# instr_prefetch

<file path="config.mk">
export PLATFORM = sky130hd
export DESIGN_NAME = instr_prefetch
export DESIGN_NICKNAME = d
export VERILOG_FILES = /design/src/rtl/riscv_pkg.sv /design/src/rtl/prefetch_fifo.sv /design/src/rtl/instr_prefetch.sv
export SDC_FILE = /design/constraint.sdc
export NUM_CORES = 1
export LEC_CHECK = 0
export CAP_MARGIN = 20
export CELL_PAD_IN_SITES_DETAIL_PLACEMENT = 0
export CELL_PAD_IN_SITES_GLOBAL_PLACEMENT = 1
export CORE_ASPECT_RATIO = 0.75
export CORE_MARGIN = 2
export CORE_UTILIZATION = 30
export DETAILED_ROUTE_END_ITERATION = 10
export HOLD_SLACK_MARGIN = 0.05
export PLACE_DENSITY = 0.54
export SYNTH_ARGS = -nofsm -noshare
export SYNTH_HDL_FRONTEND = slang
export SYNTH_SLANG_ARGS = --single-unit
</file>
<file path="constraint.sdc">
create_clock -name clk -period 8.39 [get_ports clk]
set_input_delay 1.678 -clock clk [delete_from_list [all_inputs] [get_ports clk]]
set_output_delay 1.678 -clock clk [all_outputs]
set_load 0.02 [all_outputs]
</file>
<file path="src/rtl/riscv_pkg.sv">
// Shared fetch-stage definitions: fetch FSM encoding and RV32 constants used by the prefetch unit.
package riscv_pkg;

  localparam int unsigned       XLEN      = 32;
  localparam logic [XLEN-1:0]   INSTR_NOP = 32'h0000_0013;
  localparam int unsigned       PC_STEP   = 4;

  typedef enum logic [1:0] {
    IDLE  = 2'd0,
    FETCH = 2'd1,
    DRAIN = 2'd2
  } fetch_state_e;

endpackage

</file>
<file path="src/rtl/prefetch_fifo.sv">
// Prefetch buffer: DEPTH-entry FIFO of {instr, pc} words with synchronous flush and an occupancy count.
module prefetch_fifo #(
  parameter int unsigned DW    = 64,
  parameter int unsigned DEPTH = 4
) (
  input  logic                   clk,
  input  logic                   rst,
  input  logic                   flush,
  input  logic                   wr_en,
  input  logic [DW-1:0]          wr_data,
  input  logic                   rd_en,
  output logic                   rd_valid,
  output logic [DW-1:0]          rd_data,
  output logic [$clog2(DEPTH):0] count
);

  localparam int unsigned PTR_W = $clog2(DEPTH);
  localparam int unsigned CNT_W = PTR_W + 1;

  logic [PTR_W-1:0] wr_ptr_q, wr_ptr_d;
  logic [PTR_W-1:0] rd_ptr_q, rd_ptr_d;
  logic [CNT_W-1:0] count_q, count_d;
  logic [DW-1:0]    mem_q [DEPTH];
  logic             empty, full, do_wr, do_rd;

  // NOTE: every signal below is assigned before any condition, so no latch can be inferred.
  always_comb begin
    empty    = (count_q == '0);
    full     = (count_q == CNT_W'(DEPTH));
    do_rd    = rd_en && !empty && !flush;
    // A write into a full buffer is legal only when the head leaves in the same cycle.
    do_wr    = wr_en && (!full || do_rd) && !flush;
    wr_ptr_d = do_wr ? wr_ptr_q + PTR_W'(1) : wr_ptr_q;
    rd_ptr_d = do_rd ? rd_ptr_q + PTR_W'(1) : rd_ptr_q;
    count_d  = count_q + CNT_W'(do_wr) - CNT_W'(do_rd);
    if (flush) begin
      wr_ptr_d = '0;
      rd_ptr_d = '0;
      count_d  = '0;
    end
  end

  // NOTE: state flops use non-blocking assignments so every flop samples pre-edge values.
  always_ff @(posedge clk or negedge rst) begin
    if (!rst) begin
      wr_ptr_q <= '0;
      rd_ptr_q <= '0;
      count_q  <= '0;
    end else begin
      wr_ptr_q <= wr_ptr_d;
      rd_ptr_q <= rd_ptr_d;
      count_q  <= count_d;
    end
  end

  // NOTE: storage is deliberately not reset; the head is zeroed while empty, so stale contents never escape.
  always_ff @(posedge clk) begin
    if (do_wr) begin
      mem_q[wr_ptr_q] <= wr_data;
    end
  end

  assign rd_valid = !empty;
  assign rd_data  = empty ? '0 : mem_q[rd_ptr_q];
  assign count    = count_q;

endmodule

</file>
<file path="src/rtl/instr_prefetch.sv">
// Instruction prefetch: credit-limited word fetch over req/gnt/rvalid, buffered {instr, pc, pc+4} to decode,
// flush and stale-response drain on redirect. Define PREFETCH_STATS_EN to add saturating statistics counters.
module instr_prefetch
  import riscv_pkg::*;
#(
  parameter int unsigned      WIDTH    = XLEN,
  parameter int unsigned      DEPTH    = 4,
  parameter logic [WIDTH-1:0] RESET_PC = '0
) (
  input  logic             clk,
  input  logic             rst,
  input  logic             fetch_en,
  input  logic             redirect_valid,
  input  logic [WIDTH-1:0] redirect_pc,
  output logic             mem_req,
  output logic [WIDTH-1:0] mem_addr,
  input  logic             mem_gnt,
  input  logic             mem_rvalid,
  input  logic [WIDTH-1:0] mem_rdata,
`ifdef PREFETCH_STATS_EN
  output logic [31:0]      stat_fetched,
  output logic [31:0]      stat_flushed,
  output logic [31:0]      stat_stall,
`endif
  output logic             out_valid,
  input  logic             out_ready,
  output logic [WIDTH-1:0] out_instr,
  output logic [WIDTH-1:0] out_pc,
  output logic [WIDTH-1:0] out_pc_4
);

  localparam int unsigned      CNT_W   = $clog2(DEPTH) + 1;
  localparam logic [WIDTH-1:0] STEP    = WIDTH'(PC_STEP);
  localparam logic [CNT_W:0]   CREDITS = (CNT_W + 1)'(DEPTH);

  fetch_state_e       state_q, state_d;
  logic [WIDTH-1:0]   fetch_pc_q, fetch_pc_d;
  logic [WIDTH-1:0]   resp_pc_q, resp_pc_d;
  logic [CNT_W-1:0]   outstanding_q, outstanding_d;
  logic [CNT_W-1:0]   drop_q, drop_d;
  logic [CNT_W-1:0]   fifo_count;
  logic [CNT_W:0]     credit_used;
  logic [2*WIDTH-1:0] head_data;
  logic               gnt_acc, rsp_acc, rsp_keep, enq, deq;

  // Bus handshake decode; the request depends only on registered state and fetch_en.
  always_comb begin
    credit_used = {1'b0, fifo_count} + {1'b0, outstanding_q};
    mem_req     = (state_q == FETCH) && fetch_en && (credit_used < CREDITS);
    gnt_acc     = mem_req && mem_gnt;
    rsp_acc     = mem_rvalid && (outstanding_q != '0);
    rsp_keep    = rsp_acc && (drop_q == '0);
    enq         = rsp_keep && !redirect_valid;
    deq         = out_valid && out_ready && !redirect_valid;
  end

  always_comb begin
    outstanding_d = outstanding_q + CNT_W'(gnt_acc) - CNT_W'(rsp_acc);
    fetch_pc_d    = gnt_acc ? fetch_pc_q + STEP : fetch_pc_q;
    resp_pc_d     = rsp_keep ? resp_pc_q + STEP : resp_pc_q;
    drop_d        = (rsp_acc && (drop_q != '0)) ? drop_q - CNT_W'(1) : drop_q;
    state_d       = state_q;
    case (state_q)
      IDLE:    if (fetch_en) state_d = FETCH;
      FETCH:   if (!fetch_en) state_d = IDLE;
      DRAIN:   if (drop_d == '0) state_d = FETCH;
      default: state_d = IDLE;
    endcase
    // Redirect wins: everything still in flight after this cycle's gnt/rvalid becomes stale.
    if (redirect_valid) begin
      fetch_pc_d = redirect_pc & ~WIDTH'(3);
      resp_pc_d  = redirect_pc & ~WIDTH'(3);
      drop_d     = outstanding_d;
      state_d    = (outstanding_d != '0) ? DRAIN : FETCH;
    end
  end

  always_ff @(posedge clk or negedge rst) begin
    if (!rst) begin
      state_q       <= IDLE;
      fetch_pc_q    <= RESET_PC;
      resp_pc_q     <= RESET_PC;
      outstanding_q <= '0;
      drop_q        <= '0;
    end else begin
      state_q       <= state_d;
      fetch_pc_q    <= fetch_pc_d;
      resp_pc_q     <= resp_pc_d;
      outstanding_q <= outstanding_d;
      drop_q        <= drop_d;
    end
  end

  prefetch_fifo #(
    .DW    (2 * WIDTH),
    .DEPTH (DEPTH)
  ) u_fifo (
    .clk      (clk),
    .rst      (rst),
    .flush    (redirect_valid),
    .wr_en    (enq),
    .wr_data  ({mem_rdata, resp_pc_q}),
    .rd_en    (deq),
    .rd_valid (out_valid),
    .rd_data  (head_data),
    .count    (fifo_count)
  );

  assign mem_addr  = fetch_pc_q;
  assign out_instr = head_data[2*WIDTH-1:WIDTH];
  assign out_pc    = head_data[WIDTH-1:0];
  assign out_pc_4  = out_pc + STEP;

`ifdef PREFETCH_STATS_EN
  logic [31:0] stat_fetched_q, stat_fetched_d;
  logic [31:0] stat_flushed_q, stat_flushed_d;
  logic [31:0] stat_stall_q, stat_stall_d;

  // Counters stick at all-ones instead of wrapping.
  always_comb begin
    stat_fetched_d = stat_fetched_q;
    stat_flushed_d = stat_flushed_q;
    stat_stall_d   = stat_stall_q;
    if (enq && (stat_fetched_q != '1)) stat_fetched_d = stat_fetched_q + 32'd1;
    if (redirect_valid && (stat_flushed_q != '1)) stat_flushed_d = stat_flushed_q + 32'd1;
    if (!out_valid && (state_q != IDLE) && (stat_stall_q != '1)) stat_stall_d = stat_stall_q + 32'd1;
  end

  always_ff @(posedge clk or negedge rst) begin
    if (!rst) begin
      stat_fetched_q <= '0;
      stat_flushed_q <= '0;
      stat_stall_q   <= '0;
    end else begin
      stat_fetched_q <= stat_fetched_d;
      stat_flushed_q <= stat_flushed_d;
      stat_stall_q   <= stat_stall_d;
    end
  end

  assign stat_fetched = stat_fetched_q;
  assign stat_flushed = stat_flushed_q;
  assign stat_stall   = stat_stall_q;
`endif

  // A response with nothing outstanding is a bus protocol violation; the datapath ignores it.
  rsp_protocol: assert property (@(posedge clk) disable iff (!rst) !(mem_rvalid && (outstanding_q == '0)));

endmodule

</file>
Fig. 1: instr_prefetch, supply network
Pins as bars on the die edge. Tap cells in grey.
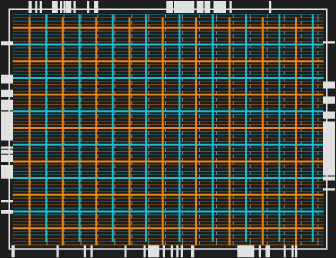
cyan -> VDD
orange -> VSS
signal pins = 201
rows = 69
met1 rails = 70
tap cells = 639
met4 straps = 18

Fig. 2: instr_prefetch, cell classes on the final placement
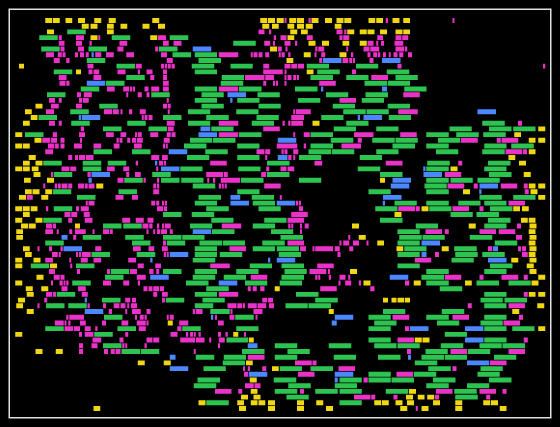
yellow -> remaining buffers and delay cells  # cells 203, share of their area 12%
magenta -> combinational and other logic  # cells 560, share of their area 28%
blue -> clock drivers and dummy loads  # cells 64, share of their area 6.5%
green -> sequential cells  # cells 323, share of their area 54%

==> job_summary.md <==
### Flow metrics

| Metric | Value |
|---|---|
| Total number of clock tree sinks | `around 320` |
| Cell area after synthesis | `around 14,000 µm²` |
| Slowest cell delay on critical path | `about 1100 ps` |
| Synthesized-area fraction occupied by ao, oa, aoi and oai cells | `0.01490` |
| Max layer used | `met4` |
| Net Sw Power | `0.001503 W` |
| Met3 demand-to-capacity share in global routing | `0.03020` |
| RSZ-0062 raised after global routing | `no` |
| Number of rows created at floorplan | `between 60 and 70` |
| Count of library flops with an enable pin | `248` |
| Non-clock inverter instance count of the final layout | `29` |
| Result of the run | `complete, no violations` |
| CP startpoint | `u_fifo.rd_ptr_q[0]$_DFFE_PN0P_` |
| Power Internal | `0.003379 W` |
| Buffers inserted by post-CTS timing repair | `0` |
| Combinational share of cell area | `0.2636` |
| Aggregate negative setup slack | `0 ps` |
| Via-per-instance ratio | `4.634` |
| Clock tree from TritonCTS | `built` |
| Count of boundary I/O pins | `201` |
| Summed standard-cell area reported by yosys | `14,450 µm²` |
| Area enclosed by the die boundary | `49,940 µm²` |

# tap3_complex_mult

Fig. 3: tap3_complex_mult, supply network
Pins as bars on the die edge. Tap cells in grey.
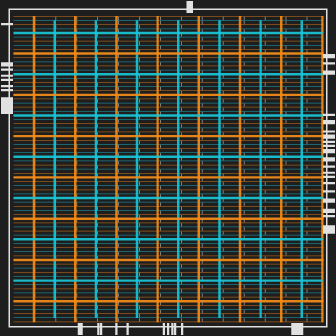
Fig. 4: tap3_complex_mult, cell classes on the final placement
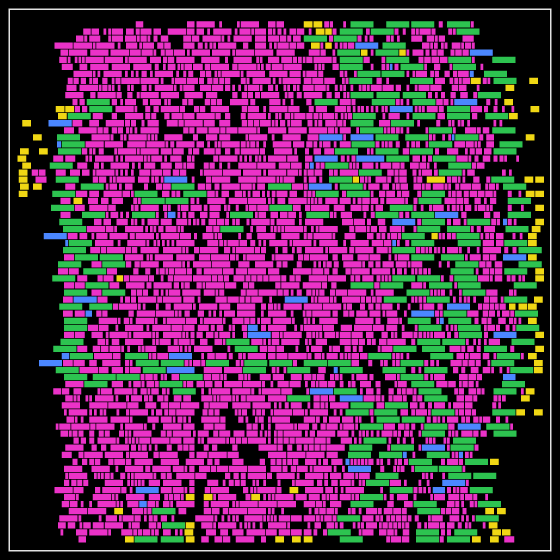
==> src/rtl/tap3_complex_mult_pkg.sv <==
// -----------------------------------------------------------------------------
// tap3_complex_mult_pkg
// Shared signed fixed-point definitions for the 3-tap complex multiplier and
// the downstream 3-input complex adder.
//   CMUL_QI / CMUL_QF : default integer / fraction bit counts
//   CMUL_WIDTH        : default sample width (QI + QF)
//   cplx_t            : one complex sample in the default format
//   fx_width()        : width derivation used by parameterised modules
//   sat_max/sat_min() : saturation limits for a given width
// -----------------------------------------------------------------------------
package tap3_complex_mult_pkg;

  localparam int CMUL_QI    = 3;
  localparam int CMUL_QF    = 3;
  localparam int CMUL_WIDTH = CMUL_QI + CMUL_QF;

  typedef struct packed {
    logic signed [CMUL_WIDTH-1:0] re;
    logic signed [CMUL_WIDTH-1:0] im;
  } cplx_t;

  function automatic int fx_width(input int qi, input int qf);
    return qi + qf;
  endfunction

  function automatic longint sat_max(input int w);
    return (longint'(1) << (w - 1)) - 1;
  endfunction

  function automatic longint sat_min(input int w);
    return -(longint'(1) << (w - 1));
  endfunction

endpackage

==> src/rtl/tap3_complex_mult_cmul_rescale.sv <==
// -----------------------------------------------------------------------------
// cmul_rescale
// One complex tap product, split around the stage-1 register of the parent:
//   front half : h * w partial products (pp_rr, pp_ii, pp_ri, pp_ir), 2*WIDTH
//   back half  : registered partials (pq_*) combined to 2*WIDTH+1 bits,
//                arithmetic shift right by QF (floor), reduced to WIDTH bits
// Ports:
//   h_re/h_im, w_re/w_im : coefficient and window sample (signed WIDTH)
//   pp_*                 : partial products out (signed 2*WIDTH)
//   pq_*                 : registered partial products in (signed 2*WIDTH)
//   y_re/y_im            : rescaled product (signed WIDTH)
//   ovf                  : either component lost significant upper bits
// Build option: CMUL_SAT_EN defined -> overflowing components saturate,
// otherwise they wrap (low WIDTH bits kept).
// -----------------------------------------------------------------------------
module cmul_rescale
  import tap3_complex_mult_pkg::*;
#(
  parameter int WIDTH = 6,
  parameter int QF    = 3
) (
  input  logic signed [WIDTH-1:0]   h_re,
  input  logic signed [WIDTH-1:0]   h_im,
  input  logic signed [WIDTH-1:0]   w_re,
  input  logic signed [WIDTH-1:0]   w_im,
  output logic signed [2*WIDTH-1:0] pp_rr,
  output logic signed [2*WIDTH-1:0] pp_ii,
  output logic signed [2*WIDTH-1:0] pp_ri,
  output logic signed [2*WIDTH-1:0] pp_ir,
  input  logic signed [2*WIDTH-1:0] pq_rr,
  input  logic signed [2*WIDTH-1:0] pq_ii,
  input  logic signed [2*WIDTH-1:0] pq_ri,
  input  logic signed [2*WIDTH-1:0] pq_ir,
  output logic signed [WIDTH-1:0]   y_re,
  output logic signed [WIDTH-1:0]   y_im,
  output logic                      ovf
);

  localparam int PW = 2 * WIDTH;
  localparam int FW = 2 * WIDTH + 1;

`ifdef CMUL_SAT_EN
  localparam logic signed [WIDTH-1:0] SAT_HI = WIDTH'(sat_max(WIDTH));
  localparam logic signed [WIDTH-1:0] SAT_LO = WIDTH'(sat_min(WIDTH));
`endif

  logic signed [PW-1:0] hr_x, hi_x, wr_x, wi_x;
  logic signed [FW-1:0] full_re, full_im, sh_re, sh_im;
  logic                 ovf_re, ovf_im;

  always_comb begin
    hr_x  = PW'(h_re);
    hi_x  = PW'(h_im);
    wr_x  = PW'(w_re);
    wi_x  = PW'(w_im);
    // A WIDTH x WIDTH signed product always fits in 2*WIDTH bits.
    pp_rr = hr_x * wr_x;
    pp_ii = hi_x * wi_x;
    pp_ri = hr_x * wi_x;
    pp_ir = hi_x * wr_x;
  end

  always_comb begin
    full_re = FW'(pq_rr) - FW'(pq_ii);
    full_im = FW'(pq_ri) + FW'(pq_ir);
    sh_re   = full_re >>> QF;
    sh_im   = full_im >>> QF;
    // Result is valid only if every discarded bit equals the new sign bit.
    ovf_re  = !((&sh_re[FW-1:WIDTH-1]) || !(|sh_re[FW-1:WIDTH-1]));
    ovf_im  = !((&sh_im[FW-1:WIDTH-1]) || !(|sh_im[FW-1:WIDTH-1]));
    ovf     = ovf_re | ovf_im;
`ifdef CMUL_SAT_EN
    y_re    = ovf_re ? (sh_re[FW-1] ? SAT_LO : SAT_HI) : sh_re[WIDTH-1:0];
    y_im    = ovf_im ? (sh_im[FW-1] ? SAT_LO : SAT_HI) : sh_im[WIDTH-1:0];
`else
    y_re    = sh_re[WIDTH-1:0];
    y_im    = sh_im[WIDTH-1:0];
`endif
  end

endmodule

==> src/rtl/tap3_complex_mult.sv <==
// -----------------------------------------------------------------------------
// tap3_complex_mult
// Three-tap complex multiplier: keeps a sample window w0..w2 and produces
// pk = hk * wk for k = 0..2 in signed Q(QI.QF), feeding a 3-input adder.
// Two pipeline stages: stage 1 holds the window and the partial products,
// stage 2 holds the rescaled products, out_valid and overflow.
// Ports:
//   clk, rst                : clock, asynchronous active-high reset
//   in_valid/in_ready       : sample handshake, x_Re/x_Im sample
//   flush                   : clears window, fill count and pipeline valids
//   coef_we/coef_sel/coef_* : coefficient write (coef_sel 3 is ignored)
//   p0..p2 _Re/_Im          : tap products
//   out_valid/out_ready     : product handshake
//   overflow                : any product component overflowed
// Build option: CMUL_SAT_EN (saturate instead of wrap on overflow).
// -----------------------------------------------------------------------------
module tap3_complex_mult
  import tap3_complex_mult_pkg::*;
#(
  parameter  int QI    = CMUL_QI,
  parameter  int QF    = CMUL_QF,
  localparam int WIDTH = fx_width(QI, QF)
) (
  input  logic                    clk,
  input  logic                    rst,
  input  logic                    in_valid,
  output logic                    in_ready,
  input  logic signed [WIDTH-1:0] x_Re,
  input  logic signed [WIDTH-1:0] x_Im,
  input  logic                    flush,
  input  logic                    coef_we,
  input  logic [1:0]              coef_sel,
  input  logic signed [WIDTH-1:0] coef_Re,
  input  logic signed [WIDTH-1:0] coef_Im,
  output logic signed [WIDTH-1:0] p0_Re,
  output logic signed [WIDTH-1:0] p0_Im,
  output logic signed [WIDTH-1:0] p1_Re,
  output logic signed [WIDTH-1:0] p1_Im,
  output logic signed [WIDTH-1:0] p2_Re,
  output logic signed [WIDTH-1:0] p2_Im,
  output logic                    out_valid,
  input  logic                    out_ready,
  output logic                    overflow
);

  localparam int PW   = 2 * WIDTH;
  localparam int NTAP = 3;

  logic signed [WIDTH-1:0] h_re_q [NTAP], h_re_d [NTAP];
  logic signed [WIDTH-1:0] h_im_q [NTAP], h_im_d [NTAP];
  logic signed [WIDTH-1:0] w_re_q [NTAP], w_re_d [NTAP];
  logic signed [WIDTH-1:0] w_im_q [NTAP], w_im_d [NTAP];
  logic signed [PW-1:0]    rr_q [NTAP], rr_d [NTAP];
  logic signed [PW-1:0]    ii_q [NTAP], ii_d [NTAP];
  logic signed [PW-1:0]    ri_q [NTAP], ri_d [NTAP];
  logic signed [PW-1:0]    ir_q [NTAP], ir_d [NTAP];
  logic signed [WIDTH-1:0] p_re_q [NTAP], p_re_d [NTAP];
  logic signed [WIDTH-1:0] p_im_q [NTAP], p_im_d [NTAP];
  logic [1:0]              fill_q, fill_d;
  logic                    s1_valid_q, s1_valid_d;
  logic                    out_valid_q, out_valid_d;
  logic                    ovf_q, ovf_d;

  // Combinational tap signals: multiplier inputs take the window as it will
  // be after this sample shifts in, so stage 1 captures matching partials.
  logic signed [WIDTH-1:0] mul_w_re [NTAP], mul_w_im [NTAP];
  logic signed [PW-1:0]    pp_rr [NTAP], pp_ii [NTAP], pp_ri [NTAP], pp_ir [NTAP];
  logic signed [WIDTH-1:0] y_re [NTAP], y_im [NTAP];
  logic [NTAP-1:0]         y_ovf;

  logic accept;

  assign in_ready = !out_valid_q | out_ready;
  assign accept   = in_valid & in_ready;

  for (genvar k = 0; k < NTAP; k++) begin : g_tap
    if (k == 0) begin : g_first
      assign mul_w_re[k] = x_Re;
      assign mul_w_im[k] = x_Im;
    end else begin : g_rest
      assign mul_w_re[k] = w_re_q[k-1];
      assign mul_w_im[k] = w_im_q[k-1];
    end

    cmul_rescale #(
      .WIDTH (WIDTH),
      .QF    (QF)
    ) u_cmul (
      .h_re  (h_re_q[k]),
      .h_im  (h_im_q[k]),
      .w_re  (mul_w_re[k]),
      .w_im  (mul_w_im[k]),
      .pp_rr (pp_rr[k]),
      .pp_ii (pp_ii[k]),
      .pp_ri (pp_ri[k]),
      .pp_ir (pp_ir[k]),
      .pq_rr (rr_q[k]),
      .pq_ii (ii_q[k]),
      .pq_ri (ri_q[k]),
      .pq_ir (ir_q[k]),
      .y_re  (y_re[k]),
      .y_im  (y_im[k]),
      .ovf   (y_ovf[k])
    );
  end

  always_comb begin
    h_re_d      = h_re_q;
    h_im_d      = h_im_q;
    w_re_d      = w_re_q;
    w_im_d      = w_im_q;
    rr_d        = rr_q;
    ii_d        = ii_q;
    ri_d        = ri_q;
    ir_d        = ir_q;
    p_re_d      = p_re_q;
    p_im_d      = p_im_q;
    fill_d      = fill_q;
    s1_valid_d  = s1_valid_q;
    out_valid_d = out_valid_q;
    ovf_d       = ovf_q;

    // Coefficient writes are independent of stalls and flushes; in-flight
    // partials were already captured with the previous value.
    for (int k = 0; k < NTAP; k++) begin
      if (coef_we && (coef_sel == 2'(k))) begin
        h_re_d[k] = coef_Re;
        h_im_d[k] = coef_Im;
      end
    end

    if (flush) begin
      // Flush wins over a same-cycle accepted sample, which is dropped.
      for (int k = 0; k < NTAP; k++) begin
        w_re_d[k] = '0;
        w_im_d[k] = '0;
      end
      fill_d      = 2'd0;
      s1_valid_d  = 1'b0;
      out_valid_d = 1'b0;
    end else if (in_ready) begin
      if (accept) begin
        w_re_d[0] = x_Re;
        w_im_d[0] = x_Im;
        w_re_d[1] = w_re_q[0];
        w_im_d[1] = w_im_q[0];
        w_re_d[2] = w_re_q[1];
        w_im_d[2] = w_im_q[1];
        rr_d      = pp_rr;
        ii_d      = pp_ii;
        ri_d      = pp_ri;
        ir_d      = pp_ir;
        fill_d    = (fill_q == 2'd3) ? 2'd3 : fill_q + 2'd1;
      end
      // Only a sample that completes a full window produces an output.
      s1_valid_d  = accept && (fill_q >= 2'd2);
      out_valid_d = s1_valid_q;
      if (s1_valid_q) begin
        p_re_d = y_re;
        p_im_d = y_im;
        ovf_d  = |y_ovf;
      end
    end
  end

  always_ff @(posedge clk or posedge rst) begin
    if (rst) begin
      for (int k = 0; k < NTAP; k++) begin
        h_re_q[k] <= '0;
        h_im_q[k] <= '0;
        w_re_q[k] <= '0;
        w_im_q[k] <= '0;
        rr_q[k]   <= '0;
        ii_q[k]   <= '0;
        ri_q[k]   <= '0;
        ir_q[k]   <= '0;
        p_re_q[k] <= '0;
        p_im_q[k] <= '0;
      end
      fill_q      <= 2'd0;
      s1_valid_q  <= 1'b0;
      out_valid_q <= 1'b0;
      ovf_q       <= 1'b0;
    end else begin
      h_re_q      <= h_re_d;
      h_im_q      <= h_im_d;
      w_re_q      <= w_re_d;
      w_im_q      <= w_im_d;
      rr_q        <= rr_d;
      ii_q        <= ii_d;
      ri_q        <= ri_d;
      ir_q        <= ir_d;
      p_re_q      <= p_re_d;
      p_im_q      <= p_im_d;
      fill_q      <= fill_d;
      s1_valid_q  <= s1_valid_d;
      out_valid_q <= out_valid_d;
      ovf_q       <= ovf_d;
    end
  end

  assign p0_Re     = p_re_q[0];
  assign p0_Im     = p_im_q[0];
  assign p1_Re     = p_re_q[1];
  assign p1_Im     = p_im_q[1];
  assign p2_Re     = p_re_q[2];
  assign p2_Im     = p_im_q[2];
  assign out_valid = out_valid_q;
  assign overflow  = ovf_q;

endmodule

==> config.mk <==
export PLATFORM = sky130hd
export DESIGN_NAME = tap3_complex_mult
export DESIGN_NICKNAME = d
export VERILOG_FILES = /design/src/rtl/tap3_complex_mult_pkg.sv /design/src/rtl/tap3_complex_mult_cmul_rescale.sv /design/src/rtl/tap3_complex_mult.sv
export SDC_FILE = /design/constraint.sdc
export NUM_CORES = 2
export LEC_CHECK = 0
export CORE_MARGIN = 2
export CORE_UTILIZATION = 65
export DETAILED_ROUTE_END_ITERATION = 7
export PLACE_DENSITY = 0.82
export SLEW_MARGIN = 25
export SYNTH_ARGS = -nofsm -noshare
export SYNTH_HDL_FRONTEND = slang
export SYNTH_SLANG_ARGS = --single-unit
==> constraint.sdc <==
create_clock -name clk -period 10.1 [get_ports clk]
set_input_delay 1.515 -clock clk [delete_from_list [all_inputs] [get_ports clk]]
set_output_delay 1.515 -clock clk [all_outputs]
set_load 0.02 [all_outputs]
==> job_summary.md <==
### Flow metrics

| Metric | Value |
|---|---|
| Result of the run | `complete, no violations` |
| Starting DRT DRC Count | `1,536` |
| Capturing element of the worst setup path | `ir_q[35]$_DFFE_PP0P_` |
| Final wirelength | `approximately 60 mm` |
| Non-clock inverter instance count of the final layout | `402` |
| Met3 demand-to-capacity share in global routing | `0.05555` |
| Combinational share of cell area | `0.6549` |
| Lkg Pwr | `14.93 nW` |
| Cell taking the most area after synthesis | `fa_1` |
| Slowest cell delay on critical path | `770 ps` |
| Count of yosys warnings during synthesis | `0` |
| Cell area after synthesis | `27,110 µm²` |
| Endpoint with the worst hold slack | `ii_q[24]$_DFFE_PP0P_` |
| XOR Share, Synth | `0.05912` |
| Clock tree buffer count of the final layout | `34` |
| Net Sw Power | `~0.0029 W` |
| Count of boundary I/O pins | `71` |
| Net switching share of the total power | `0.4512` |
| Tcrit/Tclk final | `0.5652` |
| Combinational gate area | `19,020 µm²` |
| Maximum root-to-sink buffer count | `3` |
| Summed standard-cell area reported by yosys | `about 27,000 µm²` |
| Unique masters post-synth | `63` |
| Post-detailed-placement half-perimeter wirelength | `47.64 mm` |
| Most used logic cell in the final layout | `nand2_1` |
| Clock slew at the register clock pins of the worst setup and hold paths | `60 ps` |
| Clock network power | `0.00101 W` |
| Post-CTS Hold Buffers | `0` |
| Max layer used | `met4` |
| Clock tree from TritonCTS | `built` |
| Vertical die dimension | `208.2 µm` |
| Area growth from synthesis to layout | `7.149%` |
| Fraction of standard cell area that is sequential | `0.2111` |
| Cell type with the highest occurrence count on the critical path | `fa_1` |
| CP Capture Type | `register` |
| Tool warnings | `29` |
| Slack of the worst reg-to-reg path | `5280 ps` |
| Clk network pwr share | `0.159` |
| Via count | `~20,000` |
| RSZ-0062 raised after global routing | `no` |
Notes on Fig. 3 above:
orange -> VSS
cyan -> VDD
rows = 74
signal pins = 71
met5 straps = 14
met4 straps = 15
tap cells = 532

Notes on Fig. 4 above:
green -> sequential cells  # cells 245, share of their area 22%
blue -> clock drivers and dummy loads  # cells 51, share of their area 3.2%
magenta -> combinational and other logic  # cells 2,544, share of their area 72%
yellow -> remaining buffers and delay cells  # cells 80, share of their area 2.8%


# global_barrier_unit

Fig. 5: global_barrier_unit, supply network
Pins as bars on the die edge. Tap cells in grey.
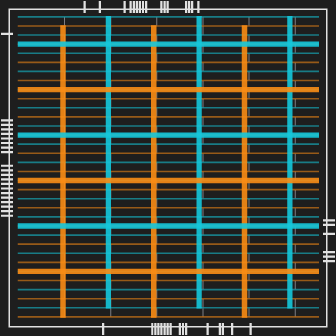
Fig. 6: global_barrier_unit, cell classes on the final placement
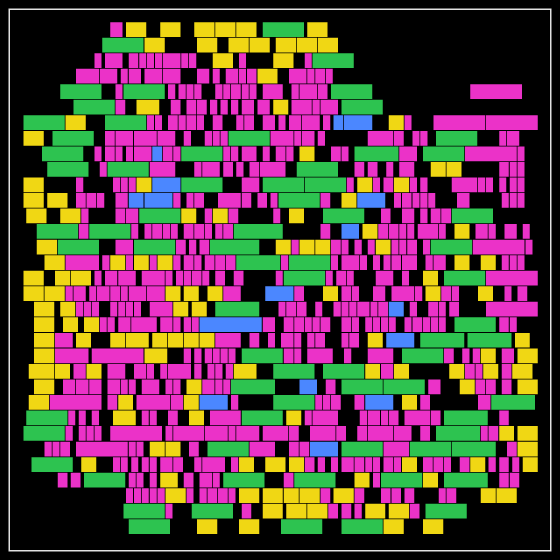
File: src/rtl/global_barrier_pkg.sv
// Shared types and default sizes for the global barrier unit.
package global_barrier_pkg;

  localparam int NUM_TILES_DEF = 4;
  localparam int TMO_W_DEF     = 16;
  localparam int CNT_W_DEF     = 16;

  // Barrier lifecycle: wait for a first request, collect the rest,
  // wait for requests to drop after release, or hold after a timeout.
  typedef enum logic [1:0] {
    ST_IDLE   = 2'd0,
    ST_GATHER = 2'd1,
    ST_DRAIN  = 2'd2,
    ST_ERROR  = 2'd3
  } state_t;

endpackage

File: src/rtl/global_barrier_unit_timer.sv
// Gather timeout timer: loaded to 1 at barrier start together with the
// timeout limit, counts gather cycles, and flags expiry once the count
// reaches the limit. A zero limit never expires.
module barrier_timeout_timer #(
  parameter int TMO_W = 16
) (
  input  logic             clk,
  input  logic             rst_n,
  input  logic             load,
  input  logic             inc,
  input  logic [TMO_W-1:0] tmo_in,
  output logic             expired
);

  logic [TMO_W-1:0] timer_q;
  logic [TMO_W-1:0] tmo_q;

  // Load on barrier start; count while gathering, saturating at all-ones.
  always_ff @(posedge clk) begin
    if (!rst_n) begin
      timer_q <= '0;
      tmo_q   <= '0;
    end else if (load) begin
      timer_q <= TMO_W'(1);
      tmo_q   <= tmo_in;
    end else if (inc && (timer_q != '1)) begin
      timer_q <= timer_q + TMO_W'(1);
    end
  end

  assign expired = (tmo_q != '0) && (timer_q >= tmo_q);

endmodule

File: src/rtl/global_barrier_unit.sv
// Global barrier responder: gathers per-tile sync requests, releases all
// participants with a simultaneous one-cycle grant, counts completed
// barriers, and reports tiles that fail to arrive before a timeout.
//
// Handshake: a tile raises sync_request (level) and holds it until it sees
// its one-cycle sync_grant; after a grant the tile must drop its request
// before the unit will start another barrier (DRAIN).
module global_barrier_unit
  import global_barrier_pkg::*;
#(
  parameter int NUM_TILES = NUM_TILES_DEF,
  parameter int TMO_W     = TMO_W_DEF,
  parameter int CNT_W     = CNT_W_DEF
) (
  input  logic                 clk,
  input  logic                 rst_n,
  input  logic                 enable,
  input  logic [NUM_TILES-1:0] participant_mask,
  input  logic [TMO_W-1:0]     timeout_cycles,
  input  logic                 clear_err,
  input  logic [NUM_TILES-1:0] sync_request,
  output logic [NUM_TILES-1:0] sync_grant,
  output logic                 global_sync_out,
  output logic                 barrier_active,
  output logic [CNT_W-1:0]     barrier_count,
  output logic                 timeout_err,
  output logic [NUM_TILES-1:0] missing_mask,
  output logic [NUM_TILES-1:0] stray_mask
);

  state_t               state_q, state_d;
  logic [NUM_TILES-1:0] arrived_q, arrived_d;
  logic [NUM_TILES-1:0] mask_q, mask_d;
  logic [NUM_TILES-1:0] grant_q, grant_d;
  logic                 gso_q, gso_d;
  logic [CNT_W-1:0]     count_q, count_d;
  logic                 err_q, err_d;
  logic [NUM_TILES-1:0] missing_q, missing_d;
  logic [NUM_TILES-1:0] stray_q, stray_d;

  logic                 tmr_load;
  logic                 tmr_inc;
  logic                 tmr_expired;

  logic [NUM_TILES-1:0] req_in;
  logic [NUM_TILES-1:0] acc;
  logic                 complete;
  logic [NUM_TILES-1:0] start_req;

  barrier_timeout_timer #(
    .TMO_W (TMO_W)
  ) u_timer (
    .clk     (clk),
    .rst_n   (rst_n),
    .load    (tmr_load),
    .inc     (tmr_inc),
    .tmo_in  (timeout_cycles),
    .expired (tmr_expired)
  );

  // Arrival view for this edge: latched arrivals plus live participant requests.
  assign req_in    = sync_request & mask_q;
  assign acc       = arrived_q | req_in;
  assign complete  = (acc == mask_q);
  assign start_req = sync_request & participant_mask;

  // Next-state and next-register values for the barrier FSM.
  always_comb begin
    state_d   = state_q;
    arrived_d = arrived_q;
    mask_d    = mask_q;
    grant_d   = '0;
    gso_d     = 1'b0;
    count_d   = count_q;
    err_d     = err_q;
    missing_d = missing_q;
    stray_d   = stray_q;
    tmr_load  = 1'b0;
    tmr_inc   = 1'b0;

    case (state_q)
      ST_IDLE: begin
        if (enable && (participant_mask != '0)) begin
          stray_d = stray_q | (sync_request & ~participant_mask);
          if (start_req != '0) begin
            mask_d    = participant_mask;
            arrived_d = start_req;
            tmr_load  = 1'b1;
            if (start_req == participant_mask) begin
              grant_d = participant_mask;
              gso_d   = 1'b1;
              count_d = count_q + CNT_W'(1);
              state_d = ST_DRAIN;
            end else begin
              state_d = ST_GATHER;
            end
          end
        end
      end

      ST_GATHER: begin
        stray_d = stray_q | (sync_request & ~mask_q);
        if (!enable) begin
          // Abort: drop arrivals, no grant, count untouched.
          arrived_d = '0;
          state_d   = ST_IDLE;
        end else begin
          arrived_d = acc;
          tmr_inc   = 1'b1;
          if (complete) begin
            // Completion beats a timeout expiring on the same edge.
            grant_d = mask_q;
            gso_d   = 1'b1;
            count_d = count_q + CNT_W'(1);
            state_d = ST_DRAIN;
          end else if (tmr_expired) begin
            missing_d = mask_q & ~acc;
            err_d     = 1'b1;
            state_d   = ST_ERROR;
          end
        end
      end

      ST_DRAIN: begin
        // Held requests after the grant must not count toward the next barrier.
        stray_d = stray_q | (sync_request & ~mask_q);
        if (req_in == '0) begin
          arrived_d = '0;
          state_d   = ST_IDLE;
        end
      end

      ST_ERROR: begin
        stray_d = stray_q | (sync_request & ~mask_q);
        if (clear_err) begin
          err_d     = 1'b0;
          missing_d = '0;
          arrived_d = '0;
          state_d   = ST_IDLE;
        end
      end

      default: begin
        state_d = ST_IDLE;
      end
    endcase

    if (clear_err) begin
      stray_d = '0;
    end
  end

  // State and status registers.
  always_ff @(posedge clk) begin
    if (!rst_n) begin
      state_q   <= ST_IDLE;
      arrived_q <= '0;
      mask_q    <= '0;
      grant_q   <= '0;
      gso_q     <= 1'b0;
      count_q   <= '0;
      err_q     <= 1'b0;
      missing_q <= '0;
      stray_q   <= '0;
    end else begin
      state_q   <= state_d;
      arrived_q <= arrived_d;
      mask_q    <= mask_d;
      grant_q   <= grant_d;
      gso_q     <= gso_d;
      count_q   <= count_d;
      err_q     <= err_d;
      missing_q <= missing_d;
      stray_q   <= stray_d;
    end
  end

  assign sync_grant      = grant_q;
  assign global_sync_out = gso_q;
  assign barrier_active  = (state_q == ST_GATHER) || (state_q == ST_DRAIN);
  assign barrier_count   = count_q;
  assign timeout_err     = err_q;
  assign missing_mask    = missing_q;
  assign stray_mask      = stray_q;

endmodule
File: config.mk
export PLATFORM = sky130hd
export DESIGN_NAME = global_barrier_unit
export DESIGN_NICKNAME = d
export VERILOG_FILES = /design/src/rtl/global_barrier_pkg.sv /design/src/rtl/global_barrier_unit_timer.sv /design/src/rtl/global_barrier_unit.sv
export SDC_FILE = /design/constraint.sdc
export NUM_CORES = 1
export LEC_CHECK = 0
export ABC_AREA = 1
export CAP_MARGIN = 5
export CORE_MARGIN = 2
export CORE_UTILIZATION = 49
export DETAILED_ROUTE_END_ITERATION = 16
export PLACE_DENSITY = 0.76
export SYNTH_ARGS = -nofsm -noshare
export SYNTH_HDL_FRONTEND = slang
export SYNTH_SLANG_ARGS = --single-unit
export TNS_END_PERCENT = 20
File: constraint.sdc
create_clock -name clk -period 1.9 [get_ports clk]
set_clock_uncertainty 0.15 [all_clocks]
set_input_delay 0.19 -clock clk [delete_from_list [all_inputs] [get_ports clk]]
set_output_delay 0.19 -clock clk [all_outputs]
set_load 0.01 [all_outputs]
==> job_summary.md <==
### Flow metrics

| Metric | Value |
|---|---|
| Result of the run | `complete, but fails checks` |
| Failing checks | `setup timing` |
| Synthesized-area fraction occupied by ao, oa, aoi and oai cells | `0.1561` |
| Post-detailed-placement half-perimeter wirelength | `about 8.2 mm` |
| Area enclosed by the die boundary | `between 8000 and 9000 µm²` |
| Net switching share of the total power | `0.3964` |
| Clock tree buffer count of the final layout | `9` |
| Critical path startpoint category | `register` |
| Cell Pwr Density | `1005 nW/µm²` |
| Clock latency reported for the late side of the worst-skew pair | `between 300 and 400 ps` |
| Multi-In Gates | `409` |
| Aggregate negative setup slack | `-2224 ps` |
| Fraction of final layout cells with drive strength greater than 1 | `0.2497` |
| Syn Inst Count | `579` |
| Slowest stage cell, crit path | `dfxtp_4` |
| RSZ-0062 raised after global routing | `yes` |
| Post-CTS Hold Buffers | `0` |
| Antenna fix cells | `0` |
| Fraction of standard cell area that is sequential | `0.2542` |
| Flip-flop and latch power | `0.00189 W` |
| Clock tree from TritonCTS | `built` |
| Cell type with the highest occurrence count on the critical path | `nor2_2` |
| Cell area after synthesis | `4016 µm²` |
| Count of boundary I/O pins | `59` |
| Maximum root-to-sink buffer count | `2` |
| Final wirelength | `11.69 mm` |
| Final setup fails | `22` |
| Most frequently used cell type in the post-synthesis netlist | `nand2_1` |
| Clock slew at the register clock pins of the worst setup and hold paths | `roughly 80 ps` |
| Endpoint required time on the critical path | `1990 ps` |
| Most used standard cells in the synthesized netlist | `126 x nand2_1, 83 x inv_1, 72 x dfxtp_1` |
| Met3 wire length | `slightly below 700 µm` |
| CP Capture Type | `register` |
| XOR Share, Synth | `0.02617` |
| Minimum setup slack in the final design | `-164.7 ps` |
| CP arrival | `2150 ps` |
Notes on Fig. 5 above:
cyan -> VDD
orange -> VSS
met1 rails = 34
met5 straps = 6
tap cells = 105
signal pins = 59

Notes on Fig. 6 above:
blue -> clock drivers and dummy loads  # cells 16, share of their area 3.5%
yellow -> remaining buffers and delay cells  # cells 134, share of their area 21%
green -> sequential cells  # cells 72, share of their area 26%
magenta -> combinational and other logic  # cells 495, share of their area 50%


# seg7_scan_driver

$ cat config.mk
export PLATFORM = sky130hd
export DESIGN_NAME = seg7_scan_driver
export DESIGN_NICKNAME = d
export VERILOG_FILES = /design/src/rtl/seg7_pkg.sv /design/src/rtl/seg7_decode.sv /design/src/rtl/seg7_scan_driver.sv
export SDC_FILE = /design/constraint.sdc
export NUM_CORES = 1
export LEC_CHECK = 0
export CAP_MARGIN = 20
export CORE_MARGIN = 3
export CORE_UTILIZATION = 55
export CTS_CLUSTER_DIAMETER = 80
export DETAILED_ROUTE_END_ITERATION = 16
export PLACE_DENSITY = 0.77
export SLEW_MARGIN = 20
export SYNTH_ARGS = -nofsm -noshare
export SYNTH_HDL_FRONTEND = slang
export SYNTH_HIERARCHICAL = 1
export SYNTH_SLANG_ARGS = --single-unit
export TNS_END_PERCENT = 20
$ cat constraint.sdc
create_clock -name clk -period 6.34 [get_ports clk]
set_input_delay 0.634 -clock clk [delete_from_list [all_inputs] [get_ports clk]]
set_output_delay 0.634 -clock clk [all_outputs]
set_load 0.03 [all_outputs]
$ cat src/rtl/seg7_pkg.sv
// Shared types and segment codes for the two-digit seven-segment scan driver.
package seg7_pkg;

    typedef enum logic [1:0] {
        S_UNITS = 2'd0,
        S_GAP0  = 2'd1,
        S_TENS  = 2'd2,
        S_GAP1  = 2'd3
    } scan_state_e;

    // Active-high segment codes, bit order gfedcba
    localparam logic [6:0] SEG_0    = 7'h3F;
    localparam logic [6:0] SEG_1    = 7'h06;
    localparam logic [6:0] SEG_2    = 7'h5B;
    localparam logic [6:0] SEG_3    = 7'h4F;
    localparam logic [6:0] SEG_4    = 7'h66;
    localparam logic [6:0] SEG_5    = 7'h6D;
    localparam logic [6:0] SEG_6    = 7'h7D;
    localparam logic [6:0] SEG_7    = 7'h07;
    localparam logic [6:0] SEG_8    = 7'h7F;
    localparam logic [6:0] SEG_9    = 7'h6F;
    localparam logic [6:0] SEG_DASH = 7'h40;
    localparam logic [6:0] SEG_OFF  = 7'h00;

endpackage

$ cat src/rtl/seg7_decode.sv
// BCD to active-high seven-segment decode; non-BCD values show a dash.
module seg7_decode
    import seg7_pkg::*;
(
    input  logic [3:0] digit_i,
    output logic [6:0] seg_o
);

    always_comb begin
        seg_o = SEG_DASH;
        case (digit_i)
            4'd0:    seg_o = SEG_0;
            4'd1:    seg_o = SEG_1;
            4'd2:    seg_o = SEG_2;
            4'd3:    seg_o = SEG_3;
            4'd4:    seg_o = SEG_4;
            4'd5:    seg_o = SEG_5;
            4'd6:    seg_o = SEG_6;
            4'd7:    seg_o = SEG_7;
            4'd8:    seg_o = SEG_8;
            4'd9:    seg_o = SEG_9;
            default: seg_o = SEG_DASH;
        endcase
    end

endmodule

$ cat src/rtl/seg7_scan_driver.sv
// Two-digit multiplexed display driver: prescaled scan with gap phases,
// leading-zero suppression, blank and blink, all outputs registered.
module seg7_scan_driver
    import seg7_pkg::*;
#(
    parameter int CLK_DIV      = 1000,
    parameter int BLINK_DIV    = 250,
    parameter bit COMMON_ANODE = 1'b1
) (
    input  logic       clk,
    input  logic       rst,
    input  logic [3:0] tens_in,
    input  logic [3:0] units_in,
    input  logic       load,
    input  logic       blank,
    input  logic       blink_en,
    output logic [6:0] seg,
    output logic [1:0] an,
    output logic       err
);

    localparam logic [6:0] SEG_IDLE = COMMON_ANODE ? ~SEG_OFF : SEG_OFF;
    localparam logic [1:0] AN_IDLE  = COMMON_ANODE ? 2'b11 : 2'b00;

    scan_state_e state_q;
    logic [15:0] cnt_q;
    logic [9:0]  bcnt_q;
    logic        blink_phase_q;
    logic        blank_q;
    logic [3:0]  tens_q, units_q;
    logic [6:0]  seg_q, seg_d, dec_seg;
    logic [1:0]  an_q, an_d;
    logic        err_q;
    logic        tick, bwrap;

    assign tick  = (cnt_q == 16'(CLK_DIV - 1));
    assign bwrap = (bcnt_q == 10'(BLINK_DIV - 1));

    always_ff @(posedge clk or posedge rst) begin
        if (rst) cnt_q <= '0;
        else     cnt_q <= tick ? '0 : cnt_q + 16'd1;
    end

    always_ff @(posedge clk or posedge rst) begin
        if (rst) begin
            state_q <= S_UNITS;
        end else if (tick) begin
            case (state_q)
                S_UNITS: state_q <= S_GAP0;
                S_GAP0:  state_q <= S_TENS;
                S_TENS:  state_q <= S_GAP1;
                default: state_q <= S_UNITS;
            endcase
        end
    end

    always_ff @(posedge clk or posedge rst) begin
        if (rst) begin
            tens_q  <= '0;
            units_q <= '0;
            blank_q <= 1'b0;
        end else begin
            blank_q <= blank;
            if (load) begin
                tens_q  <= tens_in;
                units_q <= units_in;
            end
        end
    end

    // Disabling blink clears the phase so the next enable starts visible
    always_ff @(posedge clk or posedge rst) begin
        if (rst) begin
            bcnt_q        <= '0;
            blink_phase_q <= 1'b0;
        end else if (!blink_en) begin
            bcnt_q        <= '0;
            blink_phase_q <= 1'b0;
        end else if (tick) begin
            if (bwrap) begin
                bcnt_q        <= '0;
                blink_phase_q <= ~blink_phase_q;
            end else begin
                bcnt_q <= bcnt_q + 10'd1;
            end
        end
    end

    seg7_decode u_decode (
        .digit_i (state_q == S_TENS ? tens_q : units_q),
        .seg_o   (dec_seg)
    );

    always_comb begin
        seg_d = SEG_OFF;
        an_d  = 2'b00;
        if (!blank_q && !blink_phase_q) begin
            if (state_q == S_UNITS) begin
                seg_d = dec_seg;
                an_d  = 2'b01;
            end else if (state_q == S_TENS && tens_q != 4'd0) begin
                seg_d = dec_seg;
                an_d  = 2'b10;
            end
        end
    end

    always_ff @(posedge clk or posedge rst) begin
        if (rst) begin
            seg_q <= SEG_IDLE;
            an_q  <= AN_IDLE;
            err_q <= 1'b0;
        end else begin
            seg_q <= COMMON_ANODE ? ~seg_d : seg_d;
            an_q  <= COMMON_ANODE ? ~an_d : an_d;
            err_q <= (tens_q > 4'd9) || (units_q > 4'd9);
        end
    end

    assign seg = seg_q;
    assign an  = an_q;
    assign err = err_q;

endmodule

Fig. 7: seg7_scan_driver, supply network
Pins as bars on the die edge. Tap cells in grey.
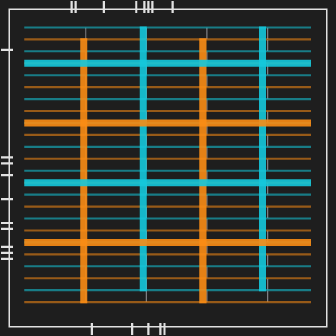
orange -> VSS
cyan -> VDD
met5 straps = 4
met1 rails = 24
met4 straps = 4
rows = 23
tap cells = 50

==> job_summary.md <==
### Flow metrics

| Metric | Value |
|---|---|
| Clock latency reported for the late side of the worst-skew pair | `just over 300 ps` |
| Initial antenna violation count | `0` |
| Cell taking the most area after synthesis | `dfrtp_1` |
| Top logic cell family in the synthesized netlist | `simple AND/OR/NAND/NOR gates` |
| Final Max Slew Viols | `0` |
| Met3 demand-to-capacity share in global routing | `0.04571` |
| Filler cell count | `304` |
| CP startpoint | `cnt_q[13]$_DFF_PP0_` |
| Worst flop-to-flop path startpoint | `cnt_q[13]$_DFF_PP0_` |
| Flip-flop and latch power | `around 0.00033 W` |
| Gr ovfl total | `0` |
| Area enclosed by the die boundary | `between 5000 and 6000 µm²` |
| RSZ-0062 raised after global routing | `no` |
| Via count | `1,733` |
| GR Util met1 | `0.2388` |
| Total number of clock tree sinks | `48` |
| Fraction of standard cell area that is sequential | `0.4395` |
| Clock slew at the register clock pins of the worst setup and hold paths | `100 ps` |
| Type of the most critical hold path | `reg -> reg` |
| Net switching share of the total power | `0.2515` |
| H-tree level count | `2` |
| Proportion of register bits with asynchronous set or reset after synthesis | `1.000` |
| Buffers inserted by post-CTS timing repair | `0` |
| Antenna fix cells | `0` |
| Largest voltage drop on the vdd net | `roughly 180 µV` |
| Result of the run | `complete, no violations` |
| Cell class with the largest area share | `sequential cells` |
| Count of library flops with an enable pin | `0` |
| Cell type with the highest occurrence count on the critical path | `or4_1` |
| Leading power group | `sequential cells` |
| Net Sw Power | `0.0001612 W` |
| Post-route non-filler standard cell count | `302` |
| Post-detailed-placement half-perimeter wirelength | `2.937 mm` |
| Syn_nets | `between 200 and 300` |
| Share of Yosys cell area claimed by the top area cell type | `0.4077` |
Fig. 8: seg7_scan_driver, cell classes on the final placement
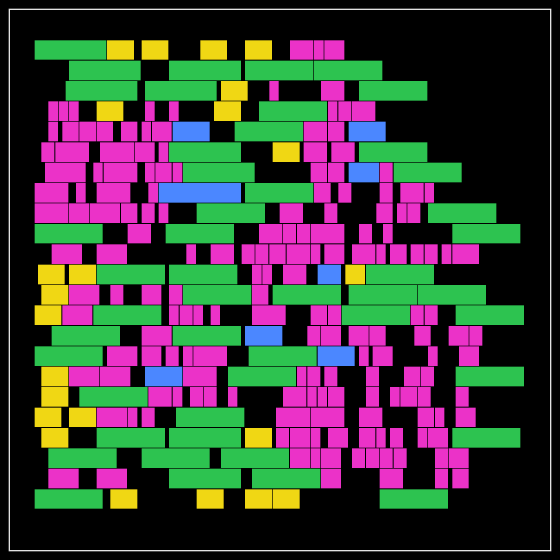
magenta -> combinational and other logic  # cells 173, share of their area 42%
yellow -> remaining buffers and delay cells  # cells 23, share of their area 8.4%
green -> sequential cells  # cells 48, share of their area 45%
blue -> clock drivers and dummy loads  # cells 8, share of their area 4.4%


# ysyx_24100027_core_seq

===== src/rtl/ysyx_24100027_pkg.sv =====
// ysyx_24100027_pkg: shared states, halt codes and instruction constants for the core sequencer
package ysyx_24100027_pkg;
  localparam int XLEN = 32;
  localparam logic [31:0] INST_EBREAK = 32'h0010_0073;
  localparam logic [31:0] INST_NOP = 32'h0000_0013;
  localparam logic [2:0] HALT_NONE = 3'd0;
  localparam logic [2:0] HALT_EBREAK = 3'd1;
  localparam logic [2:0] HALT_BUSERR = 3'd2;
  localparam logic [2:0] HALT_TIMEOUT = 3'd3;
  localparam logic [2:0] HALT_MISALIGN = 3'd4;
  typedef enum logic [2:0] {S_IDLE, S_REQ, S_WAIT, S_EXEC, S_HALT} state_t;
endpackage


===== src/rtl/ysyx_24100027_timeout_cnt.sv =====
// ysyx_24100027_timeout_cnt: clear/enable counter flagging terminal count TIMEOUT-1 (TIMEOUT=0 disables)
module ysyx_24100027_timeout_cnt #(
  parameter logic [15:0] TIMEOUT = 16'd1024
) (
  input  logic clk,
  input  logic rst,
  input  logic clr,
  input  logic en,
  output logic tc
);
  logic [15:0] cnt;
  always_ff @(posedge clk) begin
    if (rst || clr) cnt <= '0;
    else if (en) cnt <= cnt + 16'd1;
  end
  assign tc = (TIMEOUT != 16'd0) && (cnt == TIMEOUT - 16'd1);
endmodule


===== src/rtl/ysyx_24100027_core_seq.sv =====
// ysyx_24100027_core_seq: multi-cycle fetch/exec sequencer owning pc, inst, write-back gating and sticky halts
module ysyx_24100027_core_seq
  import ysyx_24100027_pkg::*;
#(
  parameter logic [31:0] RESET_PC = 32'h8000_0000,
  parameter logic [15:0] TIMEOUT = 16'd1024
) (
  input  logic            clk,
  input  logic            rst,
  input  logic            run,
  output logic            ifu_req_valid,
  input  logic            ifu_req_ready,
  output logic [XLEN-1:0] ifu_req_addr,
  input  logic            ifu_rsp_valid,
  input  logic [XLEN-1:0] ifu_rsp_data,
  input  logic            ifu_rsp_err,
  output logic [XLEN-1:0] cpu_pc,
  output logic [XLEN-1:0] cpu_inst,
  input  logic [XLEN-1:0] cpu_npc,
  output logic            cpu_wb_en,
  output logic            halt,
  output logic [2:0]      halt_code,
  output logic [XLEN-1:0] retire_cnt
);
  state_t state, state_n;
  logic [XLEN-1:0] pc, inst, retire;
  logic [2:0] code;
  logic to_tc, is_ebreak, misal;
  ysyx_24100027_timeout_cnt #(.TIMEOUT(TIMEOUT)) u_to (
    .clk(clk),
    .rst(rst),
    .clr(state == S_REQ),
    .en(state == S_WAIT),
    .tc(to_tc)
  );
  assign is_ebreak = inst == INST_EBREAK;
  assign misal = cpu_npc[1:0] != 2'b00;
  always_comb begin
    state_n = state;
    ifu_req_valid = state == S_REQ;
    cpu_wb_en = (state == S_EXEC) && !is_ebreak && !misal;
    halt = state == S_HALT;
    case (state)
      S_IDLE: state_n = run ? S_REQ : S_IDLE;
      S_REQ: state_n = ifu_req_ready ? S_WAIT : S_REQ;
      S_WAIT: state_n = ifu_rsp_valid ? (ifu_rsp_err ? S_HALT : S_EXEC) : (to_tc ? S_HALT : S_WAIT);
      S_EXEC: state_n = (is_ebreak || misal) ? S_HALT : (run ? S_REQ : S_IDLE);
      default: state_n = S_HALT;
    endcase
  end
  always_ff @(posedge clk) begin
    if (rst) begin
      state <= S_IDLE;
      pc <= RESET_PC;
      inst <= INST_NOP;
      code <= HALT_NONE;
      retire <= '0;
    end else begin
      state <= state_n;
      if (state == S_WAIT && ifu_rsp_valid && !ifu_rsp_err) inst <= ifu_rsp_data;
      if (cpu_wb_en) pc <= cpu_npc;
      if (state == S_EXEC && (is_ebreak || !misal)) retire <= retire + 32'd1;
      if (state != S_HALT && state_n == S_HALT)
        code <= (state == S_WAIT) ? (ifu_rsp_valid ? HALT_BUSERR : HALT_TIMEOUT) : (is_ebreak ? HALT_EBREAK : HALT_MISALIGN);
    end
  end
  assign ifu_req_addr = pc;
  assign cpu_pc = pc;
  assign cpu_inst = inst;
  assign halt_code = code;
  assign retire_cnt = retire;
endmodule

===== config.mk =====
export PLATFORM = sky130hd
export DESIGN_NAME = ysyx_24100027_core_seq
export DESIGN_NICKNAME = d
export VERILOG_FILES = /design/src/rtl/ysyx_24100027_pkg.sv /design/src/rtl/ysyx_24100027_timeout_cnt.sv /design/src/rtl/ysyx_24100027_core_seq.sv
export SDC_FILE = /design/constraint.sdc
export NUM_CORES = 1
export LEC_CHECK = 0
export ABC_AREA = 1
export ABC_CLOCK_PERIOD_IN_PS = 2000
export CORE_MARGIN = 3
export CORE_UTILIZATION = 45
export DETAILED_ROUTE_END_ITERATION = 16
export GPL_ROUTABILITY_DRIVEN = 0
export PLACE_DENSITY = 0.88
export SYNTH_ARGS = -nofsm -noshare
export SYNTH_HDL_FRONTEND = slang
export SYNTH_SLANG_ARGS = --single-unit

===== constraint.sdc =====
create_clock -name clk -period 2 [get_ports clk]
set_clock_uncertainty 0.2 [all_clocks]
set_input_delay 0.4 -clock clk [delete_from_list [all_inputs] [get_ports clk]]
set_output_delay 0.4 -clock clk [all_outputs]
set_load 0.05 [all_outputs]

Fig. 9: ysyx_24100027_core_seq, supply network
Pins as bars on the die edge. Tap cells in grey.
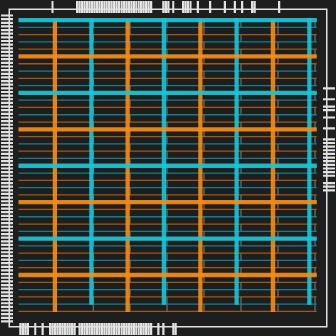
orange -> VSS
cyan -> VDD
signal pins = 204
met4 straps = 8
met1 rails = 41
met5 straps = 8

==> job_summary.md <==
### Flow metrics

| Metric | Value |
|---|---|
| Post-detailed-route DRC marker count | `0` |
| Placeable Area | `12,110 µm²` |
| Count of library flops with an enable pin | `0` |
| Capturing element of the worst setup path | `cpu_wb_en` |
| Placement Cell Area | `7565 µm²` |
| Syn Inst Count | `821` |
| Final setup fails | `1` |
| Endpoint of the worst register-to-register path | `u_to.cnt[11]$_SDFFE_PP0P_` |
| Fraction of final layout cells with drive strength greater than 1 | `0.2835` |
| Total number of clock tree sinks | `118` |
| Endpoint required time on the critical path | `1400 ps` |
| Failing checks | `setup timing` |
| Minimum setup slack in the final design | `-142.0 ps` |
| Clock tree buffer count of the final layout | `23` |
| CP startpoint | `cpu_inst[31]$_SDFFE_PP0P_` |
| Number of buffers inserted by port buffering | `203` |
| Series of cell instances along the critical path | `nor2_1 -> and2_1 -> nand2_1 -> nor2_2 -> nand2_2 -> nand2_2 -> nor2_4 -> buf_12` |
| Count of yosys warnings during synthesis | `0` |
| Slack of the worst reg-to-reg path | `100 ps` |
| Number of rows created at floorplan | `~40` |
| Met2 routed WL | `about 9.0 mm` |
| Post-CTS Hold Buffers | `0` |
| Non-clock inverter instance count of the final layout | `74` |
| Detailed Routing Iterations Pass 1 | `5` |
| Sequential element share of the synthesized area | `0.4185` |
| GRT met2 Usage | `0.4226` |
| CP Capture Type | `output pin` |
| Synthesized-area fraction occupied by ao, oa, aoi and oai cells | `0.1390` |
| Number of tap instances | `~170` |
| Combinational share of cell area | `0.3225` |
| Minimum setup slack after placement | `-217.3 ps` |
| Via count | `approximately 6,000` |
| Aggregate negative setup slack | `-142.0 ps` |
| Count of boundary I/O pins | `204` |
| Worst Hold Depth | `2` |
| Non-clk bufs | `247` |
| Result of the run | `complete, but fails checks` |
| Max Clock Freq | `between 400 and 500 MHz` |
| Largest voltage drop on the vdd net | `652.4 µV` |
| Gr ovfl total | `0` |

# alu_exec_unit_flat

File: src/rtl/alu_exec_unit_if.sv
// Request/response bundle for the EX-stage ALU.
// master = issuing stage, slave = alu_exec_unit.
interface alu_exec_unit_if #(
    parameter int WIDTH = 32,
    parameter int IMM_W = 16
);
    logic             in_valid;
    logic             in_ready;
    logic [5:0]       opcode;
    logic [5:0]       funct;
    logic [WIDTH-1:0] rs_val;
    logic [WIDTH-1:0] rt_val;
    logic [IMM_W-1:0] imm;
    logic             out_valid;
    logic             out_ready;
    logic [WIDTH-1:0] result;
    logic             wb_en;
    logic             overflow;
    logic             illegal;

    modport master (
        output in_valid, opcode, funct, rs_val, rt_val, imm, out_ready,
        input  in_ready, out_valid, result, wb_en, overflow, illegal
    );

    modport slave (
        input  in_valid, opcode, funct, rs_val, rt_val, imm, out_ready,
        output in_ready, out_valid, result, wb_en, overflow, illegal
    );
endinterface

File: src/rtl/alu_exec_unit.sv
// alu_exec_unit: MIPS EX-stage ALU with registered valid/ready result.
// Optional ALU_MULDIV_EN adds HI/LO and the iterative mult/div sequencer.
module alu_exec_unit #(
    parameter int WIDTH = 32,
    parameter int IMM_W = 16
) (
    input logic            clk,
    input logic            rst,
    alu_exec_unit_if.slave bus
);
    localparam int CW = $clog2(WIDTH) + 1;

    logic [WIDTH-1:0] w_a, w_b, w_simm, w_zimm, w_lui;
    logic [WIDTH-1:0] w_sum, w_dif, w_sumi, w_res;
    logic             w_ovf_add, w_ovf_sub, w_ovf_addi;
    logic             w_accept, w_in_ready, w_last;
    logic             w_wb, w_ovf, w_ill, w_mul, w_div;
    logic             r_out_valid, r_wb_en, r_overflow, r_illegal;
    logic [WIDTH-1:0] r_result;

`ifdef ALU_MULDIV_EN
    typedef enum logic [1:0] {IDLE, MUL, DIV, DONE} state_t;
    state_t             r_state, w_next;
    logic [CW-1:0]      r_cnt;
    logic [WIDTH-1:0]   r_hi, r_lo, r_wh, r_wl, r_op;
    logic               r_qneg, r_rneg, w_sgn, w_sa, w_sb;
    logic [WIDTH-1:0]   w_ma, w_mb, w_nh, w_nl;
    logic [WIDTH:0]     w_madd, w_drem, w_ddif;
    logic [2*WIDTH-1:0] w_prod;
`endif

    assign w_a    = bus.rs_val;
    assign w_b    = bus.rt_val;
    assign w_simm = WIDTH'($signed(bus.imm));
    assign w_zimm = WIDTH'(bus.imm);
    assign w_lui  = WIDTH'(bus.imm) << (WIDTH - IMM_W);
    assign w_sum  = w_a + w_b;
    assign w_dif  = w_a - w_b;
    assign w_sumi = w_a + w_simm;

    assign w_ovf_add  = (w_a[WIDTH-1] == w_b[WIDTH-1]) &&
                        (w_sum[WIDTH-1] != w_a[WIDTH-1]);
    assign w_ovf_sub  = (w_a[WIDTH-1] != w_b[WIDTH-1]) &&
                        (w_dif[WIDTH-1] != w_a[WIDTH-1]);
    assign w_ovf_addi = (w_a[WIDTH-1] == w_simm[WIDTH-1]) &&
                        (w_sumi[WIDTH-1] != w_a[WIDTH-1]);

    assign w_accept      = bus.in_valid && w_in_ready;
    assign bus.in_ready  = w_in_ready;
    assign bus.out_valid = r_out_valid;
    assign bus.result    = r_result;
    assign bus.wb_en     = r_wb_en;
    assign bus.overflow  = r_overflow;
    assign bus.illegal   = r_illegal;

    // Opcode/funct decode and single-cycle result selection.
    always_comb begin
        w_res = '0;
        w_wb  = 1'b1;
        w_ovf = 1'b0;
        w_ill = 1'b0;
        w_mul = 1'b0;
        w_div = 1'b0;
`ifdef ALU_MULDIV_EN
        w_sgn = 1'b0;
`endif
        case (bus.opcode)
            6'h00: begin
                case (bus.funct)
                    6'h20: begin
                        w_res = w_sum;
                        w_ovf = w_ovf_add;
                    end
                    6'h21: w_res = w_sum;
                    6'h22: begin
                        w_res = w_dif;
                        w_ovf = w_ovf_sub;
                    end
                    6'h23: w_res = w_dif;
                    6'h24: w_res = w_a & w_b;
                    6'h25: w_res = w_a | w_b;
                    6'h26: w_res = w_a ^ w_b;
                    6'h27: w_res = ~(w_a | w_b);
                    6'h2A: w_res = WIDTH'($signed(w_a) < $signed(w_b));
                    6'h2B: w_res = WIDTH'(w_a < w_b);
`ifdef ALU_MULDIV_EN
                    6'h10: w_res = r_hi;
                    6'h12: w_res = r_lo;
                    6'h18: begin
                        w_mul = 1'b1;
                        w_sgn = 1'b1;
                        w_wb  = 1'b0;
                    end
                    6'h19: begin
                        w_mul = 1'b1;
                        w_wb  = 1'b0;
                    end
                    6'h1A: begin
                        w_div = 1'b1;
                        w_sgn = 1'b1;
                        w_wb  = 1'b0;
                    end
                    6'h1B: begin
                        w_div = 1'b1;
                        w_wb  = 1'b0;
                    end
`endif
                    default: begin
                        w_ill = 1'b1;
                        w_wb  = 1'b0;
                    end
                endcase
            end
            6'h08: begin
                w_res = w_sumi;
                w_ovf = w_ovf_addi;
            end
            6'h09: w_res = w_sumi;
            6'h0A: w_res = WIDTH'($signed(w_a) < $signed(w_simm));
            6'h0B: w_res = WIDTH'(w_a < w_simm);
            6'h0C: w_res = w_a & w_zimm;
            6'h0D: w_res = w_a | w_zimm;
            6'h0E: w_res = w_a ^ w_zimm;
            6'h0F: w_res = w_lui;
            default: begin
                w_ill = 1'b1;
                w_wb  = 1'b0;
            end
        endcase
        if (w_ovf) w_wb = 1'b0;
    end

    // Result register: load on accept, post the long-op marker, drop on consume.
    always_ff @(posedge clk) begin
        if (rst) begin
            r_out_valid <= 1'b0;
            r_result    <= '0;
            r_wb_en     <= 1'b0;
            r_overflow  <= 1'b0;
            r_illegal   <= 1'b0;
        end else if (w_accept && !w_mul && !w_div) begin
            r_out_valid <= 1'b1;
            r_result    <= w_res;
            r_wb_en     <= w_wb;
            r_overflow  <= w_ovf;
            r_illegal   <= w_ill;
        end else if (w_last) begin
            r_out_valid <= 1'b1;
            r_result    <= '0;
            r_wb_en     <= 1'b0;
            r_overflow  <= 1'b0;
            r_illegal   <= 1'b0;
        end else if (bus.out_ready) begin
            r_out_valid <= 1'b0;
        end
    end

`ifdef ALU_MULDIV_EN
    assign w_sa   = w_sgn & w_a[WIDTH-1];
    assign w_sb   = w_sgn & w_b[WIDTH-1];
    assign w_ma   = w_sa ? -w_a : w_a;
    assign w_mb   = w_sb ? -w_b : w_b;
    assign w_madd = {1'b0, r_wh} + (r_wl[0] ? {1'b0, r_op} : '0);
    assign w_drem = {r_wh, r_wl[WIDTH-1]};
    assign w_ddif = w_drem - {1'b0, r_op};
    assign w_prod = {w_nh, w_nl};
    assign w_last = ((r_state == MUL) || (r_state == DIV)) &&
                    (r_cnt == CW'(WIDTH - 1));
    assign w_in_ready = (r_state == IDLE) &&
                        (!r_out_valid || bus.out_ready);

    // One shift-add (MUL) or restoring shift-subtract (DIV) step.
    always_comb begin
        w_nh = r_wh;
        w_nl = r_wl;
        if (r_state == MUL) begin
            w_nh = w_madd[WIDTH:1];
            w_nl = {w_madd[0], r_wl[WIDTH-1:1]};
        end else if (r_state == DIV) begin
            w_nh = w_ddif[WIDTH] ? w_drem[WIDTH-1:0] : w_ddif[WIDTH-1:0];
            w_nl = {r_wl[WIDTH-2:0], ~w_ddif[WIDTH]};
        end
    end

    // FSM state register.
    always_ff @(posedge clk) begin
        if (rst) r_state <= IDLE;
        else     r_state <= w_next;
    end

    // Next state: long ops run WIDTH steps then pass through DONE.
    always_comb begin
        w_next = r_state;
        case (r_state)
            IDLE: begin
                if (w_accept && w_mul)      w_next = MUL;
                else if (w_accept && w_div) w_next = DIV;
            end
            MUL, DIV: if (w_last) w_next = DONE;
            default:  w_next = IDLE;
        endcase
    end

    // Operand magnitudes, step counter and sign-corrected HI/LO write.
    always_ff @(posedge clk) begin
        if (rst) begin
            r_cnt  <= '0;
            r_wh   <= '0;
            r_wl   <= '0;
            r_op   <= '0;
            r_qneg <= 1'b0;
            r_rneg <= 1'b0;
            r_hi   <= '0;
            r_lo   <= '0;
        end else begin
            if (w_accept && (w_mul || w_div)) begin
                r_cnt <= '0;
                r_wh  <= '0;
                if (w_mul) begin
                    r_op   <= w_ma;
                    r_wl   <= w_mb;
                    r_qneg <= w_sa ^ w_sb;
                    r_rneg <= 1'b0;
                end else if (w_b == '0) begin
                    r_op   <= '0;
                    r_wl   <= w_a;
                    r_qneg <= 1'b0;
                    r_rneg <= 1'b0;
                end else begin
                    r_op   <= w_mb;
                    r_wl   <= w_ma;
                    r_qneg <= w_sa ^ w_sb;
                    r_rneg <= w_sa;
                end
            end else if ((r_state == MUL) || (r_state == DIV)) begin
                r_cnt <= r_cnt + CW'(1);
                r_wh  <= w_nh;
                r_wl  <= w_nl;
            end
            if (w_last && (r_state == MUL)) begin
                {r_hi, r_lo} <= r_qneg ? -w_prod : w_prod;
            end else if (w_last) begin
                r_lo <= r_qneg ? -w_nl : w_nl;
                r_hi <= r_rneg ? -w_nh : w_nh;
            end
        end
    end
`else
    assign w_last     = 1'b0;
    assign w_in_ready = !r_out_valid || bus.out_ready;
`endif
endmodule

File: src/flat_wrapper.sv
// flat-port wrapper written by rule: the top's interface ports become plain ports
module alu_exec_unit_flat 
#(
    parameter int WIDTH = 32,
    parameter int IMM_W = 16
)
  (clk, rst, bus_in_valid, bus_opcode, bus_funct, bus_rs_val, bus_rt_val, bus_imm, bus_out_ready, bus_in_ready, bus_out_valid, bus_result, bus_wb_en, bus_overflow, bus_illegal);
  alu_exec_unit_if #(.WIDTH(WIDTH), .IMM_W(IMM_W)) bus_i ();
  input logic clk;
  input logic rst;
  input wire logic [$bits(bus_i.in_valid)-1:0] bus_in_valid;
  input wire logic [$bits(bus_i.opcode)-1:0] bus_opcode;
  input wire logic [$bits(bus_i.funct)-1:0] bus_funct;
  input wire logic [$bits(bus_i.rs_val)-1:0] bus_rs_val;
  input wire logic [$bits(bus_i.rt_val)-1:0] bus_rt_val;
  input wire logic [$bits(bus_i.imm)-1:0] bus_imm;
  input wire logic [$bits(bus_i.out_ready)-1:0] bus_out_ready;
  output wire logic [$bits(bus_i.in_ready)-1:0] bus_in_ready;
  output wire logic [$bits(bus_i.out_valid)-1:0] bus_out_valid;
  output wire logic [$bits(bus_i.result)-1:0] bus_result;
  output wire logic [$bits(bus_i.wb_en)-1:0] bus_wb_en;
  output wire logic [$bits(bus_i.overflow)-1:0] bus_overflow;
  output wire logic [$bits(bus_i.illegal)-1:0] bus_illegal;
  assign bus_i.in_valid = bus_in_valid;
  assign bus_i.opcode = bus_opcode;
  assign bus_i.funct = bus_funct;
  assign bus_i.rs_val = bus_rs_val;
  assign bus_i.rt_val = bus_rt_val;
  assign bus_i.imm = bus_imm;
  assign bus_i.out_ready = bus_out_ready;
  assign bus_in_ready = bus_i.in_ready;
  assign bus_out_valid = bus_i.out_valid;
  assign bus_result = bus_i.result;
  assign bus_wb_en = bus_i.wb_en;
  assign bus_overflow = bus_i.overflow;
  assign bus_illegal = bus_i.illegal;
  alu_exec_unit #(.WIDTH(WIDTH), .IMM_W(IMM_W)) u_core (.clk(clk), .rst(rst), .bus(bus_i));
endmodule
File: config.mk
export PLATFORM = sky130hd
export DESIGN_NAME = alu_exec_unit_flat
export DESIGN_NICKNAME = d
export VERILOG_FILES = /design/src/rtl/alu_exec_unit_if.sv /design/src/rtl/alu_exec_unit.sv /design/src/flat_wrapper.sv
export SDC_FILE = /design/constraint.sdc
export NUM_CORES = 1
export LEC_CHECK = 0
export CAP_MARGIN = 20
export CELL_PAD_IN_SITES_DETAIL_PLACEMENT = 2
export CELL_PAD_IN_SITES_GLOBAL_PLACEMENT = 2
export CORE_UTILIZATION = 35
export CTS_CLUSTER_DIAMETER = 200
export DETAILED_ROUTE_END_ITERATION = 16
export PLACE_DENSITY_LB_ADDON = 0.1
export SLEW_MARGIN = 20
export SYNTH_ARGS = -nofsm -noshare
export SYNTH_HDL_FRONTEND = slang
export SYNTH_SLANG_ARGS = --single-unit
File: constraint.sdc
create_clock -name clk -period 12.1 [get_ports clk]
set_clock_uncertainty 0.2 [all_clocks]
set_input_delay 3.63 -clock clk [delete_from_list [all_inputs] [get_ports clk]]
set_output_delay 3.63 -clock clk [all_outputs]
set_load 0.02 [all_outputs]
Fig. 10: alu_exec_unit_flat, supply network
Pins as bars on the die edge. Tap cells in grey.
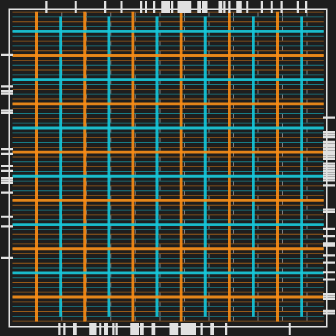
orange -> VSS
cyan -> VDD
signal pins = 133
tap cells = 396
met1 rails = 65

Fig. 11: alu_exec_unit_flat, cell classes on the final placement
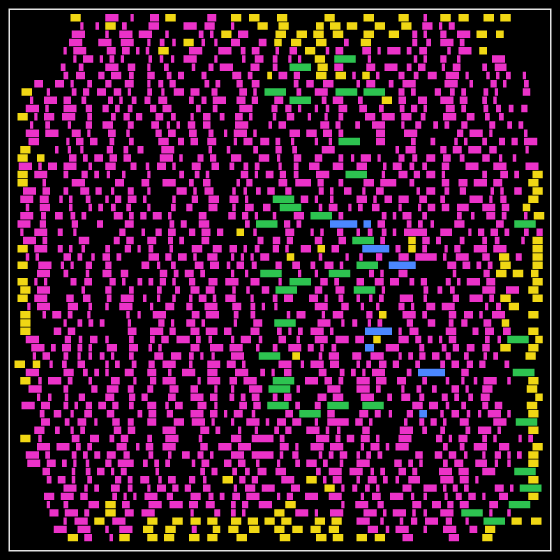
blue -> clock drivers and dummy loads  # cells 8, share of their area 1.2%
yellow -> remaining buffers and delay cells  # cells 152, share of their area 12%
green -> sequential cells  # cells 36, share of their area 6.0%
magenta -> combinational and other logic  # cells 1,427, share of their area 81%

Fig. 12: alu_exec_unit_flat, clock wires, drivers and flops
Scale bar: 50 µm.
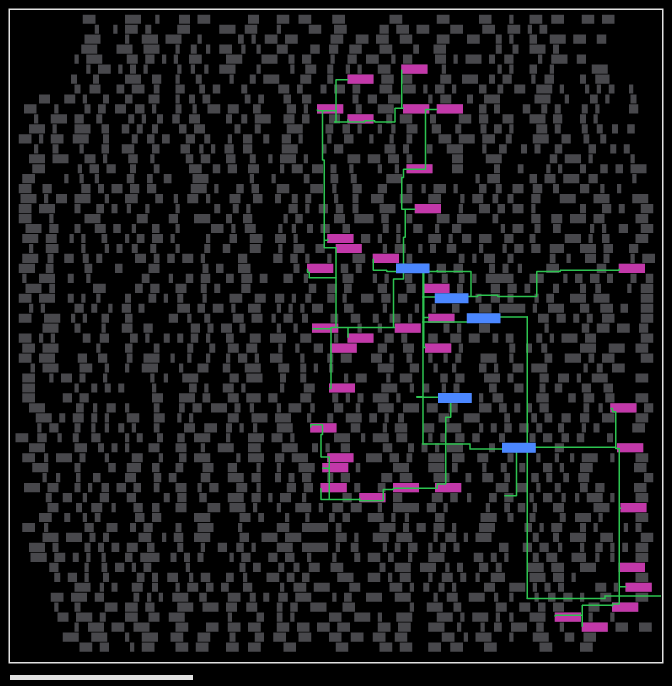
magenta -> flip-flops  # count 36
blue -> clock drivers  # count 5
green -> clock wires  # length 830 µm
routed clock nets = 6

==> job_summary.md <==
### Flow metrics

| Metric | Value |
|---|---|
| Minimum setup slack after placement | `3404 ps` |
| Result of the run | `complete, no violations` |
| Pin slew with the least headroom to its limit | `1036 ps` |
| Type of the most critical hold path | `reg -> reg` |
| Via-per-instance ratio | `6.243` |
| Flip-flop and latch power | `0.000120 W` |
| Placement Cell Area | `12,410 µm²` |
| Area growth from synthesis to layout | `15.90%` |
| Cell taking the most area after synthesis | `ha_1` |
| Relative area of non-clock buffer cells in the final design | `0.1165` |
| Count of boundary I/O pins | `133` |
| Reported combinational group power | `approximately 0.00051 W` |
| Clock slew at the register clock pins of the worst setup and hold paths | `60 ps` |
| Clk tree area frac | `0.01185` |
| Post-CTS Hold Buffers | `0` |
| Synthesized-area fraction occupied by ao, oa, aoi and oai cells | `0.3261` |
| Aggregate negative setup slack | `0 ps` |
| Antenna-violating nets left | `0` |
| Cell area after synthesis | `10,840 µm²` |
| Count of yosys warnings during synthesis | `0` |
| Cell at the root of the clock tree | `clkbuf_16` |
| Fraction of final layout cells with drive strength greater than 1 | `0.03697` |
| Net switching share of the total power | `0.5112` |
| Core occupancy in the finished layout | `0.4117` |
| Overall Global Routing Usage | `0.3337` |
| Area occupied by registers | `720.7 µm²` |
| Syn_nets | `1,842` |
| Syn Area/Cell | `6.943 µm²` |
| Vertical die dimension | `178.0 µm` |
| H-tree level count | `2` |
| Max Clock Freq | `approximately 120 MHz` |
| Via count of the first global-routing pass | `12,660` |
| Cell resize tally after clock tree synthesis | `0` |
| Final routed wire length divided by cell count | `approximately 26 µm` |
| Tool warnings | `144` |
| Minimum setup slack in the final design | `3413 ps` |
| Clock tree from TritonCTS | `built` |
| Cell type with the highest occurrence count on the critical path | `clkdlybuf4s50_1` |
| Met3 demand-to-capacity share in global routing | `0.01982` |
| Clock latency reported for the late side of the worst-skew pair | `300 ps` |
| Min-Delay Startpoint | `u_core.bus.result[5]$_SDFFE_PP0P_` |
| Flop Count | `36` |
| Cell class with the largest area share | `combinational gates` |
| Number of nets in the final layout | `between 1,500 and 2,000` |

# sd_init_ctrl

Fig. 13: sd_init_ctrl, supply network
Pins as bars on the die edge. Tap cells in grey.
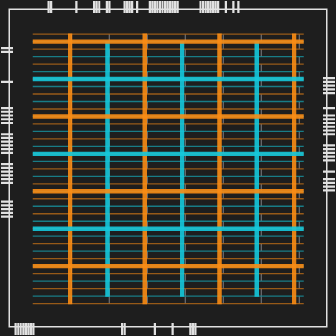
Fig. 14: sd_init_ctrl, cell classes on the final placement
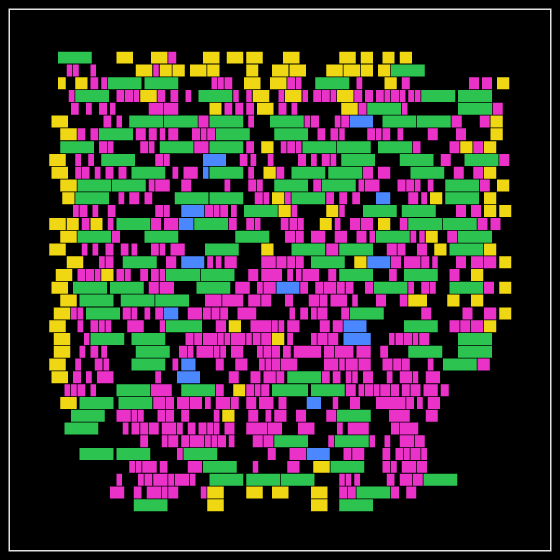
===== config.mk =====
export PLATFORM = sky130hd
export DESIGN_NAME = sd_init_ctrl
export DESIGN_NICKNAME = d
export VERILOG_FILES = /design/src/rtl/sd_init_ctrl.sv
export SDC_FILE = /design/constraint.sdc
export NUM_CORES = 1
export LEC_CHECK = 0
export CORE_MARGIN = 8
export CORE_UTILIZATION = 52
export CTS_CLUSTER_SIZE = 40
export DETAILED_ROUTE_END_ITERATION = 10
export PLACE_DENSITY_LB_ADDON = 0.2
export REMOVE_ABC_BUFFERS = 1
export SYNTH_ARGS = -nofsm -noshare
export SYNTH_HDL_FRONTEND = slang
export SYNTH_SLANG_ARGS = --single-unit
export TNS_END_PERCENT = 5

===== constraint.sdc =====
create_clock -name iclk -period 3.2 [get_ports iclk]
set_clock_uncertainty 0.1 [all_clocks]
set_input_delay 0.96 -clock iclk [delete_from_list [all_inputs] [get_ports iclk]]
set_output_delay 0.96 -clock iclk [all_outputs]
set_load 0.03 [all_outputs]

===== src/rtl/sd_init_ctrl.sv =====
// SD card initialisation sequencer: CMD0, CMD8, CMD55/ACMD41 polling, CMD2, CMD3, CMD7.
// Define SD_INIT_WIDE_BUS_EN to append CMD55/ACMD6 and select the 4-bit bus.
module sd_init_ctrl #(
    parameter int TIMEOUT_CYCLES = 1024,
    parameter int MAX_RETRY      = 3,
    parameter int ACMD41_MAX     = 1023
) (
    input  logic        iclk,
    input  logic        irst,
    input  logic        istart,
    output logic        ocmd_start,
    output logic [5:0]  ocmd_index,
    output logic [31:0] ocmd_arg,
    output logic        ocmd_rst,
    input  logic [31:0] icmd_resp,
    input  logic        icmd_done,
    output logic [15:0] orca,
    output logic        owide,
    output logic        odone,
    output logic        oerror,
    output logic [2:0]  oerr_code
);

    localparam int TW = (TIMEOUT_CYCLES > 1) ? $clog2(TIMEOUT_CYCLES) : 1;
    localparam int RW = (MAX_RETRY > 0) ? $clog2(MAX_RETRY + 1) : 1;

    localparam logic [TW-1:0] WAIT_LAST = TW'(TIMEOUT_CYCLES - 1);
    localparam logic [RW-1:0] RETRY_LIM = RW'(MAX_RETRY);
    localparam logic [9:0]    ACMD_LIM  = 10'(ACMD41_MAX);

    localparam logic [2:0] ERR_TIMEOUT = 3'd1;
    localparam logic [2:0] ERR_ECHO    = 3'd2;
    localparam logic [2:0] ERR_ACMD41  = 3'd3;

    typedef enum logic [2:0] {
        IDLE, ISSUE, WAIT, RST_DRV, EVAL, DONE, ERROR
    } state_e;

    typedef enum logic [3:0] {
        STEP_CMD0, STEP_CMD8, STEP_CMD55, STEP_ACMD41, STEP_CMD2,
        STEP_CMD3, STEP_CMD7, STEP_CMD55_W, STEP_ACMD6
    } step_e;

    state_e         state_q, state_d;
    step_e          step_q, step_d;
    logic [RW-1:0]  retry_q, retry_d;
    logic [9:0]     acmd_cnt_q, acmd_cnt_d;
    logic [TW-1:0]  wait_cnt_q, wait_cnt_d;
    logic           busy_seen_q, busy_seen_d;
    logic [31:0]    resp_q, resp_d;
    logic [5:0]     cmd_index_q, cmd_index_d;
    logic [31:0]    cmd_arg_q, cmd_arg_d;
    logic [15:0]    rca_q, rca_d;
    logic           wide_q, wide_d;
    logic           done_q, done_d;
    logic           error_q, error_d;
    logic [2:0]     err_code_q, err_code_d;

    logic [5:0]     step_index;
    logic [31:0]    step_arg;
    logic           cmd_complete;
    logic [9:0]     acmd_next;
    logic           unused_resp_bits;

    // Response bits [15:8] carry nothing this sequencer acts on.
    assign unused_resp_bits = ^resp_q[15:8];

    always_comb begin
        step_index = 6'd0;
        step_arg   = 32'h0000_0000;
        unique case (step_q)
            STEP_CMD0:    begin step_index = 6'd0;  step_arg = 32'h0000_0000;    end
            STEP_CMD8:    begin step_index = 6'd8;  step_arg = 32'h0000_01AA;    end
            STEP_CMD55:   begin step_index = 6'd55; step_arg = 32'h0000_0000;    end
            STEP_ACMD41:  begin step_index = 6'd41; step_arg = 32'h40FF_8000;    end
            STEP_CMD2:    begin step_index = 6'd2;  step_arg = 32'h0000_0000;    end
            STEP_CMD3:    begin step_index = 6'd3;  step_arg = 32'h0000_0000;    end
            STEP_CMD7:    begin step_index = 6'd7;  step_arg = {rca_q, 16'h0000}; end
            STEP_CMD55_W: begin step_index = 6'd55; step_arg = {rca_q, 16'h0000}; end
            STEP_ACMD6:   begin step_index = 6'd6;  step_arg = 32'h0000_0002;    end
            default:      ;
        endcase
    end

    assign cmd_complete = busy_seen_q && icmd_done;
    assign acmd_next    = acmd_cnt_q + 10'd1;

    always_comb begin
        // NOTE: every next-state value defaults to its current register first, so no path infers a latch.
        state_d     = state_q;
        step_d      = step_q;
        retry_d     = retry_q;
        acmd_cnt_d  = acmd_cnt_q;
        wait_cnt_d  = wait_cnt_q;
        busy_seen_d = busy_seen_q;
        resp_d      = resp_q;
        cmd_index_d = cmd_index_q;
        cmd_arg_d   = cmd_arg_q;
        rca_d       = rca_q;
        wide_d      = wide_q;
        done_d      = done_q;
        error_d     = error_q;
        err_code_d  = err_code_q;

        unique case (state_q)
            IDLE, DONE, ERROR: begin
                if (istart) begin
                    done_d      = 1'b0;
                    error_d     = 1'b0;
                    err_code_d  = 3'd0;
                    wide_d      = 1'b0;
                    rca_d       = 16'h0000;
                    retry_d     = '0;
                    acmd_cnt_d  = 10'd0;
                    wait_cnt_d  = '0;
                    busy_seen_d = 1'b0;
                    step_d      = STEP_CMD0;
                    state_d     = ISSUE;
                end
            end

            ISSUE: begin
                cmd_index_d = step_index;
                cmd_arg_d   = step_arg;
                wait_cnt_d  = '0;
                busy_seen_d = 1'b0;
                state_d     = WAIT;
            end

            WAIT: begin
                if (!icmd_done) begin
                    busy_seen_d = 1'b1;
                end
                // Completion outranks a timeout landing on the same cycle.
                if (cmd_complete) begin
                    resp_d  = icmd_resp;
                    state_d = EVAL;
                end else if (wait_cnt_q == WAIT_LAST) begin
                    state_d = RST_DRV;
                end else begin
                    wait_cnt_d = wait_cnt_q + 1'b1;
                end
            end

            RST_DRV: begin
                if (step_q == STEP_CMD0) begin
                    retry_d = '0;
                    step_d  = STEP_CMD8;
                    state_d = ISSUE;
                end else if (retry_q < RETRY_LIM) begin
                    retry_d = retry_q + 1'b1;
                    state_d = ISSUE;
                end else begin
                    error_d    = 1'b1;
                    err_code_d = ERR_TIMEOUT;
                    state_d    = ERROR;
                end
            end

            EVAL: begin
                retry_d = '0;
                state_d = ISSUE;
                unique case (step_q)
                    STEP_CMD0:  step_d = STEP_CMD8;
                    STEP_CMD8: begin
                        if (resp_q[7:0] == 8'hAA) begin
                            step_d = STEP_CMD55;
                        end else begin
                            error_d    = 1'b1;
                            err_code_d = ERR_ECHO;
                            state_d    = ERROR;
                        end
                    end
                    STEP_CMD55: step_d = STEP_ACMD41;
                    STEP_ACMD41: begin
                        if (resp_q[31]) begin
                            step_d = STEP_CMD2;
                        end else begin
                            acmd_cnt_d = acmd_next;
                            if (acmd_next == ACMD_LIM) begin
                                error_d    = 1'b1;
                                err_code_d = ERR_ACMD41;
                                state_d    = ERROR;
                            end else begin
                                step_d = STEP_CMD55;
                            end
                        end
                    end
                    STEP_CMD2:  step_d = STEP_CMD3;
                    STEP_CMD3: begin
                        rca_d  = resp_q[31:16];
                        step_d = STEP_CMD7;
                    end
`ifdef SD_INIT_WIDE_BUS_EN
                    STEP_CMD7:    step_d = STEP_CMD55_W;
                    STEP_CMD55_W: step_d = STEP_ACMD6;
                    STEP_ACMD6: begin
                        wide_d  = 1'b1;
                        done_d  = 1'b1;
                        state_d = DONE;
                    end
`else
                    STEP_CMD7: begin
                        done_d  = 1'b1;
                        state_d = DONE;
                    end
`endif
                    default: state_d = IDLE;
                endcase
            end

            default: state_d = IDLE;
        endcase
    end

    // NOTE: irst is sampled on the clock edge only; the driver gets irst directly, so no ocmd_rst pulse here.
    always_ff @(posedge iclk) begin
        if (irst) begin
            state_q     <= IDLE;
            step_q      <= STEP_CMD0;
            retry_q     <= '0;
            acmd_cnt_q  <= 10'd0;
            wait_cnt_q  <= '0;
            busy_seen_q <= 1'b0;
            resp_q      <= 32'h0000_0000;
            cmd_index_q <= 6'd0;
            cmd_arg_q   <= 32'h0000_0000;
            rca_q       <= 16'h0000;
            wide_q      <= 1'b0;
            done_q      <= 1'b0;
            error_q     <= 1'b0;
            err_code_q  <= 3'd0;
        end else begin
            state_q     <= state_d;
            step_q      <= step_d;
            retry_q     <= retry_d;
            acmd_cnt_q  <= acmd_cnt_d;
            wait_cnt_q  <= wait_cnt_d;
            busy_seen_q <= busy_seen_d;
            resp_q      <= resp_d;
            cmd_index_q <= cmd_index_d;
            cmd_arg_q   <= cmd_arg_d;
            rca_q       <= rca_d;
            wide_q      <= wide_d;
            done_q      <= done_d;
            error_q     <= error_d;
            err_code_q  <= err_code_d;
        end
    end

    // Index/arg are live during ISSUE, then held until the next ISSUE.
    assign ocmd_start = (state_q == ISSUE);
    assign ocmd_rst   = (state_q == RST_DRV);
    assign ocmd_index = (state_q == ISSUE) ? step_index : cmd_index_q;
    assign ocmd_arg   = (state_q == ISSUE) ? step_arg : cmd_arg_q;
    assign orca       = rca_q;
    assign owide      = wide_q;
    assign odone      = done_q;
    assign oerror     = error_q;
    assign oerr_code  = err_code_q;

endmodule


==> job_summary.md <==
### Flow metrics

| Metric | Value |
|---|---|
| Adder Share, Synth | `0.01182` |
| Post-synthesis register bit count | `111` |
| Endpoint required time on the critical path | `2140 ps` |
| Synthesized-area fraction occupied by ao, oa, aoi and oai cells | `0.1899` |
| Buffers inserted by post-CTS timing repair | `0` |
| Minimum setup slack in the final design | `around 140 ps` |
| Lkg Pwr | `2.318 nW` |
| RSZ-0062 raised after global routing | `no` |
| Count of yosys warnings during synthesis | `0` |
| Number of buffers inserted by port buffering | `87` |
| Result of the run | `complete, no violations` |
| Sequential element share of the synthesized area | `0.4373` |
| Net Sw Power | `0.0007569 W` |
| Clock slew at the register clock pins of the worst setup and hold paths | `100 ps` |
| Reported combinational group power | `0.000380 W` |
| Tcrit/Tclk final | `0.9549` |
| Type of the most critical hold path | `reg -> reg` |
| Pin slew with the least headroom to its limit | `820.3 ps` |
| Synth top area cells | `dfxtp_1 44%, nand2_1 8.2%, a21oi_1 8.2%` |
| Filler cell count | `~900` |
| Max Clock Freq | `327.3 MHz` |
| Cell Pwr Density | `422.8 nW/µm²` |
About Fig. 13:
orange -> VSS
cyan -> VDD
met4 straps = 7
met5 straps = 7
rows = 36
tap cells = 133
met1 rails = 37

About Fig. 14:
magenta -> combinational and other logic  # cells 489, share of their area 45%
yellow -> remaining buffers and delay cells  # cells 99, share of their area 14%
green -> sequential cells  # cells 111, share of their area 37%
blue -> clock drivers and dummy loads  # cells 16, share of their area 3.2%


# user_ahb_slave_mux

<file path="config.mk">
export PLATFORM = sky130hd
export DESIGN_NAME = user_ahb_slave_mux
export DESIGN_NICKNAME = d
export VERILOG_FILES = /design/src/rtl/user_ahb_pkg.sv /design/src/rtl/ahb_wait_watchdog.sv /design/src/rtl/user_ahb_slave_mux.sv
export SDC_FILE = /design/constraint.sdc
export NUM_CORES = 1
export LEC_CHECK = 0
export CAP_MARGIN = 20
export CELL_PAD_IN_SITES_DETAIL_PLACEMENT = 0
export CELL_PAD_IN_SITES_GLOBAL_PLACEMENT = 1
export CORE_MARGIN = 2
export CORE_UTILIZATION = 17
export DETAILED_ROUTE_END_ITERATION = 8
export PLACE_DENSITY = 0.84
export SLEW_MARGIN = 40
export SYNTH_ARGS = -nofsm -noshare
export SYNTH_HDL_FRONTEND = slang
export SYNTH_SLANG_ARGS = --single-unit
</file>
<file path="constraint.sdc">
create_clock -name HCLK -period 2.05 [get_ports HCLK]
set_input_delay 0.205 -clock HCLK [delete_from_list [all_inputs] [get_ports HCLK]]
set_output_delay 0.205 -clock HCLK [all_outputs]
set_load 0.02 [all_outputs]
</file>
<file path="src/rtl/user_ahb_pkg.sv">
// Shared types and constants for the user-area AHB slave mux.
//   dsel_e  : data-phase target (none / user slave / debug regs / default error slave)
//   state_e : response FSM state
//   nxt_state() : FSM state entered when a transfer to a given target is accepted
package user_ahb_pkg;

  typedef enum logic [1:0] {DS_NONE, DS_SLV, DS_DBG, DS_DEF} dsel_e;
  typedef enum logic [1:0] {ST_IDLE, ST_ERR1, ST_ERR2, ST_WAIT} state_e;

  // HADDR[23:3] of the debug window (offsets 0xFFFFF8 / 0xFFFFFC)
  localparam logic [20:0] DBG_WIN = 21'h1FFFFF;
  localparam int SLOT_HI = 21;
  localparam int SLOT_LO = 20;

  localparam logic HRESP_OKAY  = 1'b0;
  localparam logic HRESP_ERROR = 1'b1;

  function automatic state_e nxt_state(input dsel_e tgt);
    case (tgt)
      DS_DEF:         return ST_ERR1;
      DS_SLV, DS_DBG: return ST_WAIT;
      default:        return ST_IDLE;
    endcase
  endfunction

endpackage

</file>
<file path="src/rtl/ahb_wait_watchdog.sv">
// Wait-state watchdog: counts consecutive not-ready data-phase cycles.
//   i_clk, i_rst_n : clock, async active-low reset
//   i_en           : a slave/debug data phase is in progress
//   i_rdy          : selected slave HREADYOUT
//   o_expire       : count reached TIMEOUT with ready still low (combinational)
//   o_irq          : one-cycle pulse, the cycle after o_expire
// TIMEOUT = 0 keeps the counter at 0 and never expires.
module ahb_wait_watchdog #(
  parameter int TIMEOUT = 255
) (
  input  logic i_clk,
  input  logic i_rst_n,
  input  logic i_en,
  input  logic i_rdy,
  output logic o_expire,
  output logic o_irq
);

  localparam int CW = (TIMEOUT > 0) ? $clog2(TIMEOUT + 1) : 1;
  localparam logic [CW-1:0] LIM = CW'(TIMEOUT);

  logic [CW-1:0] r_cnt;
  logic          r_irq;

  // A ready seen in the compare cycle beats the expiry.
  assign o_expire = (TIMEOUT != 0) && i_en && !i_rdy && (r_cnt == LIM);
  assign o_irq    = r_irq;

  always_ff @(posedge i_clk or negedge i_rst_n) begin
    if (!i_rst_n) begin
      r_cnt <= '0;
      r_irq <= 1'b0;
    end else begin
      r_irq <= o_expire;
      if (TIMEOUT == 0 || !i_en || i_rdy || o_expire) r_cnt <= '0;
      else                                            r_cnt <= r_cnt + 1'b1;
    end
  end

endmodule

</file>
<file path="src/rtl/user_ahb_slave_mux.sv">
// AHB-Lite decoder / response mux for the user-project slave port.
//   Master side : HSEL, HADDR, HTRANS, HWRITE, HREADY in; HRDATA, HREADYOUT, HRESP out
//   User slaves : S_HSEL out; S_HRDATA (slave i at [32i+31:32i]), S_HREADYOUT, S_HRESP in
//   Debug regs  : D_HSEL out; D_HRDATA, D_HREADYOUT in
//   Watchdog    : timeout_irq pulse, to_slave = last abandoned slot (3 for debug)
// Unmapped, disabled or abandoned slots hit a default slave giving a 2-cycle ERROR.
module user_ahb_slave_mux
  import user_ahb_pkg::*;
#(
  parameter int          NSLV    = 4,
  parameter logic [3:0]  SLV_EN  = 4'b1111,
  parameter int          TIMEOUT = 255
) (
  input  logic                 HCLK,
  input  logic                 HRESETn,
  input  logic                 HSEL,
  input  logic [31:0]          HADDR,
  input  logic [1:0]           HTRANS,
  input  logic                 HWRITE,
  input  logic                 HREADY,
  output logic [31:0]          HRDATA,
  output logic                 HREADYOUT,
  output logic                 HRESP,
  output logic [NSLV-1:0]      S_HSEL,
  input  logic [32*NSLV-1:0]   S_HRDATA,
  input  logic [NSLV-1:0]      S_HREADYOUT,
  input  logic [NSLV-1:0]      S_HRESP,
  output logic                 D_HSEL,
  input  logic [31:0]          D_HRDATA,
  input  logic                 D_HREADYOUT,
  output logic                 timeout_irq,
  output logic [1:0]           to_slave
);

  state_e      r_state;
  dsel_e       r_dsel;
  logic [1:0]  r_dsel_idx;
  logic        r_abn_vld;
  logic [1:0]  r_abn_idx;
  logic [1:0]  r_to_slave;

  logic [1:0]  w_slot;
  logic        w_is_dbg, w_slot_ok, w_valid;
  dsel_e       w_tgt;
  logic [31:0] w_s_data;
  logic        w_s_rdy, w_s_resp, w_abn_rdy, w_sel_rdy;
  logic        w_wd_en, w_expire;
  logic        w_unused;

  assign w_unused = ^{HWRITE, HTRANS[0], HADDR[31:24], HADDR[2:0]};

  // ---- address-phase decode ----
  assign w_slot   = HADDR[SLOT_HI:SLOT_LO];
  assign w_is_dbg = (HADDR[23:3] == DBG_WIN);
  assign w_valid  = HSEL & HTRANS[1];

  always_comb begin
    w_slot_ok = 1'b0;
    for (int i = 0; i < NSLV; i++)
      if (w_slot == 2'(i) && SLV_EN[i] && !(r_abn_vld && r_abn_idx == 2'(i)))
        w_slot_ok = 1'b1;
  end

  assign w_tgt  = w_is_dbg ? DS_DBG : (w_slot_ok ? DS_SLV : DS_DEF);
  assign D_HSEL = HSEL & w_is_dbg;

  always_comb begin
    S_HSEL = '0;
    for (int i = 0; i < NSLV; i++)
      S_HSEL[i] = HSEL & !w_is_dbg & w_slot_ok & (w_slot == 2'(i));
  end

  // ---- data-phase slave selection ----
  always_comb begin
    w_s_data  = '0;
    w_s_rdy   = 1'b1;
    w_s_resp  = HRESP_OKAY;
    w_abn_rdy = 1'b0;
    for (int i = 0; i < NSLV; i++) begin
      if (r_dsel_idx == 2'(i)) begin
        w_s_data = S_HRDATA[32*i +: 32];
        w_s_rdy  = S_HREADYOUT[i];
        w_s_resp = S_HRESP[i];
      end
      if (r_abn_idx == 2'(i)) w_abn_rdy = S_HREADYOUT[i];
    end
  end

  assign w_sel_rdy = (r_dsel == DS_DBG) ? D_HREADYOUT : w_s_rdy;
  assign w_wd_en   = (r_state == ST_WAIT) && (r_dsel == DS_SLV || r_dsel == DS_DBG);

  ahb_wait_watchdog #(.TIMEOUT(TIMEOUT)) u_wdog (
    .i_clk    (HCLK),
    .i_rst_n  (HRESETn),
    .i_en     (w_wd_en),
    .i_rdy    (w_sel_rdy),
    .o_expire (w_expire),
    .o_irq    (timeout_irq)
  );

  assign to_slave = r_to_slave;

  // ---- response mux; error states override whatever slave is selected ----
  always_comb begin
    HRDATA    = '0;
    HREADYOUT = 1'b1;
    HRESP     = HRESP_OKAY;
    case (r_state)
      ST_ERR1: begin HREADYOUT = 1'b0; HRESP = HRESP_ERROR; end
      ST_ERR2: begin HREADYOUT = 1'b1; HRESP = HRESP_ERROR; end
      default: begin
        case (r_dsel)
          DS_SLV: begin HRDATA = w_s_data; HREADYOUT = w_s_rdy; HRESP = w_s_resp; end
          DS_DBG: begin HRDATA = D_HRDATA; HREADYOUT = D_HREADYOUT; end
          default: ;
        endcase
      end
    endcase
  end

  // ---- data-phase register, response FSM, abandonment tracking ----
  always_ff @(posedge HCLK or negedge HRESETn) begin
    if (!HRESETn) begin
      r_state    <= ST_IDLE;
      r_dsel     <= DS_NONE;
      r_dsel_idx <= '0;
      r_abn_vld  <= 1'b0;
      r_abn_idx  <= '0;
      r_to_slave <= '0;
    end else begin
      if (w_expire) begin
        r_state <= ST_ERR1;
        if (r_dsel == DS_DBG) begin
          r_to_slave <= 2'b11;
        end else begin
          r_to_slave <= r_dsel_idx;
          r_abn_vld  <= 1'b1;
          r_abn_idx  <= r_dsel_idx;
        end
      end else begin
        if (r_abn_vld && w_abn_rdy) r_abn_vld <= 1'b0;
        case (r_state)
          ST_ERR1: r_state <= ST_ERR2;
          default: begin
            if (HREADY)                 r_state <= nxt_state(w_valid ? w_tgt : DS_NONE);
            else if (r_state == ST_ERR2) r_state <= ST_IDLE;
          end
        endcase
      end
      if (HREADY) begin
        r_dsel     <= w_valid ? w_tgt : DS_NONE;
        r_dsel_idx <= w_slot;
      end
    end
  end

endmodule

</file>
Fig. 15: user_ahb_slave_mux, supply network
Pins as bars on the die edge. Tap cells in grey.
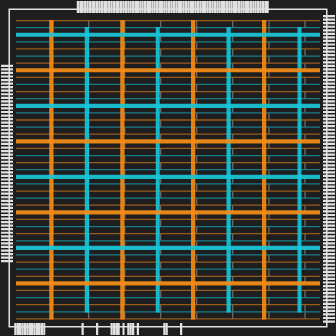
cyan -> VDD
orange -> VSS
rows = 42
met1 rails = 43
tap cells = 176
signal pins = 250

Fig. 16: user_ahb_slave_mux, cell classes on the final placement
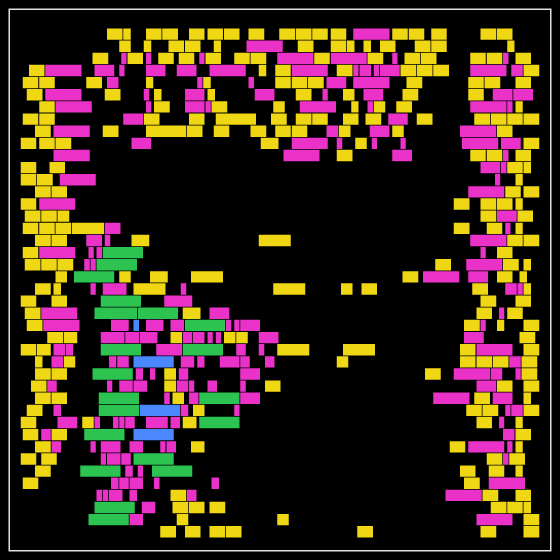
yellow -> remaining buffers and delay cells  # cells 265, share of their area 51%
green -> sequential cells  # cells 20, share of their area 10%
blue -> clock drivers and dummy loads  # cells 4, share of their area 1.6%
magenta -> combinational and other logic  # cells 187, share of their area 38%

==> job_summary.md <==
### Flow metrics

| Metric | Value |
|---|---|
| Setup CP Type | `reg -> reg` |
| Relative area of non-clock buffer cells in the final design | `0.4871` |
| CP startpoint | `r_dsel_idx[0]$_DFFE_PN0P_` |
| Clk network pwr share | `0.214` |
| Post-CTS Hold Buffers | `0` |
| Failing checks | `setup timing` |
| Power Internal | `0.001339 W` |
| Placeable Area | `between 10,000 and 15,000 µm²` |
| Largest voltage drop on the vdd net | `219.0 µV` |
| Endpoint of the worst register-to-register path | `r_abn_idx[0]$_DFFE_PN0P_` |
| MUX share of area | `0.3683` |
| Via count of the first global-routing pass | `3,126` |
| Adder Share, Synth | `0.03226` |
| DRT met1 WL | `4.344 mm` |
| Cell resize tally after clock tree synthesis | `approximately 140` |
| Number of tap instances | `~180` |
| Biggest fanout along the worst timing path | `4` |
| Cell taking the most area after synthesis | `mux4_2` |
| Result of the run | `complete, but fails checks` |
| Max reg flops | `8` |
| Met3 wire length | `1.417 mm` |
| Number of buffers inserted by port buffering | `236` |
| Minimum setup slack in the final design | `-81.46 ps` |
| Final setup fails | `14` |
| Max-Slew Margin vs Limit | `0.6751` |
| Max Clock Freq | `469.2 MHz` |
| Combinational share of cell area | `0.3535` |
| Number of rows created at floorplan | `~42` |

# difftest_step_batcher

### config.mk
export PLATFORM = sky130hd
export DESIGN_NAME = difftest_step_batcher
export DESIGN_NICKNAME = d
export VERILOG_FILES = /design/src/rtl/difftest_step_batcher.sv
export SDC_FILE = /design/constraint.sdc
export NUM_CORES = 1
export LEC_CHECK = 0
export ABC_AREA = 1
export CAP_MARGIN = 25
export CORE_ASPECT_RATIO = 2
export CORE_MARGIN = 5
export CORE_UTILIZATION = 51
export CTS_CLUSTER_SIZE = 16
export DETAILED_ROUTE_END_ITERATION = 8
export GPL_ROUTABILITY_DRIVEN = 1
export GPL_TIMING_DRIVEN = 0
export PLACE_DENSITY_LB_ADDON = 0.15
export SLEW_MARGIN = 10
export SYNTH_ARGS = -nofsm -noshare
export SYNTH_HDL_FRONTEND = slang
export SYNTH_SLANG_ARGS = --single-unit
export TNS_END_PERCENT = 30
### constraint.sdc
create_clock -name clock -period 3.05 [get_ports clock]
set_input_delay 0.61 -clock clock [delete_from_list [all_inputs] [get_ports clock]]
set_output_delay 0.61 -clock clock [all_outputs]
set_load 0.03 [all_outputs]
### src/rtl/difftest_step_batcher.sv
// difftest_step_batcher
//   Batches per-cycle commit counts into step pulses for the difftest
//   endpoint. This cuts down the number of golden-model step calls. The
//   block also holds back the DUT exit code until every pending step has
//   been emitted.
//
//   Ports:
//     clock     clock
//     reset     synchronous reset, active-low
//     in_step   instructions committed this cycle
//     in_flush  emit the pending count this cycle regardless of BATCH
//     in_exit   DUT exit code (0 = none, all-ones = good trap, else error)
//     out_step  registered step count to the endpoint (0 = no step)
//     out_exit  registered exit code to the endpoint
//     busy      registered; high while a count is pending or once an exit
//               has been seen
//
//   state | meaning
//   RUN   | accumulating counts, emitting on batch/flush/timeout
//   DRAIN | exit seen; emit the saturation remainder (may be 0)
//   EXIT  | present held exit code; terminal until reset
module difftest_step_batcher #(
  parameter int STEPWIDTH = 8,
  parameter int BATCH     = 16,
  parameter int TIMEOUT   = 64,
  parameter int TIMERW    = 16
) (
  input  logic                 clock,
  input  logic                 reset,
  input  logic [STEPWIDTH-1:0] in_step,
  input  logic                 in_flush,
  input  logic [63:0]          in_exit,
  output logic [STEPWIDTH-1:0] out_step,
  output logic [63:0]          out_exit,
  output logic                 busy
);

  localparam logic [STEPWIDTH:0]   BATCH_W = (STEPWIDTH+1)'(BATCH);
  localparam logic [TIMERW-1:0]    T_LAST  = TIMERW'(TIMEOUT - 1);
  localparam logic [STEPWIDTH-1:0] MAX_S   = {STEPWIDTH{1'b1}};

  typedef enum logic [1:0] {
    RUN   = 2'd0,
    DRAIN = 2'd1,
    EXIT  = 2'd2
  } state_t;

  state_t               state;
  logic [STEPWIDTH-1:0] acc;
  logic [TIMERW-1:0]    timer;
  logic [63:0]          exit_hold;

  logic [STEPWIDTH:0]   sum;
  logic [STEPWIDTH-1:0] sat;
  logic [STEPWIDTH-1:0] rem;
  logic                 emit;

  always_comb begin
    sum = {1'b0, acc} + {1'b0, in_step};
    // sum never exceeds 2*MAX. When it overflows, the low bits are sum-2^W,
    // so the remainder sum-MAX is low+1. That cannot wrap.
    sat = sum[STEPWIDTH] ? MAX_S : sum[STEPWIDTH-1:0];
    rem = sum[STEPWIDTH] ? (sum[STEPWIDTH-1:0] + 1'b1) : '0;
    emit = (sum >= BATCH_W)
         | ((sum != '0) & in_flush)
         | ((acc != '0) & (timer == T_LAST));
  end

  always_ff @(posedge clock) begin
    if (!reset) begin
      state     <= RUN;
      acc       <= '0;
      timer     <= '0;
      exit_hold <= '0;
      out_step  <= '0;
      out_exit  <= '0;
      busy      <= 1'b0;
    end else begin
      case (state)
        RUN: begin
          if (in_exit != 64'd0) begin
            exit_hold <= in_exit;
            out_step  <= sat;
            acc       <= rem;
            timer     <= '0;
            state     <= DRAIN;
            busy      <= 1'b1;
          end else if (emit) begin
            out_step <= sat;
            acc      <= rem;
            timer    <= '0;
            busy     <= (rem != '0);
          end else begin
            out_step <= '0;
            acc      <= sum[STEPWIDTH-1:0];
            timer    <= (acc != '0) ? timer + 1'b1 : '0;
            busy     <= (sum != '0);
          end
        end
        DRAIN: begin
          out_step <= acc;
          acc      <= '0;
          state    <= EXIT;
          busy     <= 1'b1;
        end
        EXIT: begin
          out_step <= '0;
          out_exit <= exit_hold;
          busy     <= 1'b1;
        end
        default: begin
          state    <= RUN;
          out_step <= '0;
          acc      <= '0;
          timer    <= '0;
          busy     <= 1'b0;
        end
      endcase
    end
  end

endmodule
==> job_summary.md <==
### Flow metrics

| Metric | Value |
|---|---|
| Levels on crit path | `14` |
| Post-synthesis register bit count | `163` |
| Result of the run | `complete, no violations` |
| Final worst hold slack | `482.6 ps` |
| Clock tree from TritonCTS | `built` |
| Non-clk bufs | `198` |
| Slack of the worst reg-to-reg path | `about 360 ps` |
| Buffers inserted by post-CTS timing repair | `0` |
| Aggregate negative setup slack | `0 ps` |
| MaxCap Viol Count | `0` |
| Count of boundary I/O pins | `148` |
| Summed standard-cell area reported by yosys | `7053 µm²` |
| Clock latency reported for the late side of the worst-skew pair | `430 ps` |
| Pin count of the biggest net entering global routing | `19` |
| Unique masters post-synth | `35` |
| Max Clock Freq | `350.8 MHz` |
| Filler cell count | `1,140` |
| Synth top area cells | `dfxtp_1 46%, nor2_1 16%, o21ai_0 9.4%` |
| Syn Area/Cell | `slightly above 7 µm²` |
| DRT met1 WL | `6.877 mm` |
| Vertical die dimension | `176.3 µm` |
| Antenna fix cells | `0` |
| Worst Hold Depth | `2` |
Fig. 17: difftest_step_batcher, track usage over the die
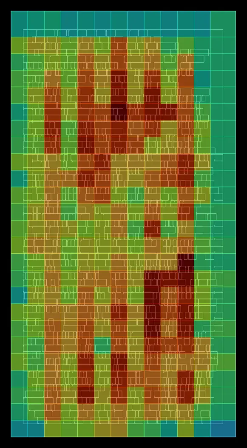
core occupancy in the finished layout: 0.6907
final routed wire length divided by cell count: 15.31 µm
GRT met2 Usage: 0.4725
Top Usage Layer GRT: met2

Fig. 18: difftest_step_batcher, cell classes on the final placement
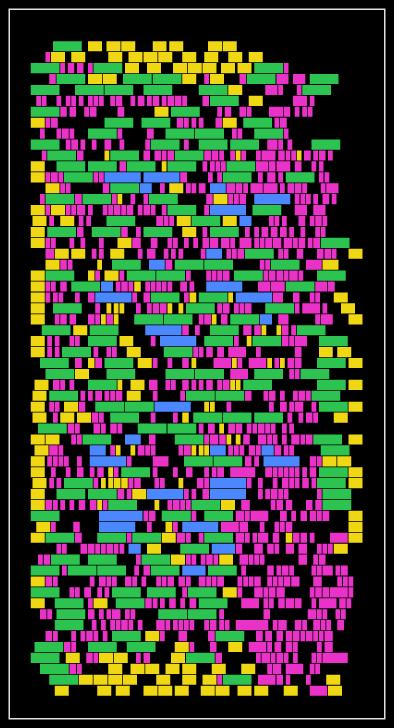
yellow -> remaining buffers and delay cells  # cells 198, share of their area 18%
green -> sequential cells  # cells 163, share of their area 36%
blue -> clock drivers and dummy loads  # cells 32, share of their area 6.7%
magenta -> combinational and other logic  # cells 770, share of their area 39%


# fls_seq

[src/rtl/fls_seq.sv]
// rtl/fls_seq.sv - Fibonacci-like sequence driver/consumer for the lab ALU
//
// Loads two seed terms from d, then produces each later term as the ALU sum
// of the two previous terms. One step per 0->1 transition of en.
//
// Parameters:
//   WIDTH   datapath width; must match the attached ALU
// Ports:
//   clk     system clock, rising edge
//   rst_n   synchronous active-low reset
//   en      step request (level, rising-edge detected)
//   d       seed term, sampled on the first two steps only
//   alu_y   ALU result (combinational, same cycle)
//   alu_cf  ALU carry flag for the current operands
//   alu_a   ALU operand a = older term
//   alu_b   ALU operand b = newer term
//   alu_m   ALU opcode, constant ADD (3'b000)
//   f       most recent term
//   upd     one-cycle pulse the cycle after a step
//   carry   sticky unsigned-wrap flag
//   cnt     8-bit saturating step counter (only with FLS_CNT_EN)
// Build option: define FLS_CNT_EN to add the cnt output and its counter.

module fls_seq #(
  parameter int WIDTH = 32
) (
  input  logic             clk,
  input  logic             rst_n,
  input  logic             en,
  input  logic [WIDTH-1:0] d,
  input  logic [WIDTH-1:0] alu_y,
  input  logic             alu_cf,
  output logic [WIDTH-1:0] alu_a,
  output logic [WIDTH-1:0] alu_b,
  output logic [2:0]       alu_m,
  output logic [WIDTH-1:0] f,
  output logic             upd,
  output logic             carry
`ifdef FLS_CNT_EN
  ,
  output logic [7:0]       cnt
`endif
);

  typedef enum logic [1:0] {
    S_LOAD0 = 2'b00,
    S_LOAD1 = 2'b01,
    S_RUN   = 2'b10,
    S_BAD   = 2'b11
  } state_t;

  state_t           state;
  logic [WIDTH-1:0] r0;
  logic [WIDTH-1:0] r1;
  logic             en_q;
  logic             step;

  assign step = en & ~en_q;

  // ALU operands come from registers only, so there is no loop through the ALU.
  assign alu_a = r0;
  assign alu_b = r1;
  assign alu_m = 3'b000;
  assign f     = r1;

  always_ff @(posedge clk) begin
    if (!rst_n) begin
      state <= S_LOAD0;
      r0    <= '0;
      r1    <= '0;
      // Reset treats en as already high so a held button is not a press.
      en_q  <= 1'b1;
      upd   <= 1'b0;
      carry <= 1'b0;
    end else begin
      en_q <= en;
      upd  <= step;
      case (state)
        S_LOAD0: begin
          if (step) begin
            r1    <= d;
            state <= S_LOAD1;
          end
        end
        S_LOAD1: begin
          if (step) begin
            r0    <= r1;
            r1    <= d;
            state <= S_RUN;
          end
        end
        S_RUN: begin
          if (step) begin
            r0    <= r1;
            r1    <= alu_y;
            carry <= carry | alu_cf;
          end
        end
        S_BAD: begin
          state <= S_LOAD0;
        end
      endcase
    end
  end

`ifdef FLS_CNT_EN
  always_ff @(posedge clk) begin
    if (!rst_n) begin
      cnt <= 8'd0;
    end else if (step && (cnt != 8'hFF)) begin
      cnt <= cnt + 8'd1;
    end
  end
`endif

endmodule

[config.mk]
export PLATFORM = sky130hd
export DESIGN_NAME = fls_seq
export DESIGN_NICKNAME = d
export VERILOG_FILES = /design/src/rtl/fls_seq.sv
export SDC_FILE = /design/constraint.sdc
export NUM_CORES = 1
export LEC_CHECK = 0
export CAP_MARGIN = 20
export CORE_ASPECT_RATIO = 0.8
export CORE_MARGIN = 2
export CORE_UTILIZATION = 37
export CTS_CLUSTER_DIAMETER = 50
export DETAILED_ROUTE_END_ITERATION = 10
export PLACE_DENSITY = 0.9
export SLEW_MARGIN = 25
export SYNTH_ARGS = -nofsm -noshare
export SYNTH_HDL_FRONTEND = slang
export SYNTH_SLANG_ARGS = --single-unit
[constraint.sdc]
create_clock -name clk -period 1.65 [get_ports clk]
set_input_delay 0.4125 -clock clk [delete_from_list [all_inputs] [get_ports clk]]
set_output_delay 0.4125 -clock clk [all_outputs]
set_load 0.05 [all_outputs]
Fig. 19: fls_seq, supply network
Pins as bars on the die edge. Tap cells in grey.
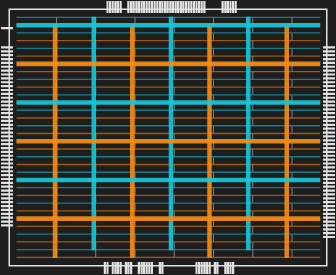
cyan -> VDD
orange -> VSS
signal pins = 169
tap cells = 115
met1 rails = 32

Fig. 20: fls_seq, cell classes on the final placement
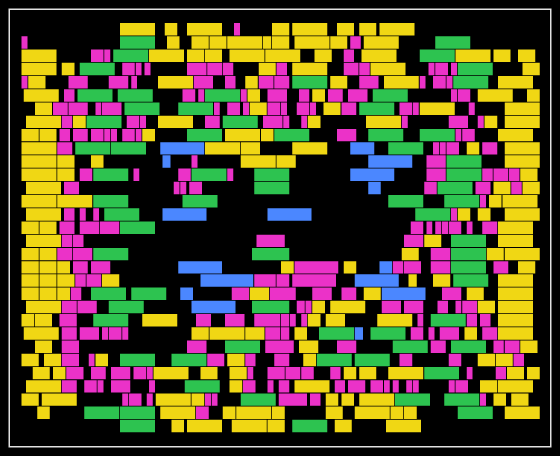
green -> sequential cells  # cells 69, share of their area 24%
blue -> clock drivers and dummy loads  # cells 16, share of their area 5.2%
yellow -> remaining buffers and delay cells  # cells 189, share of their area 43%
magenta -> combinational and other logic  # cells 220, share of their area 28%

Fig. 21: fls_seq, clock wires, drivers and flops
Scale bar: 20 µm.
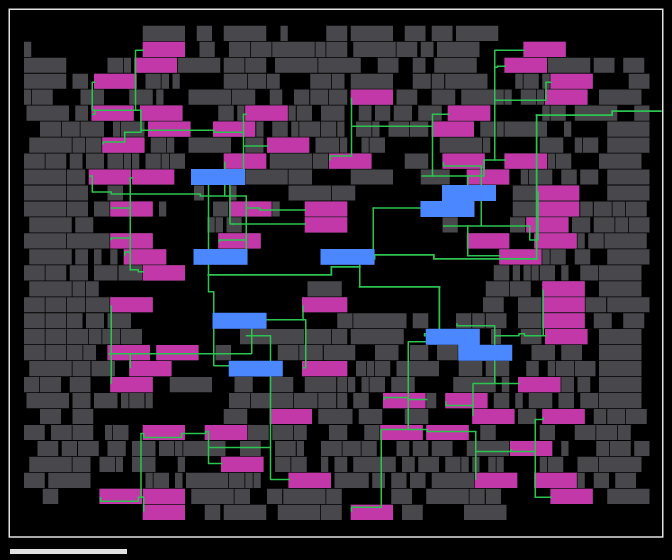
green -> clock wires  # length 855 µm
magenta -> flip-flops  # count 69
blue -> clock drivers  # count 9
flops lie = spread over the die
routed clock nets = 10

==> job_summary.md <==
### Flow metrics

| Metric | Value |
|---|---|
| Final worst hold slack | `454.6 ps` |
| Slowest stage cell, crit path | `dfxtp_2` |
| Area enclosed by the die boundary | `9958 µm²` |
| Combinational gate area | `1605 µm²` |
| Area occupied by registers | `1384 µm²` |
| Worst Hold Depth | `2` |
| H-tree level count | `3` |
| Floorplan-stage core utilization | `0.3771` |
| Area growth from synthesis to layout | `75.55%` |
| Result of the run | `complete, no violations` |
| Fraction of standard cell area that is sequential | `0.2323` |
| Post-CTS Hold Buffers | `0` |
| Post-detailed-placement half-perimeter wirelength | `7.222 mm` |
| Leading power group | `combinational logic` |
| Top logic cell family in the synthesized netlist | `AND-OR/OR-AND gates` |
| Endpoint required time on the critical path | `1860 ps` |
| Syn Inst Count | `352` |
| Lkg Pwr | `2.455 nW` |
| Proportion of register bits with asynchronous set or reset after synthesis | `0` |
| MaxCap Viol Count | `0` |
| Tcrit/Tclk final | `0.9718` |
| Core occupancy in the finished layout | `0.6620` |
| Capturing element of the worst setup path | `alu_b[0]$_SDFFE_PN0P_` |

# mux_8x1_rr_arbiter

--- src/rtl/mux_8x1_rr_arbiter.sv ---
// mux_8x1_rr_arbiter: round-robin owner of an 8:1 mux; define ARB_HOLD_LIMIT_EN to cap tenure at MAX_HOLD cycles
module mux_8x1_rr_arbiter #(
  parameter int DATA_W   = 1,
  parameter int MAX_HOLD = 16
) (
  input  logic                clk,
  input  logic                rst_n,
  input  logic [7:0]          req,
  input  logic [8*DATA_W-1:0] data_in,
  output logic [7:0]          grant,
  output logic [2:0]          sel,
  output logic                valid,
  output logic [DATA_W-1:0]   y
);
  typedef enum logic {IDLE, GRANT} state_t;
  state_t state, state_nxt;
  logic [2:0] ptr, w;
  logic found, take;
  if (MAX_HOLD < 2) begin : g_max_hold_check
    $error("MAX_HOLD must be >= 2");
  end
  always_comb begin
    found = 1'b0;
    w = ptr;
    for (int i = 1; i <= 8; i++) begin
      if (!found && req[3'(ptr + 3'(i))]) begin
        found = 1'b1;
        w = 3'(ptr + 3'(i));
      end
    end
  end
`ifdef ARB_HOLD_LIMIT_EN
  localparam int HW = $clog2(MAX_HOLD);
  logic [HW-1:0] hold_cnt;
  logic force_rel;
  assign force_rel = (hold_cnt == HW'(MAX_HOLD - 1)) && |(req & ~grant);
`else
  logic force_rel;
  assign force_rel = 1'b0;
`endif
  always_comb begin
    state_nxt = state;
    take = 1'b0;
    if (state == IDLE) begin
      take = found;
      state_nxt = found ? GRANT : IDLE;
    end else if (!req[sel]) begin
      take = found;
      state_nxt = found ? GRANT : IDLE;
    end else begin
      take = force_rel;
    end
  end
  always_ff @(posedge clk) begin
    if (!rst_n) begin
      state <= IDLE;
      grant <= '0;
      sel   <= '0;
      valid <= 1'b0;
      ptr   <= 3'd7;
    end else begin
      state <= state_nxt;
      if (take) begin
        grant <= 8'(1) << w;
        sel   <= w;
        valid <= 1'b1;
        ptr   <= w;
      end else if (state_nxt == IDLE) begin
        grant <= '0;
        valid <= 1'b0;
      end
    end
  end
`ifdef ARB_HOLD_LIMIT_EN
  always_ff @(posedge clk) begin
    if (!rst_n || take)
      hold_cnt <= '0;
    else if (state == GRANT && hold_cnt != HW'(MAX_HOLD - 1))
      hold_cnt <= hold_cnt + 1'b1;
  end
`endif
  assign y = valid ? data_in[sel*DATA_W +: DATA_W] : '0;
endmodule

--- config.mk ---
export PLATFORM = sky130hd
export DESIGN_NAME = mux_8x1_rr_arbiter
export DESIGN_NICKNAME = d
export VERILOG_FILES = /design/src/rtl/mux_8x1_rr_arbiter.sv
export SDC_FILE = /design/constraint.sdc
export NUM_CORES = 1
export LEC_CHECK = 0
export CAP_MARGIN = 10
export CORE_MARGIN = 2
export CORE_UTILIZATION = 52
export DETAILED_ROUTE_END_ITERATION = 16
export GPL_ROUTABILITY_DRIVEN = 0
export GPL_TIMING_DRIVEN = 0
export PLACE_DENSITY = 0.77
export SETUP_SLACK_MARGIN = 0.05
export SYNTH_ARGS = -nofsm -noshare
export SYNTH_HDL_FRONTEND = slang
export SYNTH_SLANG_ARGS = --single-unit
--- constraint.sdc ---
create_clock -name clk -period 5.5 [get_ports clk]
set_clock_uncertainty 0.15 [all_clocks]
set_input_delay 1.65 -clock clk [delete_from_list [all_inputs] [get_ports clk]]
set_output_delay 1.65 -clock clk [all_outputs]
set_load 0.005 [all_outputs]
==> job_summary.md <==
### Flow metrics

| Metric | Value |
|---|---|
| GR Util met1 | `0.3333` |
| Slowest stage cell, crit path | `mux4_2` |
| Fin crit period | `5005 ps` |
| Top logic cell family in the synthesized netlist | `multiplexers` |
| Buffers inserted by post-CTS timing repair | `0` |
| Largest voltage drop on the vdd net | `384.0 µV` |
| Sequential element share of the synthesized area | `0.1802` |
| Met3 wire length | `381 µm` |
| Combinational gate area | `1369 µm²` |
| Most instantiated flip-flop cell in the synthesis netlist | `dfxtp_1` |
| Largest registers in the final layout | `grant (8), ptr (3), sel (3)` |
| Count of boundary I/O pins | `31` |
| Biggest fanout along the worst timing path | `1` |
| Fraction of final layout cells with drive strength greater than 1 | `0.2133` |
| Power Internal | `0.0007287 W` |
| Result of the run | `complete, no violations` |
| Reported combinational group power | `0.00118 W` |
| Endpoint of the worst register-to-register path | `grant[3]$_SDFFE_PN0P_` |
| Antenna-violating nets left | `0` |
| Antenna fix cells | `0` |
| Pin slew with the least headroom to its limit | `653.2 ps` |
| Gate power share | `0.824` |
| Worst flop-to-flop path startpoint | `ptr[1]$_SDFFE_PN1P_` |
| Placeable Area | `3311 µm²` |
Fig. 22: mux_8x1_rr_arbiter, cell classes on the final placement
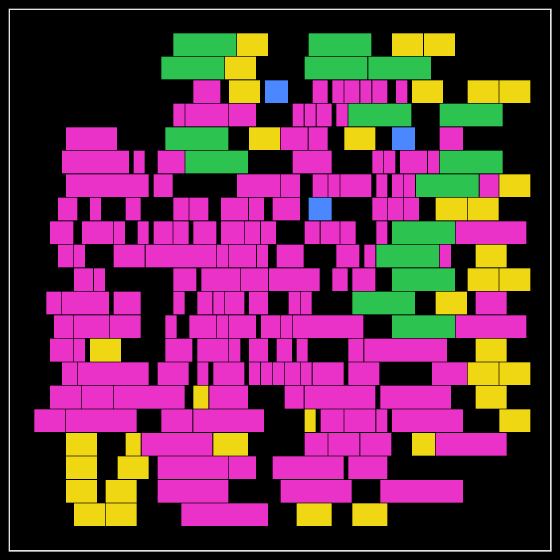
yellow -> remaining buffers and delay cells  # cells 37, share of their area 17%
green -> sequential cells  # cells 16, share of their area 15%
blue -> clock drivers  # cells 3, share of their area 1.1%
magenta -> combinational and other logic  # cells 155, share of their area 67%

Fig. 23: mux_8x1_rr_arbiter, clock wires, drivers and flops
Scale bar: 20 µm.
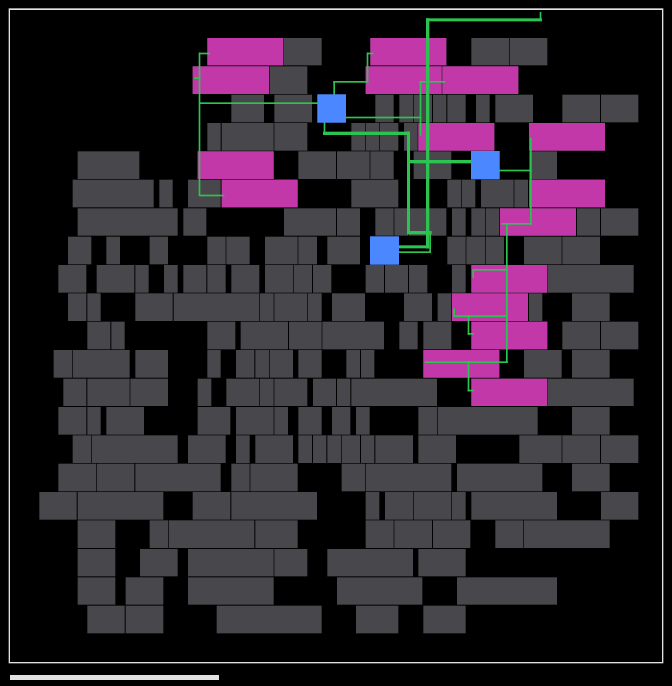
blue -> clock drivers  # count 3
green -> clock wires  # length 177 µm
magenta -> flip-flops  # count 16
routed clock nets = 4

Fig. 24: mux_8x1_rr_arbiter, track usage over the die
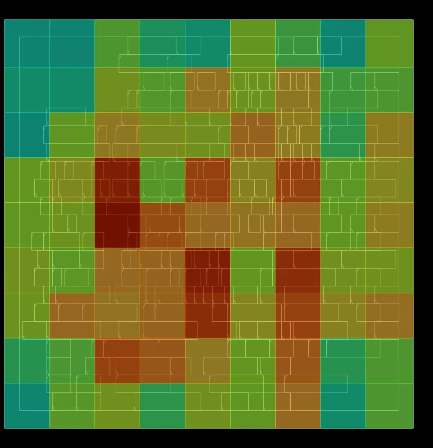
core occupancy in the finished layout: 0.6519
Overall Global Routing Usage: 0.2524


# coo_edge_sequencer

## src/rtl/gcn_pkg.sv

```systemverilog
// Shared types and default sizes for the GCN aggregation stage.
//   coo_seq_state_t : sequencer FSM states
//   row_t           : one FM x WM product row (WEIGHT_COLS elements)
package gcn_pkg;

  localparam int unsigned FEATURE_ROWS   = 6;
  localparam int unsigned WEIGHT_COLS    = 3;
  localparam int unsigned DOT_PROD_WIDTH = 16;

  typedef logic [WEIGHT_COLS-1:0][DOT_PROD_WIDTH-1:0] row_t;

  typedef enum logic [3:0] {
    ST_IDLE,
    ST_CLEAR,
    ST_FETCH,
    ST_WAIT,
    ST_READ_A,
    ST_ACC_A,
    ST_READ_B,
    ST_ACC_B,
    ST_SELF_RD,
    ST_SELF_ACC,
    ST_DONE
  } coo_seq_state_t;

endpackage

```

## src/rtl/coo_acc_bank.sv

```systemverilog
// Adjacency-result register file: ROWS rows of COLS elements, DW bits each.
//   clk, rst_n       : clock, async active-low reset (clears every row)
//   clear            : zero every row this cycle
//   add_en/addr/row  : acc[add_addr] += add_row element-wise, wrapping mod 2^DW
//   rd_addr/rd_row   : combinational read port
module coo_acc_bank #(
  parameter int unsigned ROWS = 6,
  parameter int unsigned COLS = 3,
  parameter int unsigned DW   = 16,
  parameter int unsigned AW   = $clog2(ROWS)
) (
  input  logic                     clk,
  input  logic                     rst_n,
  input  logic                     clear,
  input  logic                     add_en,
  input  logic [AW-1:0]            add_addr,
  input  logic [COLS-1:0][DW-1:0]  add_row,
  input  logic [AW-1:0]            rd_addr,
  output logic [COLS-1:0][DW-1:0]  rd_row
);

  localparam logic [AW-1:0] LAST_ROW = AW'(ROWS - 1);

  logic [COLS-1:0][DW-1:0] acc_q [ROWS];
  logic [COLS-1:0][DW-1:0] acc_d [ROWS];
  logic [COLS-1:0][DW-1:0] sum_c;

  // Element-wise sum of the addressed row and the incoming row.
  always_comb begin
    sum_c = '0;
    if (add_addr <= LAST_ROW) begin
      for (int unsigned c = 0; c < COLS; c++) begin
        sum_c[c] = acc_q[add_addr][c] + add_row[c];
      end
    end
  end

  // Clear has priority over accumulate; out-of-range addresses are dropped.
  always_comb begin
    acc_d = acc_q;
    if (clear) begin
      for (int unsigned r = 0; r < ROWS; r++) begin
        acc_d[r] = '0;
      end
    end else if (add_en && (add_addr <= LAST_ROW)) begin
      acc_d[add_addr] = sum_c;
    end
  end

  always_ff @(posedge clk or negedge rst_n) begin
    if (!rst_n) begin
      for (int unsigned r = 0; r < ROWS; r++) begin
        acc_q[r] <= '0;
      end
    end else begin
      acc_q <= acc_d;
    end
  end

  assign rd_row = (rd_addr <= LAST_ROW) ? acc_q[rd_addr] : '0;

endmodule

```

## src/rtl/coo_edge_sequencer.sv

```systemverilog
// Walks a COO edge list, fetches FM x WM rows per edge endpoint and
// accumulates them into an adjacency-result bank (rows of A*(F*W)).
//   clk, reset               : clock, async active-low reset
//   start, num_edges         : job launch (IDLE only) and edge count
//   undirected, add_self_loops : mode bits latched at start
//   coo_re/coo_addr/coo_data : edge memory port, one-cycle read latency
//   fm_re/fm_addr/fm_data    : FM x WM row memory port, one-cycle read latency
//   out_row/out_data         : combinational result readout
//   busy, done, err_count    : job status
module coo_edge_sequencer #(
  parameter int unsigned FEATURE_ROWS   = gcn_pkg::FEATURE_ROWS,
  parameter int unsigned WEIGHT_COLS    = gcn_pkg::WEIGHT_COLS,
  parameter int unsigned DOT_PROD_WIDTH = gcn_pkg::DOT_PROD_WIDTH,
  parameter int unsigned MAX_EDGES      = 16,
  parameter int unsigned IDX_W          = $clog2(FEATURE_ROWS + 1),
  parameter int unsigned ROW_W          = $clog2(FEATURE_ROWS),
  parameter int unsigned EDGE_W         = $clog2(MAX_EDGES + 1)
) (
  input  logic                                        clk,
  input  logic                                        reset,
  input  logic                                        start,
  input  logic [EDGE_W-1:0]                           num_edges,
  input  logic                                        undirected,
  input  logic                                        add_self_loops,
  output logic                                        coo_re,
  output logic [EDGE_W-1:0]                           coo_addr,
  input  logic [1:0][IDX_W-1:0]                       coo_data,
  output logic                                        fm_re,
  output logic [ROW_W-1:0]                            fm_addr,
  input  logic [WEIGHT_COLS-1:0][DOT_PROD_WIDTH-1:0]  fm_data,
  input  logic [ROW_W-1:0]                            out_row,
  output logic [WEIGHT_COLS-1:0][DOT_PROD_WIDTH-1:0]  out_data,
  output logic                                        busy,
  output logic                                        done,
  output logic [EDGE_W-1:0]                           err_count
);

  import gcn_pkg::*;

  localparam logic [EDGE_W-1:0] EDGE_MAX = EDGE_W'(MAX_EDGES);
  localparam logic [EDGE_W-1:0] ERR_MAX  = {EDGE_W{1'b1}};
  localparam logic [IDX_W-1:0]  IDX_MAX  = IDX_W'(FEATURE_ROWS);
  localparam logic [ROW_W-1:0]  LAST_ROW = ROW_W'(FEATURE_ROWS - 1);

  coo_seq_state_t    state_q, state_d;
  logic [EDGE_W-1:0] edge_idx_q, edge_idx_d;
  logic [EDGE_W-1:0] num_edges_q, num_edges_d;
  logic              undirected_q, undirected_d;
  logic              self_loops_q, self_loops_d;
  logic [ROW_W-1:0]  src_q, src_d;
  logic [ROW_W-1:0]  dst_q, dst_d;
  logic [ROW_W-1:0]  node_q, node_d;
  logic [EDGE_W-1:0] err_count_q, err_count_d;
  logic              busy_q, busy_d;
  logic              done_q, done_d;
  logic              coo_re_q, coo_re_d;
  logic [EDGE_W-1:0] coo_addr_q, coo_addr_d;
  logic              fm_re_q, fm_re_d;
  logic [ROW_W-1:0]  fm_addr_q, fm_addr_d;

  logic [IDX_W-1:0]  src_raw_c, dst_raw_c;
  logic              idx_bad_c;
  logic              last_edge_c;
  coo_seq_state_t    after_edges_c;
  logic              clear_c;
  logic              add_en_c;
  logic [ROW_W-1:0]  add_addr_c;

  // Raw 1-based indices; 0 and anything past the last node are rejected.
  assign src_raw_c     = coo_data[0];
  assign dst_raw_c     = coo_data[1];
  assign idx_bad_c     = (src_raw_c == '0) || (src_raw_c > IDX_MAX) ||
                         (dst_raw_c == '0) || (dst_raw_c > IDX_MAX);
  assign last_edge_c   = (edge_idx_q == (num_edges_q - EDGE_W'(1)));
  assign after_edges_c = self_loops_q ? ST_SELF_RD : ST_DONE;

  // Next-state, datapath control and next values of the registered outputs.
  always_comb begin
    state_d      = state_q;
    edge_idx_d   = edge_idx_q;
    num_edges_d  = num_edges_q;
    undirected_d = undirected_q;
    self_loops_d = self_loops_q;
    src_d        = src_q;
    dst_d        = dst_q;
    node_d       = node_q;
    err_count_d  = err_count_q;
    clear_c      = 1'b0;
    add_en_c     = 1'b0;
    add_addr_c   = dst_q;

    unique case (state_q)
      ST_IDLE: begin
        if (start) begin
          state_d      = ST_CLEAR;
          num_edges_d  = (num_edges > EDGE_MAX) ? EDGE_MAX : num_edges;
          undirected_d = undirected;
          self_loops_d = add_self_loops;
          edge_idx_d   = '0;
          err_count_d  = '0;
          node_d       = '0;
        end
      end
      ST_CLEAR: begin
        clear_c = 1'b1;
        state_d = (num_edges_q != '0) ? ST_FETCH : after_edges_c;
      end
      ST_FETCH: state_d = ST_WAIT;
      ST_WAIT: begin
        if (idx_bad_c) begin
          err_count_d = (err_count_q == ERR_MAX) ? err_count_q : err_count_q + EDGE_W'(1);
          if (last_edge_c) begin
            state_d = after_edges_c;
          end else begin
            edge_idx_d = edge_idx_q + EDGE_W'(1);
            state_d    = ST_FETCH;
          end
        end else begin
          src_d   = ROW_W'(src_raw_c - IDX_W'(1));
          dst_d   = ROW_W'(dst_raw_c - IDX_W'(1));
          state_d = ST_READ_A;
        end
      end
      ST_READ_A: state_d = ST_ACC_A;
      ST_ACC_A: begin
        add_en_c   = 1'b1;
        add_addr_c = dst_q;
        // A self-edge contributes once even in undirected mode.
        if (undirected_q && (src_q != dst_q)) begin
          state_d = ST_READ_B;
        end else if (last_edge_c) begin
          state_d = after_edges_c;
        end else begin
          edge_idx_d = edge_idx_q + EDGE_W'(1);
          state_d    = ST_FETCH;
        end
      end
      ST_READ_B: state_d = ST_ACC_B;
      ST_ACC_B: begin
        add_en_c   = 1'b1;
        add_addr_c = src_q;
        if (last_edge_c) begin
          state_d = after_edges_c;
        end else begin
          edge_idx_d = edge_idx_q + EDGE_W'(1);
          state_d    = ST_FETCH;
        end
      end
      ST_SELF_RD: state_d = ST_SELF_ACC;
      ST_SELF_ACC: begin
        add_en_c   = 1'b1;
        add_addr_c = node_q;
        if (node_q == LAST_ROW) begin
          state_d = ST_DONE;
        end else begin
          node_d  = node_q + ROW_W'(1);
          state_d = ST_SELF_RD;
        end
      end
      ST_DONE: state_d = ST_IDLE;
      default: state_d = ST_IDLE;
    endcase

    // Outputs are registered from the next state so they align with it.
    busy_d     = !(state_d inside {ST_IDLE, ST_DONE});
    done_d     = (state_d == ST_DONE);
    coo_re_d   = (state_d == ST_FETCH);
    coo_addr_d = coo_re_d ? edge_idx_d : coo_addr_q;
    fm_re_d    = (state_d inside {ST_READ_A, ST_READ_B, ST_SELF_RD});
    unique case (state_d)
      ST_READ_A:  fm_addr_d = src_d;
      ST_READ_B:  fm_addr_d = dst_q;
      ST_SELF_RD: fm_addr_d = node_d;
      default:    fm_addr_d = fm_addr_q;
    endcase
  end

  always_ff @(posedge clk or negedge reset) begin
    if (!reset) begin
      state_q      <= ST_IDLE;
      edge_idx_q   <= '0;
      num_edges_q  <= '0;
      undirected_q <= 1'b0;
      self_loops_q <= 1'b0;
      src_q        <= '0;
      dst_q        <= '0;
      node_q       <= '0;
      err_count_q  <= '0;
      busy_q       <= 1'b0;
      done_q       <= 1'b0;
      coo_re_q     <= 1'b0;
      coo_addr_q   <= '0;
      fm_re_q      <= 1'b0;
      fm_addr_q    <= '0;
    end else begin
      state_q      <= state_d;
      edge_idx_q   <= edge_idx_d;
      num_edges_q  <= num_edges_d;
      undirected_q <= undirected_d;
      self_loops_q <= self_loops_d;
      src_q        <= src_d;
      dst_q        <= dst_d;
      node_q       <= node_d;
      err_count_q  <= err_count_d;
      busy_q       <= busy_d;
      done_q       <= done_d;
      coo_re_q     <= coo_re_d;
      coo_addr_q   <= coo_addr_d;
      fm_re_q      <= fm_re_d;
      fm_addr_q    <= fm_addr_d;
    end
  end

  coo_acc_bank #(
    .ROWS (FEATURE_ROWS),
    .COLS (WEIGHT_COLS),
    .DW   (DOT_PROD_WIDTH),
    .AW   (ROW_W)
  ) u_acc_bank (
    .clk      (clk),
    .rst_n    (reset),
    .clear    (clear_c),
    .add_en   (add_en_c),
    .add_addr (add_addr_c),
    .add_row  (fm_data),
    .rd_addr  (out_row),
    .rd_row   (out_data)
  );

  assign busy      = busy_q;
  assign done      = done_q;
  assign coo_re    = coo_re_q;
  assign coo_addr  = coo_addr_q;
  assign fm_re     = fm_re_q;
  assign fm_addr   = fm_addr_q;
  assign err_count = err_count_q;

endmodule

```

## config.mk

```make
export PLATFORM = sky130hd
export DESIGN_NAME = coo_edge_sequencer
export DESIGN_NICKNAME = d
export VERILOG_FILES = /design/src/rtl/gcn_pkg.sv /design/src/rtl/coo_acc_bank.sv /design/src/rtl/coo_edge_sequencer.sv
export SDC_FILE = /design/constraint.sdc
export NUM_CORES = 1
export LEC_CHECK = 0
export CAP_MARGIN = 20
export CORE_MARGIN = 4
export CORE_UTILIZATION = 35
export CTS_BUF_LIST = sky130_fd_sc_hd__clkbuf_8
export DETAILED_ROUTE_END_ITERATION = 12
export HOLD_SLACK_MARGIN = 0.08
export PLACE_DENSITY = 0.53
export SYNTH_ARGS = -nofsm -noshare
export SYNTH_HDL_FRONTEND = slang
export SYNTH_HIERARCHICAL = 1
export SYNTH_SLANG_ARGS = --single-unit
export TNS_END_PERCENT = 20
```

## constraint.sdc

```tcl
create_clock -name clk -period 12.8 [get_ports clk]
set_clock_uncertainty 0.15 [all_clocks]
set_input_delay 2.56 -clock clk [delete_from_list [all_inputs] [get_ports clk]]
set_output_delay 2.56 -clock clk [all_outputs]
set_load 0.01 [all_outputs]
```

Fig. 25: coo_edge_sequencer, supply network
Pins as bars on the die edge. Tap cells in grey.
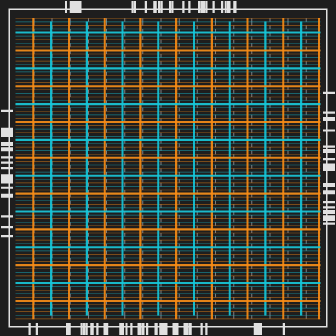
cyan -> VDD
orange -> VSS
met5 straps = 16
met4 straps = 17
tap cells = 688
signal pins = 132
rows = 84

==> job_summary.md <==
### Flow metrics

| Metric | Value |
|---|---|
| Result of the run | `complete, no violations` |
| Buffers inserted by post-CTS timing repair | `0` |
| Die Span X | `240.2 µm` |
| Post-detailed-route DRC marker count | `0` |
| Type of the most critical hold path | `reg -> reg` |
| Clk network pwr share | `0.200` |
| Cell class with the largest area share | `combinational gates` |
| Number of buffers added by the clock tree synthesis step | `58` |
| Met3 demand-to-capacity share in global routing | `0.04175` |
| Combinational share of cell area | `0.4480` |
| Area enclosed by the die boundary | `57,690 µm²` |
| Post-route cell area | `22,160 µm²` |
| Share of power burned in registers | `0.312` |
| Fraction of standard cell area that is sequential | `0.3727` |
| Lkg Pwr | `9.681 nW` |
| Power Internal | `0.002798 W` |
| MaxCap Viol Count | `0` |
| Flop Count | `between 300 and 400` |
| CP arrival | `about 5400 ps` |
| Summed standard-cell area reported by yosys | `18,870 µm²` |
| Weighted congestion reported at the end of routability-driven placement | `roughly 0.84` |
| Final setup fails | `0` |
| Antenna-violating nets left | `0` |
| Core occupancy in the finished layout | `0.4183` |
| GR Util met1 | `0.3218` |
| Initial antenna violation count | `1` |
| Number of nets in the final layout | `1,992` |
| Met2 routed WL | `a little over 30 mm` |
| Pwr Total | `~0.0052 W` |
| Leading power group | `combinational logic` |
| Clock tree from TritonCTS | `built` |
| Most frequently used cell type in the post-synthesis netlist | `dfrtp_1` |
| Maximum root-to-sink buffer count | `3` |
| Vertical die dimension | `240.2 µm` |
| Count of boundary I/O pins | `132` |
| Via count | `16,040` |
| Slowest cell delay on critical path | `870 ps` |
| MUX share of area | `0.1175` |
| Min-Delay Startpoint | `u_acc_bank/acc_q[162]$_DFFE_PN0P_` |
| Biggest fanout along the worst timing path | `49` |
Fig. 26: coo_edge_sequencer, cell classes on the final placement
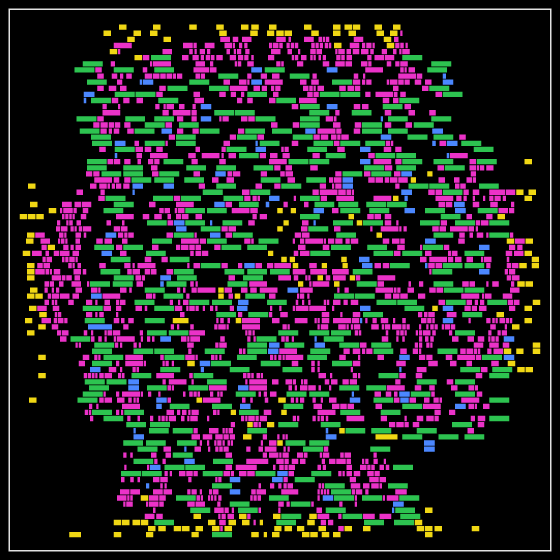
magenta -> combinational and other logic  # cells 1,310, share of their area 48%
yellow -> remaining buffers and delay cells  # cells 165, share of their area 7.5%
green -> sequential cells  # cells 330, share of their area 39%
blue -> clock drivers and dummy loads  # cells 107, share of their area 5.8%


# vga_bounce_box

**config.mk**
```make
export PLATFORM = sky130hd
export DESIGN_NAME = vga_bounce_box
export DESIGN_NICKNAME = d
export VERILOG_FILES = /design/src/rtl/vga_bounce_box_pkg.sv /design/src/rtl/vga_frame_tick.sv /design/src/rtl/vga_bounce_box.sv
export SDC_FILE = /design/constraint.sdc
export NUM_CORES = 1
export LEC_CHECK = 0
export CORE_MARGIN = 4
export CORE_UTILIZATION = 59
export DETAILED_ROUTE_END_ITERATION = 10
export DONT_BUFFER_PORTS = 1
export PLACE_DENSITY_LB_ADDON = 0.08
export SLEW_MARGIN = 40
export SYNTH_ARGS = -nofsm -noshare
export SYNTH_HDL_FRONTEND = slang
export SYNTH_SLANG_ARGS = --single-unit
export TNS_END_PERCENT = 10
```
**constraint.sdc**
```tcl
create_clock -name clk -period 2.4 [get_ports clk]
set_input_delay 0.24 -clock clk [delete_from_list [all_inputs] [get_ports clk]]
set_output_delay 0.24 -clock clk [all_outputs]
set_load 0.1 [all_outputs]
```
**src/rtl/vga_bounce_box_pkg.sv**
```systemverilog
// Shared types, default screen geometry and the per-axis bounce rule for
// the bouncing-box pixel stage.
package vga_bounce_box_pkg;

  localparam int H_ACTIVE_DEF = 800;
  localparam int V_ACTIVE_DEF = 600;
  localparam int BOX_SIZE_DEF = 32;
  localparam int STEP_DEF     = 2;
  localparam bit VS_POL_DEF   = 1'b1;

  localparam logic DIR_POS = 1'b0;
  localparam logic DIR_NEG = 1'b1;

  typedef enum logic [1:0] {IDLE, MOVE_X, MOVE_Y, DONE} state_t;

  typedef struct packed {
    state_t      state;
    logic [10:0] box_x;
    logic [9:0]  box_y;
    logic        dir_x;
    logic        dir_y;
  } dbg_t;

  typedef struct packed {
    logic [11:0] pos;
    logic        dir;
    logic        hit;
  } axis_t;

  // One axis update: advance by step, or clamp to the edge and reverse.
  function automatic axis_t axis_step(input logic [11:0] pos, input logic dir,
                                      input logic [11:0] limit, input logic [11:0] size,
                                      input logic [11:0] step);
    axis_t r;
    r.pos = pos;
    r.dir = dir;
    r.hit = 1'b0;
    if (dir == DIR_POS) begin
      if (pos + size + step > limit) begin
        r.pos = limit - size;
        r.dir = DIR_NEG;
        r.hit = 1'b1;
      end else begin
        r.pos = pos + step;
      end
    end else begin
      if (pos < step) begin
        r.pos = '0;
        r.dir = DIR_POS;
        r.hit = 1'b1;
      end else begin
        r.pos = pos - step;
      end
    end
    return r;
  endfunction

endpackage

```
**src/rtl/vga_frame_tick.sv**
```systemverilog
// Vertical-sync edge detector: one-clock tick when vsync moves to its asserted level.
module vga_frame_tick #(
  parameter bit VS_POL = 1'b1
) (
  input  logic clk,
  input  logic rst,
  input  logic vsync,
  output logic tick
);

  logic vsync_q;

  always_ff @(posedge clk or negedge rst) begin
    if (!rst) vsync_q <= ~VS_POL;
    else      vsync_q <= vsync;
  end

  assign tick = (vsync == VS_POL) && (vsync_q != VS_POL);

endmodule

```
**src/rtl/vga_bounce_box.sv**
```systemverilog
// Pixel stage: 2-clk pipeline drawing a bouncing yellow box over a blue grid,
// with a per-frame motion FSM that only moves the box during vertical sync.
module vga_bounce_box
  import vga_bounce_box_pkg::*;
#(
  parameter int H_ACTIVE = H_ACTIVE_DEF,
  parameter int V_ACTIVE = V_ACTIVE_DEF,
  parameter int BOX_SIZE = BOX_SIZE_DEF,
  parameter int STEP     = STEP_DEF,
  parameter bit VS_POL   = VS_POL_DEF
) (
  input  logic        clk,
  input  logic        rst,
  input  logic        hsync_in,
  input  logic        vsync_in,
  input  logic        display_on,
  input  logic [10:0] x,
  input  logic [9:0]  y,
  input  logic        run,
  output logic        hsync_out,
  output logic        vsync_out,
  output logic        red,
  output logic        green,
  output logic        blue,
  output logic        corner_hit,
  output dbg_t        dbg
);

  localparam logic [11:0] H12    = 12'(H_ACTIVE);
  localparam logic [11:0] V12    = 12'(V_ACTIVE);
  localparam logic [11:0] SIZE12 = 12'(BOX_SIZE);
  localparam logic [11:0] STEP12 = 12'(STEP);

  logic        tick;
  state_t      state, state_d;
  logic [11:0] box_x, box_x_d, box_y, box_y_d;
  logic        dir_x, dir_x_d, dir_y, dir_y_d;
  logic        bx, bx_d, by, by_d;
  axis_t       ax, ay;

  vga_frame_tick #(.VS_POL(VS_POL)) u_tick (
    .clk   (clk),
    .rst   (rst),
    .vsync (vsync_in),
    .tick  (tick)
  );

  always_ff @(posedge clk or negedge rst) begin
    if (!rst) begin
      state <= IDLE;
      box_x <= '0;
      box_y <= '0;
      dir_x <= DIR_POS;
      dir_y <= DIR_POS;
      bx    <= 1'b0;
      by    <= 1'b0;
    end else begin
      state <= state_d;
      box_x <= box_x_d;
      box_y <= box_y_d;
      dir_x <= dir_x_d;
      dir_y <= dir_y_d;
      bx    <= bx_d;
      by    <= by_d;
    end
  end

  // A tick outside IDLE is dropped; the sequence always completes once started.
  always_comb begin
    state_d = state;
    box_x_d = box_x;
    box_y_d = box_y;
    dir_x_d = dir_x;
    dir_y_d = dir_y;
    bx_d    = bx;
    by_d    = by;
    ax      = axis_step(box_x, dir_x, H12, SIZE12, STEP12);
    ay      = axis_step(box_y, dir_y, V12, SIZE12, STEP12);
    case (state)
      IDLE:   if (tick && run) state_d = MOVE_X;
      MOVE_X: begin
        box_x_d = ax.pos;
        dir_x_d = ax.dir;
        bx_d    = ax.hit;
        state_d = MOVE_Y;
      end
      MOVE_Y: begin
        box_y_d = ay.pos;
        dir_y_d = ay.dir;
        by_d    = ay.hit;
        state_d = DONE;
      end
      DONE: begin
        bx_d    = 1'b0;
        by_d    = 1'b0;
        state_d = IDLE;
      end
      default: state_d = IDLE;
    endcase
  end

  assign corner_hit = (state == DONE) && bx && by;

  always_comb begin
    dbg.state = state;
    dbg.box_x = box_x[10:0];
    dbg.box_y = box_y[9:0];
    dbg.dir_x = dir_x;
    dbg.dir_y = dir_y;
  end

  // Pixel pipeline; compares are 12-bit since box_x + BOX_SIZE can exceed 11 bits.
  logic       in_box_q, grid_q, de_q, hs_q, vs_q;
  logic [2:0] rgb;

  always_ff @(posedge clk or negedge rst) begin
    if (!rst) begin
      in_box_q  <= 1'b0;
      grid_q    <= 1'b0;
      de_q      <= 1'b0;
      hs_q      <= ~VS_POL;
      vs_q      <= ~VS_POL;
      rgb       <= 3'b000;
      hsync_out <= ~VS_POL;
      vsync_out <= ~VS_POL;
    end else begin
      in_box_q  <= ({1'b0, x} >= box_x) && ({1'b0, x} < box_x + SIZE12) &&
                   ({2'b0, y} >= box_y) && ({2'b0, y} < box_y + SIZE12);
      grid_q    <= (x[4:0] == 5'd0) || (y[4:0] == 5'd0);
      de_q      <= display_on;
      hs_q      <= hsync_in;
      vs_q      <= vsync_in;
      hsync_out <= hs_q;
      vsync_out <= vs_q;
      if (!de_q)         rgb <= 3'b000;
      else if (in_box_q) rgb <= 3'b110;
      else if (grid_q)   rgb <= 3'b001;
      else               rgb <= 3'b000;
    end
  end

  assign red   = rgb[2];
  assign green = rgb[1];
  assign blue  = rgb[0];

endmodule
```
Fig. 27: vga_bounce_box, supply network
Pins as bars on the die edge. Tap cells in grey.
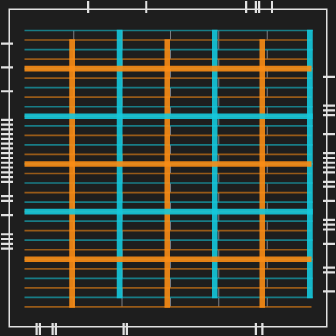
cyan -> VDD
orange -> VSS
tap cells = 77
met1 rails = 30
signal pins = 58
met5 straps = 5

Fig. 28: vga_bounce_box, cell classes on the final placement
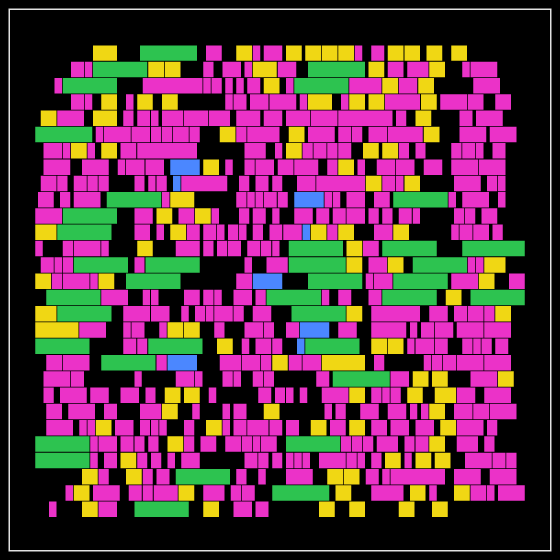
magenta -> combinational and other logic  # cells 397, share of their area 60%
green -> sequential cells  # cells 37, share of their area 20%
yellow -> remaining buffers and delay cells  # cells 105, share of their area 18%
blue -> clock drivers and dummy loads  # cells 8, share of their area 1.7%

==> job_summary.md <==
### Flow metrics

| Metric | Value |
|---|---|
| Result of the run | `complete, but fails checks` |
| Failing checks | `setup timing` |
| Synth top area cells | `dfrtp_1 23%, ha_1 14%, buf_4 4.9%` |
| Post-detailed-placement half-perimeter wirelength | `approximately 8.5 mm` |
| Number of tap instances | `just under 80` |
| Reported combinational group power | `0.00255 W` |
| Met2 routed WL | `5.161 mm` |
| Top Usage Layer GRT | `met2` |
| Net Sw Power | `0.002061 W` |
| Most instantiated flip-flop cell in the synthesis netlist | `dfrtp_1` |
| Non-clk bufs | `105` |
| Core occupancy in the finished layout | `0.7420` |
| Leading power group | `combinational logic` |
| Largest registers in the final layout | `box_x (11), box_y (11)` |
| Slack of the worst reg-to-reg path | `-120 ps` |
| Max layer used | `met4` |
| Total number of clock tree sinks | `37` |
| Tool warnings | `between 40 and 50` |
| Minimum setup slack in the final design | `-115.0 ps` |
| XOR Share, Synth | `0.06817` |
| Cell resize tally after clock tree synthesis | `6` |
| Most frequently used cell type in the post-synthesis netlist | `ha_1` |
| Fraction of standard cell area that is sequential | `0.1956` |
| Share of Yosys cell area claimed by the top area cell type | `0.2325` |
| Final Max Slew Viols | `0` |
| Buffers inserted by post-CTS timing repair | `5` |
| Number of rows created at floorplan | `29` |
| Leading cell types in the layout, fill and taps excluded | `94 x buf_4, 41 x ha_1, 35 x nand2_1, 31 x o21ai_0, 30 x dfrtp_1` |
| Area enclosed by the die boundary | `8129 µm²` |
| Clock tree buffer count of the final layout | `8` |
| Final setup fails | `2` |
| Post-route non-filler standard cell count | `624` |
| Critical path startpoint category | `register` |
| CP arrival | `2740 ps` |
| Detailed Routing Iterations Pass 1 | `5` |

# logic_unit_arbiter_flat

Fig. 29: logic_unit_arbiter_flat, supply network
Pins as bars on the die edge. Tap cells in grey.
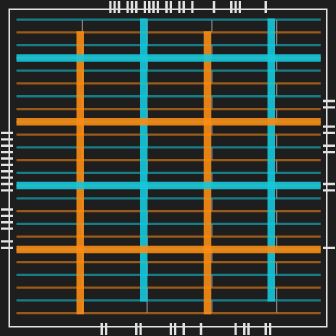
Fig. 30: logic_unit_arbiter_flat, cell classes on the final placement
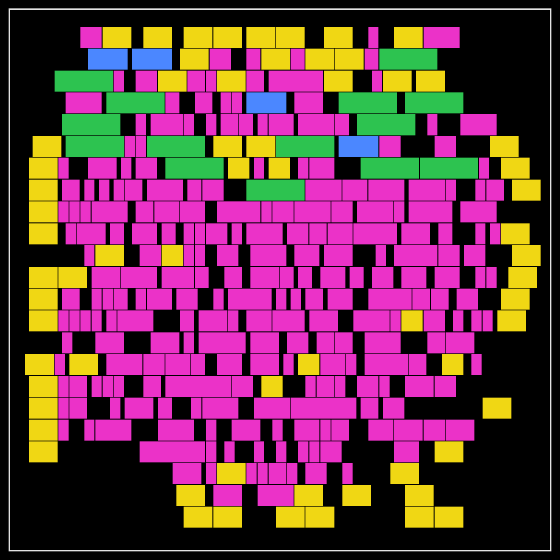
$ cat config.mk
export PLATFORM = sky130hd
export DESIGN_NAME = logic_unit_arbiter_flat
export DESIGN_NICKNAME = d
export VERILOG_FILES = /design/src/rtl/logic_unit_pkg.sv /design/src/rtl/logic_unit_arbiter_if.sv /design/src/rtl/logic_unit_arbiter_lu.sv /design/src/rtl/logic_unit_arbiter.sv /design/src/flat_wrapper.sv
export SDC_FILE = /design/constraint.sdc
export NUM_CORES = 1
export LEC_CHECK = 0
export CAP_MARGIN = 20
export CORE_UTILIZATION = 50
export CTS_CLUSTER_DIAMETER = 60
export DETAILED_ROUTE_END_ITERATION = 7
export PLACE_DENSITY = 0.93
export SLEW_MARGIN = 10
export SYNTH_ARGS = -nofsm -noshare
export SYNTH_HDL_FRONTEND = slang
export SYNTH_SLANG_ARGS = --single-unit
$ cat constraint.sdc
create_clock -name clk -period 4.95 [get_ports clk]
set_input_delay 0.99 -clock clk [delete_from_list [all_inputs] [get_ports clk]]
set_output_delay 0.99 -clock clk [all_outputs]
set_load 0.01 [all_outputs]
$ cat src/rtl/logic_unit_pkg.sv
// Shared constants, op encodings, FSM state encoding and a parity helper for the logic unit arbiter.
// Latency: none (declarations only).
// Backpressure: not applicable.
package logic_unit_pkg;

    localparam int DATA_W = 8;
    localparam int OP_W   = 3;

    typedef enum logic [OP_W-1:0] {
        OP_AND  = 3'd0,
        OP_OR   = 3'd1,
        OP_NOT  = 3'd2,
        OP_NAND = 3'd3,
        OP_NOR  = 3'd4,
        OP_XOR  = 3'd5,
        OP_XNOR = 3'd6,
        OP_RSVD = 3'd7
    } lu_op_t;

    // Response buffer occupancy.
    typedef enum logic {
        EMPTY = 1'b0,
        FULL  = 1'b1
    } state_t;

    // Odd-parity bit: 1 when an odd number of bits are set.
    function automatic logic odd_parity(input logic [DATA_W-1:0] d);
        return ^d;
    endfunction

endpackage

$ cat src/rtl/logic_unit_arbiter_if.sv
// Bundles the two requester channels and the response channel of the logic unit arbiter.
// Latency: none (wiring only).
// Backpressure: req*_ready driven by the arbiter, resp_ready driven by the consumer.
// Ports: req0_*/req1_* valid/ready/op/a/b; resp_valid/ready/id/data/zero/parity/err.
// master = requesters + consumer side, slave = the arbiter.
import logic_unit_pkg::*;

interface logic_unit_arbiter_if;
    logic              req0_valid;
    logic              req0_ready;
    logic [OP_W-1:0]   req0_op;
    logic [DATA_W-1:0] req0_a;
    logic [DATA_W-1:0] req0_b;

    logic              req1_valid;
    logic              req1_ready;
    logic [OP_W-1:0]   req1_op;
    logic [DATA_W-1:0] req1_a;
    logic [DATA_W-1:0] req1_b;

    logic              resp_valid;
    logic              resp_ready;
    logic              resp_id;
    logic [DATA_W-1:0] resp_data;
    logic              resp_zero;
    logic              resp_parity;
    logic              resp_err;

    modport master (
        output req0_valid, req0_op, req0_a, req0_b,
        output req1_valid, req1_op, req1_a, req1_b,
        output resp_ready,
        input  req0_ready, req1_ready,
        input  resp_valid, resp_id, resp_data, resp_zero, resp_parity, resp_err
    );

    modport slave (
        input  req0_valid, req0_op, req0_a, req0_b,
        input  req1_valid, req1_op, req1_a, req1_b,
        input  resp_ready,
        output req0_ready, req1_ready,
        output resp_valid, resp_id, resp_data, resp_zero, resp_parity, resp_err
    );
endinterface

$ cat src/rtl/logic_unit_arbiter_lu.sv
// Combinational 8-bit logical unit: AND/OR/NOT/NAND/NOR/XOR/XNOR, reserved op yields zero.
// Latency: 0 cycles (purely combinational).
// Backpressure: none; the caller decides when the result is used.
// Ports: op (select), a, b (operands), y (result).
import logic_unit_pkg::*;

module logic_unit #(
    parameter int W   = DATA_W,
    parameter int OPW = OP_W
) (
    input  logic [OPW-1:0] op,
    input  logic [W-1:0]   a,
    input  logic [W-1:0]   b,
    output logic [W-1:0]   y
);

    always_comb begin
        y = '0;
        case (op)
            OP_AND:  y = a & b;
            OP_OR:   y = a | b;
            OP_NOT:  y = ~a;          // b intentionally unused
            OP_NAND: y = ~(a & b);
            OP_NOR:  y = ~(a | b);
            OP_XOR:  y = a ^ b;
            OP_XNOR: y = ~(a ^ b);
            default: y = '0;          // reserved encoding
        endcase
    end

endmodule

$ cat src/rtl/logic_unit_arbiter.sv
// Round-robin arbiter sharing one logical unit between two requesters, with a one-entry response buffer.
// Latency: accept in cycle T, resp_valid from T+1; one op per cycle while resp_ready stays high.
// Backpressure: req*_ready only when the buffer is empty or being drained this cycle; never during rst.
// Ports: clk, rst (sync, active-high); bus (slave modport) carrying both request channels and the response.
import logic_unit_pkg::*;

module logic_unit_arbiter (
    input  logic                 clk,
    input  logic                 rst,
    logic_unit_arbiter_if.slave  bus
);

    state_t            state;
    state_t            state_nxt;
    logic              last_grant;
    logic              winner;
    logic              can_accept;
    logic              rdy0;
    logic              rdy1;
    logic              xfer;

    logic [OP_W-1:0]   sel_op;
    logic [DATA_W-1:0] sel_a;
    logic [DATA_W-1:0] sel_b;
    logic [DATA_W-1:0] lu_y;

    logic              id_r;
    logic [DATA_W-1:0] data_r;
    logic              zero_r;
    logic              parity_r;
    logic              err_r;

    // Arbitration looks only at the current valids; last_grant breaks ties so
    // that two continuously valid requesters alternate.
    always_comb begin
        winner = 1'b0;
        if (bus.req0_valid && bus.req1_valid) begin
            winner = ~last_grant;
        end else if (bus.req1_valid) begin
            winner = 1'b1;
        end
    end

    // Reset is folded in here so no handshake can complete during rst.
    assign can_accept = !rst && ((state == EMPTY) || ((state == FULL) && bus.resp_ready));
    assign rdy0       = can_accept && !winner && bus.req0_valid;
    assign rdy1       = can_accept &&  winner && bus.req1_valid;
    assign xfer       = rdy0 || rdy1;

    assign bus.req0_ready = rdy0;
    assign bus.req1_ready = rdy1;

    // Winner's operands feed the shared datapath.
    assign sel_op = winner ? bus.req1_op : bus.req0_op;
    assign sel_a  = winner ? bus.req1_a  : bus.req0_a;
    assign sel_b  = winner ? bus.req1_b  : bus.req0_b;

    logic_unit #(
        .W   (DATA_W),
        .OPW (OP_W)
    ) u_lu (
        .op (sel_op),
        .a  (sel_a),
        .b  (sel_b),
        .y  (lu_y)
    );

    always_comb begin
        state_nxt = state;
        case (state)
            EMPTY: begin
                if (xfer) state_nxt = FULL;
            end
            FULL: begin
                // Drain with no refill empties the buffer; drain with refill
                // overwrites it in place for back-to-back throughput.
                if (bus.resp_ready && !xfer) state_nxt = EMPTY;
            end
            default: state_nxt = EMPTY;
        endcase
    end

    always_ff @(posedge clk) begin
        if (rst) begin
            state      <= EMPTY;
            last_grant <= 1'b1;
            id_r       <= 1'b0;
            data_r     <= '0;
            zero_r     <= 1'b0;
            parity_r   <= 1'b0;
            err_r      <= 1'b0;
        end else begin
            state <= state_nxt;
            if (xfer) begin
                last_grant <= winner;
                id_r       <= winner;
                data_r     <= lu_y;
                zero_r     <= (lu_y == '0);
                parity_r   <= odd_parity(lu_y);
                err_r      <= (sel_op == OP_RSVD);
            end
        end
    end

    // Payload registers hold their last values after the buffer drains;
    // only resp_valid reflects occupancy.
    assign bus.resp_valid  = (state == FULL);
    assign bus.resp_id     = id_r;
    assign bus.resp_data   = data_r;
    assign bus.resp_zero   = zero_r;
    assign bus.resp_parity = parity_r;
    assign bus.resp_err    = err_r;

endmodule

$ cat src/flat_wrapper.sv
// flat-port wrapper written by rule: the top's interface ports become plain ports
module logic_unit_arbiter_flat 
  (clk, rst, bus_req0_valid, bus_req0_op, bus_req0_a, bus_req0_b, bus_req1_valid, bus_req1_op, bus_req1_a, bus_req1_b, bus_resp_ready, bus_req0_ready, bus_req1_ready, bus_resp_valid, bus_resp_id, bus_resp_data, bus_resp_zero, bus_resp_parity, bus_resp_err);
  logic_unit_arbiter_if bus_i ();
  input  logic clk;
  input  logic rst;
  input wire logic [$bits(bus_i.req0_valid)-1:0] bus_req0_valid;
  input wire logic [$bits(bus_i.req0_op)-1:0] bus_req0_op;
  input wire logic [$bits(bus_i.req0_a)-1:0] bus_req0_a;
  input wire logic [$bits(bus_i.req0_b)-1:0] bus_req0_b;
  input wire logic [$bits(bus_i.req1_valid)-1:0] bus_req1_valid;
  input wire logic [$bits(bus_i.req1_op)-1:0] bus_req1_op;
  input wire logic [$bits(bus_i.req1_a)-1:0] bus_req1_a;
  input wire logic [$bits(bus_i.req1_b)-1:0] bus_req1_b;
  input wire logic [$bits(bus_i.resp_ready)-1:0] bus_resp_ready;
  output wire logic [$bits(bus_i.req0_ready)-1:0] bus_req0_ready;
  output wire logic [$bits(bus_i.req1_ready)-1:0] bus_req1_ready;
  output wire logic [$bits(bus_i.resp_valid)-1:0] bus_resp_valid;
  output wire logic [$bits(bus_i.resp_id)-1:0] bus_resp_id;
  output wire logic [$bits(bus_i.resp_data)-1:0] bus_resp_data;
  output wire logic [$bits(bus_i.resp_zero)-1:0] bus_resp_zero;
  output wire logic [$bits(bus_i.resp_parity)-1:0] bus_resp_parity;
  output wire logic [$bits(bus_i.resp_err)-1:0] bus_resp_err;
  assign bus_i.req0_valid = bus_req0_valid;
  assign bus_i.req0_op = bus_req0_op;
  assign bus_i.req0_a = bus_req0_a;
  assign bus_i.req0_b = bus_req0_b;
  assign bus_i.req1_valid = bus_req1_valid;
  assign bus_i.req1_op = bus_req1_op;
  assign bus_i.req1_a = bus_req1_a;
  assign bus_i.req1_b = bus_req1_b;
  assign bus_i.resp_ready = bus_resp_ready;
  assign bus_req0_ready = bus_i.req0_ready;
  assign bus_req1_ready = bus_i.req1_ready;
  assign bus_resp_valid = bus_i.resp_valid;
  assign bus_resp_id = bus_i.resp_id;
  assign bus_resp_data = bus_i.resp_data;
  assign bus_resp_zero = bus_i.resp_zero;
  assign bus_resp_parity = bus_i.resp_parity;
  assign bus_resp_err = bus_i.resp_err;
  logic_unit_arbiter u_core (.clk(clk), .rst(rst), .bus(bus_i));
endmodule
==> job_summary.md <==
### Flow metrics

| Metric | Value |
|---|---|
| Detailed Routing Iterations Pass 1 | `4` |
| Capturing element of the worst setup path | `u_core.bus.resp_parity$_SDFFE_PP0P_` |
| Result of the run | `complete, no violations` |
| Final Max Slew Viols | `0` |
| Aggregate negative setup slack | `0 ps` |
| Area occupied by registers | `280.3 µm²` |
| Cells on worst reg2reg path | `12` |
| Non-clock inverter instance count of the final layout | `20` |
| Minimum setup slack after placement | `roughly 480 ps` |
| Post-detailed-route DRC marker count | `0` |
| Die Span X | `slightly below 70 µm` |
| MUX share of area | `0.1460` |
| Setup CP Type | `in -> reg` |
| Pwr Total | `0.0005675 W` |
| Endpoint with the worst hold slack | `u_core.bus.resp_zero$_SDFFE_PP0P_` |
| Net Sw Power | `between 0.0002 and 0.00025 W` |
| Gate family responsible for the most delay along the worst path | `AND-OR/OR-AND gates` |
| Adder Share, Synth | `0.1172` |
| Series of cell instances along the critical path | `clkdlybuf4s50_1 -> a21bo_1 -> buf_4 -> nand2_1 -> and2_1 -> ha_1 -> mux2_2 -> a221oi_1 -> nor2b_1 -> ha_1 -> xnor2_1 -> xnor2_1 -> a211oi_1` |
| Number of hold violations in the final report | `0` |
| Fraction of standard cell area that is sequential | `0.1025` |
| Fraction of final layout cells with drive strength greater than 1 | `0.1153` |
| Number of buffers inserted by port buffering | `between 50 and 60` |
| First-pass GRT wire length | `9.266 mm` |
| MaxCap Viol Count | `0` |
| CP startpoint | `bus_req0_valid` |
| Most instantiated flip-flop cell in the synthesis netlist | `dfxtp_1` |
| Relative area of non-clock buffer cells in the final design | `0.2278` |
| And+or+nand+nor area frac | `0.2855` |
| Overall Global Routing Usage | `0.2643` |
| Sequential element share of the synthesized area | `0.1313` |
| Share of Yosys cell area claimed by the top area cell type | `0.1313` |
| Syn Inst Count | `270` |
| Synth top area cells | `dfxtp_1 13%, ha_1 12%, nand2_1 9.3%` |
| Gate power share | `0.569` |
| Reported combinational group power | `0.000323 W` |
| Antenna-violating nets left | `0` |
| Via count | `2,157` |
| Worst path bufs/invs | `2` |
Notes on Fig. 29 above:
orange -> VSS
cyan -> VDD
met4 straps = 4
met5 straps = 4
signal pins = 58
tap cells = 50
rows = 23

Notes on Fig. 30 above:
blue -> clock drivers and dummy loads  # cells 4, share of their area 2.1%
yellow -> remaining buffers and delay cells  # cells 64, share of their area 23%
magenta -> combinational and other logic  # cells 239, share of their area 64%
green -> sequential cells  # cells 14, share of their area 10%


# dispatch_sequencer

Fig. 31: dispatch_sequencer, supply network
Pins as bars on the die edge. Tap cells in grey.
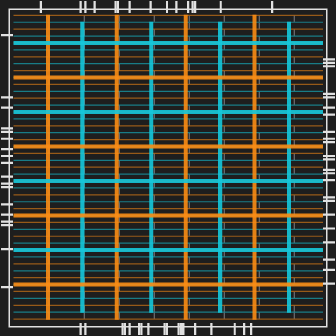
Fig. 32: dispatch_sequencer, cell classes on the final placement
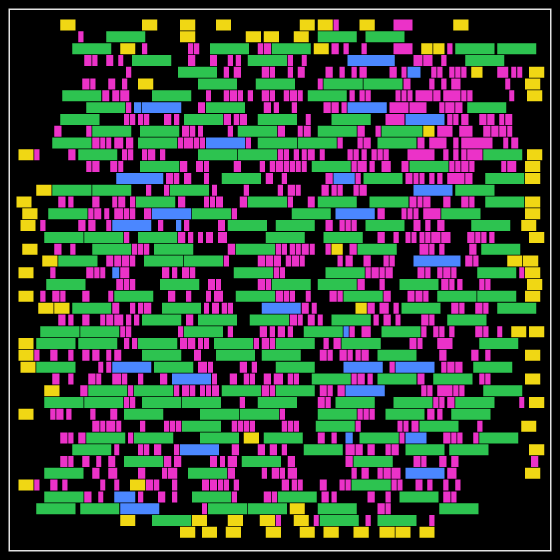
`src/rtl/dispatch_sequencer_pkg.sv`:
```
// Shared types and predecode constants for the dispatch sequencer and decode.
// Instruction classes are recognised by masked compares on the 32-bit word.
package dispatch_sequencer_pkg;

  typedef enum logic [1:0] {
    SEQ_RUN    = 2'd0,
    SEQ_CRACK  = 2'd1,
    SEQ_HALTED = 2'd2
  } seq_state_t;

  localparam logic [31:0] LDP_MASK  = 32'hFFC0_0000;
  localparam logic [31:0] LDP_VALUE = 32'hA8C0_0000;
  localparam logic [31:0] STP_MASK  = 32'hFFC0_0000;
  localparam logic [31:0] STP_VALUE = 32'hA900_0000;
  localparam logic [31:0] HLT_MASK  = 32'hFFE0_001F;
  localparam logic [31:0] HLT_VALUE = 32'hD440_0000;

  // Load/store pair words are cracked into two micro-ops.
  function automatic logic is_pair(input logic [31:0] word);
    return ((word & LDP_MASK) == LDP_VALUE) || ((word & STP_MASK) == STP_VALUE);
  endfunction

  function automatic logic is_hlt(input logic [31:0] word);
    return (word & HLT_MASK) == HLT_VALUE;
  endfunction

endpackage

```
`src/rtl/dispatch_sequencer_insn_queue.sv`:
```
// Circular instruction buffer with push, pop and flush; exposes head word and occupancy.
// Callers guarantee no push when full and no pop when empty.
module dispatch_sequencer_insn_queue #(
  parameter int INSNBITS_SIZE = 32,
  parameter int QUEUE_DEPTH   = 4,
  localparam int PTR_W        = $clog2(QUEUE_DEPTH),
  localparam int CNT_W        = PTR_W + 1
) (
  input  logic                     clk_i,
  input  logic                     rst_i,
  input  logic                     flush_i,
  input  logic                     push_i,
  input  logic                     pop_i,
  input  logic [INSNBITS_SIZE-1:0] push_data_i,
  output logic [INSNBITS_SIZE-1:0] head_o,
  output logic [CNT_W-1:0]         count_o
);

  logic [INSNBITS_SIZE-1:0] mem_q [QUEUE_DEPTH];
  logic [PTR_W-1:0]         head_ptr_q;
  logic [PTR_W-1:0]         tail_ptr_q;
  logic [CNT_W-1:0]         count_q;

  // Pointers wrap naturally because the depth is a power of two.
  always_ff @(posedge clk_i or posedge rst_i) begin
    if (rst_i) begin
      head_ptr_q <= '0;
      tail_ptr_q <= '0;
      count_q    <= '0;
      for (int i = 0; i < QUEUE_DEPTH; i++) begin
        mem_q[i] <= '0;
      end
    end else if (flush_i) begin
      head_ptr_q <= '0;
      tail_ptr_q <= '0;
      count_q    <= '0;
    end else begin
      if (push_i) begin
        mem_q[tail_ptr_q] <= push_data_i;
        tail_ptr_q        <= tail_ptr_q + PTR_W'(1);
      end
      if (pop_i) begin
        head_ptr_q <= head_ptr_q + PTR_W'(1);
      end
      case ({push_i, pop_i})
        2'b10:   count_q <= count_q + CNT_W'(1);
        2'b01:   count_q <= count_q - CNT_W'(1);
        default: count_q <= count_q;
      endcase
    end
  end

  assign head_o  = mem_q[head_ptr_q];
  assign count_o = count_q;

endmodule

```
`src/rtl/dispatch_sequencer.sv`:
```
// Sequences queued instruction words into dispatch one micro-op per cycle,
// cracking LDP/STP into two halves and stopping for good after HLT.
module dispatch_sequencer
  import dispatch_sequencer_pkg::*;
#(
  parameter int INSNBITS_SIZE = 32,
  parameter int QUEUE_DEPTH   = 4
) (
  input  logic                     in_clk,
  input  logic                     in_rst,
  input  logic                     in_flush,
  input  logic                     in_stall,
  input  logic [INSNBITS_SIZE-1:0] in_fetch_insnbits,
  input  logic                     in_fetch_done,
  output logic                     out_fetch_stall,
  output logic [INSNBITS_SIZE-1:0] out_insnbits,
  output logic                     out_done,
  output logic                     out_uop_idx,
  output logic                     out_halted,
  output logic                     out_overflow
);

  localparam int CNT_W = $clog2(QUEUE_DEPTH) + 1;

  seq_state_t               state_q, state_d;
  logic [INSNBITS_SIZE-1:0] q_head_s;
  logic [CNT_W-1:0]         q_count_s;
  logic                     empty_s, full_s, halted_s;
  logic                     push_s, pop_s, issue_s, can_issue_s, uop_idx_d;
  logic [INSNBITS_SIZE-1:0] insn_q;
  logic                     done_q, uop_idx_q, overflow_q;

  assign empty_s         = (q_count_s == CNT_W'(0));
  assign full_s          = (q_count_s == CNT_W'(QUEUE_DEPTH));
  assign halted_s        = (state_q == SEQ_HALTED);
  assign out_fetch_stall = full_s || halted_s;
  assign push_s          = in_fetch_done && !out_fetch_stall && !in_flush;
  assign can_issue_s     = !halted_s && !empty_s && !in_stall && !in_flush;

  dispatch_sequencer_insn_queue #(
    .INSNBITS_SIZE (INSNBITS_SIZE),
    .QUEUE_DEPTH   (QUEUE_DEPTH)
  ) u_queue (
    .clk_i       (in_clk),
    .rst_i       (in_rst),
    .flush_i     (in_flush),
    .push_i      (push_s),
    .pop_i       (pop_s),
    .push_data_i (in_fetch_insnbits),
    .head_o      (q_head_s),
    .count_o     (q_count_s)
  );

  // Next-state and issue decisions; a pair head stays queued until its second half issues.
  always_comb begin
    state_d   = state_q;
    issue_s   = 1'b0;
    pop_s     = 1'b0;
    uop_idx_d = 1'b0;
    case (state_q)
      SEQ_RUN: begin
        if (can_issue_s) begin
          issue_s = 1'b1;
          if (is_pair(q_head_s)) begin
            state_d = SEQ_CRACK;
          end else begin
            pop_s   = 1'b1;
            state_d = is_hlt(q_head_s) ? SEQ_HALTED : SEQ_RUN;
          end
        end else begin
          state_d = SEQ_RUN;
        end
      end
      SEQ_CRACK: begin
        if (can_issue_s) begin
          issue_s   = 1'b1;
          pop_s     = 1'b1;
          uop_idx_d = 1'b1;
          state_d   = SEQ_RUN;
        end else begin
          state_d = SEQ_CRACK;
        end
      end
      SEQ_HALTED: state_d = SEQ_HALTED;
      default:    state_d = SEQ_RUN;
    endcase
    if (in_flush && !halted_s) begin
      state_d = SEQ_RUN;
    end else begin
      state_d = state_d;
    end
  end

  // State and registered dispatch outputs; overflow is sticky until reset.
  always_ff @(posedge in_clk or posedge in_rst) begin
    if (in_rst) begin
      state_q    <= SEQ_RUN;
      insn_q     <= '0;
      done_q     <= 1'b0;
      uop_idx_q  <= 1'b0;
      overflow_q <= 1'b0;
    end else begin
      state_q <= state_d;
      done_q  <= issue_s;
      if (issue_s) begin
        insn_q    <= q_head_s;
        uop_idx_q <= uop_idx_d;
      end
      if (in_fetch_done && full_s && !halted_s) begin
        overflow_q <= 1'b1;
      end
    end
  end

  assign out_insnbits = insn_q;
  assign out_done     = done_q;
  assign out_uop_idx  = uop_idx_q;
  assign out_halted   = halted_s;
  assign out_overflow = overflow_q;

endmodule
```
`config.mk`:
```
export PLATFORM = sky130hd
export DESIGN_NAME = dispatch_sequencer
export DESIGN_NICKNAME = d
export VERILOG_FILES = /design/src/rtl/dispatch_sequencer_pkg.sv /design/src/rtl/dispatch_sequencer_insn_queue.sv /design/src/rtl/dispatch_sequencer.sv
export SDC_FILE = /design/constraint.sdc
export NUM_CORES = 1
export LEC_CHECK = 0
export ABC_AREA = 1
export CORE_UTILIZATION = 50
export CTS_CLUSTER_SIZE = 30
export DETAILED_ROUTE_END_ITERATION = 10
export HOLD_SLACK_MARGIN = 0.02
export PLACE_DENSITY = 0.71
export RECOVER_POWER = 25
export REMOVE_ABC_BUFFERS = 1
export SETUP_SLACK_MARGIN = 0.5
export SLEW_MARGIN = 15
export SYNTH_ARGS = -nofsm -noshare
export SYNTH_HDL_FRONTEND = slang
export SYNTH_SLANG_ARGS = --single-unit
```
`constraint.sdc`:
```
create_clock -name in_clk -period 13.87 [get_ports in_clk]
set_input_delay 2.774 -clock in_clk [delete_from_list [all_inputs] [get_ports in_clk]]
set_output_delay 2.774 -clock in_clk [all_outputs]
set_load 0.02 [all_outputs]
```
==> job_summary.md <==
### Flow metrics

| Metric | Value |
|---|---|
| Post-detailed-route DRC marker count | `0` |
| Total number of clock tree sinks | `172` |
| Max Clock Freq | `155.1 MHz` |
| Net Sw Power | `0.0003356 W` |
| Ys cells | `879` |
| Via-per-instance ratio | `roughly 5.3` |
| Failing checks | `capacitance limit, slew limit` |
| Pin slew with the least headroom to its limit | `between 4000 and 5000 ps` |
| Aggregate negative setup slack | `0 ps` |
| Pin count of the biggest net entering global routing | `105` |
| Most used logic cell in the final layout | `nand2_1` |
| Endpoint required time on the critical path | `14,310 ps` |
| MaxCap Viol Count | `1` |
| Final Max Slew Viols | `105` |
| Maximum root-to-sink buffer count | `2` |
| Clock network power | `a little under 0.0005 W` |
| Synthesized-area fraction occupied by ao, oa, aoi and oai cells | `0.1497` |
| Largest voltage drop on the vdd net | `82.40 µV` |
| Result of the run | `complete, but fails checks` |
| Synth top area cells | `dfrtp_1 57%, nand2_1 14%, o21ai_0 11%` |
| Share of Yosys cell area claimed by the top area cell type | `0.5735` |
| Post-route non-filler standard cell count | `1,121` |
| Non-clock inverter instance count of the final layout | `57` |
| GR Util met1 | `0.3222` |
| Reported combinational group power | `between 0.00015 and 0.0002 W` |
| Tool warnings | `30` |
Notes on Fig. 31 above:
orange -> VSS
cyan -> VDD
tap cells = 184
met4 straps = 8
met5 straps = 8
signal pins = 74

Notes on Fig. 32 above:
green -> sequential cells  # cells 172, share of their area 50%
yellow -> remaining buffers and delay cells  # cells 79, share of their area 9.0%
magenta -> combinational and other logic  # cells 657, share of their area 34%
blue -> clock drivers and dummy loads  # cells 29, share of their area 6.8%


# mem_access

Fig. 33: mem_access, supply network
Pins as bars on the die edge. Tap cells in grey.
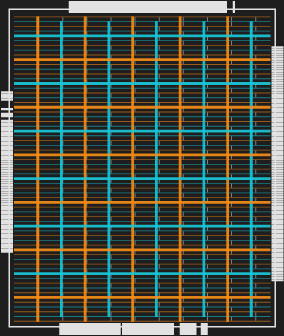
Fig. 34: mem_access, cell classes on the final placement
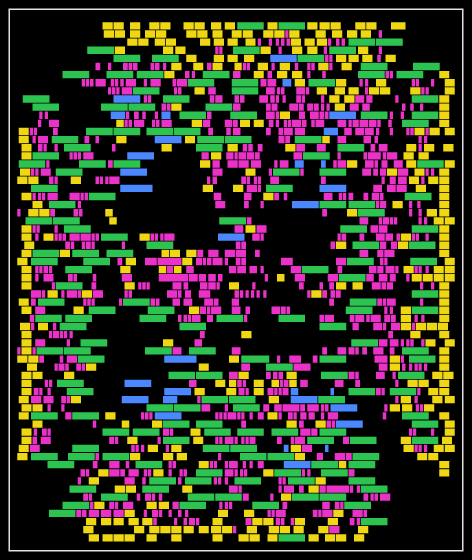
**config.mk**
```make
export PLATFORM = sky130hd
export DESIGN_NAME = mem_access
export DESIGN_NICKNAME = d
export VERILOG_FILES = /design/src/rtl/mem_pkg.sv /design/src/rtl/mem_lane_align.sv /design/src/rtl/mem_access.sv
export SDC_FILE = /design/constraint.sdc
export NUM_CORES = 1
export LEC_CHECK = 0
export CAP_MARGIN = 20
export CORE_ASPECT_RATIO = 1.2
export CORE_MARGIN = 2
export CORE_UTILIZATION = 35
export DETAILED_ROUTE_END_ITERATION = 7
export PLACE_DENSITY = 0.69
export SETUP_SLACK_MARGIN = 0.4
export SYNTH_ARGS = -nofsm -noshare
export SYNTH_HDL_FRONTEND = slang
export SYNTH_SLANG_ARGS = --single-unit
```
**constraint.sdc**
```tcl
create_clock -name clk -period 4.6 [get_ports clk]
set_input_delay 0.69 -clock clk [delete_from_list [all_inputs] [get_ports clk]]
set_output_delay 0.69 -clock clk [all_outputs]
set_load 0.03 [all_outputs]
```
**src/rtl/mem_pkg.sv**
```systemverilog
// Shared constants and types for the memory-access pipeline stage.
package mem_pkg;

  // Major opcodes the stage needs to distinguish
  localparam logic [6:0] LOAD   = 7'b0000011;
  localparam logic [6:0] STORE  = 7'b0100011;
  localparam logic [6:0] JAL    = 7'b1101111;
  localparam logic [6:0] JALR   = 7'b1100111;
  localparam logic [6:0] BRANCH = 7'b1100011;

  // Load size/sign selectors
  localparam logic [2:0] LB  = 3'b000;
  localparam logic [2:0] LH  = 3'b001;
  localparam logic [2:0] LW  = 3'b010;
  localparam logic [2:0] LBU = 3'b100;
  localparam logic [2:0] LHU = 3'b101;

  // Store size selectors
  localparam logic [2:0] SB = 3'b000;
  localparam logic [2:0] SH = 3'b001;
  localparam logic [2:0] SW = 3'b010;

  typedef enum logic {IDLE, ACCESS} state_t;

  // A halfword must sit on an even byte, a word on a multiple of four
  function automatic logic is_misaligned(input logic [2:0] funct3, input logic [1:0] lane);
    logic mis;
    mis = 1'b0;
    if (funct3[1:0] == 2'b01) mis = lane[0];
    else if (funct3[1:0] == 2'b10) mis = (lane != 2'b00);
    return mis;
  endfunction

endpackage

```
**src/rtl/mem_lane_align.sv**
```systemverilog
// Byte-lane steering between the 32-bit data bus and sub-word accesses:
// byte enables and replicated store data going out, extended load data coming back.
module mem_lane_align
  import mem_pkg::*;
(
  input  logic [2:0]  funct3,
  input  logic [1:0]  addr,
  input  logic [31:0] B,
  input  logic [31:0] rdata,
  output logic [3:0]  be,
  output logic [31:0] wdata,
  output logic [31:0] load_data
);

  logic [7:0]  byte_v;
  logic [15:0] half_v;

  // Size-driven enables and lane replication; misaligned halfwords fall onto lane addr[1]
  always_comb begin
    be    = 4'b1111;
    wdata = B;
    case (funct3[1:0])
      2'b00: begin
        be    = 4'b0001 << addr;
        wdata = {4{B[7:0]}};
      end
      2'b01: begin
        be    = 4'b0011 << {addr[1], 1'b0};
        wdata = {2{B[15:0]}};
      end
      default: begin
        be    = 4'b1111;
        wdata = B;
      end
    endcase
  end

  // Pick the addressed byte/halfword out of the returned word and extend it
  always_comb begin
    byte_v    = rdata[7:0];
    half_v    = addr[1] ? rdata[31:16] : rdata[15:0];
    load_data = rdata;
    case (addr)
      2'b00:   byte_v = rdata[7:0];
      2'b01:   byte_v = rdata[15:8];
      2'b10:   byte_v = rdata[23:16];
      default: byte_v = rdata[31:24];
    endcase
    case (funct3)
      LB:      load_data = {{24{byte_v[7]}}, byte_v};
      LH:      load_data = {{16{half_v[15]}}, half_v};
      LBU:     load_data = {24'h0, byte_v};
      LHU:     load_data = {16'h0, half_v};
      default: load_data = rdata;
    endcase
  end

endmodule

```
**src/rtl/mem_access.sv**
```systemverilog
// Memory-access pipeline stage between execute and writeback.
// Loads/stores run a req/ack transaction on the data port; everything else
// passes straight into the output register. Optional feature macro:
// MEM_MISALIGN_TRAP_EN - misaligned halfword/word accesses skip memory and
// return the faulting address with the misalign flag set.
module mem_access
  import mem_pkg::*;
#(
  parameter int XLEN       = 32,
  parameter int ADDR_ALIGN = 2
) (
  input  logic            clk,
  input  logic            rst_n,
  input  logic [XLEN-1:0] IR,
  input  logic [XLEN-1:0] ALU,
  input  logic [XLEN-1:0] PC,
  input  logic [XLEN-1:0] B,
  input  logic [4:0]      AA,
  input  logic            v_in,
  output logic            r_out,
  output logic            v_out,
  input  logic            r_in,
  output logic            stall_out,
  output logic            dmem_req,
  output logic            dmem_we,
  output logic [3:0]      dmem_be,
  output logic [XLEN-1:0] dmem_addr,
  output logic [XLEN-1:0] dmem_wdata,
  input  logic [XLEN-1:0] dmem_rdata,
  input  logic            dmem_ack,
  output logic [XLEN-1:0] IR_out,
  output logic [XLEN-1:0] WB_out,
  output logic [XLEN-1:0] FM,
  output logic [4:0]      AM,
  output logic            misalign
);

  state_t state_q, state_d;

  logic [6:0]      opcode;
  logic [2:0]      funct3;
  logic            is_mem;
  logic            accept;
  logic            trap;

  logic [XLEN-1:0] pend_ir;
  logic [4:0]      pend_aa;
  logic [1:0]      pend_lane;
  logic            pend_is_load;

  logic            v_out_q;
  logic [XLEN-1:0] ir_out_q;
  logic [XLEN-1:0] wb_out_q;
  logic [4:0]      am_q;

  logic [2:0]      la_funct3;
  logic [1:0]      la_addr;
  logic [3:0]      la_be;
  logic [31:0]     la_wdata;
  logic [31:0]     la_load;

  logic [XLEN-1:0] pass_wb;
  logic [4:0]      pass_am;

  assign opcode       = IR[6:0];
  assign funct3       = IR[14:12];
  assign is_mem       = (opcode == LOAD) || (opcode == STORE);
  assign r_out        = (state_q == IDLE) && (!v_out_q || r_in);
  assign stall_out    = !r_out;
  assign accept       = v_in && r_out;
  assign pend_is_load = (pend_ir[6:0] == LOAD);

`ifdef MEM_MISALIGN_TRAP_EN
  assign trap = is_mem && is_misaligned(funct3, ALU[1:0]);
`else
  assign trap = 1'b0;
`endif

  // While a transaction is open the aligner must look at the captured access, not execute's
  assign la_funct3 = (state_q == ACCESS) ? pend_ir[14:12] : funct3;
  assign la_addr   = (state_q == ACCESS) ? pend_lane : ALU[1:0];

  mem_lane_align u_lane_align (
    .funct3    (la_funct3),
    .addr      (la_addr),
    .B         (B),
    .rdata     (dmem_rdata),
    .be        (la_be),
    .wdata     (la_wdata),
    .load_data (la_load)
  );

  // Result and forwarding address for anything that does not wait on memory
  always_comb begin
    pass_wb = ALU;
    pass_am = AA;
    if ((opcode == JAL) || (opcode == JALR)) pass_wb = PC + XLEN'(4);
    if ((opcode == BRANCH) || (opcode == STORE) || (opcode == LOAD)) pass_am = '0;
  end

  // State register
  always_ff @(posedge clk or negedge rst_n) begin
    if (!rst_n) state_q <= IDLE;
    else        state_q <= state_d;
  end

  // Enter ACCESS on an accepted aligned load/store, leave on the ack strobe
  always_comb begin
    state_d = state_q;
    case (state_q)
      IDLE:    if (accept && is_mem && !trap) state_d = ACCESS;
      ACCESS:  if (dmem_ack) state_d = IDLE;
      default: state_d = IDLE;
    endcase
  end

  // Output register, memory request register and captured access details
  always_ff @(posedge clk or negedge rst_n) begin
    if (!rst_n) begin
      v_out_q    <= 1'b0;
      ir_out_q   <= '0;
      wb_out_q   <= '0;
      am_q       <= '0;
      dmem_req   <= 1'b0;
      dmem_we    <= 1'b0;
      dmem_be    <= '0;
      dmem_addr  <= '0;
      dmem_wdata <= '0;
      pend_ir    <= '0;
      pend_aa    <= '0;
      pend_lane  <= '0;
    end else begin
      case (state_q)
        IDLE: begin
          if (accept) begin
            if (is_mem && !trap) begin
              v_out_q    <= 1'b0;
              dmem_req   <= 1'b1;
              dmem_we    <= (opcode == STORE);
              dmem_be    <= la_be;
              dmem_addr  <= {ALU[XLEN-1:ADDR_ALIGN], {ADDR_ALIGN{1'b0}}};
              dmem_wdata <= la_wdata;
              pend_ir    <= IR;
              pend_aa    <= AA;
              pend_lane  <= ALU[1:0];
            end else begin
              v_out_q  <= 1'b1;
              ir_out_q <= IR;
              wb_out_q <= pass_wb;
              am_q     <= pass_am;
            end
          end else if (v_out_q && r_in) begin
            v_out_q <= 1'b0;
          end
        end
        ACCESS: begin
          if (dmem_ack) begin
            dmem_req <= 1'b0;
            dmem_we  <= 1'b0;
            dmem_be  <= '0;
            v_out_q  <= 1'b1;
            ir_out_q <= pend_ir;
            wb_out_q <= pend_is_load ? la_load : '0;
            am_q     <= pend_is_load ? pend_aa : '0;
          end
        end
        default: ;
      endcase
    end
  end

`ifdef MEM_MISALIGN_TRAP_EN
  logic misalign_q;

  // Remember whether the current output is a trapped access
  always_ff @(posedge clk or negedge rst_n) begin
    if (!rst_n) misalign_q <= 1'b0;
    else if ((state_q == IDLE) && accept) misalign_q <= trap;
    else if ((state_q == ACCESS) && dmem_ack) misalign_q <= 1'b0;
  end

  assign misalign = v_out_q && misalign_q;
`else
  assign misalign = 1'b0;
`endif

  assign v_out  = v_out_q;
  assign IR_out = ir_out_q;
  assign WB_out = wb_out_q;
  assign FM     = wb_out_q;
  assign AM     = v_out_q ? am_q : '0;

endmodule

```
==> job_summary.md <==
### Flow metrics

| Metric | Value |
|---|---|
| Number of buffers added by the clock tree synthesis step | `17` |
| Final routed wire length divided by cell count | `approximately 19 µm` |
| Filler cell count | `approximately 2,400` |
| Count of boundary I/O pins | `345` |
| Area enclosed by the die boundary | `27,350 µm²` |
| Combinational gate area | `4174 µm²` |
| Antenna-violating nets left | `0` |
| Max-Slew Margin vs Limit | `0.4024` |
| Multi-In Gates | `~750` |
| Levels on crit path | `3` |
| Slack of the worst reg-to-reg path | `1420 ps` |
| Maximum root-to-sink buffer count | `2` |
| Clk network pwr share | `0.299` |
| Fin crit period | `between 3000 and 4000 ps` |
| Summed standard-cell area reported by yosys | `9112 µm²` |
| Share of Yosys cell area claimed by the top area cell type | `0.4888` |
| Non-clock inverter instance count of the final layout | `8` |
| Worst flop-to-flop path startpoint | `state_q$_DFF_PN0_` |
| Area growth from synthesis to layout | `44.72%` |
| Cell Pwr Density | `370.8 nW/µm²` |
| Share of power burned in registers | `0.395` |
| Result of the run | `complete, no violations` |
| Pwr Total | `0.004890 W` |
| First-pass GRT wire length | `49.13 mm` |
| Minimum setup slack after placement | `1054 ps` |
| Cell resize tally after clock tree synthesis | `0` |
| Floorplan-stage core utilization | `0.3567` |
| Initial antenna violation count | `8` |
| Via count | `8,554` |
| Setup skew after layout | `about 14 ps` |
| Number of tap instances | `about 330` |
| Slowest cell delay on critical path | `910 ps` |
| Number of rows created at floorplan | `64` |
| Series of cell instances along the critical path | `nor2_1 -> inv_1 -> clkdlybuf4s50_1` |
| Final setup fails | `0` |
| Buffers inserted by post-CTS timing repair | `0` |
| Weighted congestion reported at the end of routability-driven placement | `0.8951` |
| Leading cell types in the layout, fill and taps excluded | `340 x clkdlybuf4s50_1, 299 x nand2_1, 177 x dfrtp_1, 79 x nor2_1, 75 x o21ai_0` |
| H-tree level count | `4` |
| Reported combinational group power | `0.00149 W` |
| Via count of the first global-routing pass | `about 8,500` |
## Picture notes: Fig. 33
orange -> VSS
cyan -> VDD
met4 straps = 10
met1 rails = 65

## Picture notes: Fig. 34
blue -> clock drivers and dummy loads  # cells 30, share of their area 4.5%
yellow -> remaining buffers and delay cells  # cells 355, share of their area 28%
magenta -> combinational and other logic  # cells 757, share of their area 33%
green -> sequential cells  # cells 178, share of their area 35%


# instruction_fetch_unit

Fig. 35: instruction_fetch_unit, supply network
Pins as bars on the die edge. Tap cells in grey.
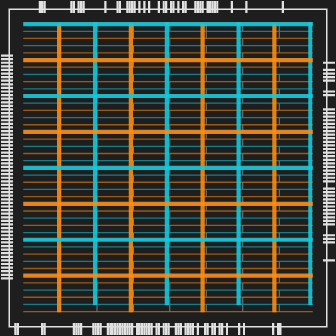
Fig. 36: instruction_fetch_unit, cell classes on the final placement
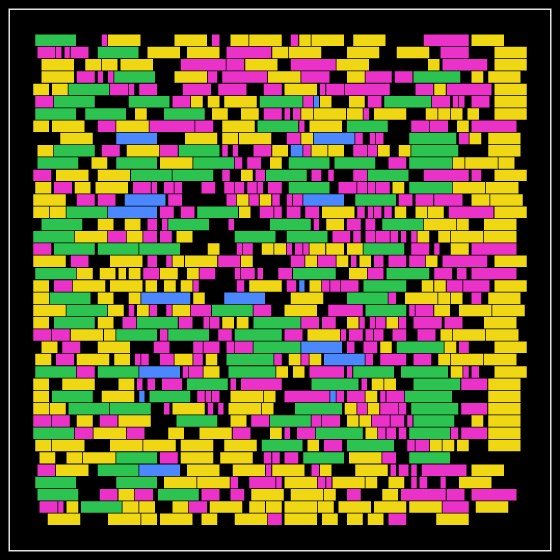
Fig. 37: instruction_fetch_unit, clock wires, drivers and flops
Scale bar: 20 µm.
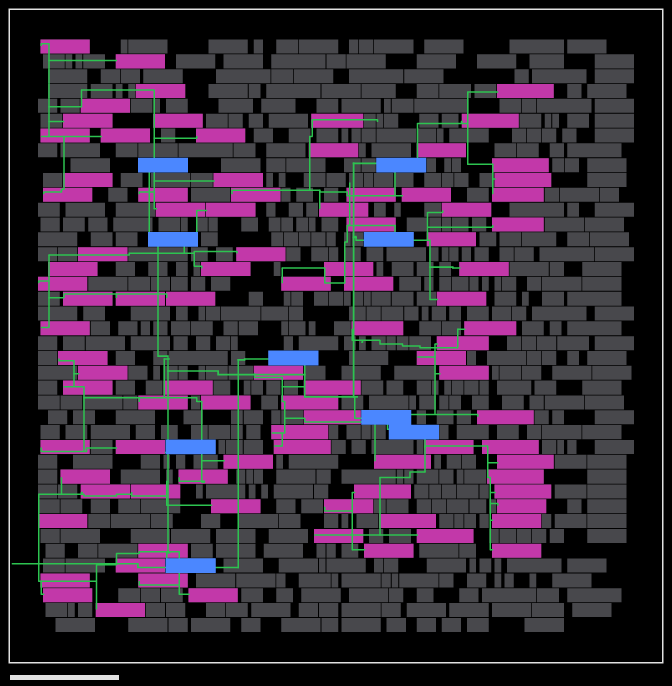
<file path="config.mk">
export PLATFORM = sky130hd
export DESIGN_NAME = instruction_fetch_unit
export DESIGN_NICKNAME = d
export VERILOG_FILES = /design/src/rtl/instruction_fetch_unit.sv
export SDC_FILE = /design/constraint.sdc
export NUM_CORES = 1
export LEC_CHECK = 0
export CORE_MARGIN = 5
export CORE_UTILIZATION = 39
export CTS_BUF_LIST = sky130_fd_sc_hd__clkbuf_16
export CTS_CLUSTER_DIAMETER = 200
export DETAILED_ROUTE_END_ITERATION = 10
export PLACE_DENSITY_LB_ADDON = 0.08
export SYNTH_ARGS = -nofsm -noshare
export SYNTH_HDL_FRONTEND = slang
export SYNTH_SLANG_ARGS = --single-unit
export TNS_END_PERCENT = 20
</file>
<file path="constraint.sdc">
create_clock -name clock -period 1.8 [get_ports clock]
set_input_delay 0.36 -clock clock [delete_from_list [all_inputs] [get_ports clock]]
set_output_delay 0.36 -clock clock [all_outputs]
set_load 0.1 [all_outputs]
</file>
<file path="src/rtl/instruction_fetch_unit.sv">
// instruction_fetch_unit: PC register and instruction register with a ready/valid output to decode.
// Define MISALIGN_TRAP_EN to trap misaligned fetches in a sticky FAULT state instead of aligning redirect targets.
module instruction_fetch_unit #(
  parameter logic [31:0] RESET_VECTOR = 32'h00000000
) (
  input  logic        clock,
  input  logic        resetSignal,
  output logic [31:0] programCounter,
  input  logic [31:0] instruction,
  input  logic        fetchEnable,
  input  logic        redirectValid,
  input  logic [31:0] redirectTarget,
  output logic        instrValid,
  input  logic        instrReady,
  output logic [31:0] instrOut,
  output logic [31:0] instrPc,
  output logic [31:0] pcPlus4,
  output logic        fetchFault
);
`ifdef MISALIGN_TRAP_EN
  typedef enum logic [1:0] {IDLE, FETCH, FAULT} state_t;
  logic [31:0] target;
  logic        misaligned;
  assign target     = redirectTarget;
  assign misaligned = |programCounter[1:0];
`else
  typedef enum logic {IDLE, FETCH} state_t;
  logic [31:0] target;
  logic        misaligned;
  assign target     = {redirectTarget[31:2], 2'b00};
  assign misaligned = 1'b0;
`endif
  state_t state;
  logic   capture;
  assign capture = state == FETCH && fetchEnable && (!instrValid || instrReady) && !redirectValid;
  assign pcPlus4 = instrPc + 32'd4;
`ifdef MISALIGN_TRAP_EN
  assign fetchFault = state == FAULT;
`else
  assign fetchFault = 1'b0;
`endif
  always_ff @(posedge clock or negedge resetSignal)
    if (!resetSignal) begin
      state          <= IDLE;
      programCounter <= RESET_VECTOR;
      instrValid     <= 1'b0;
      instrOut       <= 32'd0;
      instrPc        <= 32'd0;
    end else begin
      if (redirectValid) begin
        programCounter <= target;
        instrValid     <= 1'b0;
      end else if (capture && !misaligned) begin
        instrOut       <= instruction;
        instrPc        <= programCounter;
        instrValid     <= 1'b1;
        programCounter <= programCounter + 32'd4;
      end else if (instrReady || capture) begin
        instrValid     <= 1'b0;
      end
      case (state)
        IDLE:    state <= fetchEnable && !redirectValid ? FETCH : IDLE;
`ifdef MISALIGN_TRAP_EN
        FETCH:   state <= capture && misaligned ? FAULT : fetchEnable ? FETCH : IDLE;
        default: state <= redirectValid && redirectTarget[1:0] == 2'b00 ? IDLE : FAULT;
`else
        default: state <= fetchEnable ? FETCH : IDLE;
`endif
      endcase
    end
endmodule

</file>
==> job_summary.md <==
### Flow metrics

| Metric | Value |
|---|---|
| Result of the run | `complete, but fails checks` |
| Failing checks | `setup timing` |
| Synthesized-area fraction occupied by ao, oa, aoi and oai cells | `0.03954` |
| Area enclosed by the die boundary | `14,300 µm²` |
| Top Usage Layer GRT | `met2` |
| Buffers inserted by post-CTS timing repair | `4` |
| Flip-flop and latch power | `between 0.003 and 0.004 W` |
| Relative area of non-clock buffer cells in the final design | `0.4119` |
| Leading cell types in the layout, fill and taps excluded | `129 x buf_12, 87 x buf_4, 70 x dfrtp_1, 64 x clkdlybuf4s50_1, 61 x mux2_2` |
| Via-per-instance ratio | `4.999` |
| Starting DRT DRC Count | `128` |
| Final routed wire length divided by cell count | `17.85 µm` |
| Adder Share, Synth | `0.005343` |
| Fin crit period | `2557 ps` |
| Final worst hold slack | `474.0 ps` |
| Post-CTS Hold Buffers | `1` |
| Reported combinational group power | `between 0.009 and 0.01 W` |
| Gate family responsible for the most delay along the worst path | `simple AND/OR/NAND/NOR gates` |
| Count of yosys warnings during synthesis | `0` |
| Gr ovfl total | `0` |
| Via count | `4,274` |
| Share of Yosys cell area claimed by the top area cell type | `0.5023` |
| Minimum setup slack in the final design | `-757.1 ps` |
| Antenna fix cells | `0` |
| Cell taking the most area after synthesis | `dfrtp_1` |
| Final setup fails | `28` |
| Synth top area cells | `dfrtp_1 50%, mux2_2 15%, xor2_1 5.6%` |
| Vertical die dimension | `119.6 µm` |
| Area growth from synthesis to layout | `108.1%` |
| Cell resize tally after clock tree synthesis | `16` |
| Post-detailed-route DRC marker count | `0` |
About Fig. 35:
orange -> VSS
cyan -> VDD
met4 straps = 8
rows = 40
met5 straps = 8
met1 rails = 41
tap cells = 147

About Fig. 36:
yellow -> remaining buffers and delay cells  # cells 293, share of their area 42%
magenta -> combinational and other logic  # cells 305, share of their area 29%
green -> sequential cells  # cells 94, share of their area 25%
blue -> clock drivers and dummy loads  # cells 16, share of their area 3.2%

About Fig. 37:
magenta -> flip-flops  # count 94
blue -> clock drivers  # count 9
green -> clock wires  # length 1,120 µm
routed clock nets = 10


# c5_mem_arbiter

Fig. 38: c5_mem_arbiter, supply network
Pins as bars on the die edge. Tap cells in grey.
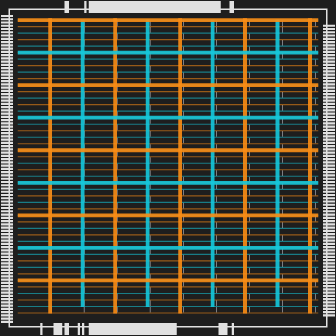
--- src/rtl/c5_pkg.sv ---
// rtl/c5_pkg.sv - shared states, port ids and constants for the c5 memory arbiter
package c5_pkg;

    typedef enum logic [1:0] {
        S_IDLE  = 2'd0,
        S_ISSUE = 2'd1,
        S_DONE  = 2'd2
    } arb_state_t;

    localparam logic ARB_CPU = 1'b0;
    localparam logic ARB_DMA = 1'b1;

    localparam logic [31:0] C5_ERR_RDATA = 32'hDEADBEEF;

    localparam int BURST_W = 8;

endpackage

--- src/rtl/c5_arb_pick.sv ---
// rtl/c5_arb_pick.sv - winner selection and CPU burst-counter next state
module c5_arb_pick
    import c5_pkg::*;
#(
    parameter int CPU_BURST_MAX = 4
)(
    input  logic               req0,
    input  logic               req1,
    input  logic [BURST_W-1:0] burst_cnt,
    output logic               grant,
    output logic [BURST_W-1:0] next_cnt
);

    localparam logic [BURST_W-1:0] BURST_LIMIT = BURST_W'(CPU_BURST_MAX);

    // The count only grows while the DMA port is waiting, so it never passes the limit.
    always_comb begin
        grant    = ARB_CPU;
        next_cnt = '0;
        if (req1 && (!req0 || burst_cnt >= BURST_LIMIT)) begin
            grant = ARB_DMA;
        end
        if (req0 && req1 && grant == ARB_CPU) begin
            next_cnt = burst_cnt + 1'b1;
        end
    end

endmodule

--- src/rtl/c5_mem_arbiter.sv ---
// rtl/c5_mem_arbiter.sv - two-port memory arbiter (CPU/DMA) with a single outstanding access
// Optional wait-for-ack timeout enabled by defining C5_ARB_TIMEOUT_EN.
module c5_mem_arbiter
    import c5_pkg::*;
#(
    parameter int CPU_BURST_MAX  = 4,
    parameter int TIMEOUT_CYCLES = 255
)(
    input  logic        I_clk,
    input  logic        I_rst_n,
    input  logic        I_req0,
    input  logic [29:0] I_addr0,
    input  logic [3:0]  I_we0,
    input  logic [31:0] I_wdata0,
    output logic [31:0] O_rdata0,
    output logic        O_ack0,
    output logic        O_cpu_pause,
    input  logic        I_req1,
    input  logic [29:0] I_addr1,
    input  logic [3:0]  I_we1,
    input  logic [31:0] I_wdata1,
    output logic [31:0] O_rdata1,
    output logic        O_ack1,
    output logic        O_mem_req,
    output logic [29:0] O_mem_addr,
    output logic [3:0]  O_mem_we,
    output logic [31:0] O_mem_wdata,
    input  logic        I_mem_ack,
    input  logic [31:0] I_mem_rdata,
    output logic        O_err
);

    arb_state_t         state;
    logic               winner;
    logic [BURST_W-1:0] burst_cnt;
    logic [BURST_W-1:0] next_cnt;
    logic               pick_grant;
    logic               done_now;
    logic [31:0]        done_rdata;

    c5_arb_pick #(
        .CPU_BURST_MAX(CPU_BURST_MAX)
    ) u_pick (
        .req0      (I_req0),
        .req1      (I_req1),
        .burst_cnt (burst_cnt),
        .grant     (pick_grant),
        .next_cnt  (next_cnt)
    );

    assign O_cpu_pause = I_req0 & ~O_ack0;

`ifdef C5_ARB_TIMEOUT_EN
    localparam int WAIT_W = $clog2(TIMEOUT_CYCLES + 1);
    logic [WAIT_W-1:0] wait_cnt;
    logic              timeout_hit;

    assign timeout_hit = (wait_cnt == WAIT_W'(TIMEOUT_CYCLES));
    // A real ack in the timeout cycle still returns the memory data.
    assign done_now    = I_mem_ack | timeout_hit;
    assign done_rdata  = I_mem_ack ? I_mem_rdata : C5_ERR_RDATA;
`else
    assign done_now    = I_mem_ack;
    assign done_rdata  = I_mem_rdata;
    assign O_err       = 1'b0 && (TIMEOUT_CYCLES > 0);
`endif

    always_ff @(posedge I_clk or negedge I_rst_n) begin
        if (!I_rst_n) begin
            state       <= S_IDLE;
            winner      <= ARB_CPU;
            burst_cnt   <= '0;
            O_mem_req   <= 1'b0;
            O_mem_addr  <= '0;
            O_mem_we    <= '0;
            O_mem_wdata <= '0;
            O_ack0      <= 1'b0;
            O_ack1      <= 1'b0;
            O_rdata0    <= '0;
            O_rdata1    <= '0;
`ifdef C5_ARB_TIMEOUT_EN
            wait_cnt    <= '0;
            O_err       <= 1'b0;
`endif
        end else begin
            case (state)
                S_IDLE: begin
                    burst_cnt <= next_cnt;
`ifdef C5_ARB_TIMEOUT_EN
                    wait_cnt  <= '0;
`endif
                    if (I_req0 || I_req1) begin
                        winner      <= pick_grant;
                        O_mem_req   <= 1'b1;
                        O_mem_addr  <= (pick_grant == ARB_DMA) ? I_addr1  : I_addr0;
                        O_mem_we    <= (pick_grant == ARB_DMA) ? I_we1    : I_we0;
                        O_mem_wdata <= (pick_grant == ARB_DMA) ? I_wdata1 : I_wdata0;
                        state       <= S_ISSUE;
                    end
                end
                S_ISSUE: begin
`ifdef C5_ARB_TIMEOUT_EN
                    wait_cnt <= wait_cnt + 1'b1;
`endif
                    if (done_now) begin
                        O_mem_req <= 1'b0;
                        if (winner == ARB_DMA) begin
                            O_ack1   <= 1'b1;
                            O_rdata1 <= done_rdata;
                        end else begin
                            O_ack0   <= 1'b1;
                            O_rdata0 <= done_rdata;
                        end
`ifdef C5_ARB_TIMEOUT_EN
                        if (!I_mem_ack) begin
                            O_err <= 1'b1;
                        end
`endif
                        state <= S_DONE;
                    end
                end
                S_DONE: begin
                    O_ack0 <= 1'b0;
                    O_ack1 <= 1'b0;
                    state  <= S_IDLE;
                end
                default: begin
                    state <= S_IDLE;
                end
            endcase
        end
    end

endmodule

--- config.mk ---
export PLATFORM = sky130hd
export DESIGN_NAME = c5_mem_arbiter
export DESIGN_NICKNAME = d
export VERILOG_FILES = /design/src/rtl/c5_pkg.sv /design/src/rtl/c5_arb_pick.sv /design/src/rtl/c5_mem_arbiter.sv
export SDC_FILE = /design/constraint.sdc
export NUM_CORES = 1
export LEC_CHECK = 0
export ABC_AREA = 1
export CAP_MARGIN = 20
export CORE_MARGIN = 3
export CORE_UTILIZATION = 42
export DETAILED_ROUTE_END_ITERATION = 16
export PLACE_DENSITY = 0.91
export SLEW_MARGIN = 20
export SYNTH_ARGS = -nofsm -noshare
export SYNTH_HDL_FRONTEND = slang
export SYNTH_SLANG_ARGS = --single-unit
--- constraint.sdc ---
create_clock -name I_clk -period 1.9 [get_ports I_clk]
set_clock_uncertainty 0.05 [all_clocks]
set_input_delay 0.19 -clock I_clk [delete_from_list [all_inputs] [get_ports I_clk]]
set_output_delay 0.19 -clock I_clk [all_outputs]
set_load 0.005 [all_outputs]
==> job_summary.md <==
### Flow metrics

| Metric | Value |
|---|---|
| Reported combinational group power | `0.00622 W` |
| Result of the run | `complete, no violations` |
| Flop Count | `around 140` |
| Starting DRT DRC Count | `between 400 and 500` |
| Area enclosed by the die boundary | `17,440 µm²` |
| Ys cells | `873` |
| Count of boundary I/O pins | `304` |
| Cell class with the largest area share | `sequential cells` |
| Syn_nets | `1,044` |
| Most frequently used cell type in the post-synthesis netlist | `nand2_1` |
| Minimum setup slack after placement | `around 160 ps` |
| Tcrit/Tclk final | `0.8986` |
| Max Clock Freq | `between 500 and 600 MHz` |
| Met2 routed WL | `10.56 mm` |
| Max layer used | `met5` |
| Count of yosys warnings during synthesis | `0` |
| Synthesized-area fraction occupied by ao, oa, aoi and oai cells | `0.05532` |
| Total number of clock tree sinks | `144` |
| Number of tap instances | `between 200 and 250` |
| Antenna-violating nets left | `0` |
| Fraction of final layout cells with drive strength greater than 1 | `0.04868` |
| GR Util met1 | `0.2798` |
| Non-clock inverter instance count of the final layout | `181` |
| Area occupied by registers | `3603 µm²` |
| Vertical die dimension | `roughly 130 µm` |
| Proportion of register bits with asynchronous set or reset after synthesis | `1.000` |
| Post-synthesis register bit count | `roughly 140` |
| Number of buffers inserted by port buffering | `302` |
| Series of cell instances along the critical path | `nor2_1 -> clkdlybuf4s50_1` |
| Aggregate negative setup slack | `0 ps` |
| Detailed Routing Iterations Pass 1 | `6` |
| Filler cell count | `~1,200` |
| Clk network pwr share | `0.244` |
| Leading power group | `combinational logic` |
| RSZ-0062 raised after global routing | `no` |
| CP Capture Type | `output pin` |
## Picture notes: Fig. 38
cyan -> VDD
orange -> VSS
signal pins = 304
tap cells = 211
met5 straps = 9
met4 straps = 9


# mem_arbiter_flat

**src/rtl/mem_arbiter_if.sv**
```systemverilog
// Bus bundle between the fetch port, the data port, the shared memory and the arbiter.
//   slave  : arbiter view. It takes the requests and memory responses, and drives the acks,
//            the read data, the memory command and stall.
//   master : requester/memory view, the mirror of slave.
interface mem_arbiter_if;
    localparam int unsigned AW = 32;
    localparam int unsigned DW = 32;
    localparam int unsigned SW = 3;

    // fetch port
    logic          if_req;
    logic [AW-1:0] if_addr;
    logic [DW-1:0] if_rdata;
    logic          if_ack;
    // data port
    logic          d_req;
    logic          d_we;
    logic [AW-1:0] d_addr;
    logic [DW-1:0] d_wdata;
    logic [SW-1:0] d_size;
    logic [DW-1:0] d_rdata;
    logic          d_ack;
    logic          d_err;
    // shared memory
    logic          mem_req;
    logic          mem_we;
    logic [AW-1:0] mem_addr;
    logic [DW-1:0] mem_wdata;
    logic [SW-1:0] mem_size;
    logic [DW-1:0] mem_rdata;
    logic          mem_ready;
    // pipeline hold
    logic          stall;

    modport slave (
        input  if_req, if_addr, d_req, d_we, d_addr, d_wdata, d_size, mem_rdata, mem_ready,
        output if_rdata, if_ack, d_rdata, d_ack, d_err,
               mem_req, mem_we, mem_addr, mem_wdata, mem_size, stall
    );

    modport master (
        output if_req, if_addr, d_req, d_we, d_addr, d_wdata, d_size, mem_rdata, mem_ready,
        input  if_rdata, if_ack, d_rdata, d_ack, d_err,
               mem_req, mem_we, mem_addr, mem_wdata, mem_size, stall
    );
endinterface

```
**src/rtl/mem_arbiter.sv**
```systemverilog
// Arbitrates an instruction-fetch port and a data port onto one shared memory.
// At most one memory transaction is outstanding. A waiting fetch is protected from
// starvation by a saturating counter of data grants.
// Ports:
//   clk   - clock, rising edge
//   rst_n - synchronous active-low reset
//   bus   - mem_arbiter_if.slave: fetch/data request ports, memory command/response, stall
module mem_arbiter #(
    parameter int unsigned STARVE_LIMIT = 4,
    parameter bit          DATA_FIRST   = 1'b1
) (
    input  logic         clk,
    input  logic         rst_n,
    mem_arbiter_if.slave bus
);
    localparam int unsigned AW = 32;
    localparam int unsigned DW = 32;
    localparam int unsigned SW = 3;
    localparam int unsigned CW = 3;

    localparam logic [CW-1:0] STARVE_MAX = CW'(STARVE_LIMIT);
    localparam logic [SW-1:0] SIZE_WORD  = SW'(3'b010);

    typedef enum logic [1:0] {
        IDLE   = 2'd0,
        BUSY_I = 2'd1,
        BUSY_D = 2'd2
    } state_t;

    state_t        state_q, state_d;
    logic          mem_req_q, mem_req_d;
    logic          mem_we_q, mem_we_d;
    logic [AW-1:0] mem_addr_q, mem_addr_d;
    logic [DW-1:0] mem_wdata_q, mem_wdata_d;
    logic [SW-1:0] mem_size_q, mem_size_d;
    logic [DW-1:0] if_rdata_q, if_rdata_d;
    logic [DW-1:0] d_rdata_q, d_rdata_d;
    logic          if_ack_q, if_ack_d;
    logic          d_ack_q, d_ack_d;
    logic          d_err_q, d_err_d;
    logic [CW-1:0] starve_q, starve_d;

    logic if_elig;
    logic d_elig;
    logic grant_i;
    logic grant_d;
    logic d_misaligned;

    // A port stays ineligible in the cycle its ack is shown, so a held request is not re-granted.
    assign if_elig = bus.if_req & ~if_ack_q;
    assign d_elig  = bus.d_req & ~d_ack_q;

    // Data wins ties only when preferred and the fetch has not hit its starvation limit.
    assign grant_d = (state_q == IDLE) && d_elig &&
                     (!if_elig || (DATA_FIRST && (starve_q != STARVE_MAX)));
    assign grant_i = (state_q == IDLE) && if_elig && !grant_d;

    // Half access on an odd address, or word access not on a 4-byte boundary.
    assign d_misaligned = ((bus.d_size[1:0] == 2'b01) && bus.d_addr[0]) ||
                          ((bus.d_size[1:0] == 2'b10) && (bus.d_addr[1:0] != 2'b00));

    // Next-state and next-output logic
    always_comb begin
        state_d     = state_q;
        mem_req_d   = mem_req_q;
        mem_we_d    = mem_we_q;
        mem_addr_d  = mem_addr_q;
        mem_wdata_d = mem_wdata_q;
        mem_size_d  = mem_size_q;
        if_rdata_d  = if_rdata_q;
        d_rdata_d   = d_rdata_q;
        if_ack_d    = 1'b0;
        d_ack_d     = 1'b0;
        d_err_d     = 1'b0;
        starve_d    = starve_q;

        case (state_q)
            IDLE: begin
                if (grant_d) begin
                    if (bus.if_req && (starve_q != STARVE_MAX)) begin
                        starve_d = starve_q + CW'(1);
                    end
                    if (d_misaligned) begin
                        // Answered locally; the memory is never touched.
                        d_ack_d   = 1'b1;
                        d_err_d   = 1'b1;
                        d_rdata_d = '0;
                    end else begin
                        state_d     = BUSY_D;
                        mem_req_d   = 1'b1;
                        mem_we_d    = bus.d_we;
                        mem_addr_d  = bus.d_addr;
                        mem_wdata_d = bus.d_wdata;
                        mem_size_d  = bus.d_size;
                    end
                end else if (grant_i) begin
                    starve_d    = '0;
                    state_d     = BUSY_I;
                    mem_req_d   = 1'b1;
                    mem_we_d    = 1'b0;
                    mem_addr_d  = bus.if_addr;
                    mem_wdata_d = '0;
                    mem_size_d  = SIZE_WORD;
                end
            end
            BUSY_I: begin
                if (bus.mem_ready) begin
                    if_rdata_d = bus.mem_rdata;
                    if_ack_d   = 1'b1;
                    mem_req_d  = 1'b0;
                    state_d    = IDLE;
                end
            end
            BUSY_D: begin
                if (bus.mem_ready) begin
                    d_rdata_d = bus.mem_rdata;
                    d_ack_d   = 1'b1;
                    mem_req_d = 1'b0;
                    state_d   = IDLE;
                end
            end
            default: state_d = IDLE;
        endcase
    end

    // State and output registers
    always_ff @(posedge clk) begin
        if (!rst_n) begin
            state_q     <= IDLE;
            mem_req_q   <= 1'b0;
            mem_we_q    <= 1'b0;
            mem_addr_q  <= '0;
            mem_wdata_q <= '0;
            mem_size_q  <= '0;
            if_rdata_q  <= '0;
            d_rdata_q   <= '0;
            if_ack_q    <= 1'b0;
            d_ack_q     <= 1'b0;
            d_err_q     <= 1'b0;
            starve_q    <= '0;
        end else begin
            state_q     <= state_d;
            mem_req_q   <= mem_req_d;
            mem_we_q    <= mem_we_d;
            mem_addr_q  <= mem_addr_d;
            mem_wdata_q <= mem_wdata_d;
            mem_size_q  <= mem_size_d;
            if_rdata_q  <= if_rdata_d;
            d_rdata_q   <= d_rdata_d;
            if_ack_q    <= if_ack_d;
            d_ack_q     <= d_ack_d;
            d_err_q     <= d_err_d;
            starve_q    <= starve_d;
        end
    end

    assign bus.mem_req   = mem_req_q;
    assign bus.mem_we    = mem_we_q;
    assign bus.mem_addr  = mem_addr_q;
    assign bus.mem_wdata = mem_wdata_q;
    assign bus.mem_size  = mem_size_q;
    assign bus.if_rdata  = if_rdata_q;
    assign bus.d_rdata   = d_rdata_q;
    assign bus.if_ack    = if_ack_q;
    assign bus.d_ack     = d_ack_q;
    assign bus.d_err     = d_err_q;

    // Hold the pipeline while any request is still waiting for its ack.
    assign bus.stall = (bus.if_req & ~if_ack_q) | (bus.d_req & ~d_ack_q);

endmodule

```
**src/flat_wrapper.sv**
```systemverilog
// flat-port wrapper written by rule: the top's interface ports become plain ports
module mem_arbiter_flat 
#(
    parameter int unsigned STARVE_LIMIT = 4,
    parameter bit          DATA_FIRST   = 1'b1
)
  (clk, rst_n, bus_if_req, bus_if_addr, bus_d_req, bus_d_we, bus_d_addr, bus_d_wdata, bus_d_size, bus_mem_rdata, bus_mem_ready, bus_if_rdata, bus_if_ack, bus_d_rdata, bus_d_ack, bus_d_err, bus_mem_req, bus_mem_we, bus_mem_addr, bus_mem_wdata, bus_mem_size, bus_stall);
  mem_arbiter_if bus_i ();
  input  logic clk;
  input  logic rst_n;
  input wire logic [$bits(bus_i.if_req)-1:0] bus_if_req;
  input wire logic [$bits(bus_i.if_addr)-1:0] bus_if_addr;
  input wire logic [$bits(bus_i.d_req)-1:0] bus_d_req;
  input wire logic [$bits(bus_i.d_we)-1:0] bus_d_we;
  input wire logic [$bits(bus_i.d_addr)-1:0] bus_d_addr;
  input wire logic [$bits(bus_i.d_wdata)-1:0] bus_d_wdata;
  input wire logic [$bits(bus_i.d_size)-1:0] bus_d_size;
  input wire logic [$bits(bus_i.mem_rdata)-1:0] bus_mem_rdata;
  input wire logic [$bits(bus_i.mem_ready)-1:0] bus_mem_ready;
  output wire logic [$bits(bus_i.if_rdata)-1:0] bus_if_rdata;
  output wire logic [$bits(bus_i.if_ack)-1:0] bus_if_ack;
  output wire logic [$bits(bus_i.d_rdata)-1:0] bus_d_rdata;
  output wire logic [$bits(bus_i.d_ack)-1:0] bus_d_ack;
  output wire logic [$bits(bus_i.d_err)-1:0] bus_d_err;
  output wire logic [$bits(bus_i.mem_req)-1:0] bus_mem_req;
  output wire logic [$bits(bus_i.mem_we)-1:0] bus_mem_we;
  output wire logic [$bits(bus_i.mem_addr)-1:0] bus_mem_addr;
  output wire logic [$bits(bus_i.mem_wdata)-1:0] bus_mem_wdata;
  output wire logic [$bits(bus_i.mem_size)-1:0] bus_mem_size;
  output wire logic [$bits(bus_i.stall)-1:0] bus_stall;
  assign bus_i.if_req = bus_if_req;
  assign bus_i.if_addr = bus_if_addr;
  assign bus_i.d_req = bus_d_req;
  assign bus_i.d_we = bus_d_we;
  assign bus_i.d_addr = bus_d_addr;
  assign bus_i.d_wdata = bus_d_wdata;
  assign bus_i.d_size = bus_d_size;
  assign bus_i.mem_rdata = bus_mem_rdata;
  assign bus_i.mem_ready = bus_mem_ready;
  assign bus_if_rdata = bus_i.if_rdata;
  assign bus_if_ack = bus_i.if_ack;
  assign bus_d_rdata = bus_i.d_rdata;
  assign bus_d_ack = bus_i.d_ack;
  assign bus_d_err = bus_i.d_err;
  assign bus_mem_req = bus_i.mem_req;
  assign bus_mem_we = bus_i.mem_we;
  assign bus_mem_addr = bus_i.mem_addr;
  assign bus_mem_wdata = bus_i.mem_wdata;
  assign bus_mem_size = bus_i.mem_size;
  assign bus_stall = bus_i.stall;
  mem_arbiter #(.STARVE_LIMIT(STARVE_LIMIT), .DATA_FIRST(DATA_FIRST)) u_core (.clk(clk), .rst_n(rst_n), .bus(bus_i));
endmodule
```
**config.mk**
```make
export PLATFORM = sky130hd
export DESIGN_NAME = mem_arbiter_flat
export DESIGN_NICKNAME = d
export VERILOG_FILES = /design/src/rtl/mem_arbiter_if.sv /design/src/rtl/mem_arbiter.sv /design/src/flat_wrapper.sv
export SDC_FILE = /design/constraint.sdc
export NUM_CORES = 1
export LEC_CHECK = 0
export CAP_MARGIN = 25
export CORE_MARGIN = 2
export CORE_UTILIZATION = 42
export CTS_CLUSTER_DIAMETER = 120
export DETAILED_ROUTE_END_ITERATION = 10
export PLACE_DENSITY = 0.86
export SYNTH_ARGS = -nofsm -noshare
export SYNTH_HDL_FRONTEND = slang
export SYNTH_SLANG_ARGS = --single-unit
```
**constraint.sdc**
```tcl
create_clock -name clk -period 2.53 [get_ports clk]
set_input_delay 0.506 -clock clk [delete_from_list [all_inputs] [get_ports clk]]
set_output_delay 0.506 -clock clk [all_outputs]
set_load 0.05 [all_outputs]
```
Fig. 39: mem_arbiter_flat, supply network
Pins as bars on the die edge. Tap cells in grey.
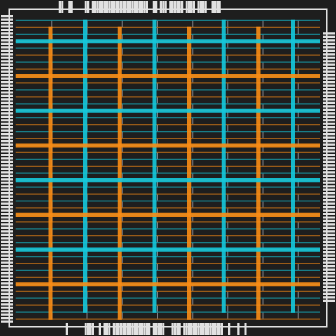
orange -> VSS
cyan -> VDD
signal pins = 274
met5 straps = 8
rows = 43
met4 straps = 8

==> job_summary.md <==
### Flow metrics

| Metric | Value |
|---|---|
| Fin crit period | `2168 ps` |
| Minimum setup slack in the final design | `roughly 360 ps` |
| Combinational gate area | `2804 µm²` |
| DRT met1 WL | `6.993 mm` |
| Cell taking the most area after synthesis | `dfxtp_1` |
| Result of the run | `complete, no violations` |
| Detailed Routing Iterations Pass 1 | `4` |
| Combinational share of cell area | `0.2954` |
| Ys cells | `665` |
| Number of rows created at floorplan | `43` |
| Slowest stage cell, crit path | `clkdlybuf4s50_1` |
| Pin slew with the least headroom to its limit | `647.2 ps` |
| RSZ-0062 raised after global routing | `no` |
| Aggregate negative setup slack | `0 ps` |
| Number of nets in the final layout | `about 1,100` |

# button_event_decoder

Fig. 40: button_event_decoder, supply network
Pins as bars on the die edge. Tap cells in grey.
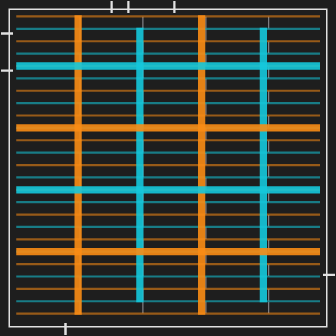
Fig. 41: button_event_decoder, cell classes on the final placement
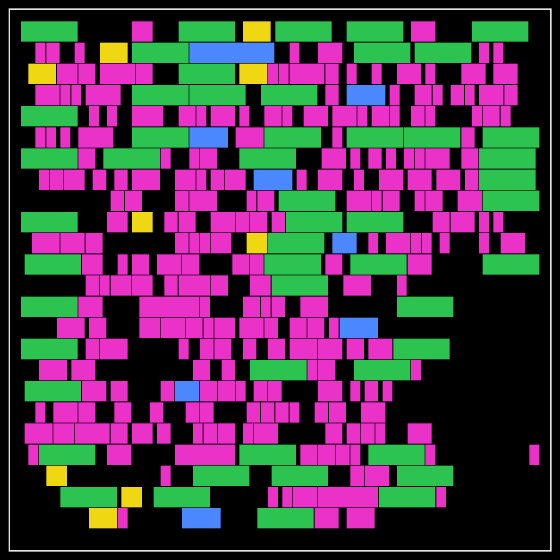
$ cat src/rtl/button_event_decoder.sv
// Push-button front end: 2-flop synchronizer, debounce, and short/long/auto-repeat press decoding.
// Auto-repeat pulses are built only when BUTTON_AUTO_REPEAT_EN is defined; otherwise o_Repeat is 0.
module button_event_decoder #(
    parameter int unsigned DEBOUNCE_CYCLES = 250000,
    parameter int unsigned LONG_CYCLES     = 25000000,
    parameter int unsigned REPEAT_CYCLES   = 5000000
) (
    input  logic i_Clock,
    input  logic i_Reset,
    input  logic i_Button,
    output logic o_Pressed,
    output logic o_Short_Press,
    output logic o_Long_Press,
    output logic o_Repeat
);

    if (DEBOUNCE_CYCLES < 2 || LONG_CYCLES < 2 || REPEAT_CYCLES < 2) begin : g_param_check
        $error("button_event_decoder: cycle parameters must all be >= 2");
    end

    localparam int unsigned DebW  = $clog2(DEBOUNCE_CYCLES);
    localparam int unsigned LongW = $clog2(LONG_CYCLES);

    localparam logic [DebW-1:0]  DebLast  = DebW'(DEBOUNCE_CYCLES - 1);
    localparam logic [LongW-1:0] LongLast = LongW'(LONG_CYCLES - 1);

    typedef enum logic [1:0] {
        StIdle,
        StPressed,
        StLong
    } state_e;

    logic            r_Meta;
    logic            r_Sync;
    logic            r_Stable;
    logic [DebW-1:0] r_Deb_Count;

    state_e           r_State;
    logic [LongW-1:0] r_Hold_Count;

`ifdef BUTTON_AUTO_REPEAT_EN
    localparam int unsigned RepW = $clog2(REPEAT_CYCLES);
    localparam logic [RepW-1:0] RepLast = RepW'(REPEAT_CYCLES - 1);

    logic [RepW-1:0] r_Rep_Count;
    logic            r_Repeat;

    assign o_Repeat = r_Repeat;
`else
    assign o_Repeat = 1'b0;
`endif

    // Synchronizer and debounce: a new level is accepted after DEBOUNCE_CYCLES
    // consecutive samples that differ from the current stable level.
    always_ff @(posedge i_Clock) begin
        if (i_Reset) begin
            r_Meta      <= 1'b0;
            r_Sync      <= 1'b0;
            r_Stable    <= 1'b0;
            r_Deb_Count <= '0;
        end else begin
            r_Meta <= i_Button;
            r_Sync <= r_Meta;
            if (r_Sync == r_Stable) begin
                r_Deb_Count <= '0;
            end else if (r_Deb_Count == DebLast) begin
                r_Stable    <= r_Sync;
                r_Deb_Count <= '0;
            end else begin
                r_Deb_Count <= r_Deb_Count + DebW'(1);
            end
        end
    end

    // Event FSM; release is checked first so it wins over any threshold in the same cycle.
    always_ff @(posedge i_Clock) begin
        if (i_Reset) begin
            r_State       <= StIdle;
            r_Hold_Count  <= '0;
            o_Pressed     <= 1'b0;
            o_Short_Press <= 1'b0;
            o_Long_Press  <= 1'b0;
`ifdef BUTTON_AUTO_REPEAT_EN
            r_Rep_Count   <= '0;
            r_Repeat      <= 1'b0;
`endif
        end else begin
            o_Short_Press <= 1'b0;
            o_Long_Press  <= 1'b0;
`ifdef BUTTON_AUTO_REPEAT_EN
            r_Repeat      <= 1'b0;
`endif
            unique case (r_State)
                StIdle: begin
                    if (r_Stable) begin
                        r_State      <= StPressed;
                        o_Pressed    <= 1'b1;
                        r_Hold_Count <= '0;
                    end
                end
                StPressed: begin
                    r_Hold_Count <= r_Hold_Count + LongW'(1);
                    if (!r_Stable) begin
                        r_State       <= StIdle;
                        o_Pressed     <= 1'b0;
                        o_Short_Press <= 1'b1;
                        r_Hold_Count  <= '0;
                    end else if (r_Hold_Count == LongLast) begin
                        r_State      <= StLong;
                        o_Long_Press <= 1'b1;
                        r_Hold_Count <= '0;
`ifdef BUTTON_AUTO_REPEAT_EN
                        r_Rep_Count  <= '0;
`endif
                    end
                end
                StLong: begin
                    if (!r_Stable) begin
                        r_State   <= StIdle;
                        o_Pressed <= 1'b0;
                    end
`ifdef BUTTON_AUTO_REPEAT_EN
                    else if (r_Rep_Count == RepLast) begin
                        r_Repeat    <= 1'b1;
                        r_Rep_Count <= '0;
                    end else begin
                        r_Rep_Count <= r_Rep_Count + RepW'(1);
                    end
`endif
                end
                default: begin
                    r_State   <= StIdle;
                    o_Pressed <= 1'b0;
                end
            endcase
        end
    end

endmodule

$ cat config.mk
export PLATFORM = sky130hd
export DESIGN_NAME = button_event_decoder
export DESIGN_NICKNAME = d
export VERILOG_FILES = /design/src/rtl/button_event_decoder.sv
export SDC_FILE = /design/constraint.sdc
export NUM_CORES = 1
export LEC_CHECK = 0
export ABC_AREA = 0
export CAP_MARGIN = 20
export CORE_UTILIZATION = 58
export CTS_CLUSTER_DIAMETER = 200
export CTS_CLUSTER_SIZE = 28
export DETAILED_ROUTE_END_ITERATION = 12
export HOLD_SLACK_MARGIN = 0.1
export PLACE_DENSITY = 0.79
export SLEW_MARGIN = 20
export SYNTH_ARGS = -nofsm -noshare
export SYNTH_HDL_FRONTEND = slang
export SYNTH_SLANG_ARGS = --single-unit
$ cat constraint.sdc
create_clock -name i_Clock -period 2.6 [get_ports i_Clock]
set_input_delay 0.39 -clock i_Clock [delete_from_list [all_inputs] [get_ports i_Clock]]
set_output_delay 0.39 -clock i_Clock [all_outputs]
set_load 0.05 [all_outputs]
==> job_summary.md <==
### Flow metrics

| Metric | Value |
|---|---|
| Buffers inserted by post-CTS timing repair | `0` |
| Sequential element share of the synthesized area | `0.3873` |
| Worst Hold Depth | `1` |
| Most used logic cell in the final layout | `dfxtp_1` |
| Leading cell types in the layout, fill and taps excluded | `51 x dfxtp_1, 45 x nor2_1, 26 x nand2_1, 22 x nand3_1, 14 x xnor2_1` |
| Via-per-instance ratio | `6.104` |
| Post-route cell area | `around 2800 µm²` |
| Adder Share, Synth | `0.02373` |
| Core occupancy in the finished layout | `0.6468` |
| Area enclosed by the die boundary | `4819 µm²` |
| Minimum setup slack in the final design | `430.4 ps` |
| Number of buffers inserted by port buffering | `5` |
| Power Internal | `0.001081 W` |
| DRT met1 WL | `about 2.4 mm` |
| Share of Yosys cell area claimed by the top area cell type | `0.3873` |
| Tcrit/Tclk final | `0.8344` |
| Net Sw Power | `0.0002895 W` |
| MUX share of area | `0.01566` |
| Summed standard-cell area reported by yosys | `2636 µm²` |
| MaxCap Viol Count | `0` |
| Net switching share of the total power | `0.2113` |
| Post-synthesis register bit count | `51` |
| Met2 routed WL | `2.434 mm` |
| Lkg Pwr | `0.8927 nW` |
| Clock slew at the register clock pins of the worst setup and hold paths | `90 ps` |
| Non-clock inverter instance count of the final layout | `6` |
| Result of the run | `complete, no violations` |
| Gate power share | `0.019` |
| Final wirelength | `5.254 mm` |
| Cell area after synthesis | `2636 µm²` |
| Largest registers in the final layout | `r_Hold_Count (25), r_Deb_Count (18), r_State (2)` |
| Type of the most critical hold path | `reg -> reg` |
| Initial antenna violation count | `0` |
| Syn Inst Count | `312` |
| Pin count of the biggest net entering global routing | `26` |
| Vertical die dimension | `about 69 µm` |
| Top logic cell family in the synthesized netlist | `simple AND/OR/NAND/NOR gates` |
| Endpoint of the worst register-to-register path | `r_Hold_Count[12]$_SDFFE_PP0P_` |
| Cell at the root of the clock tree | `clkbuf_8` |
| Weighted congestion reported at the end of routability-driven placement | `0.8566` |
| Area occupied by registers | `approximately 1000 µm²` |
## Picture notes: Fig. 40
orange -> VSS
cyan -> VDD
tap cells = 52
rows = 24
met4 straps = 4
met5 straps = 4

## Picture notes: Fig. 41
magenta -> combinational and other logic  # cells 245, share of their area 56%
blue -> clock drivers and dummy loads  # cells 8, share of their area 4.2%
green -> sequential cells  # cells 51, share of their area 37%
yellow -> remaining buffers and delay cells  # cells 9, share of their area 2.9%


# seg_scan_bcd_dec

Fig. 42: seg_scan_bcd_dec, supply network
Pins as bars on the die edge. Tap cells in grey.
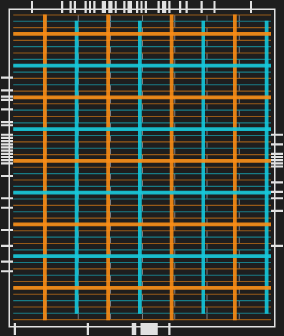
Fig. 43: seg_scan_bcd_dec, cell classes on the final placement
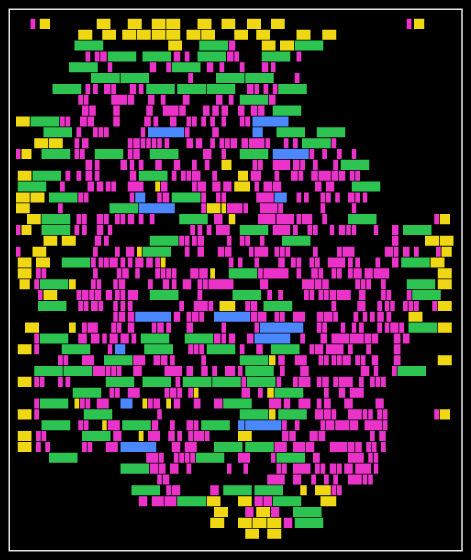
Fig. 44: seg_scan_bcd_dec, clock wires, drivers and flops
Scale bar: 20 µm.
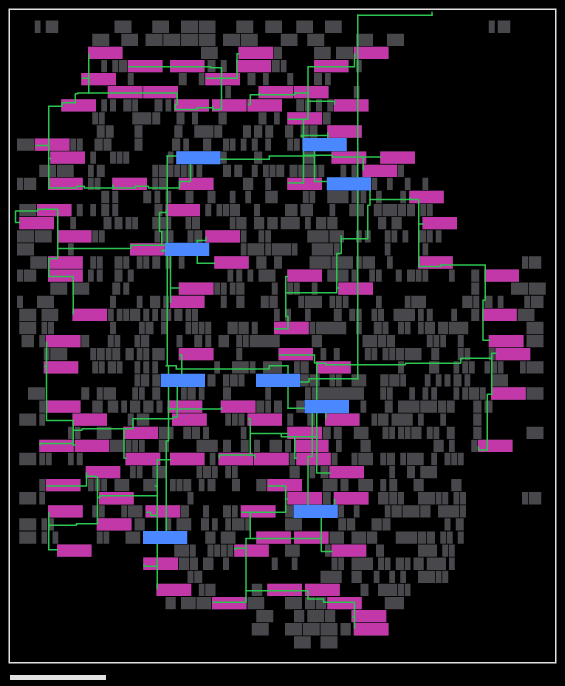
`config.mk`:
```
export PLATFORM = sky130hd
export DESIGN_NAME = seg_scan_bcd_dec
export DESIGN_NICKNAME = d
export VERILOG_FILES = /design/src/rtl/seg_scan_pkg.sv /design/src/rtl/seg_to_bcd.sv /design/src/rtl/seg_scan_bcd_dec.sv
export SDC_FILE = /design/constraint.sdc
export NUM_CORES = 1
export LEC_CHECK = 0
export ABC_AREA = 1
export CORE_ASPECT_RATIO = 1.2
export CORE_UTILIZATION = 35
export CTS_CLUSTER_SIZE = 40
export DETAILED_ROUTE_END_ITERATION = 7
export GPL_TIMING_DRIVEN = 0
export MAX_ROUTING_LAYER = met4
export SLEW_MARGIN = 10
export SYNTH_ARGS = -nofsm -noshare
export SYNTH_HDL_FRONTEND = slang
export SYNTH_SLANG_ARGS = --single-unit
export TNS_END_PERCENT = 10
```
`constraint.sdc`:
```
create_clock -name clk -period 12.2 [get_ports clk]
set_input_delay 1.22 -clock clk [delete_from_list [all_inputs] [get_ports clk]]
set_output_delay 1.22 -clock clk [all_outputs]
set_load 0.005 [all_outputs]
```
`src/rtl/seg_scan_pkg.sv`:
```
// rtl/seg_scan_pkg.sv - shared FSM encoding and segment pattern constants for the bus scanner
package seg_scan_pkg;

    typedef enum logic [1:0] {
        ST_IDLE   = 2'd0,
        ST_SETTLE = 2'd1,
        ST_HOLD   = 2'd2
    } state_t;

    // Segment order is bit0=a .. bit6=g, matching the forward encoder
    localparam logic [6:0] SEG_0     = 7'h3F;
    localparam logic [6:0] SEG_1     = 7'h06;
    localparam logic [6:0] SEG_2     = 7'h5B;
    localparam logic [6:0] SEG_3     = 7'h4F;
    localparam logic [6:0] SEG_4     = 7'h66;
    localparam logic [6:0] SEG_5     = 7'h6D;
    localparam logic [6:0] SEG_6     = 7'h7D;
    localparam logic [6:0] SEG_7     = 7'h07;
    localparam logic [6:0] SEG_8     = 7'h7F;
    localparam logic [6:0] SEG_9     = 7'h67;
    localparam logic [6:0] SEG_BLANK = 7'h00;

    localparam logic [3:0] BCD_NONE  = 4'hF;

endpackage

```
`src/rtl/seg_to_bcd.sv`:
```
// rtl/seg_to_bcd.sv - combinational inverse of the 7-segment encoder
module seg_to_bcd
    import seg_scan_pkg::*;
(
    input  logic [6:0] i_seg,
    output logic [3:0] o_bcd,
    output logic       o_valid,
    output logic       o_err
);

    always_comb begin
        o_bcd   = BCD_NONE;
        o_valid = 1'b1;
        o_err   = 1'b0;
        case (i_seg)
            SEG_0:     o_bcd = 4'd0;
            SEG_1:     o_bcd = 4'd1;
            SEG_2:     o_bcd = 4'd2;
            SEG_3:     o_bcd = 4'd3;
            SEG_4:     o_bcd = 4'd4;
            SEG_5:     o_bcd = 4'd5;
            SEG_6:     o_bcd = 4'd6;
            SEG_7:     o_bcd = 4'd7;
            SEG_8:     o_bcd = 4'd8;
            SEG_9:     o_bcd = 4'd9;
            SEG_BLANK: o_valid = 1'b0;
            default: begin
                o_valid = 1'b0;
                o_err   = 1'b1;
            end
        endcase
    end

endmodule

```
`src/rtl/seg_scan_bcd_dec.sv`:
```
// rtl/seg_scan_bcd_dec.sv - samples a multiplexed 8-digit 7-segment bus and rebuilds per-digit BCD
// Optional macro SEG_DP_EN: decimal points are captured and take part in the settle compare.
module seg_scan_bcd_dec
    import seg_scan_pkg::*;
#(
    parameter int STABLE_CYC = 4,
    parameter int NUM_DIG    = 8
) (
    input  logic                 clk,
    input  logic                 rst,
    input  logic [7:0]           seg_data,
    input  logic [NUM_DIG-1:0]   seg_com,
    output logic [4*NUM_DIG-1:0] dig_bcd,
    output logic [NUM_DIG-1:0]   dig_valid,
    output logic [NUM_DIG-1:0]   dig_err,
    output logic [NUM_DIG-1:0]   dp_out,
    output logic                 frame_done,
    output logic                 com_err
);

    localparam int         IDX_W    = $clog2(NUM_DIG);
    localparam int         HIT_W    = $clog2(NUM_DIG + 1);
    localparam logic [7:0] CNT_LAST = 8'(STABLE_CYC - 1);

    logic [7:0]           w_data_in;
    logic [7:0]           r_cur_data, r_prev_data;
    logic [NUM_DIG-1:0]   r_cur_com, r_prev_com;
    state_t               r_state, w_state_next;
    logic [7:0]           r_cnt, w_cnt_next;
    logic                 w_same, w_eval, w_capture, w_com_bad, w_seen_full;
    logic [NUM_DIG-1:0]   w_com_n, w_seen_upd;
    logic [IDX_W-1:0]     w_idx;
    logic [HIT_W-1:0]     w_hits;
    logic [3:0]           w_bcd;
    logic                 w_valid, w_err;
    logic [4*NUM_DIG-1:0] r_bcd;
    logic [NUM_DIG-1:0]   r_valid, r_err, r_seen;
    logic                 r_fill, r_frame_done, r_com_err;

    // Without DP support bit7 is zeroed here so DP toggling cannot disturb settling
`ifdef SEG_DP_EN
    assign w_data_in = seg_data;
`else
    logic w_dp_unused;
    assign w_dp_unused = seg_data[7];
    assign w_data_in   = {1'b0, seg_data[6:0]};
`endif

    always_ff @(posedge clk) begin
        if (!rst) begin
            r_cur_data  <= 8'h00;
            r_cur_com   <= '1;
            r_prev_data <= 8'h00;
            r_prev_com  <= '1;
        end else begin
            r_cur_data  <= w_data_in;
            r_cur_com   <= seg_com;
            r_prev_data <= r_cur_data;
            r_prev_com  <= r_cur_com;
        end
    end

    assign w_same = (r_cur_data == r_prev_data) && (r_cur_com == r_prev_com);
    assign w_eval = (r_state == ST_SETTLE) && w_same && (r_cnt == CNT_LAST);

    always_ff @(posedge clk) begin
        if (!rst) begin
            r_state <= ST_IDLE;
            r_cnt   <= 8'd0;
        end else begin
            r_state <= w_state_next;
            r_cnt   <= w_cnt_next;
        end
    end

    always_comb begin
        w_state_next = r_state;
        w_cnt_next   = r_cnt;
        case (r_state)
            ST_IDLE: begin
                w_state_next = ST_SETTLE;
                w_cnt_next   = 8'd0;
            end
            ST_SETTLE: begin
                if (!w_same) begin
                    w_cnt_next = 8'd0;
                end else if (w_eval) begin
                    w_state_next = ST_HOLD;
                    w_cnt_next   = 8'd0;
                end else begin
                    w_cnt_next = r_cnt + 8'd1;
                end
            end
            ST_HOLD: begin
                if (!w_same) begin
                    w_state_next = ST_SETTLE;
                    w_cnt_next   = 8'd0;
                end
            end
            default: begin
                w_state_next = ST_IDLE;
                w_cnt_next   = 8'd0;
            end
        endcase
    end

    // Zero low commons means an all-off bus; exactly one is a digit select
    assign w_com_n = ~r_cur_com;
    always_comb begin
        w_idx  = '0;
        w_hits = '0;
        for (int i = 0; i < NUM_DIG; i++) begin
            if (w_com_n[i]) begin
                w_idx  = IDX_W'(i);
                w_hits = w_hits + HIT_W'(1);
            end
        end
    end

    seg_to_bcd u_dec (
        .i_seg   (r_cur_data[6:0]),
        .o_bcd   (w_bcd),
        .o_valid (w_valid),
        .o_err   (w_err)
    );

    assign w_capture   = w_eval && (w_hits == HIT_W'(1));
    assign w_com_bad   = w_eval && (w_hits != HIT_W'(1)) && (w_hits != '0);
    assign w_seen_upd  = r_seen | (NUM_DIG'(1) << w_idx);
    assign w_seen_full = (w_seen_upd == '1);

    always_ff @(posedge clk) begin
        if (!rst) begin
            r_bcd        <= '1;
            r_valid      <= '0;
            r_err        <= '0;
            r_seen       <= '0;
            r_fill       <= 1'b0;
            r_frame_done <= 1'b0;
            r_com_err    <= 1'b0;
        end else begin
            r_fill       <= w_capture && w_seen_full;
            r_frame_done <= r_fill;
            r_com_err    <= w_com_bad;
            if (w_capture) begin
                r_bcd[4*w_idx +: 4] <= w_bcd;
                r_valid[w_idx]      <= w_valid;
                r_err[w_idx]        <= w_err;
                r_seen              <= w_seen_full ? '0 : w_seen_upd;
            end
        end
    end

`ifdef SEG_DP_EN
    logic [NUM_DIG-1:0] r_dp;
    always_ff @(posedge clk) begin
        if (!rst) begin
            r_dp <= '0;
        end else if (w_capture) begin
            r_dp[w_idx] <= r_cur_data[7];
        end
    end
    assign dp_out = r_dp;
`else
    assign dp_out = '0;
`endif

    assign dig_bcd    = r_bcd;
    assign dig_valid  = r_valid;
    assign dig_err    = r_err;
    assign frame_done = r_frame_done;
    assign com_err    = r_com_err;

endmodule

```
==> job_summary.md <==
### Flow metrics

| Metric | Value |
|---|---|
| Number of buffers inserted by port buffering | `between 60 and 70` |
| Final wirelength | `12.32 mm` |
| Final Max Slew Viols | `0` |
| Buffers inserted by post-CTS timing repair | `0` |
| Count of library flops with an enable pin | `0` |
| Summed standard-cell area reported by yosys | `roughly 5200 µm²` |
| Fraction of standard cell area that is sequential | `0.3103` |
| Combinational share of cell area | `0.4120` |
| Relative area of non-clock buffer cells in the final design | `0.1326` |
| Clock latency reported for the late side of the worst-skew pair | `350 ps` |
| Placed cells | `~990` |
| Count of boundary I/O pins | `76` |
| Largest voltage drop on the vdd net | `approximately 73 µV` |
| Ys cells | `743` |
| Antenna fix cells | `0` |
| Adder Share, Synth | `0.03375` |
| Post-route non-filler standard cell count | `1,006` |
| Weighted congestion reported at the end of routability-driven placement | `about 0.85` |
| Clk network pwr share | `0.398` |
| Net Sw Power | `~0.00020 W` |
| Non-clk bufs | `97` |
| Synthesized-area fraction occupied by ao, oa, aoi and oai cells | `0.06316` |
| Endpoint required time on the critical path | `~12,000 ps` |
| Aggregate negative setup slack | `0 ps` |
| Leading power group | `sequential cells` |
| Sequential element share of the synthesized area | `0.3819` |
| Pin count of the biggest net entering global routing | `18` |
| Result of the run | `complete, no violations` |
Notes on Fig. 42 above:
cyan -> VDD
orange -> VSS
tap cells = 175
rows = 48
met5 straps = 9
met1 rails = 49

Notes on Fig. 43 above:
yellow -> remaining buffers and delay cells  # cells 97, share of their area 14%
green -> sequential cells  # cells 99, share of their area 32%
magenta -> combinational and other logic  # cells 619, share of their area 49%
blue -> clock drivers and dummy loads  # cells 16, share of their area 4.9%

Notes on Fig. 44 above:
blue -> clock drivers  # count 9
green -> clock wires  # length 1,220 µm
magenta -> flip-flops  # count 99
routed clock nets = 10


# aes_state_unload_flat

===== config.mk =====
export PLATFORM = sky130hd
export DESIGN_NAME = aes_state_unload_flat
export DESIGN_NICKNAME = d
export VERILOG_FILES = /design/src/rtl/aes_state_unload_if.sv /design/src/rtl/aes_state_unload.sv /design/src/flat_wrapper.sv
export SDC_FILE = /design/constraint.sdc
export NUM_CORES = 1
export LEC_CHECK = 0
export ABC_CLOCK_PERIOD_IN_PS = 3000
export CAP_MARGIN = 30
export CORE_MARGIN = 2
export CORE_UTILIZATION = 50
export DETAILED_ROUTE_END_ITERATION = 8
export PLACE_DENSITY = 0.79
export SYNTH_ARGS = -nofsm -noshare
export SYNTH_HDL_FRONTEND = slang
export SYNTH_SLANG_ARGS = --single-unit

===== constraint.sdc =====
create_clock -name clk -period 3 [get_ports clk]
set_input_delay 0.6 -clock clk [delete_from_list [all_inputs] [get_ports clk]]
set_output_delay 0.6 -clock clk [all_outputs]
set_load 0.005 [all_outputs]

===== src/rtl/aes_state_unload_if.sv =====
// rtl/aes_state_unload_if.sv - block-in / word-out handshake bundle for aes_state_unload
interface aes_state_unload_if #(
  parameter int DATA_W = 32
);
  logic              blk_valid;
  logic              blk_ready;
  logic [127:0]      blk_data;
  logic              out_valid;
  logic              out_ready;
  logic [DATA_W-1:0] out_data;
  logic              out_last;
  logic              busy;

  modport master (
    output blk_valid, blk_data, out_ready,
    input  blk_ready, out_valid, out_data, out_last, busy
  );

  modport slave (
    input  blk_valid, blk_data, out_ready,
    output blk_ready, out_valid, out_data, out_last, busy
  );
endinterface


===== src/rtl/aes_state_unload.sv =====
// rtl/aes_state_unload.sv - unloads a 128-bit AES state as DATA_W-bit beats
// Optional AES_UNLOAD_LSB_FIRST_EN: emit the least-significant word first.
module aes_state_unload #(
  parameter int DATA_W = 32
) (
  input  logic               clk,
  input  logic               rst_n,
  aes_state_unload_if.slave  bus
);
  localparam int NWORDS = 128 / DATA_W;
  localparam int CNT_W  = (NWORDS > 1) ? $clog2(NWORDS) : 1;
  localparam logic [CNT_W-1:0] LAST_IDX = CNT_W'(NWORDS - 1);

  generate
    if (!(DATA_W == 8 || DATA_W == 16 || DATA_W == 32 || DATA_W == 64)) begin : g_bad_data_w
      $error("aes_state_unload: DATA_W must be 8, 16, 32 or 64");
    end
  endgenerate

  typedef enum logic {IDLE, SEND} state_t;

  state_t            state;
  logic [127:0]      hold;
  logic [CNT_W-1:0]  cnt;
  logic              out_valid_q;
  logic              out_last_q;
  logic              busy_q;
  logic [DATA_W-1:0] out_data_q;
  logic [CNT_W-1:0]  cnt_nxt;
  logic              blk_ready_c;

  function automatic logic [DATA_W-1:0] word_of(input logic [127:0] blk, input logic [CNT_W-1:0] k);
    logic [127:0] s;
`ifdef AES_UNLOAD_LSB_FIRST_EN
    s = blk >> (int'(k) * DATA_W);
    return s[DATA_W-1:0];
`else
    s = blk << (int'(k) * DATA_W);
    return s[127 -: DATA_W];
`endif
  endfunction

  assign cnt_nxt = cnt + 1'b1;

  // Last-beat acceptance reopens the block port so a waiting block loads with no bubble.
  assign blk_ready_c   = (state == IDLE) || ((state == SEND) && bus.out_ready && out_last_q);
  assign bus.blk_ready = blk_ready_c;
  assign bus.out_valid = out_valid_q;
  assign bus.out_last  = out_last_q;
  assign bus.out_data  = out_data_q;
  assign bus.busy      = busy_q;

  always_ff @(posedge clk or negedge rst_n) begin
    if (!rst_n) begin
      state       <= IDLE;
      hold        <= '0;
      cnt         <= '0;
      out_valid_q <= 1'b0;
      out_last_q  <= 1'b0;
      busy_q      <= 1'b0;
      out_data_q  <= '0;
    end else begin
      case (state)
        IDLE: begin
          if (bus.blk_valid) begin
            hold        <= bus.blk_data;
            cnt         <= '0;
            out_data_q  <= word_of(bus.blk_data, '0);
            out_last_q  <= 1'b0;
            out_valid_q <= 1'b1;
            busy_q      <= 1'b1;
            state       <= SEND;
          end
        end
        SEND: begin
          if (bus.out_ready) begin
            if (!out_last_q) begin
              cnt        <= cnt_nxt;
              out_data_q <= word_of(hold, cnt_nxt);
              out_last_q <= (cnt_nxt == LAST_IDX);
            end else if (bus.blk_valid) begin
              hold       <= bus.blk_data;
              cnt        <= '0;
              out_data_q <= word_of(bus.blk_data, '0);
              out_last_q <= 1'b0;
            end else begin
              cnt         <= '0;
              out_last_q  <= 1'b0;
              out_valid_q <= 1'b0;
              busy_q      <= 1'b0;
              state       <= IDLE;
            end
          end
        end
        default: state <= IDLE;
      endcase
    end
  end
endmodule

===== src/flat_wrapper.sv =====
// flat-port wrapper written by rule: the top's interface ports become plain ports
module aes_state_unload_flat 
#(
  parameter int DATA_W = 32
)
  (clk, rst_n, bus_blk_valid, bus_blk_data, bus_out_ready, bus_blk_ready, bus_out_valid, bus_out_data, bus_out_last, bus_busy);
  aes_state_unload_if #(.DATA_W(DATA_W)) bus_i ();
  input  logic clk;
  input  logic rst_n;
  input wire logic [$bits(bus_i.blk_valid)-1:0] bus_blk_valid;
  input wire logic [$bits(bus_i.blk_data)-1:0] bus_blk_data;
  input wire logic [$bits(bus_i.out_ready)-1:0] bus_out_ready;
  output wire logic [$bits(bus_i.blk_ready)-1:0] bus_blk_ready;
  output wire logic [$bits(bus_i.out_valid)-1:0] bus_out_valid;
  output wire logic [$bits(bus_i.out_data)-1:0] bus_out_data;
  output wire logic [$bits(bus_i.out_last)-1:0] bus_out_last;
  output wire logic [$bits(bus_i.busy)-1:0] bus_busy;
  assign bus_i.blk_valid = bus_blk_valid;
  assign bus_i.blk_data = bus_blk_data;
  assign bus_i.out_ready = bus_out_ready;
  assign bus_blk_ready = bus_i.blk_ready;
  assign bus_out_valid = bus_i.out_valid;
  assign bus_out_data = bus_i.out_data;
  assign bus_out_last = bus_i.out_last;
  assign bus_busy = bus_i.busy;
  aes_state_unload #(.DATA_W(DATA_W)) u_core (.clk(clk), .rst_n(rst_n), .bus(bus_i));
endmodule

==> job_summary.md <==
### Flow metrics

| Metric | Value |
|---|---|
| Levels on crit path | `3` |
| Area occupied by registers | `just over 4000 µm²` |
| Cell taking the most area after synthesis | `dfrtp_1` |
| Non-clock inverter instance count of the final layout | `15` |
| Via-per-instance ratio | `5.669` |
| H-tree level count | `4` |
| Pin slew with the least headroom to its limit | `925.5 ps` |
| Result of the run | `complete, no violations` |
| GRT met2 Usage | `0.4111` |
| Top logic cell family in the synthesized netlist | `multiplexers` |
| Flip-flop and latch power | `0.00405 W` |
| Share of Yosys cell area claimed by the top area cell type | `0.5300` |
| Cell resize tally after clock tree synthesis | `0` |
| Most instantiated flip-flop cell in the synthesis netlist | `dfrtp_1` |
| GR Util met1 | `0.2757` |
| Area growth from synthesis to layout | `29.79%` |
Fig. 45: aes_state_unload_flat, supply network
Pins as bars on the die edge. Tap cells in grey.
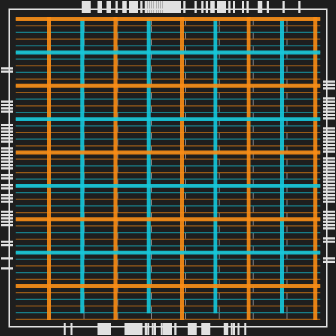
orange -> VSS
cyan -> VDD
signal pins = 168
rows = 45
tap cells = 188

Fig. 46: aes_state_unload_flat, cell classes on the final placement
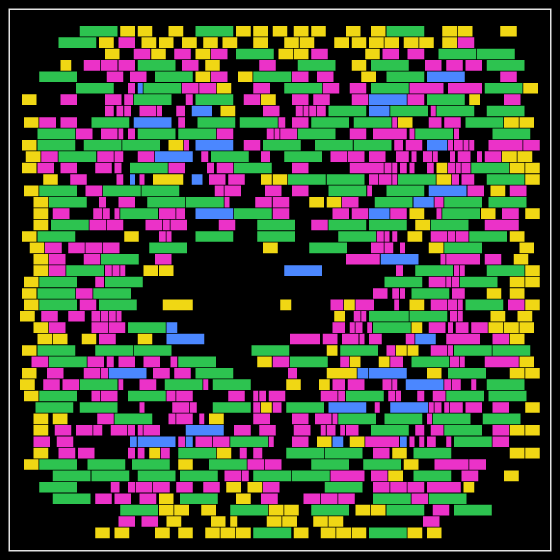
green -> sequential cells  # cells 165, share of their area 42%
yellow -> remaining buffers and delay cells  # cells 187, share of their area 19%
blue -> clock drivers and dummy loads  # cells 32, share of their area 5.7%
magenta -> combinational and other logic  # cells 375, share of their area 34%

Fig. 47: aes_state_unload_flat, clock wires, drivers and flops
Scale bar: 50 µm.
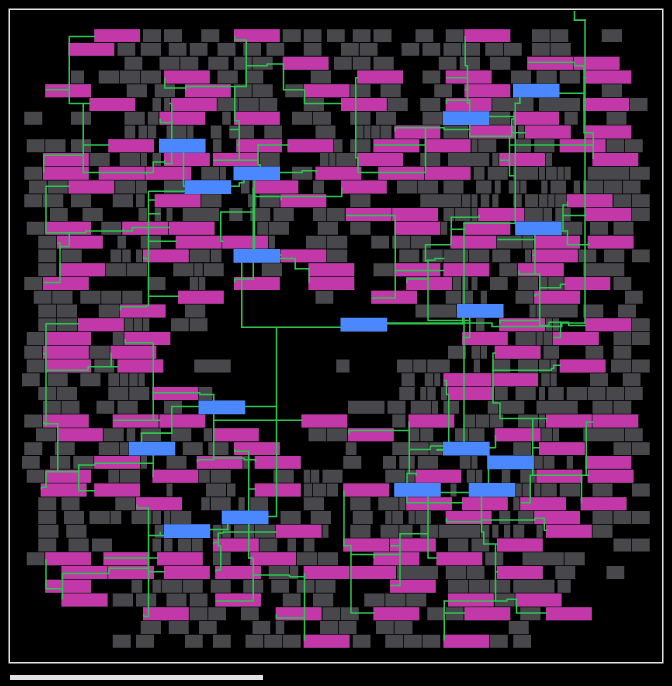
blue -> clock drivers  # count 17
green -> clock wires  # length 1,910 µm
magenta -> flip-flops  # count 165
flops lie = spread over the die


# redcim_scheduler

Fig. 48: redcim_scheduler, supply network
Pins as bars on the die edge. Tap cells in grey.
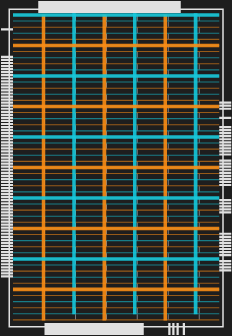
Fig. 49: redcim_scheduler, cell classes on the final placement
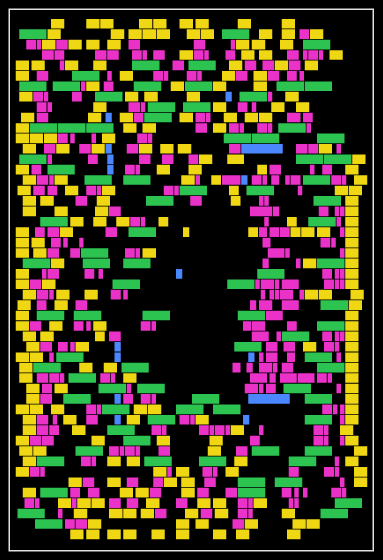
$ cat config.mk
export PLATFORM = sky130hd
export DESIGN_NAME = redcim_scheduler
export DESIGN_NICKNAME = d
export VERILOG_FILES = /design/src/rtl/redcim_pkg.sv /design/src/rtl/rr_arbiter.sv /design/src/rtl/redcim_scheduler.sv
export SDC_FILE = /design/constraint.sdc
export NUM_CORES = 1
export LEC_CHECK = 0
export CAP_MARGIN = 20
export CORE_ASPECT_RATIO = 1.5
export CORE_UTILIZATION = 30
export CTS_BUF_LIST = sky130_fd_sc_hd__clkbuf_2
export DETAILED_ROUTE_END_ITERATION = 12
export PLACE_DENSITY_LB_ADDON = 0.15
export SLEW_MARGIN = 15
export SYNTH_ARGS = -nofsm -noshare
export SYNTH_HDL_FRONTEND = slang
export SYNTH_HIERARCHICAL = 1
export SYNTH_SLANG_ARGS = --single-unit
$ cat constraint.sdc
create_clock -name clk -period 3.1 [get_ports clk]
set_input_delay 0.465 -clock clk [delete_from_list [all_inputs] [get_ports clk]]
set_output_delay 0.465 -clock clk [all_outputs]
set_load 0.02 [all_outputs]
$ cat src/rtl/redcim_pkg.sv
// rtl/redcim_pkg.sv - shared types and constants for the ReDCIM job scheduler
package redcim_pkg;

    localparam int BF16_W = 16;

    typedef logic [BF16_W-1:0] bf16_t;

    typedef enum logic [1:0] {
        IDLE  = 2'd0,
        ISSUE = 2'd1,
        WAIT  = 2'd2,
        RESP  = 2'd3
    } sched_state_t;

endpackage

$ cat src/rtl/rr_arbiter.sv
// rtl/rr_arbiter.sv - combinational round-robin arbiter; pointer register is owned by the caller
module rr_arbiter #(
    parameter  int NREQ = 2,
    localparam int IW   = (NREQ > 1) ? $clog2(NREQ) : 1
) (
    input  logic [NREQ-1:0] req,
    input  logic [IW-1:0]   rr_ptr,
    input  logic            en,
    output logic [NREQ-1:0] gnt,
    output logic [IW-1:0]   gnt_idx,
    output logic            gnt_valid
);

    // Index of the k-th requester counted from the pointer, wrapping modulo NREQ.
    function automatic logic [IW-1:0] wrap_idx(input logic [IW-1:0] base, input int unsigned off);
        int unsigned s;
        s = (32'(base) + off) % 32'(NREQ);
        return IW'(s);
    endfunction

    logic [IW-1:0] cand;

    // Scan from the pointer and take the first asserted request.
    always_comb begin
        gnt       = '0;
        gnt_idx   = '0;
        gnt_valid = 1'b0;
        cand      = '0;
        if (en) begin
            for (int k = 0; k < NREQ; k++) begin
                cand = wrap_idx(rr_ptr, 32'(k));
                if (!gnt_valid && req[cand]) begin
                    gnt_valid = 1'b1;
                    gnt_idx   = cand;
                end
            end
            if (gnt_valid) begin
                gnt = NREQ'(1) << gnt_idx;
            end
        end
    end

endmodule

$ cat src/rtl/redcim_scheduler.sv
// rtl/redcim_scheduler.sv - shares one ReDCIM dot-product engine among NREQ requesters
module redcim_scheduler
    import redcim_pkg::*;
#(
    parameter  int SIZE    = 2,
    parameter  int NREQ    = 2,
    parameter  int LATENCY = 8,
    localparam int IW      = (NREQ > 1) ? $clog2(NREQ) : 1,
    localparam int VW      = BF16_W * SIZE,
    localparam int CW      = $clog2(LATENCY + 1)
) (
    input  logic                 clk,
    input  logic                 rst_n,
    input  logic [NREQ-1:0]      req_valid,
    output logic [NREQ-1:0]      req_ready,
    input  logic [NREQ*VW-1:0]   req_a,
    input  logic [NREQ*VW-1:0]   req_b,
    output logic                 rsp_valid,
    input  logic                 rsp_ready,
    output logic [BF16_W-1:0]    rsp_data,
    output logic [IW-1:0]        rsp_id,
    output logic                 cim_start,
    output logic [VW-1:0]        cim_a,
    output logic [VW-1:0]        cim_b,
    input  logic [BF16_W-1:0]    cim_out,
    output logic                 busy
);

    sched_state_t  state_q, state_d;
    logic [IW-1:0] rr_ptr_q, rr_ptr_d;
    logic [IW-1:0] id_q, id_d;
    logic [CW-1:0] cnt_q, cnt_d;
    logic [VW-1:0] op_a_q, op_a_d;
    logic [VW-1:0] op_b_q, op_b_d;
    bf16_t         rsp_data_q, rsp_data_d;

    logic [NREQ-1:0] gnt;
    logic [IW-1:0]   gnt_idx;
    logic            gnt_valid;
    logic            arb_en;
    logic [VW-1:0]   sel_a, sel_b;

    // Grants are only offered while idle and out of reset, so req_ready is zero elsewhere.
    assign arb_en = rst_n && (state_q == IDLE);

    rr_arbiter #(
        .NREQ (NREQ)
    ) u_arb (
        .req       (req_valid),
        .rr_ptr    (rr_ptr_q),
        .en        (arb_en),
        .gnt       (gnt),
        .gnt_idx   (gnt_idx),
        .gnt_valid (gnt_valid)
    );

    // Select the granted requester's operand slices.
    always_comb begin
        sel_a = '0;
        sel_b = '0;
        for (int i = 0; i < NREQ; i++) begin
            if (gnt[i]) begin
                sel_a = req_a[i*VW +: VW];
                sel_b = req_b[i*VW +: VW];
            end
        end
    end

    // Job sequencing: accept, pulse start, wait the fixed engine latency, hold the result.
    always_comb begin
        state_d    = state_q;
        rr_ptr_d   = rr_ptr_q;
        id_d       = id_q;
        cnt_d      = cnt_q;
        op_a_d     = op_a_q;
        op_b_d     = op_b_q;
        rsp_data_d = rsp_data_q;
        case (state_q)
            IDLE: begin
                if (gnt_valid) begin
                    op_a_d   = sel_a;
                    op_b_d   = sel_b;
                    id_d     = gnt_idx;
                    rr_ptr_d = (gnt_idx == IW'(NREQ - 1)) ? '0 : gnt_idx + 1'b1;
                    state_d  = ISSUE;
                end
            end
            ISSUE: begin
                cnt_d   = CW'(LATENCY - 1);
                state_d = WAIT;
            end
            WAIT: begin
                if (cnt_q == '0) begin
                    rsp_data_d = cim_out;
                    state_d    = RESP;
                end else begin
                    cnt_d = cnt_q - 1'b1;
                end
            end
            RESP: begin
                if (rsp_ready) begin
                    state_d = IDLE;
                end
            end
            default: state_d = IDLE;
        endcase
    end

    // State and datapath registers; reset abandons any job in flight.
    always_ff @(posedge clk) begin
        if (!rst_n) begin
            state_q    <= IDLE;
            rr_ptr_q   <= '0;
            id_q       <= '0;
            cnt_q      <= '0;
            op_a_q     <= '0;
            op_b_q     <= '0;
            rsp_data_q <= '0;
        end else begin
            state_q    <= state_d;
            rr_ptr_q   <= rr_ptr_d;
            id_q       <= id_d;
            cnt_q      <= cnt_d;
            op_a_q     <= op_a_d;
            op_b_q     <= op_b_d;
            rsp_data_q <= rsp_data_d;
        end
    end

    assign req_ready = gnt;
    assign rsp_valid = (state_q == RESP);
    assign rsp_data  = rsp_data_q;
    assign rsp_id    = id_q;
    assign cim_start = (state_q == ISSUE);
    assign cim_a     = op_a_q;
    assign cim_b     = op_b_q;
    assign busy      = (state_q != IDLE);

endmodule

==> job_summary.md <==
### Flow metrics

| Metric | Value |
|---|---|
| Post-detailed-route DRC marker count | `0` |
| Levels on crit path | `6` |
| Cell at the root of the clock tree | `clkbuf_2` |
| Leading cell types in the layout, fill and taps excluded | `232 x clkdlybuf4s50_1, 88 x dfxtp_1, 63 x nor2_1, 63 x a221oi_1, 63 x nor3b_1` |
| Minimum setup slack in the final design | `246.2 ps` |
| Maximum root-to-sink buffer count | `2` |
| Fraction of final layout cells with drive strength greater than 1 | `0.05443` |
| Final setup fails | `0` |
| Final wirelength | `12.78 mm` |
| Initial antenna violation count | `2` |
| Max Clock Freq | `~350 MHz` |
| Flip-flop and latch power | `0.00166 W` |
| Top Usage Layer GRT | `met2` |
| Slowest stage cell, crit path | `clkdlybuf4s50_1` |
| Number of hold violations in the final report | `0` |
| Endpoint of the worst register-to-register path | `cim_a[27]$_SDFFE_PN0P_` |
| Clock latency reported for the late side of the worst-skew pair | `530 ps` |
| Gr ovfl total | `0` |
| Clock tree from TritonCTS | `built` |
| Buffers inserted by post-CTS timing repair | `0` |
| Most frequently used cell type in the post-synthesis netlist | `dfxtp_1` |
| Core occupancy in the finished layout | `0.5139` |
| Adder Share, Synth | `0.01944` |
| Final worst hold slack | `around 470 ps` |
| Fin crit period | `roughly 2900 ps` |
| Result of the run | `complete, no violations` |
| Post-detailed-placement half-perimeter wirelength | `a little over 9 mm` |
| Die Span X | `94.63 µm` |
| Cell resize tally after clock tree synthesis | `0` |
About Fig. 48:
cyan -> VDD
orange -> VSS
met4 straps = 6
signal pins = 235
rows = 50
tap cells = 156

About Fig. 49:
green -> sequential cells  # cells 88, share of their area 28%
yellow -> remaining buffers and delay cells  # cells 243, share of their area 39%
blue -> clock drivers and dummy loads  # cells 15, share of their area 2.0%
magenta -> combinational and other logic  # cells 297, share of their area 31%



## Gallery

Signal wires by layer.
Plate I
Scale bar: 20 µm.
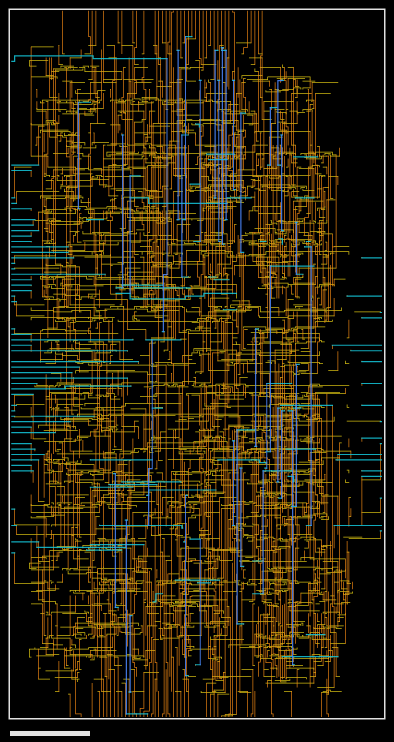
Plate II
Scale bar: 20 µm.
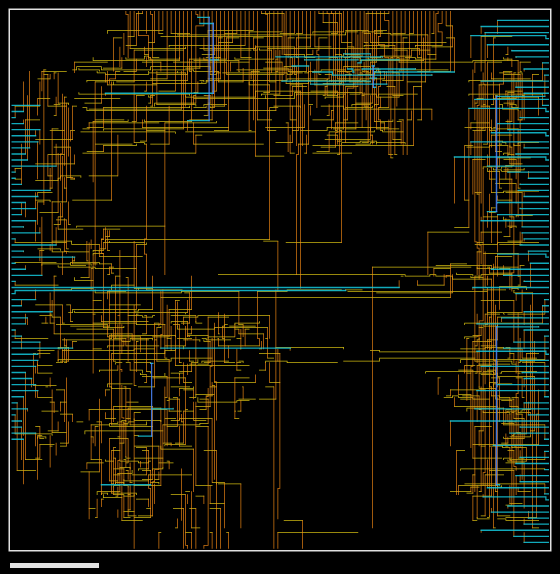
Plate III
Scale bar: 50 µm.
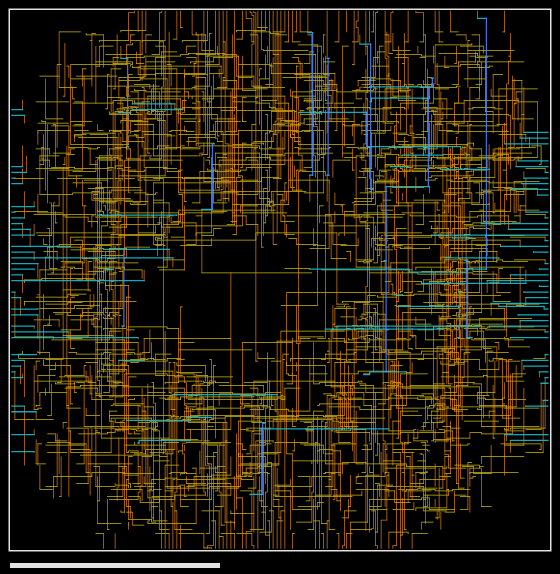
Plate IV
Scale bar: 20 µm.
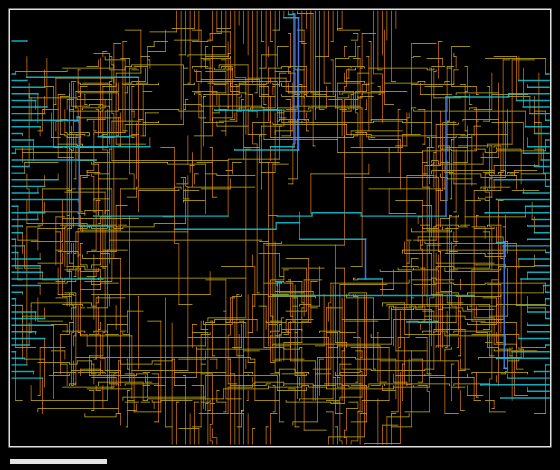
Plate V
Scale bar: 20 µm.
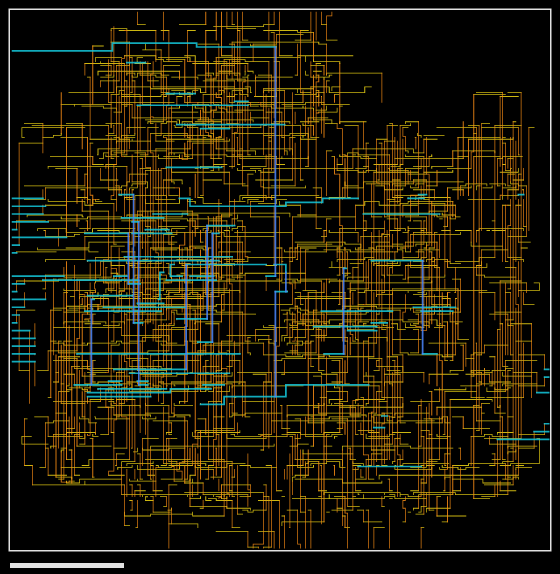
Plate VI
Scale bar: 20 µm.
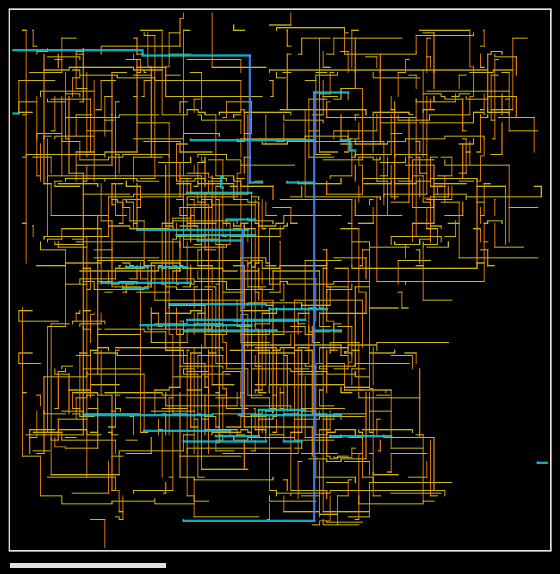
user_ahb_slave_mux -> Plate II
fls_seq -> Plate IV
button_event_decoder -> Plate VI
global_barrier_unit -> Plate V
difftest_step_batcher -> Plate I
aes_state_unload_flat -> Plate III


==> screenshots <==
Signal wires by layer.
image #1
Scale bar: 20 µm.
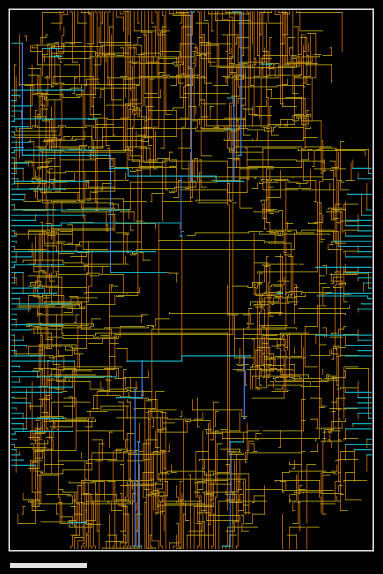
image #2
Scale bar: 20 µm.
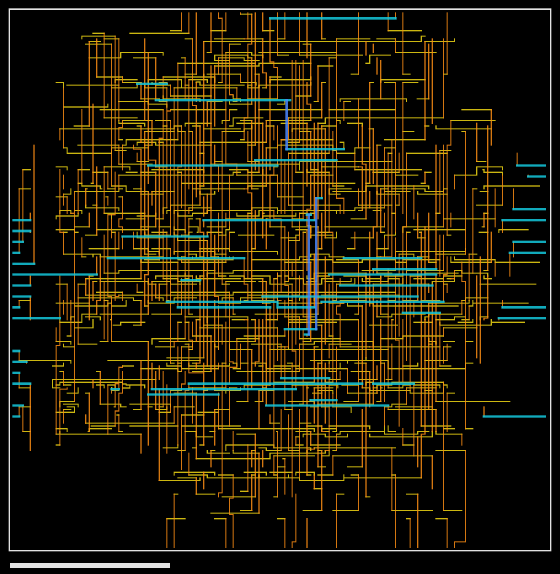
image #3
Scale bar: 20 µm.
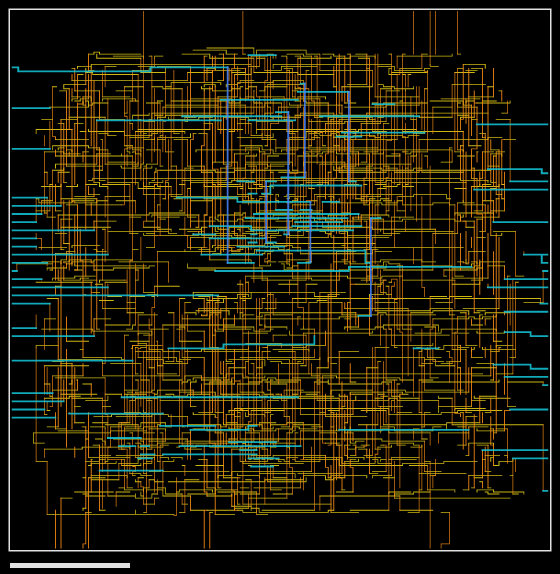
image #4
Scale bar: 20 µm.
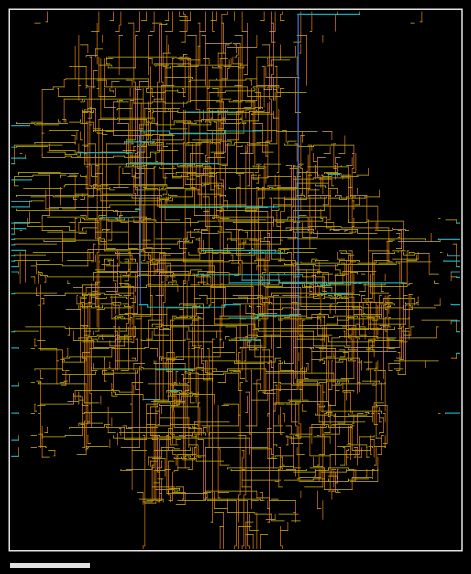
image #5
Scale bar: 100 µm.
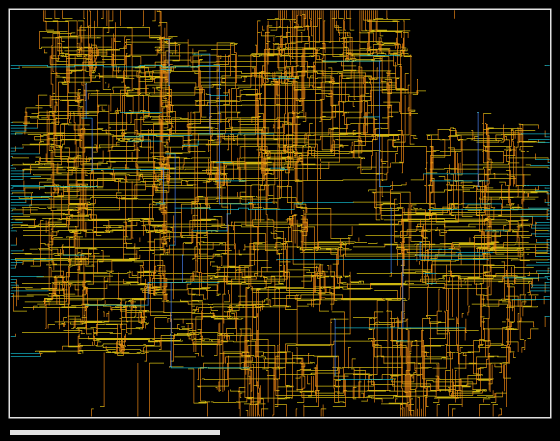
image #6
Scale bar: 20 µm.
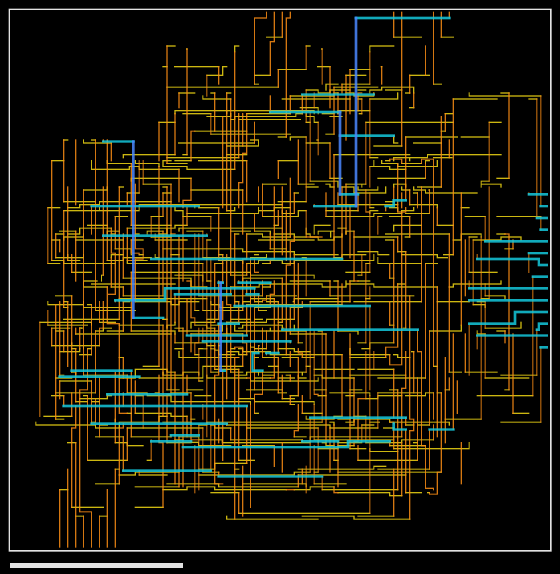
| picture | from |
|---|---|
| image #6 | mux_8x1_rr_arbiter |
| image #4 | seg_scan_bcd_dec |
| image #1 | redcim_scheduler |
| image #5 | instr_prefetch |
| image #3 | vga_bounce_box |
| image #2 | logic_unit_arbiter_flat |
Of these, largest die: image #5

Power figures rest on the tool's default switching activity, not on a simulated workload.
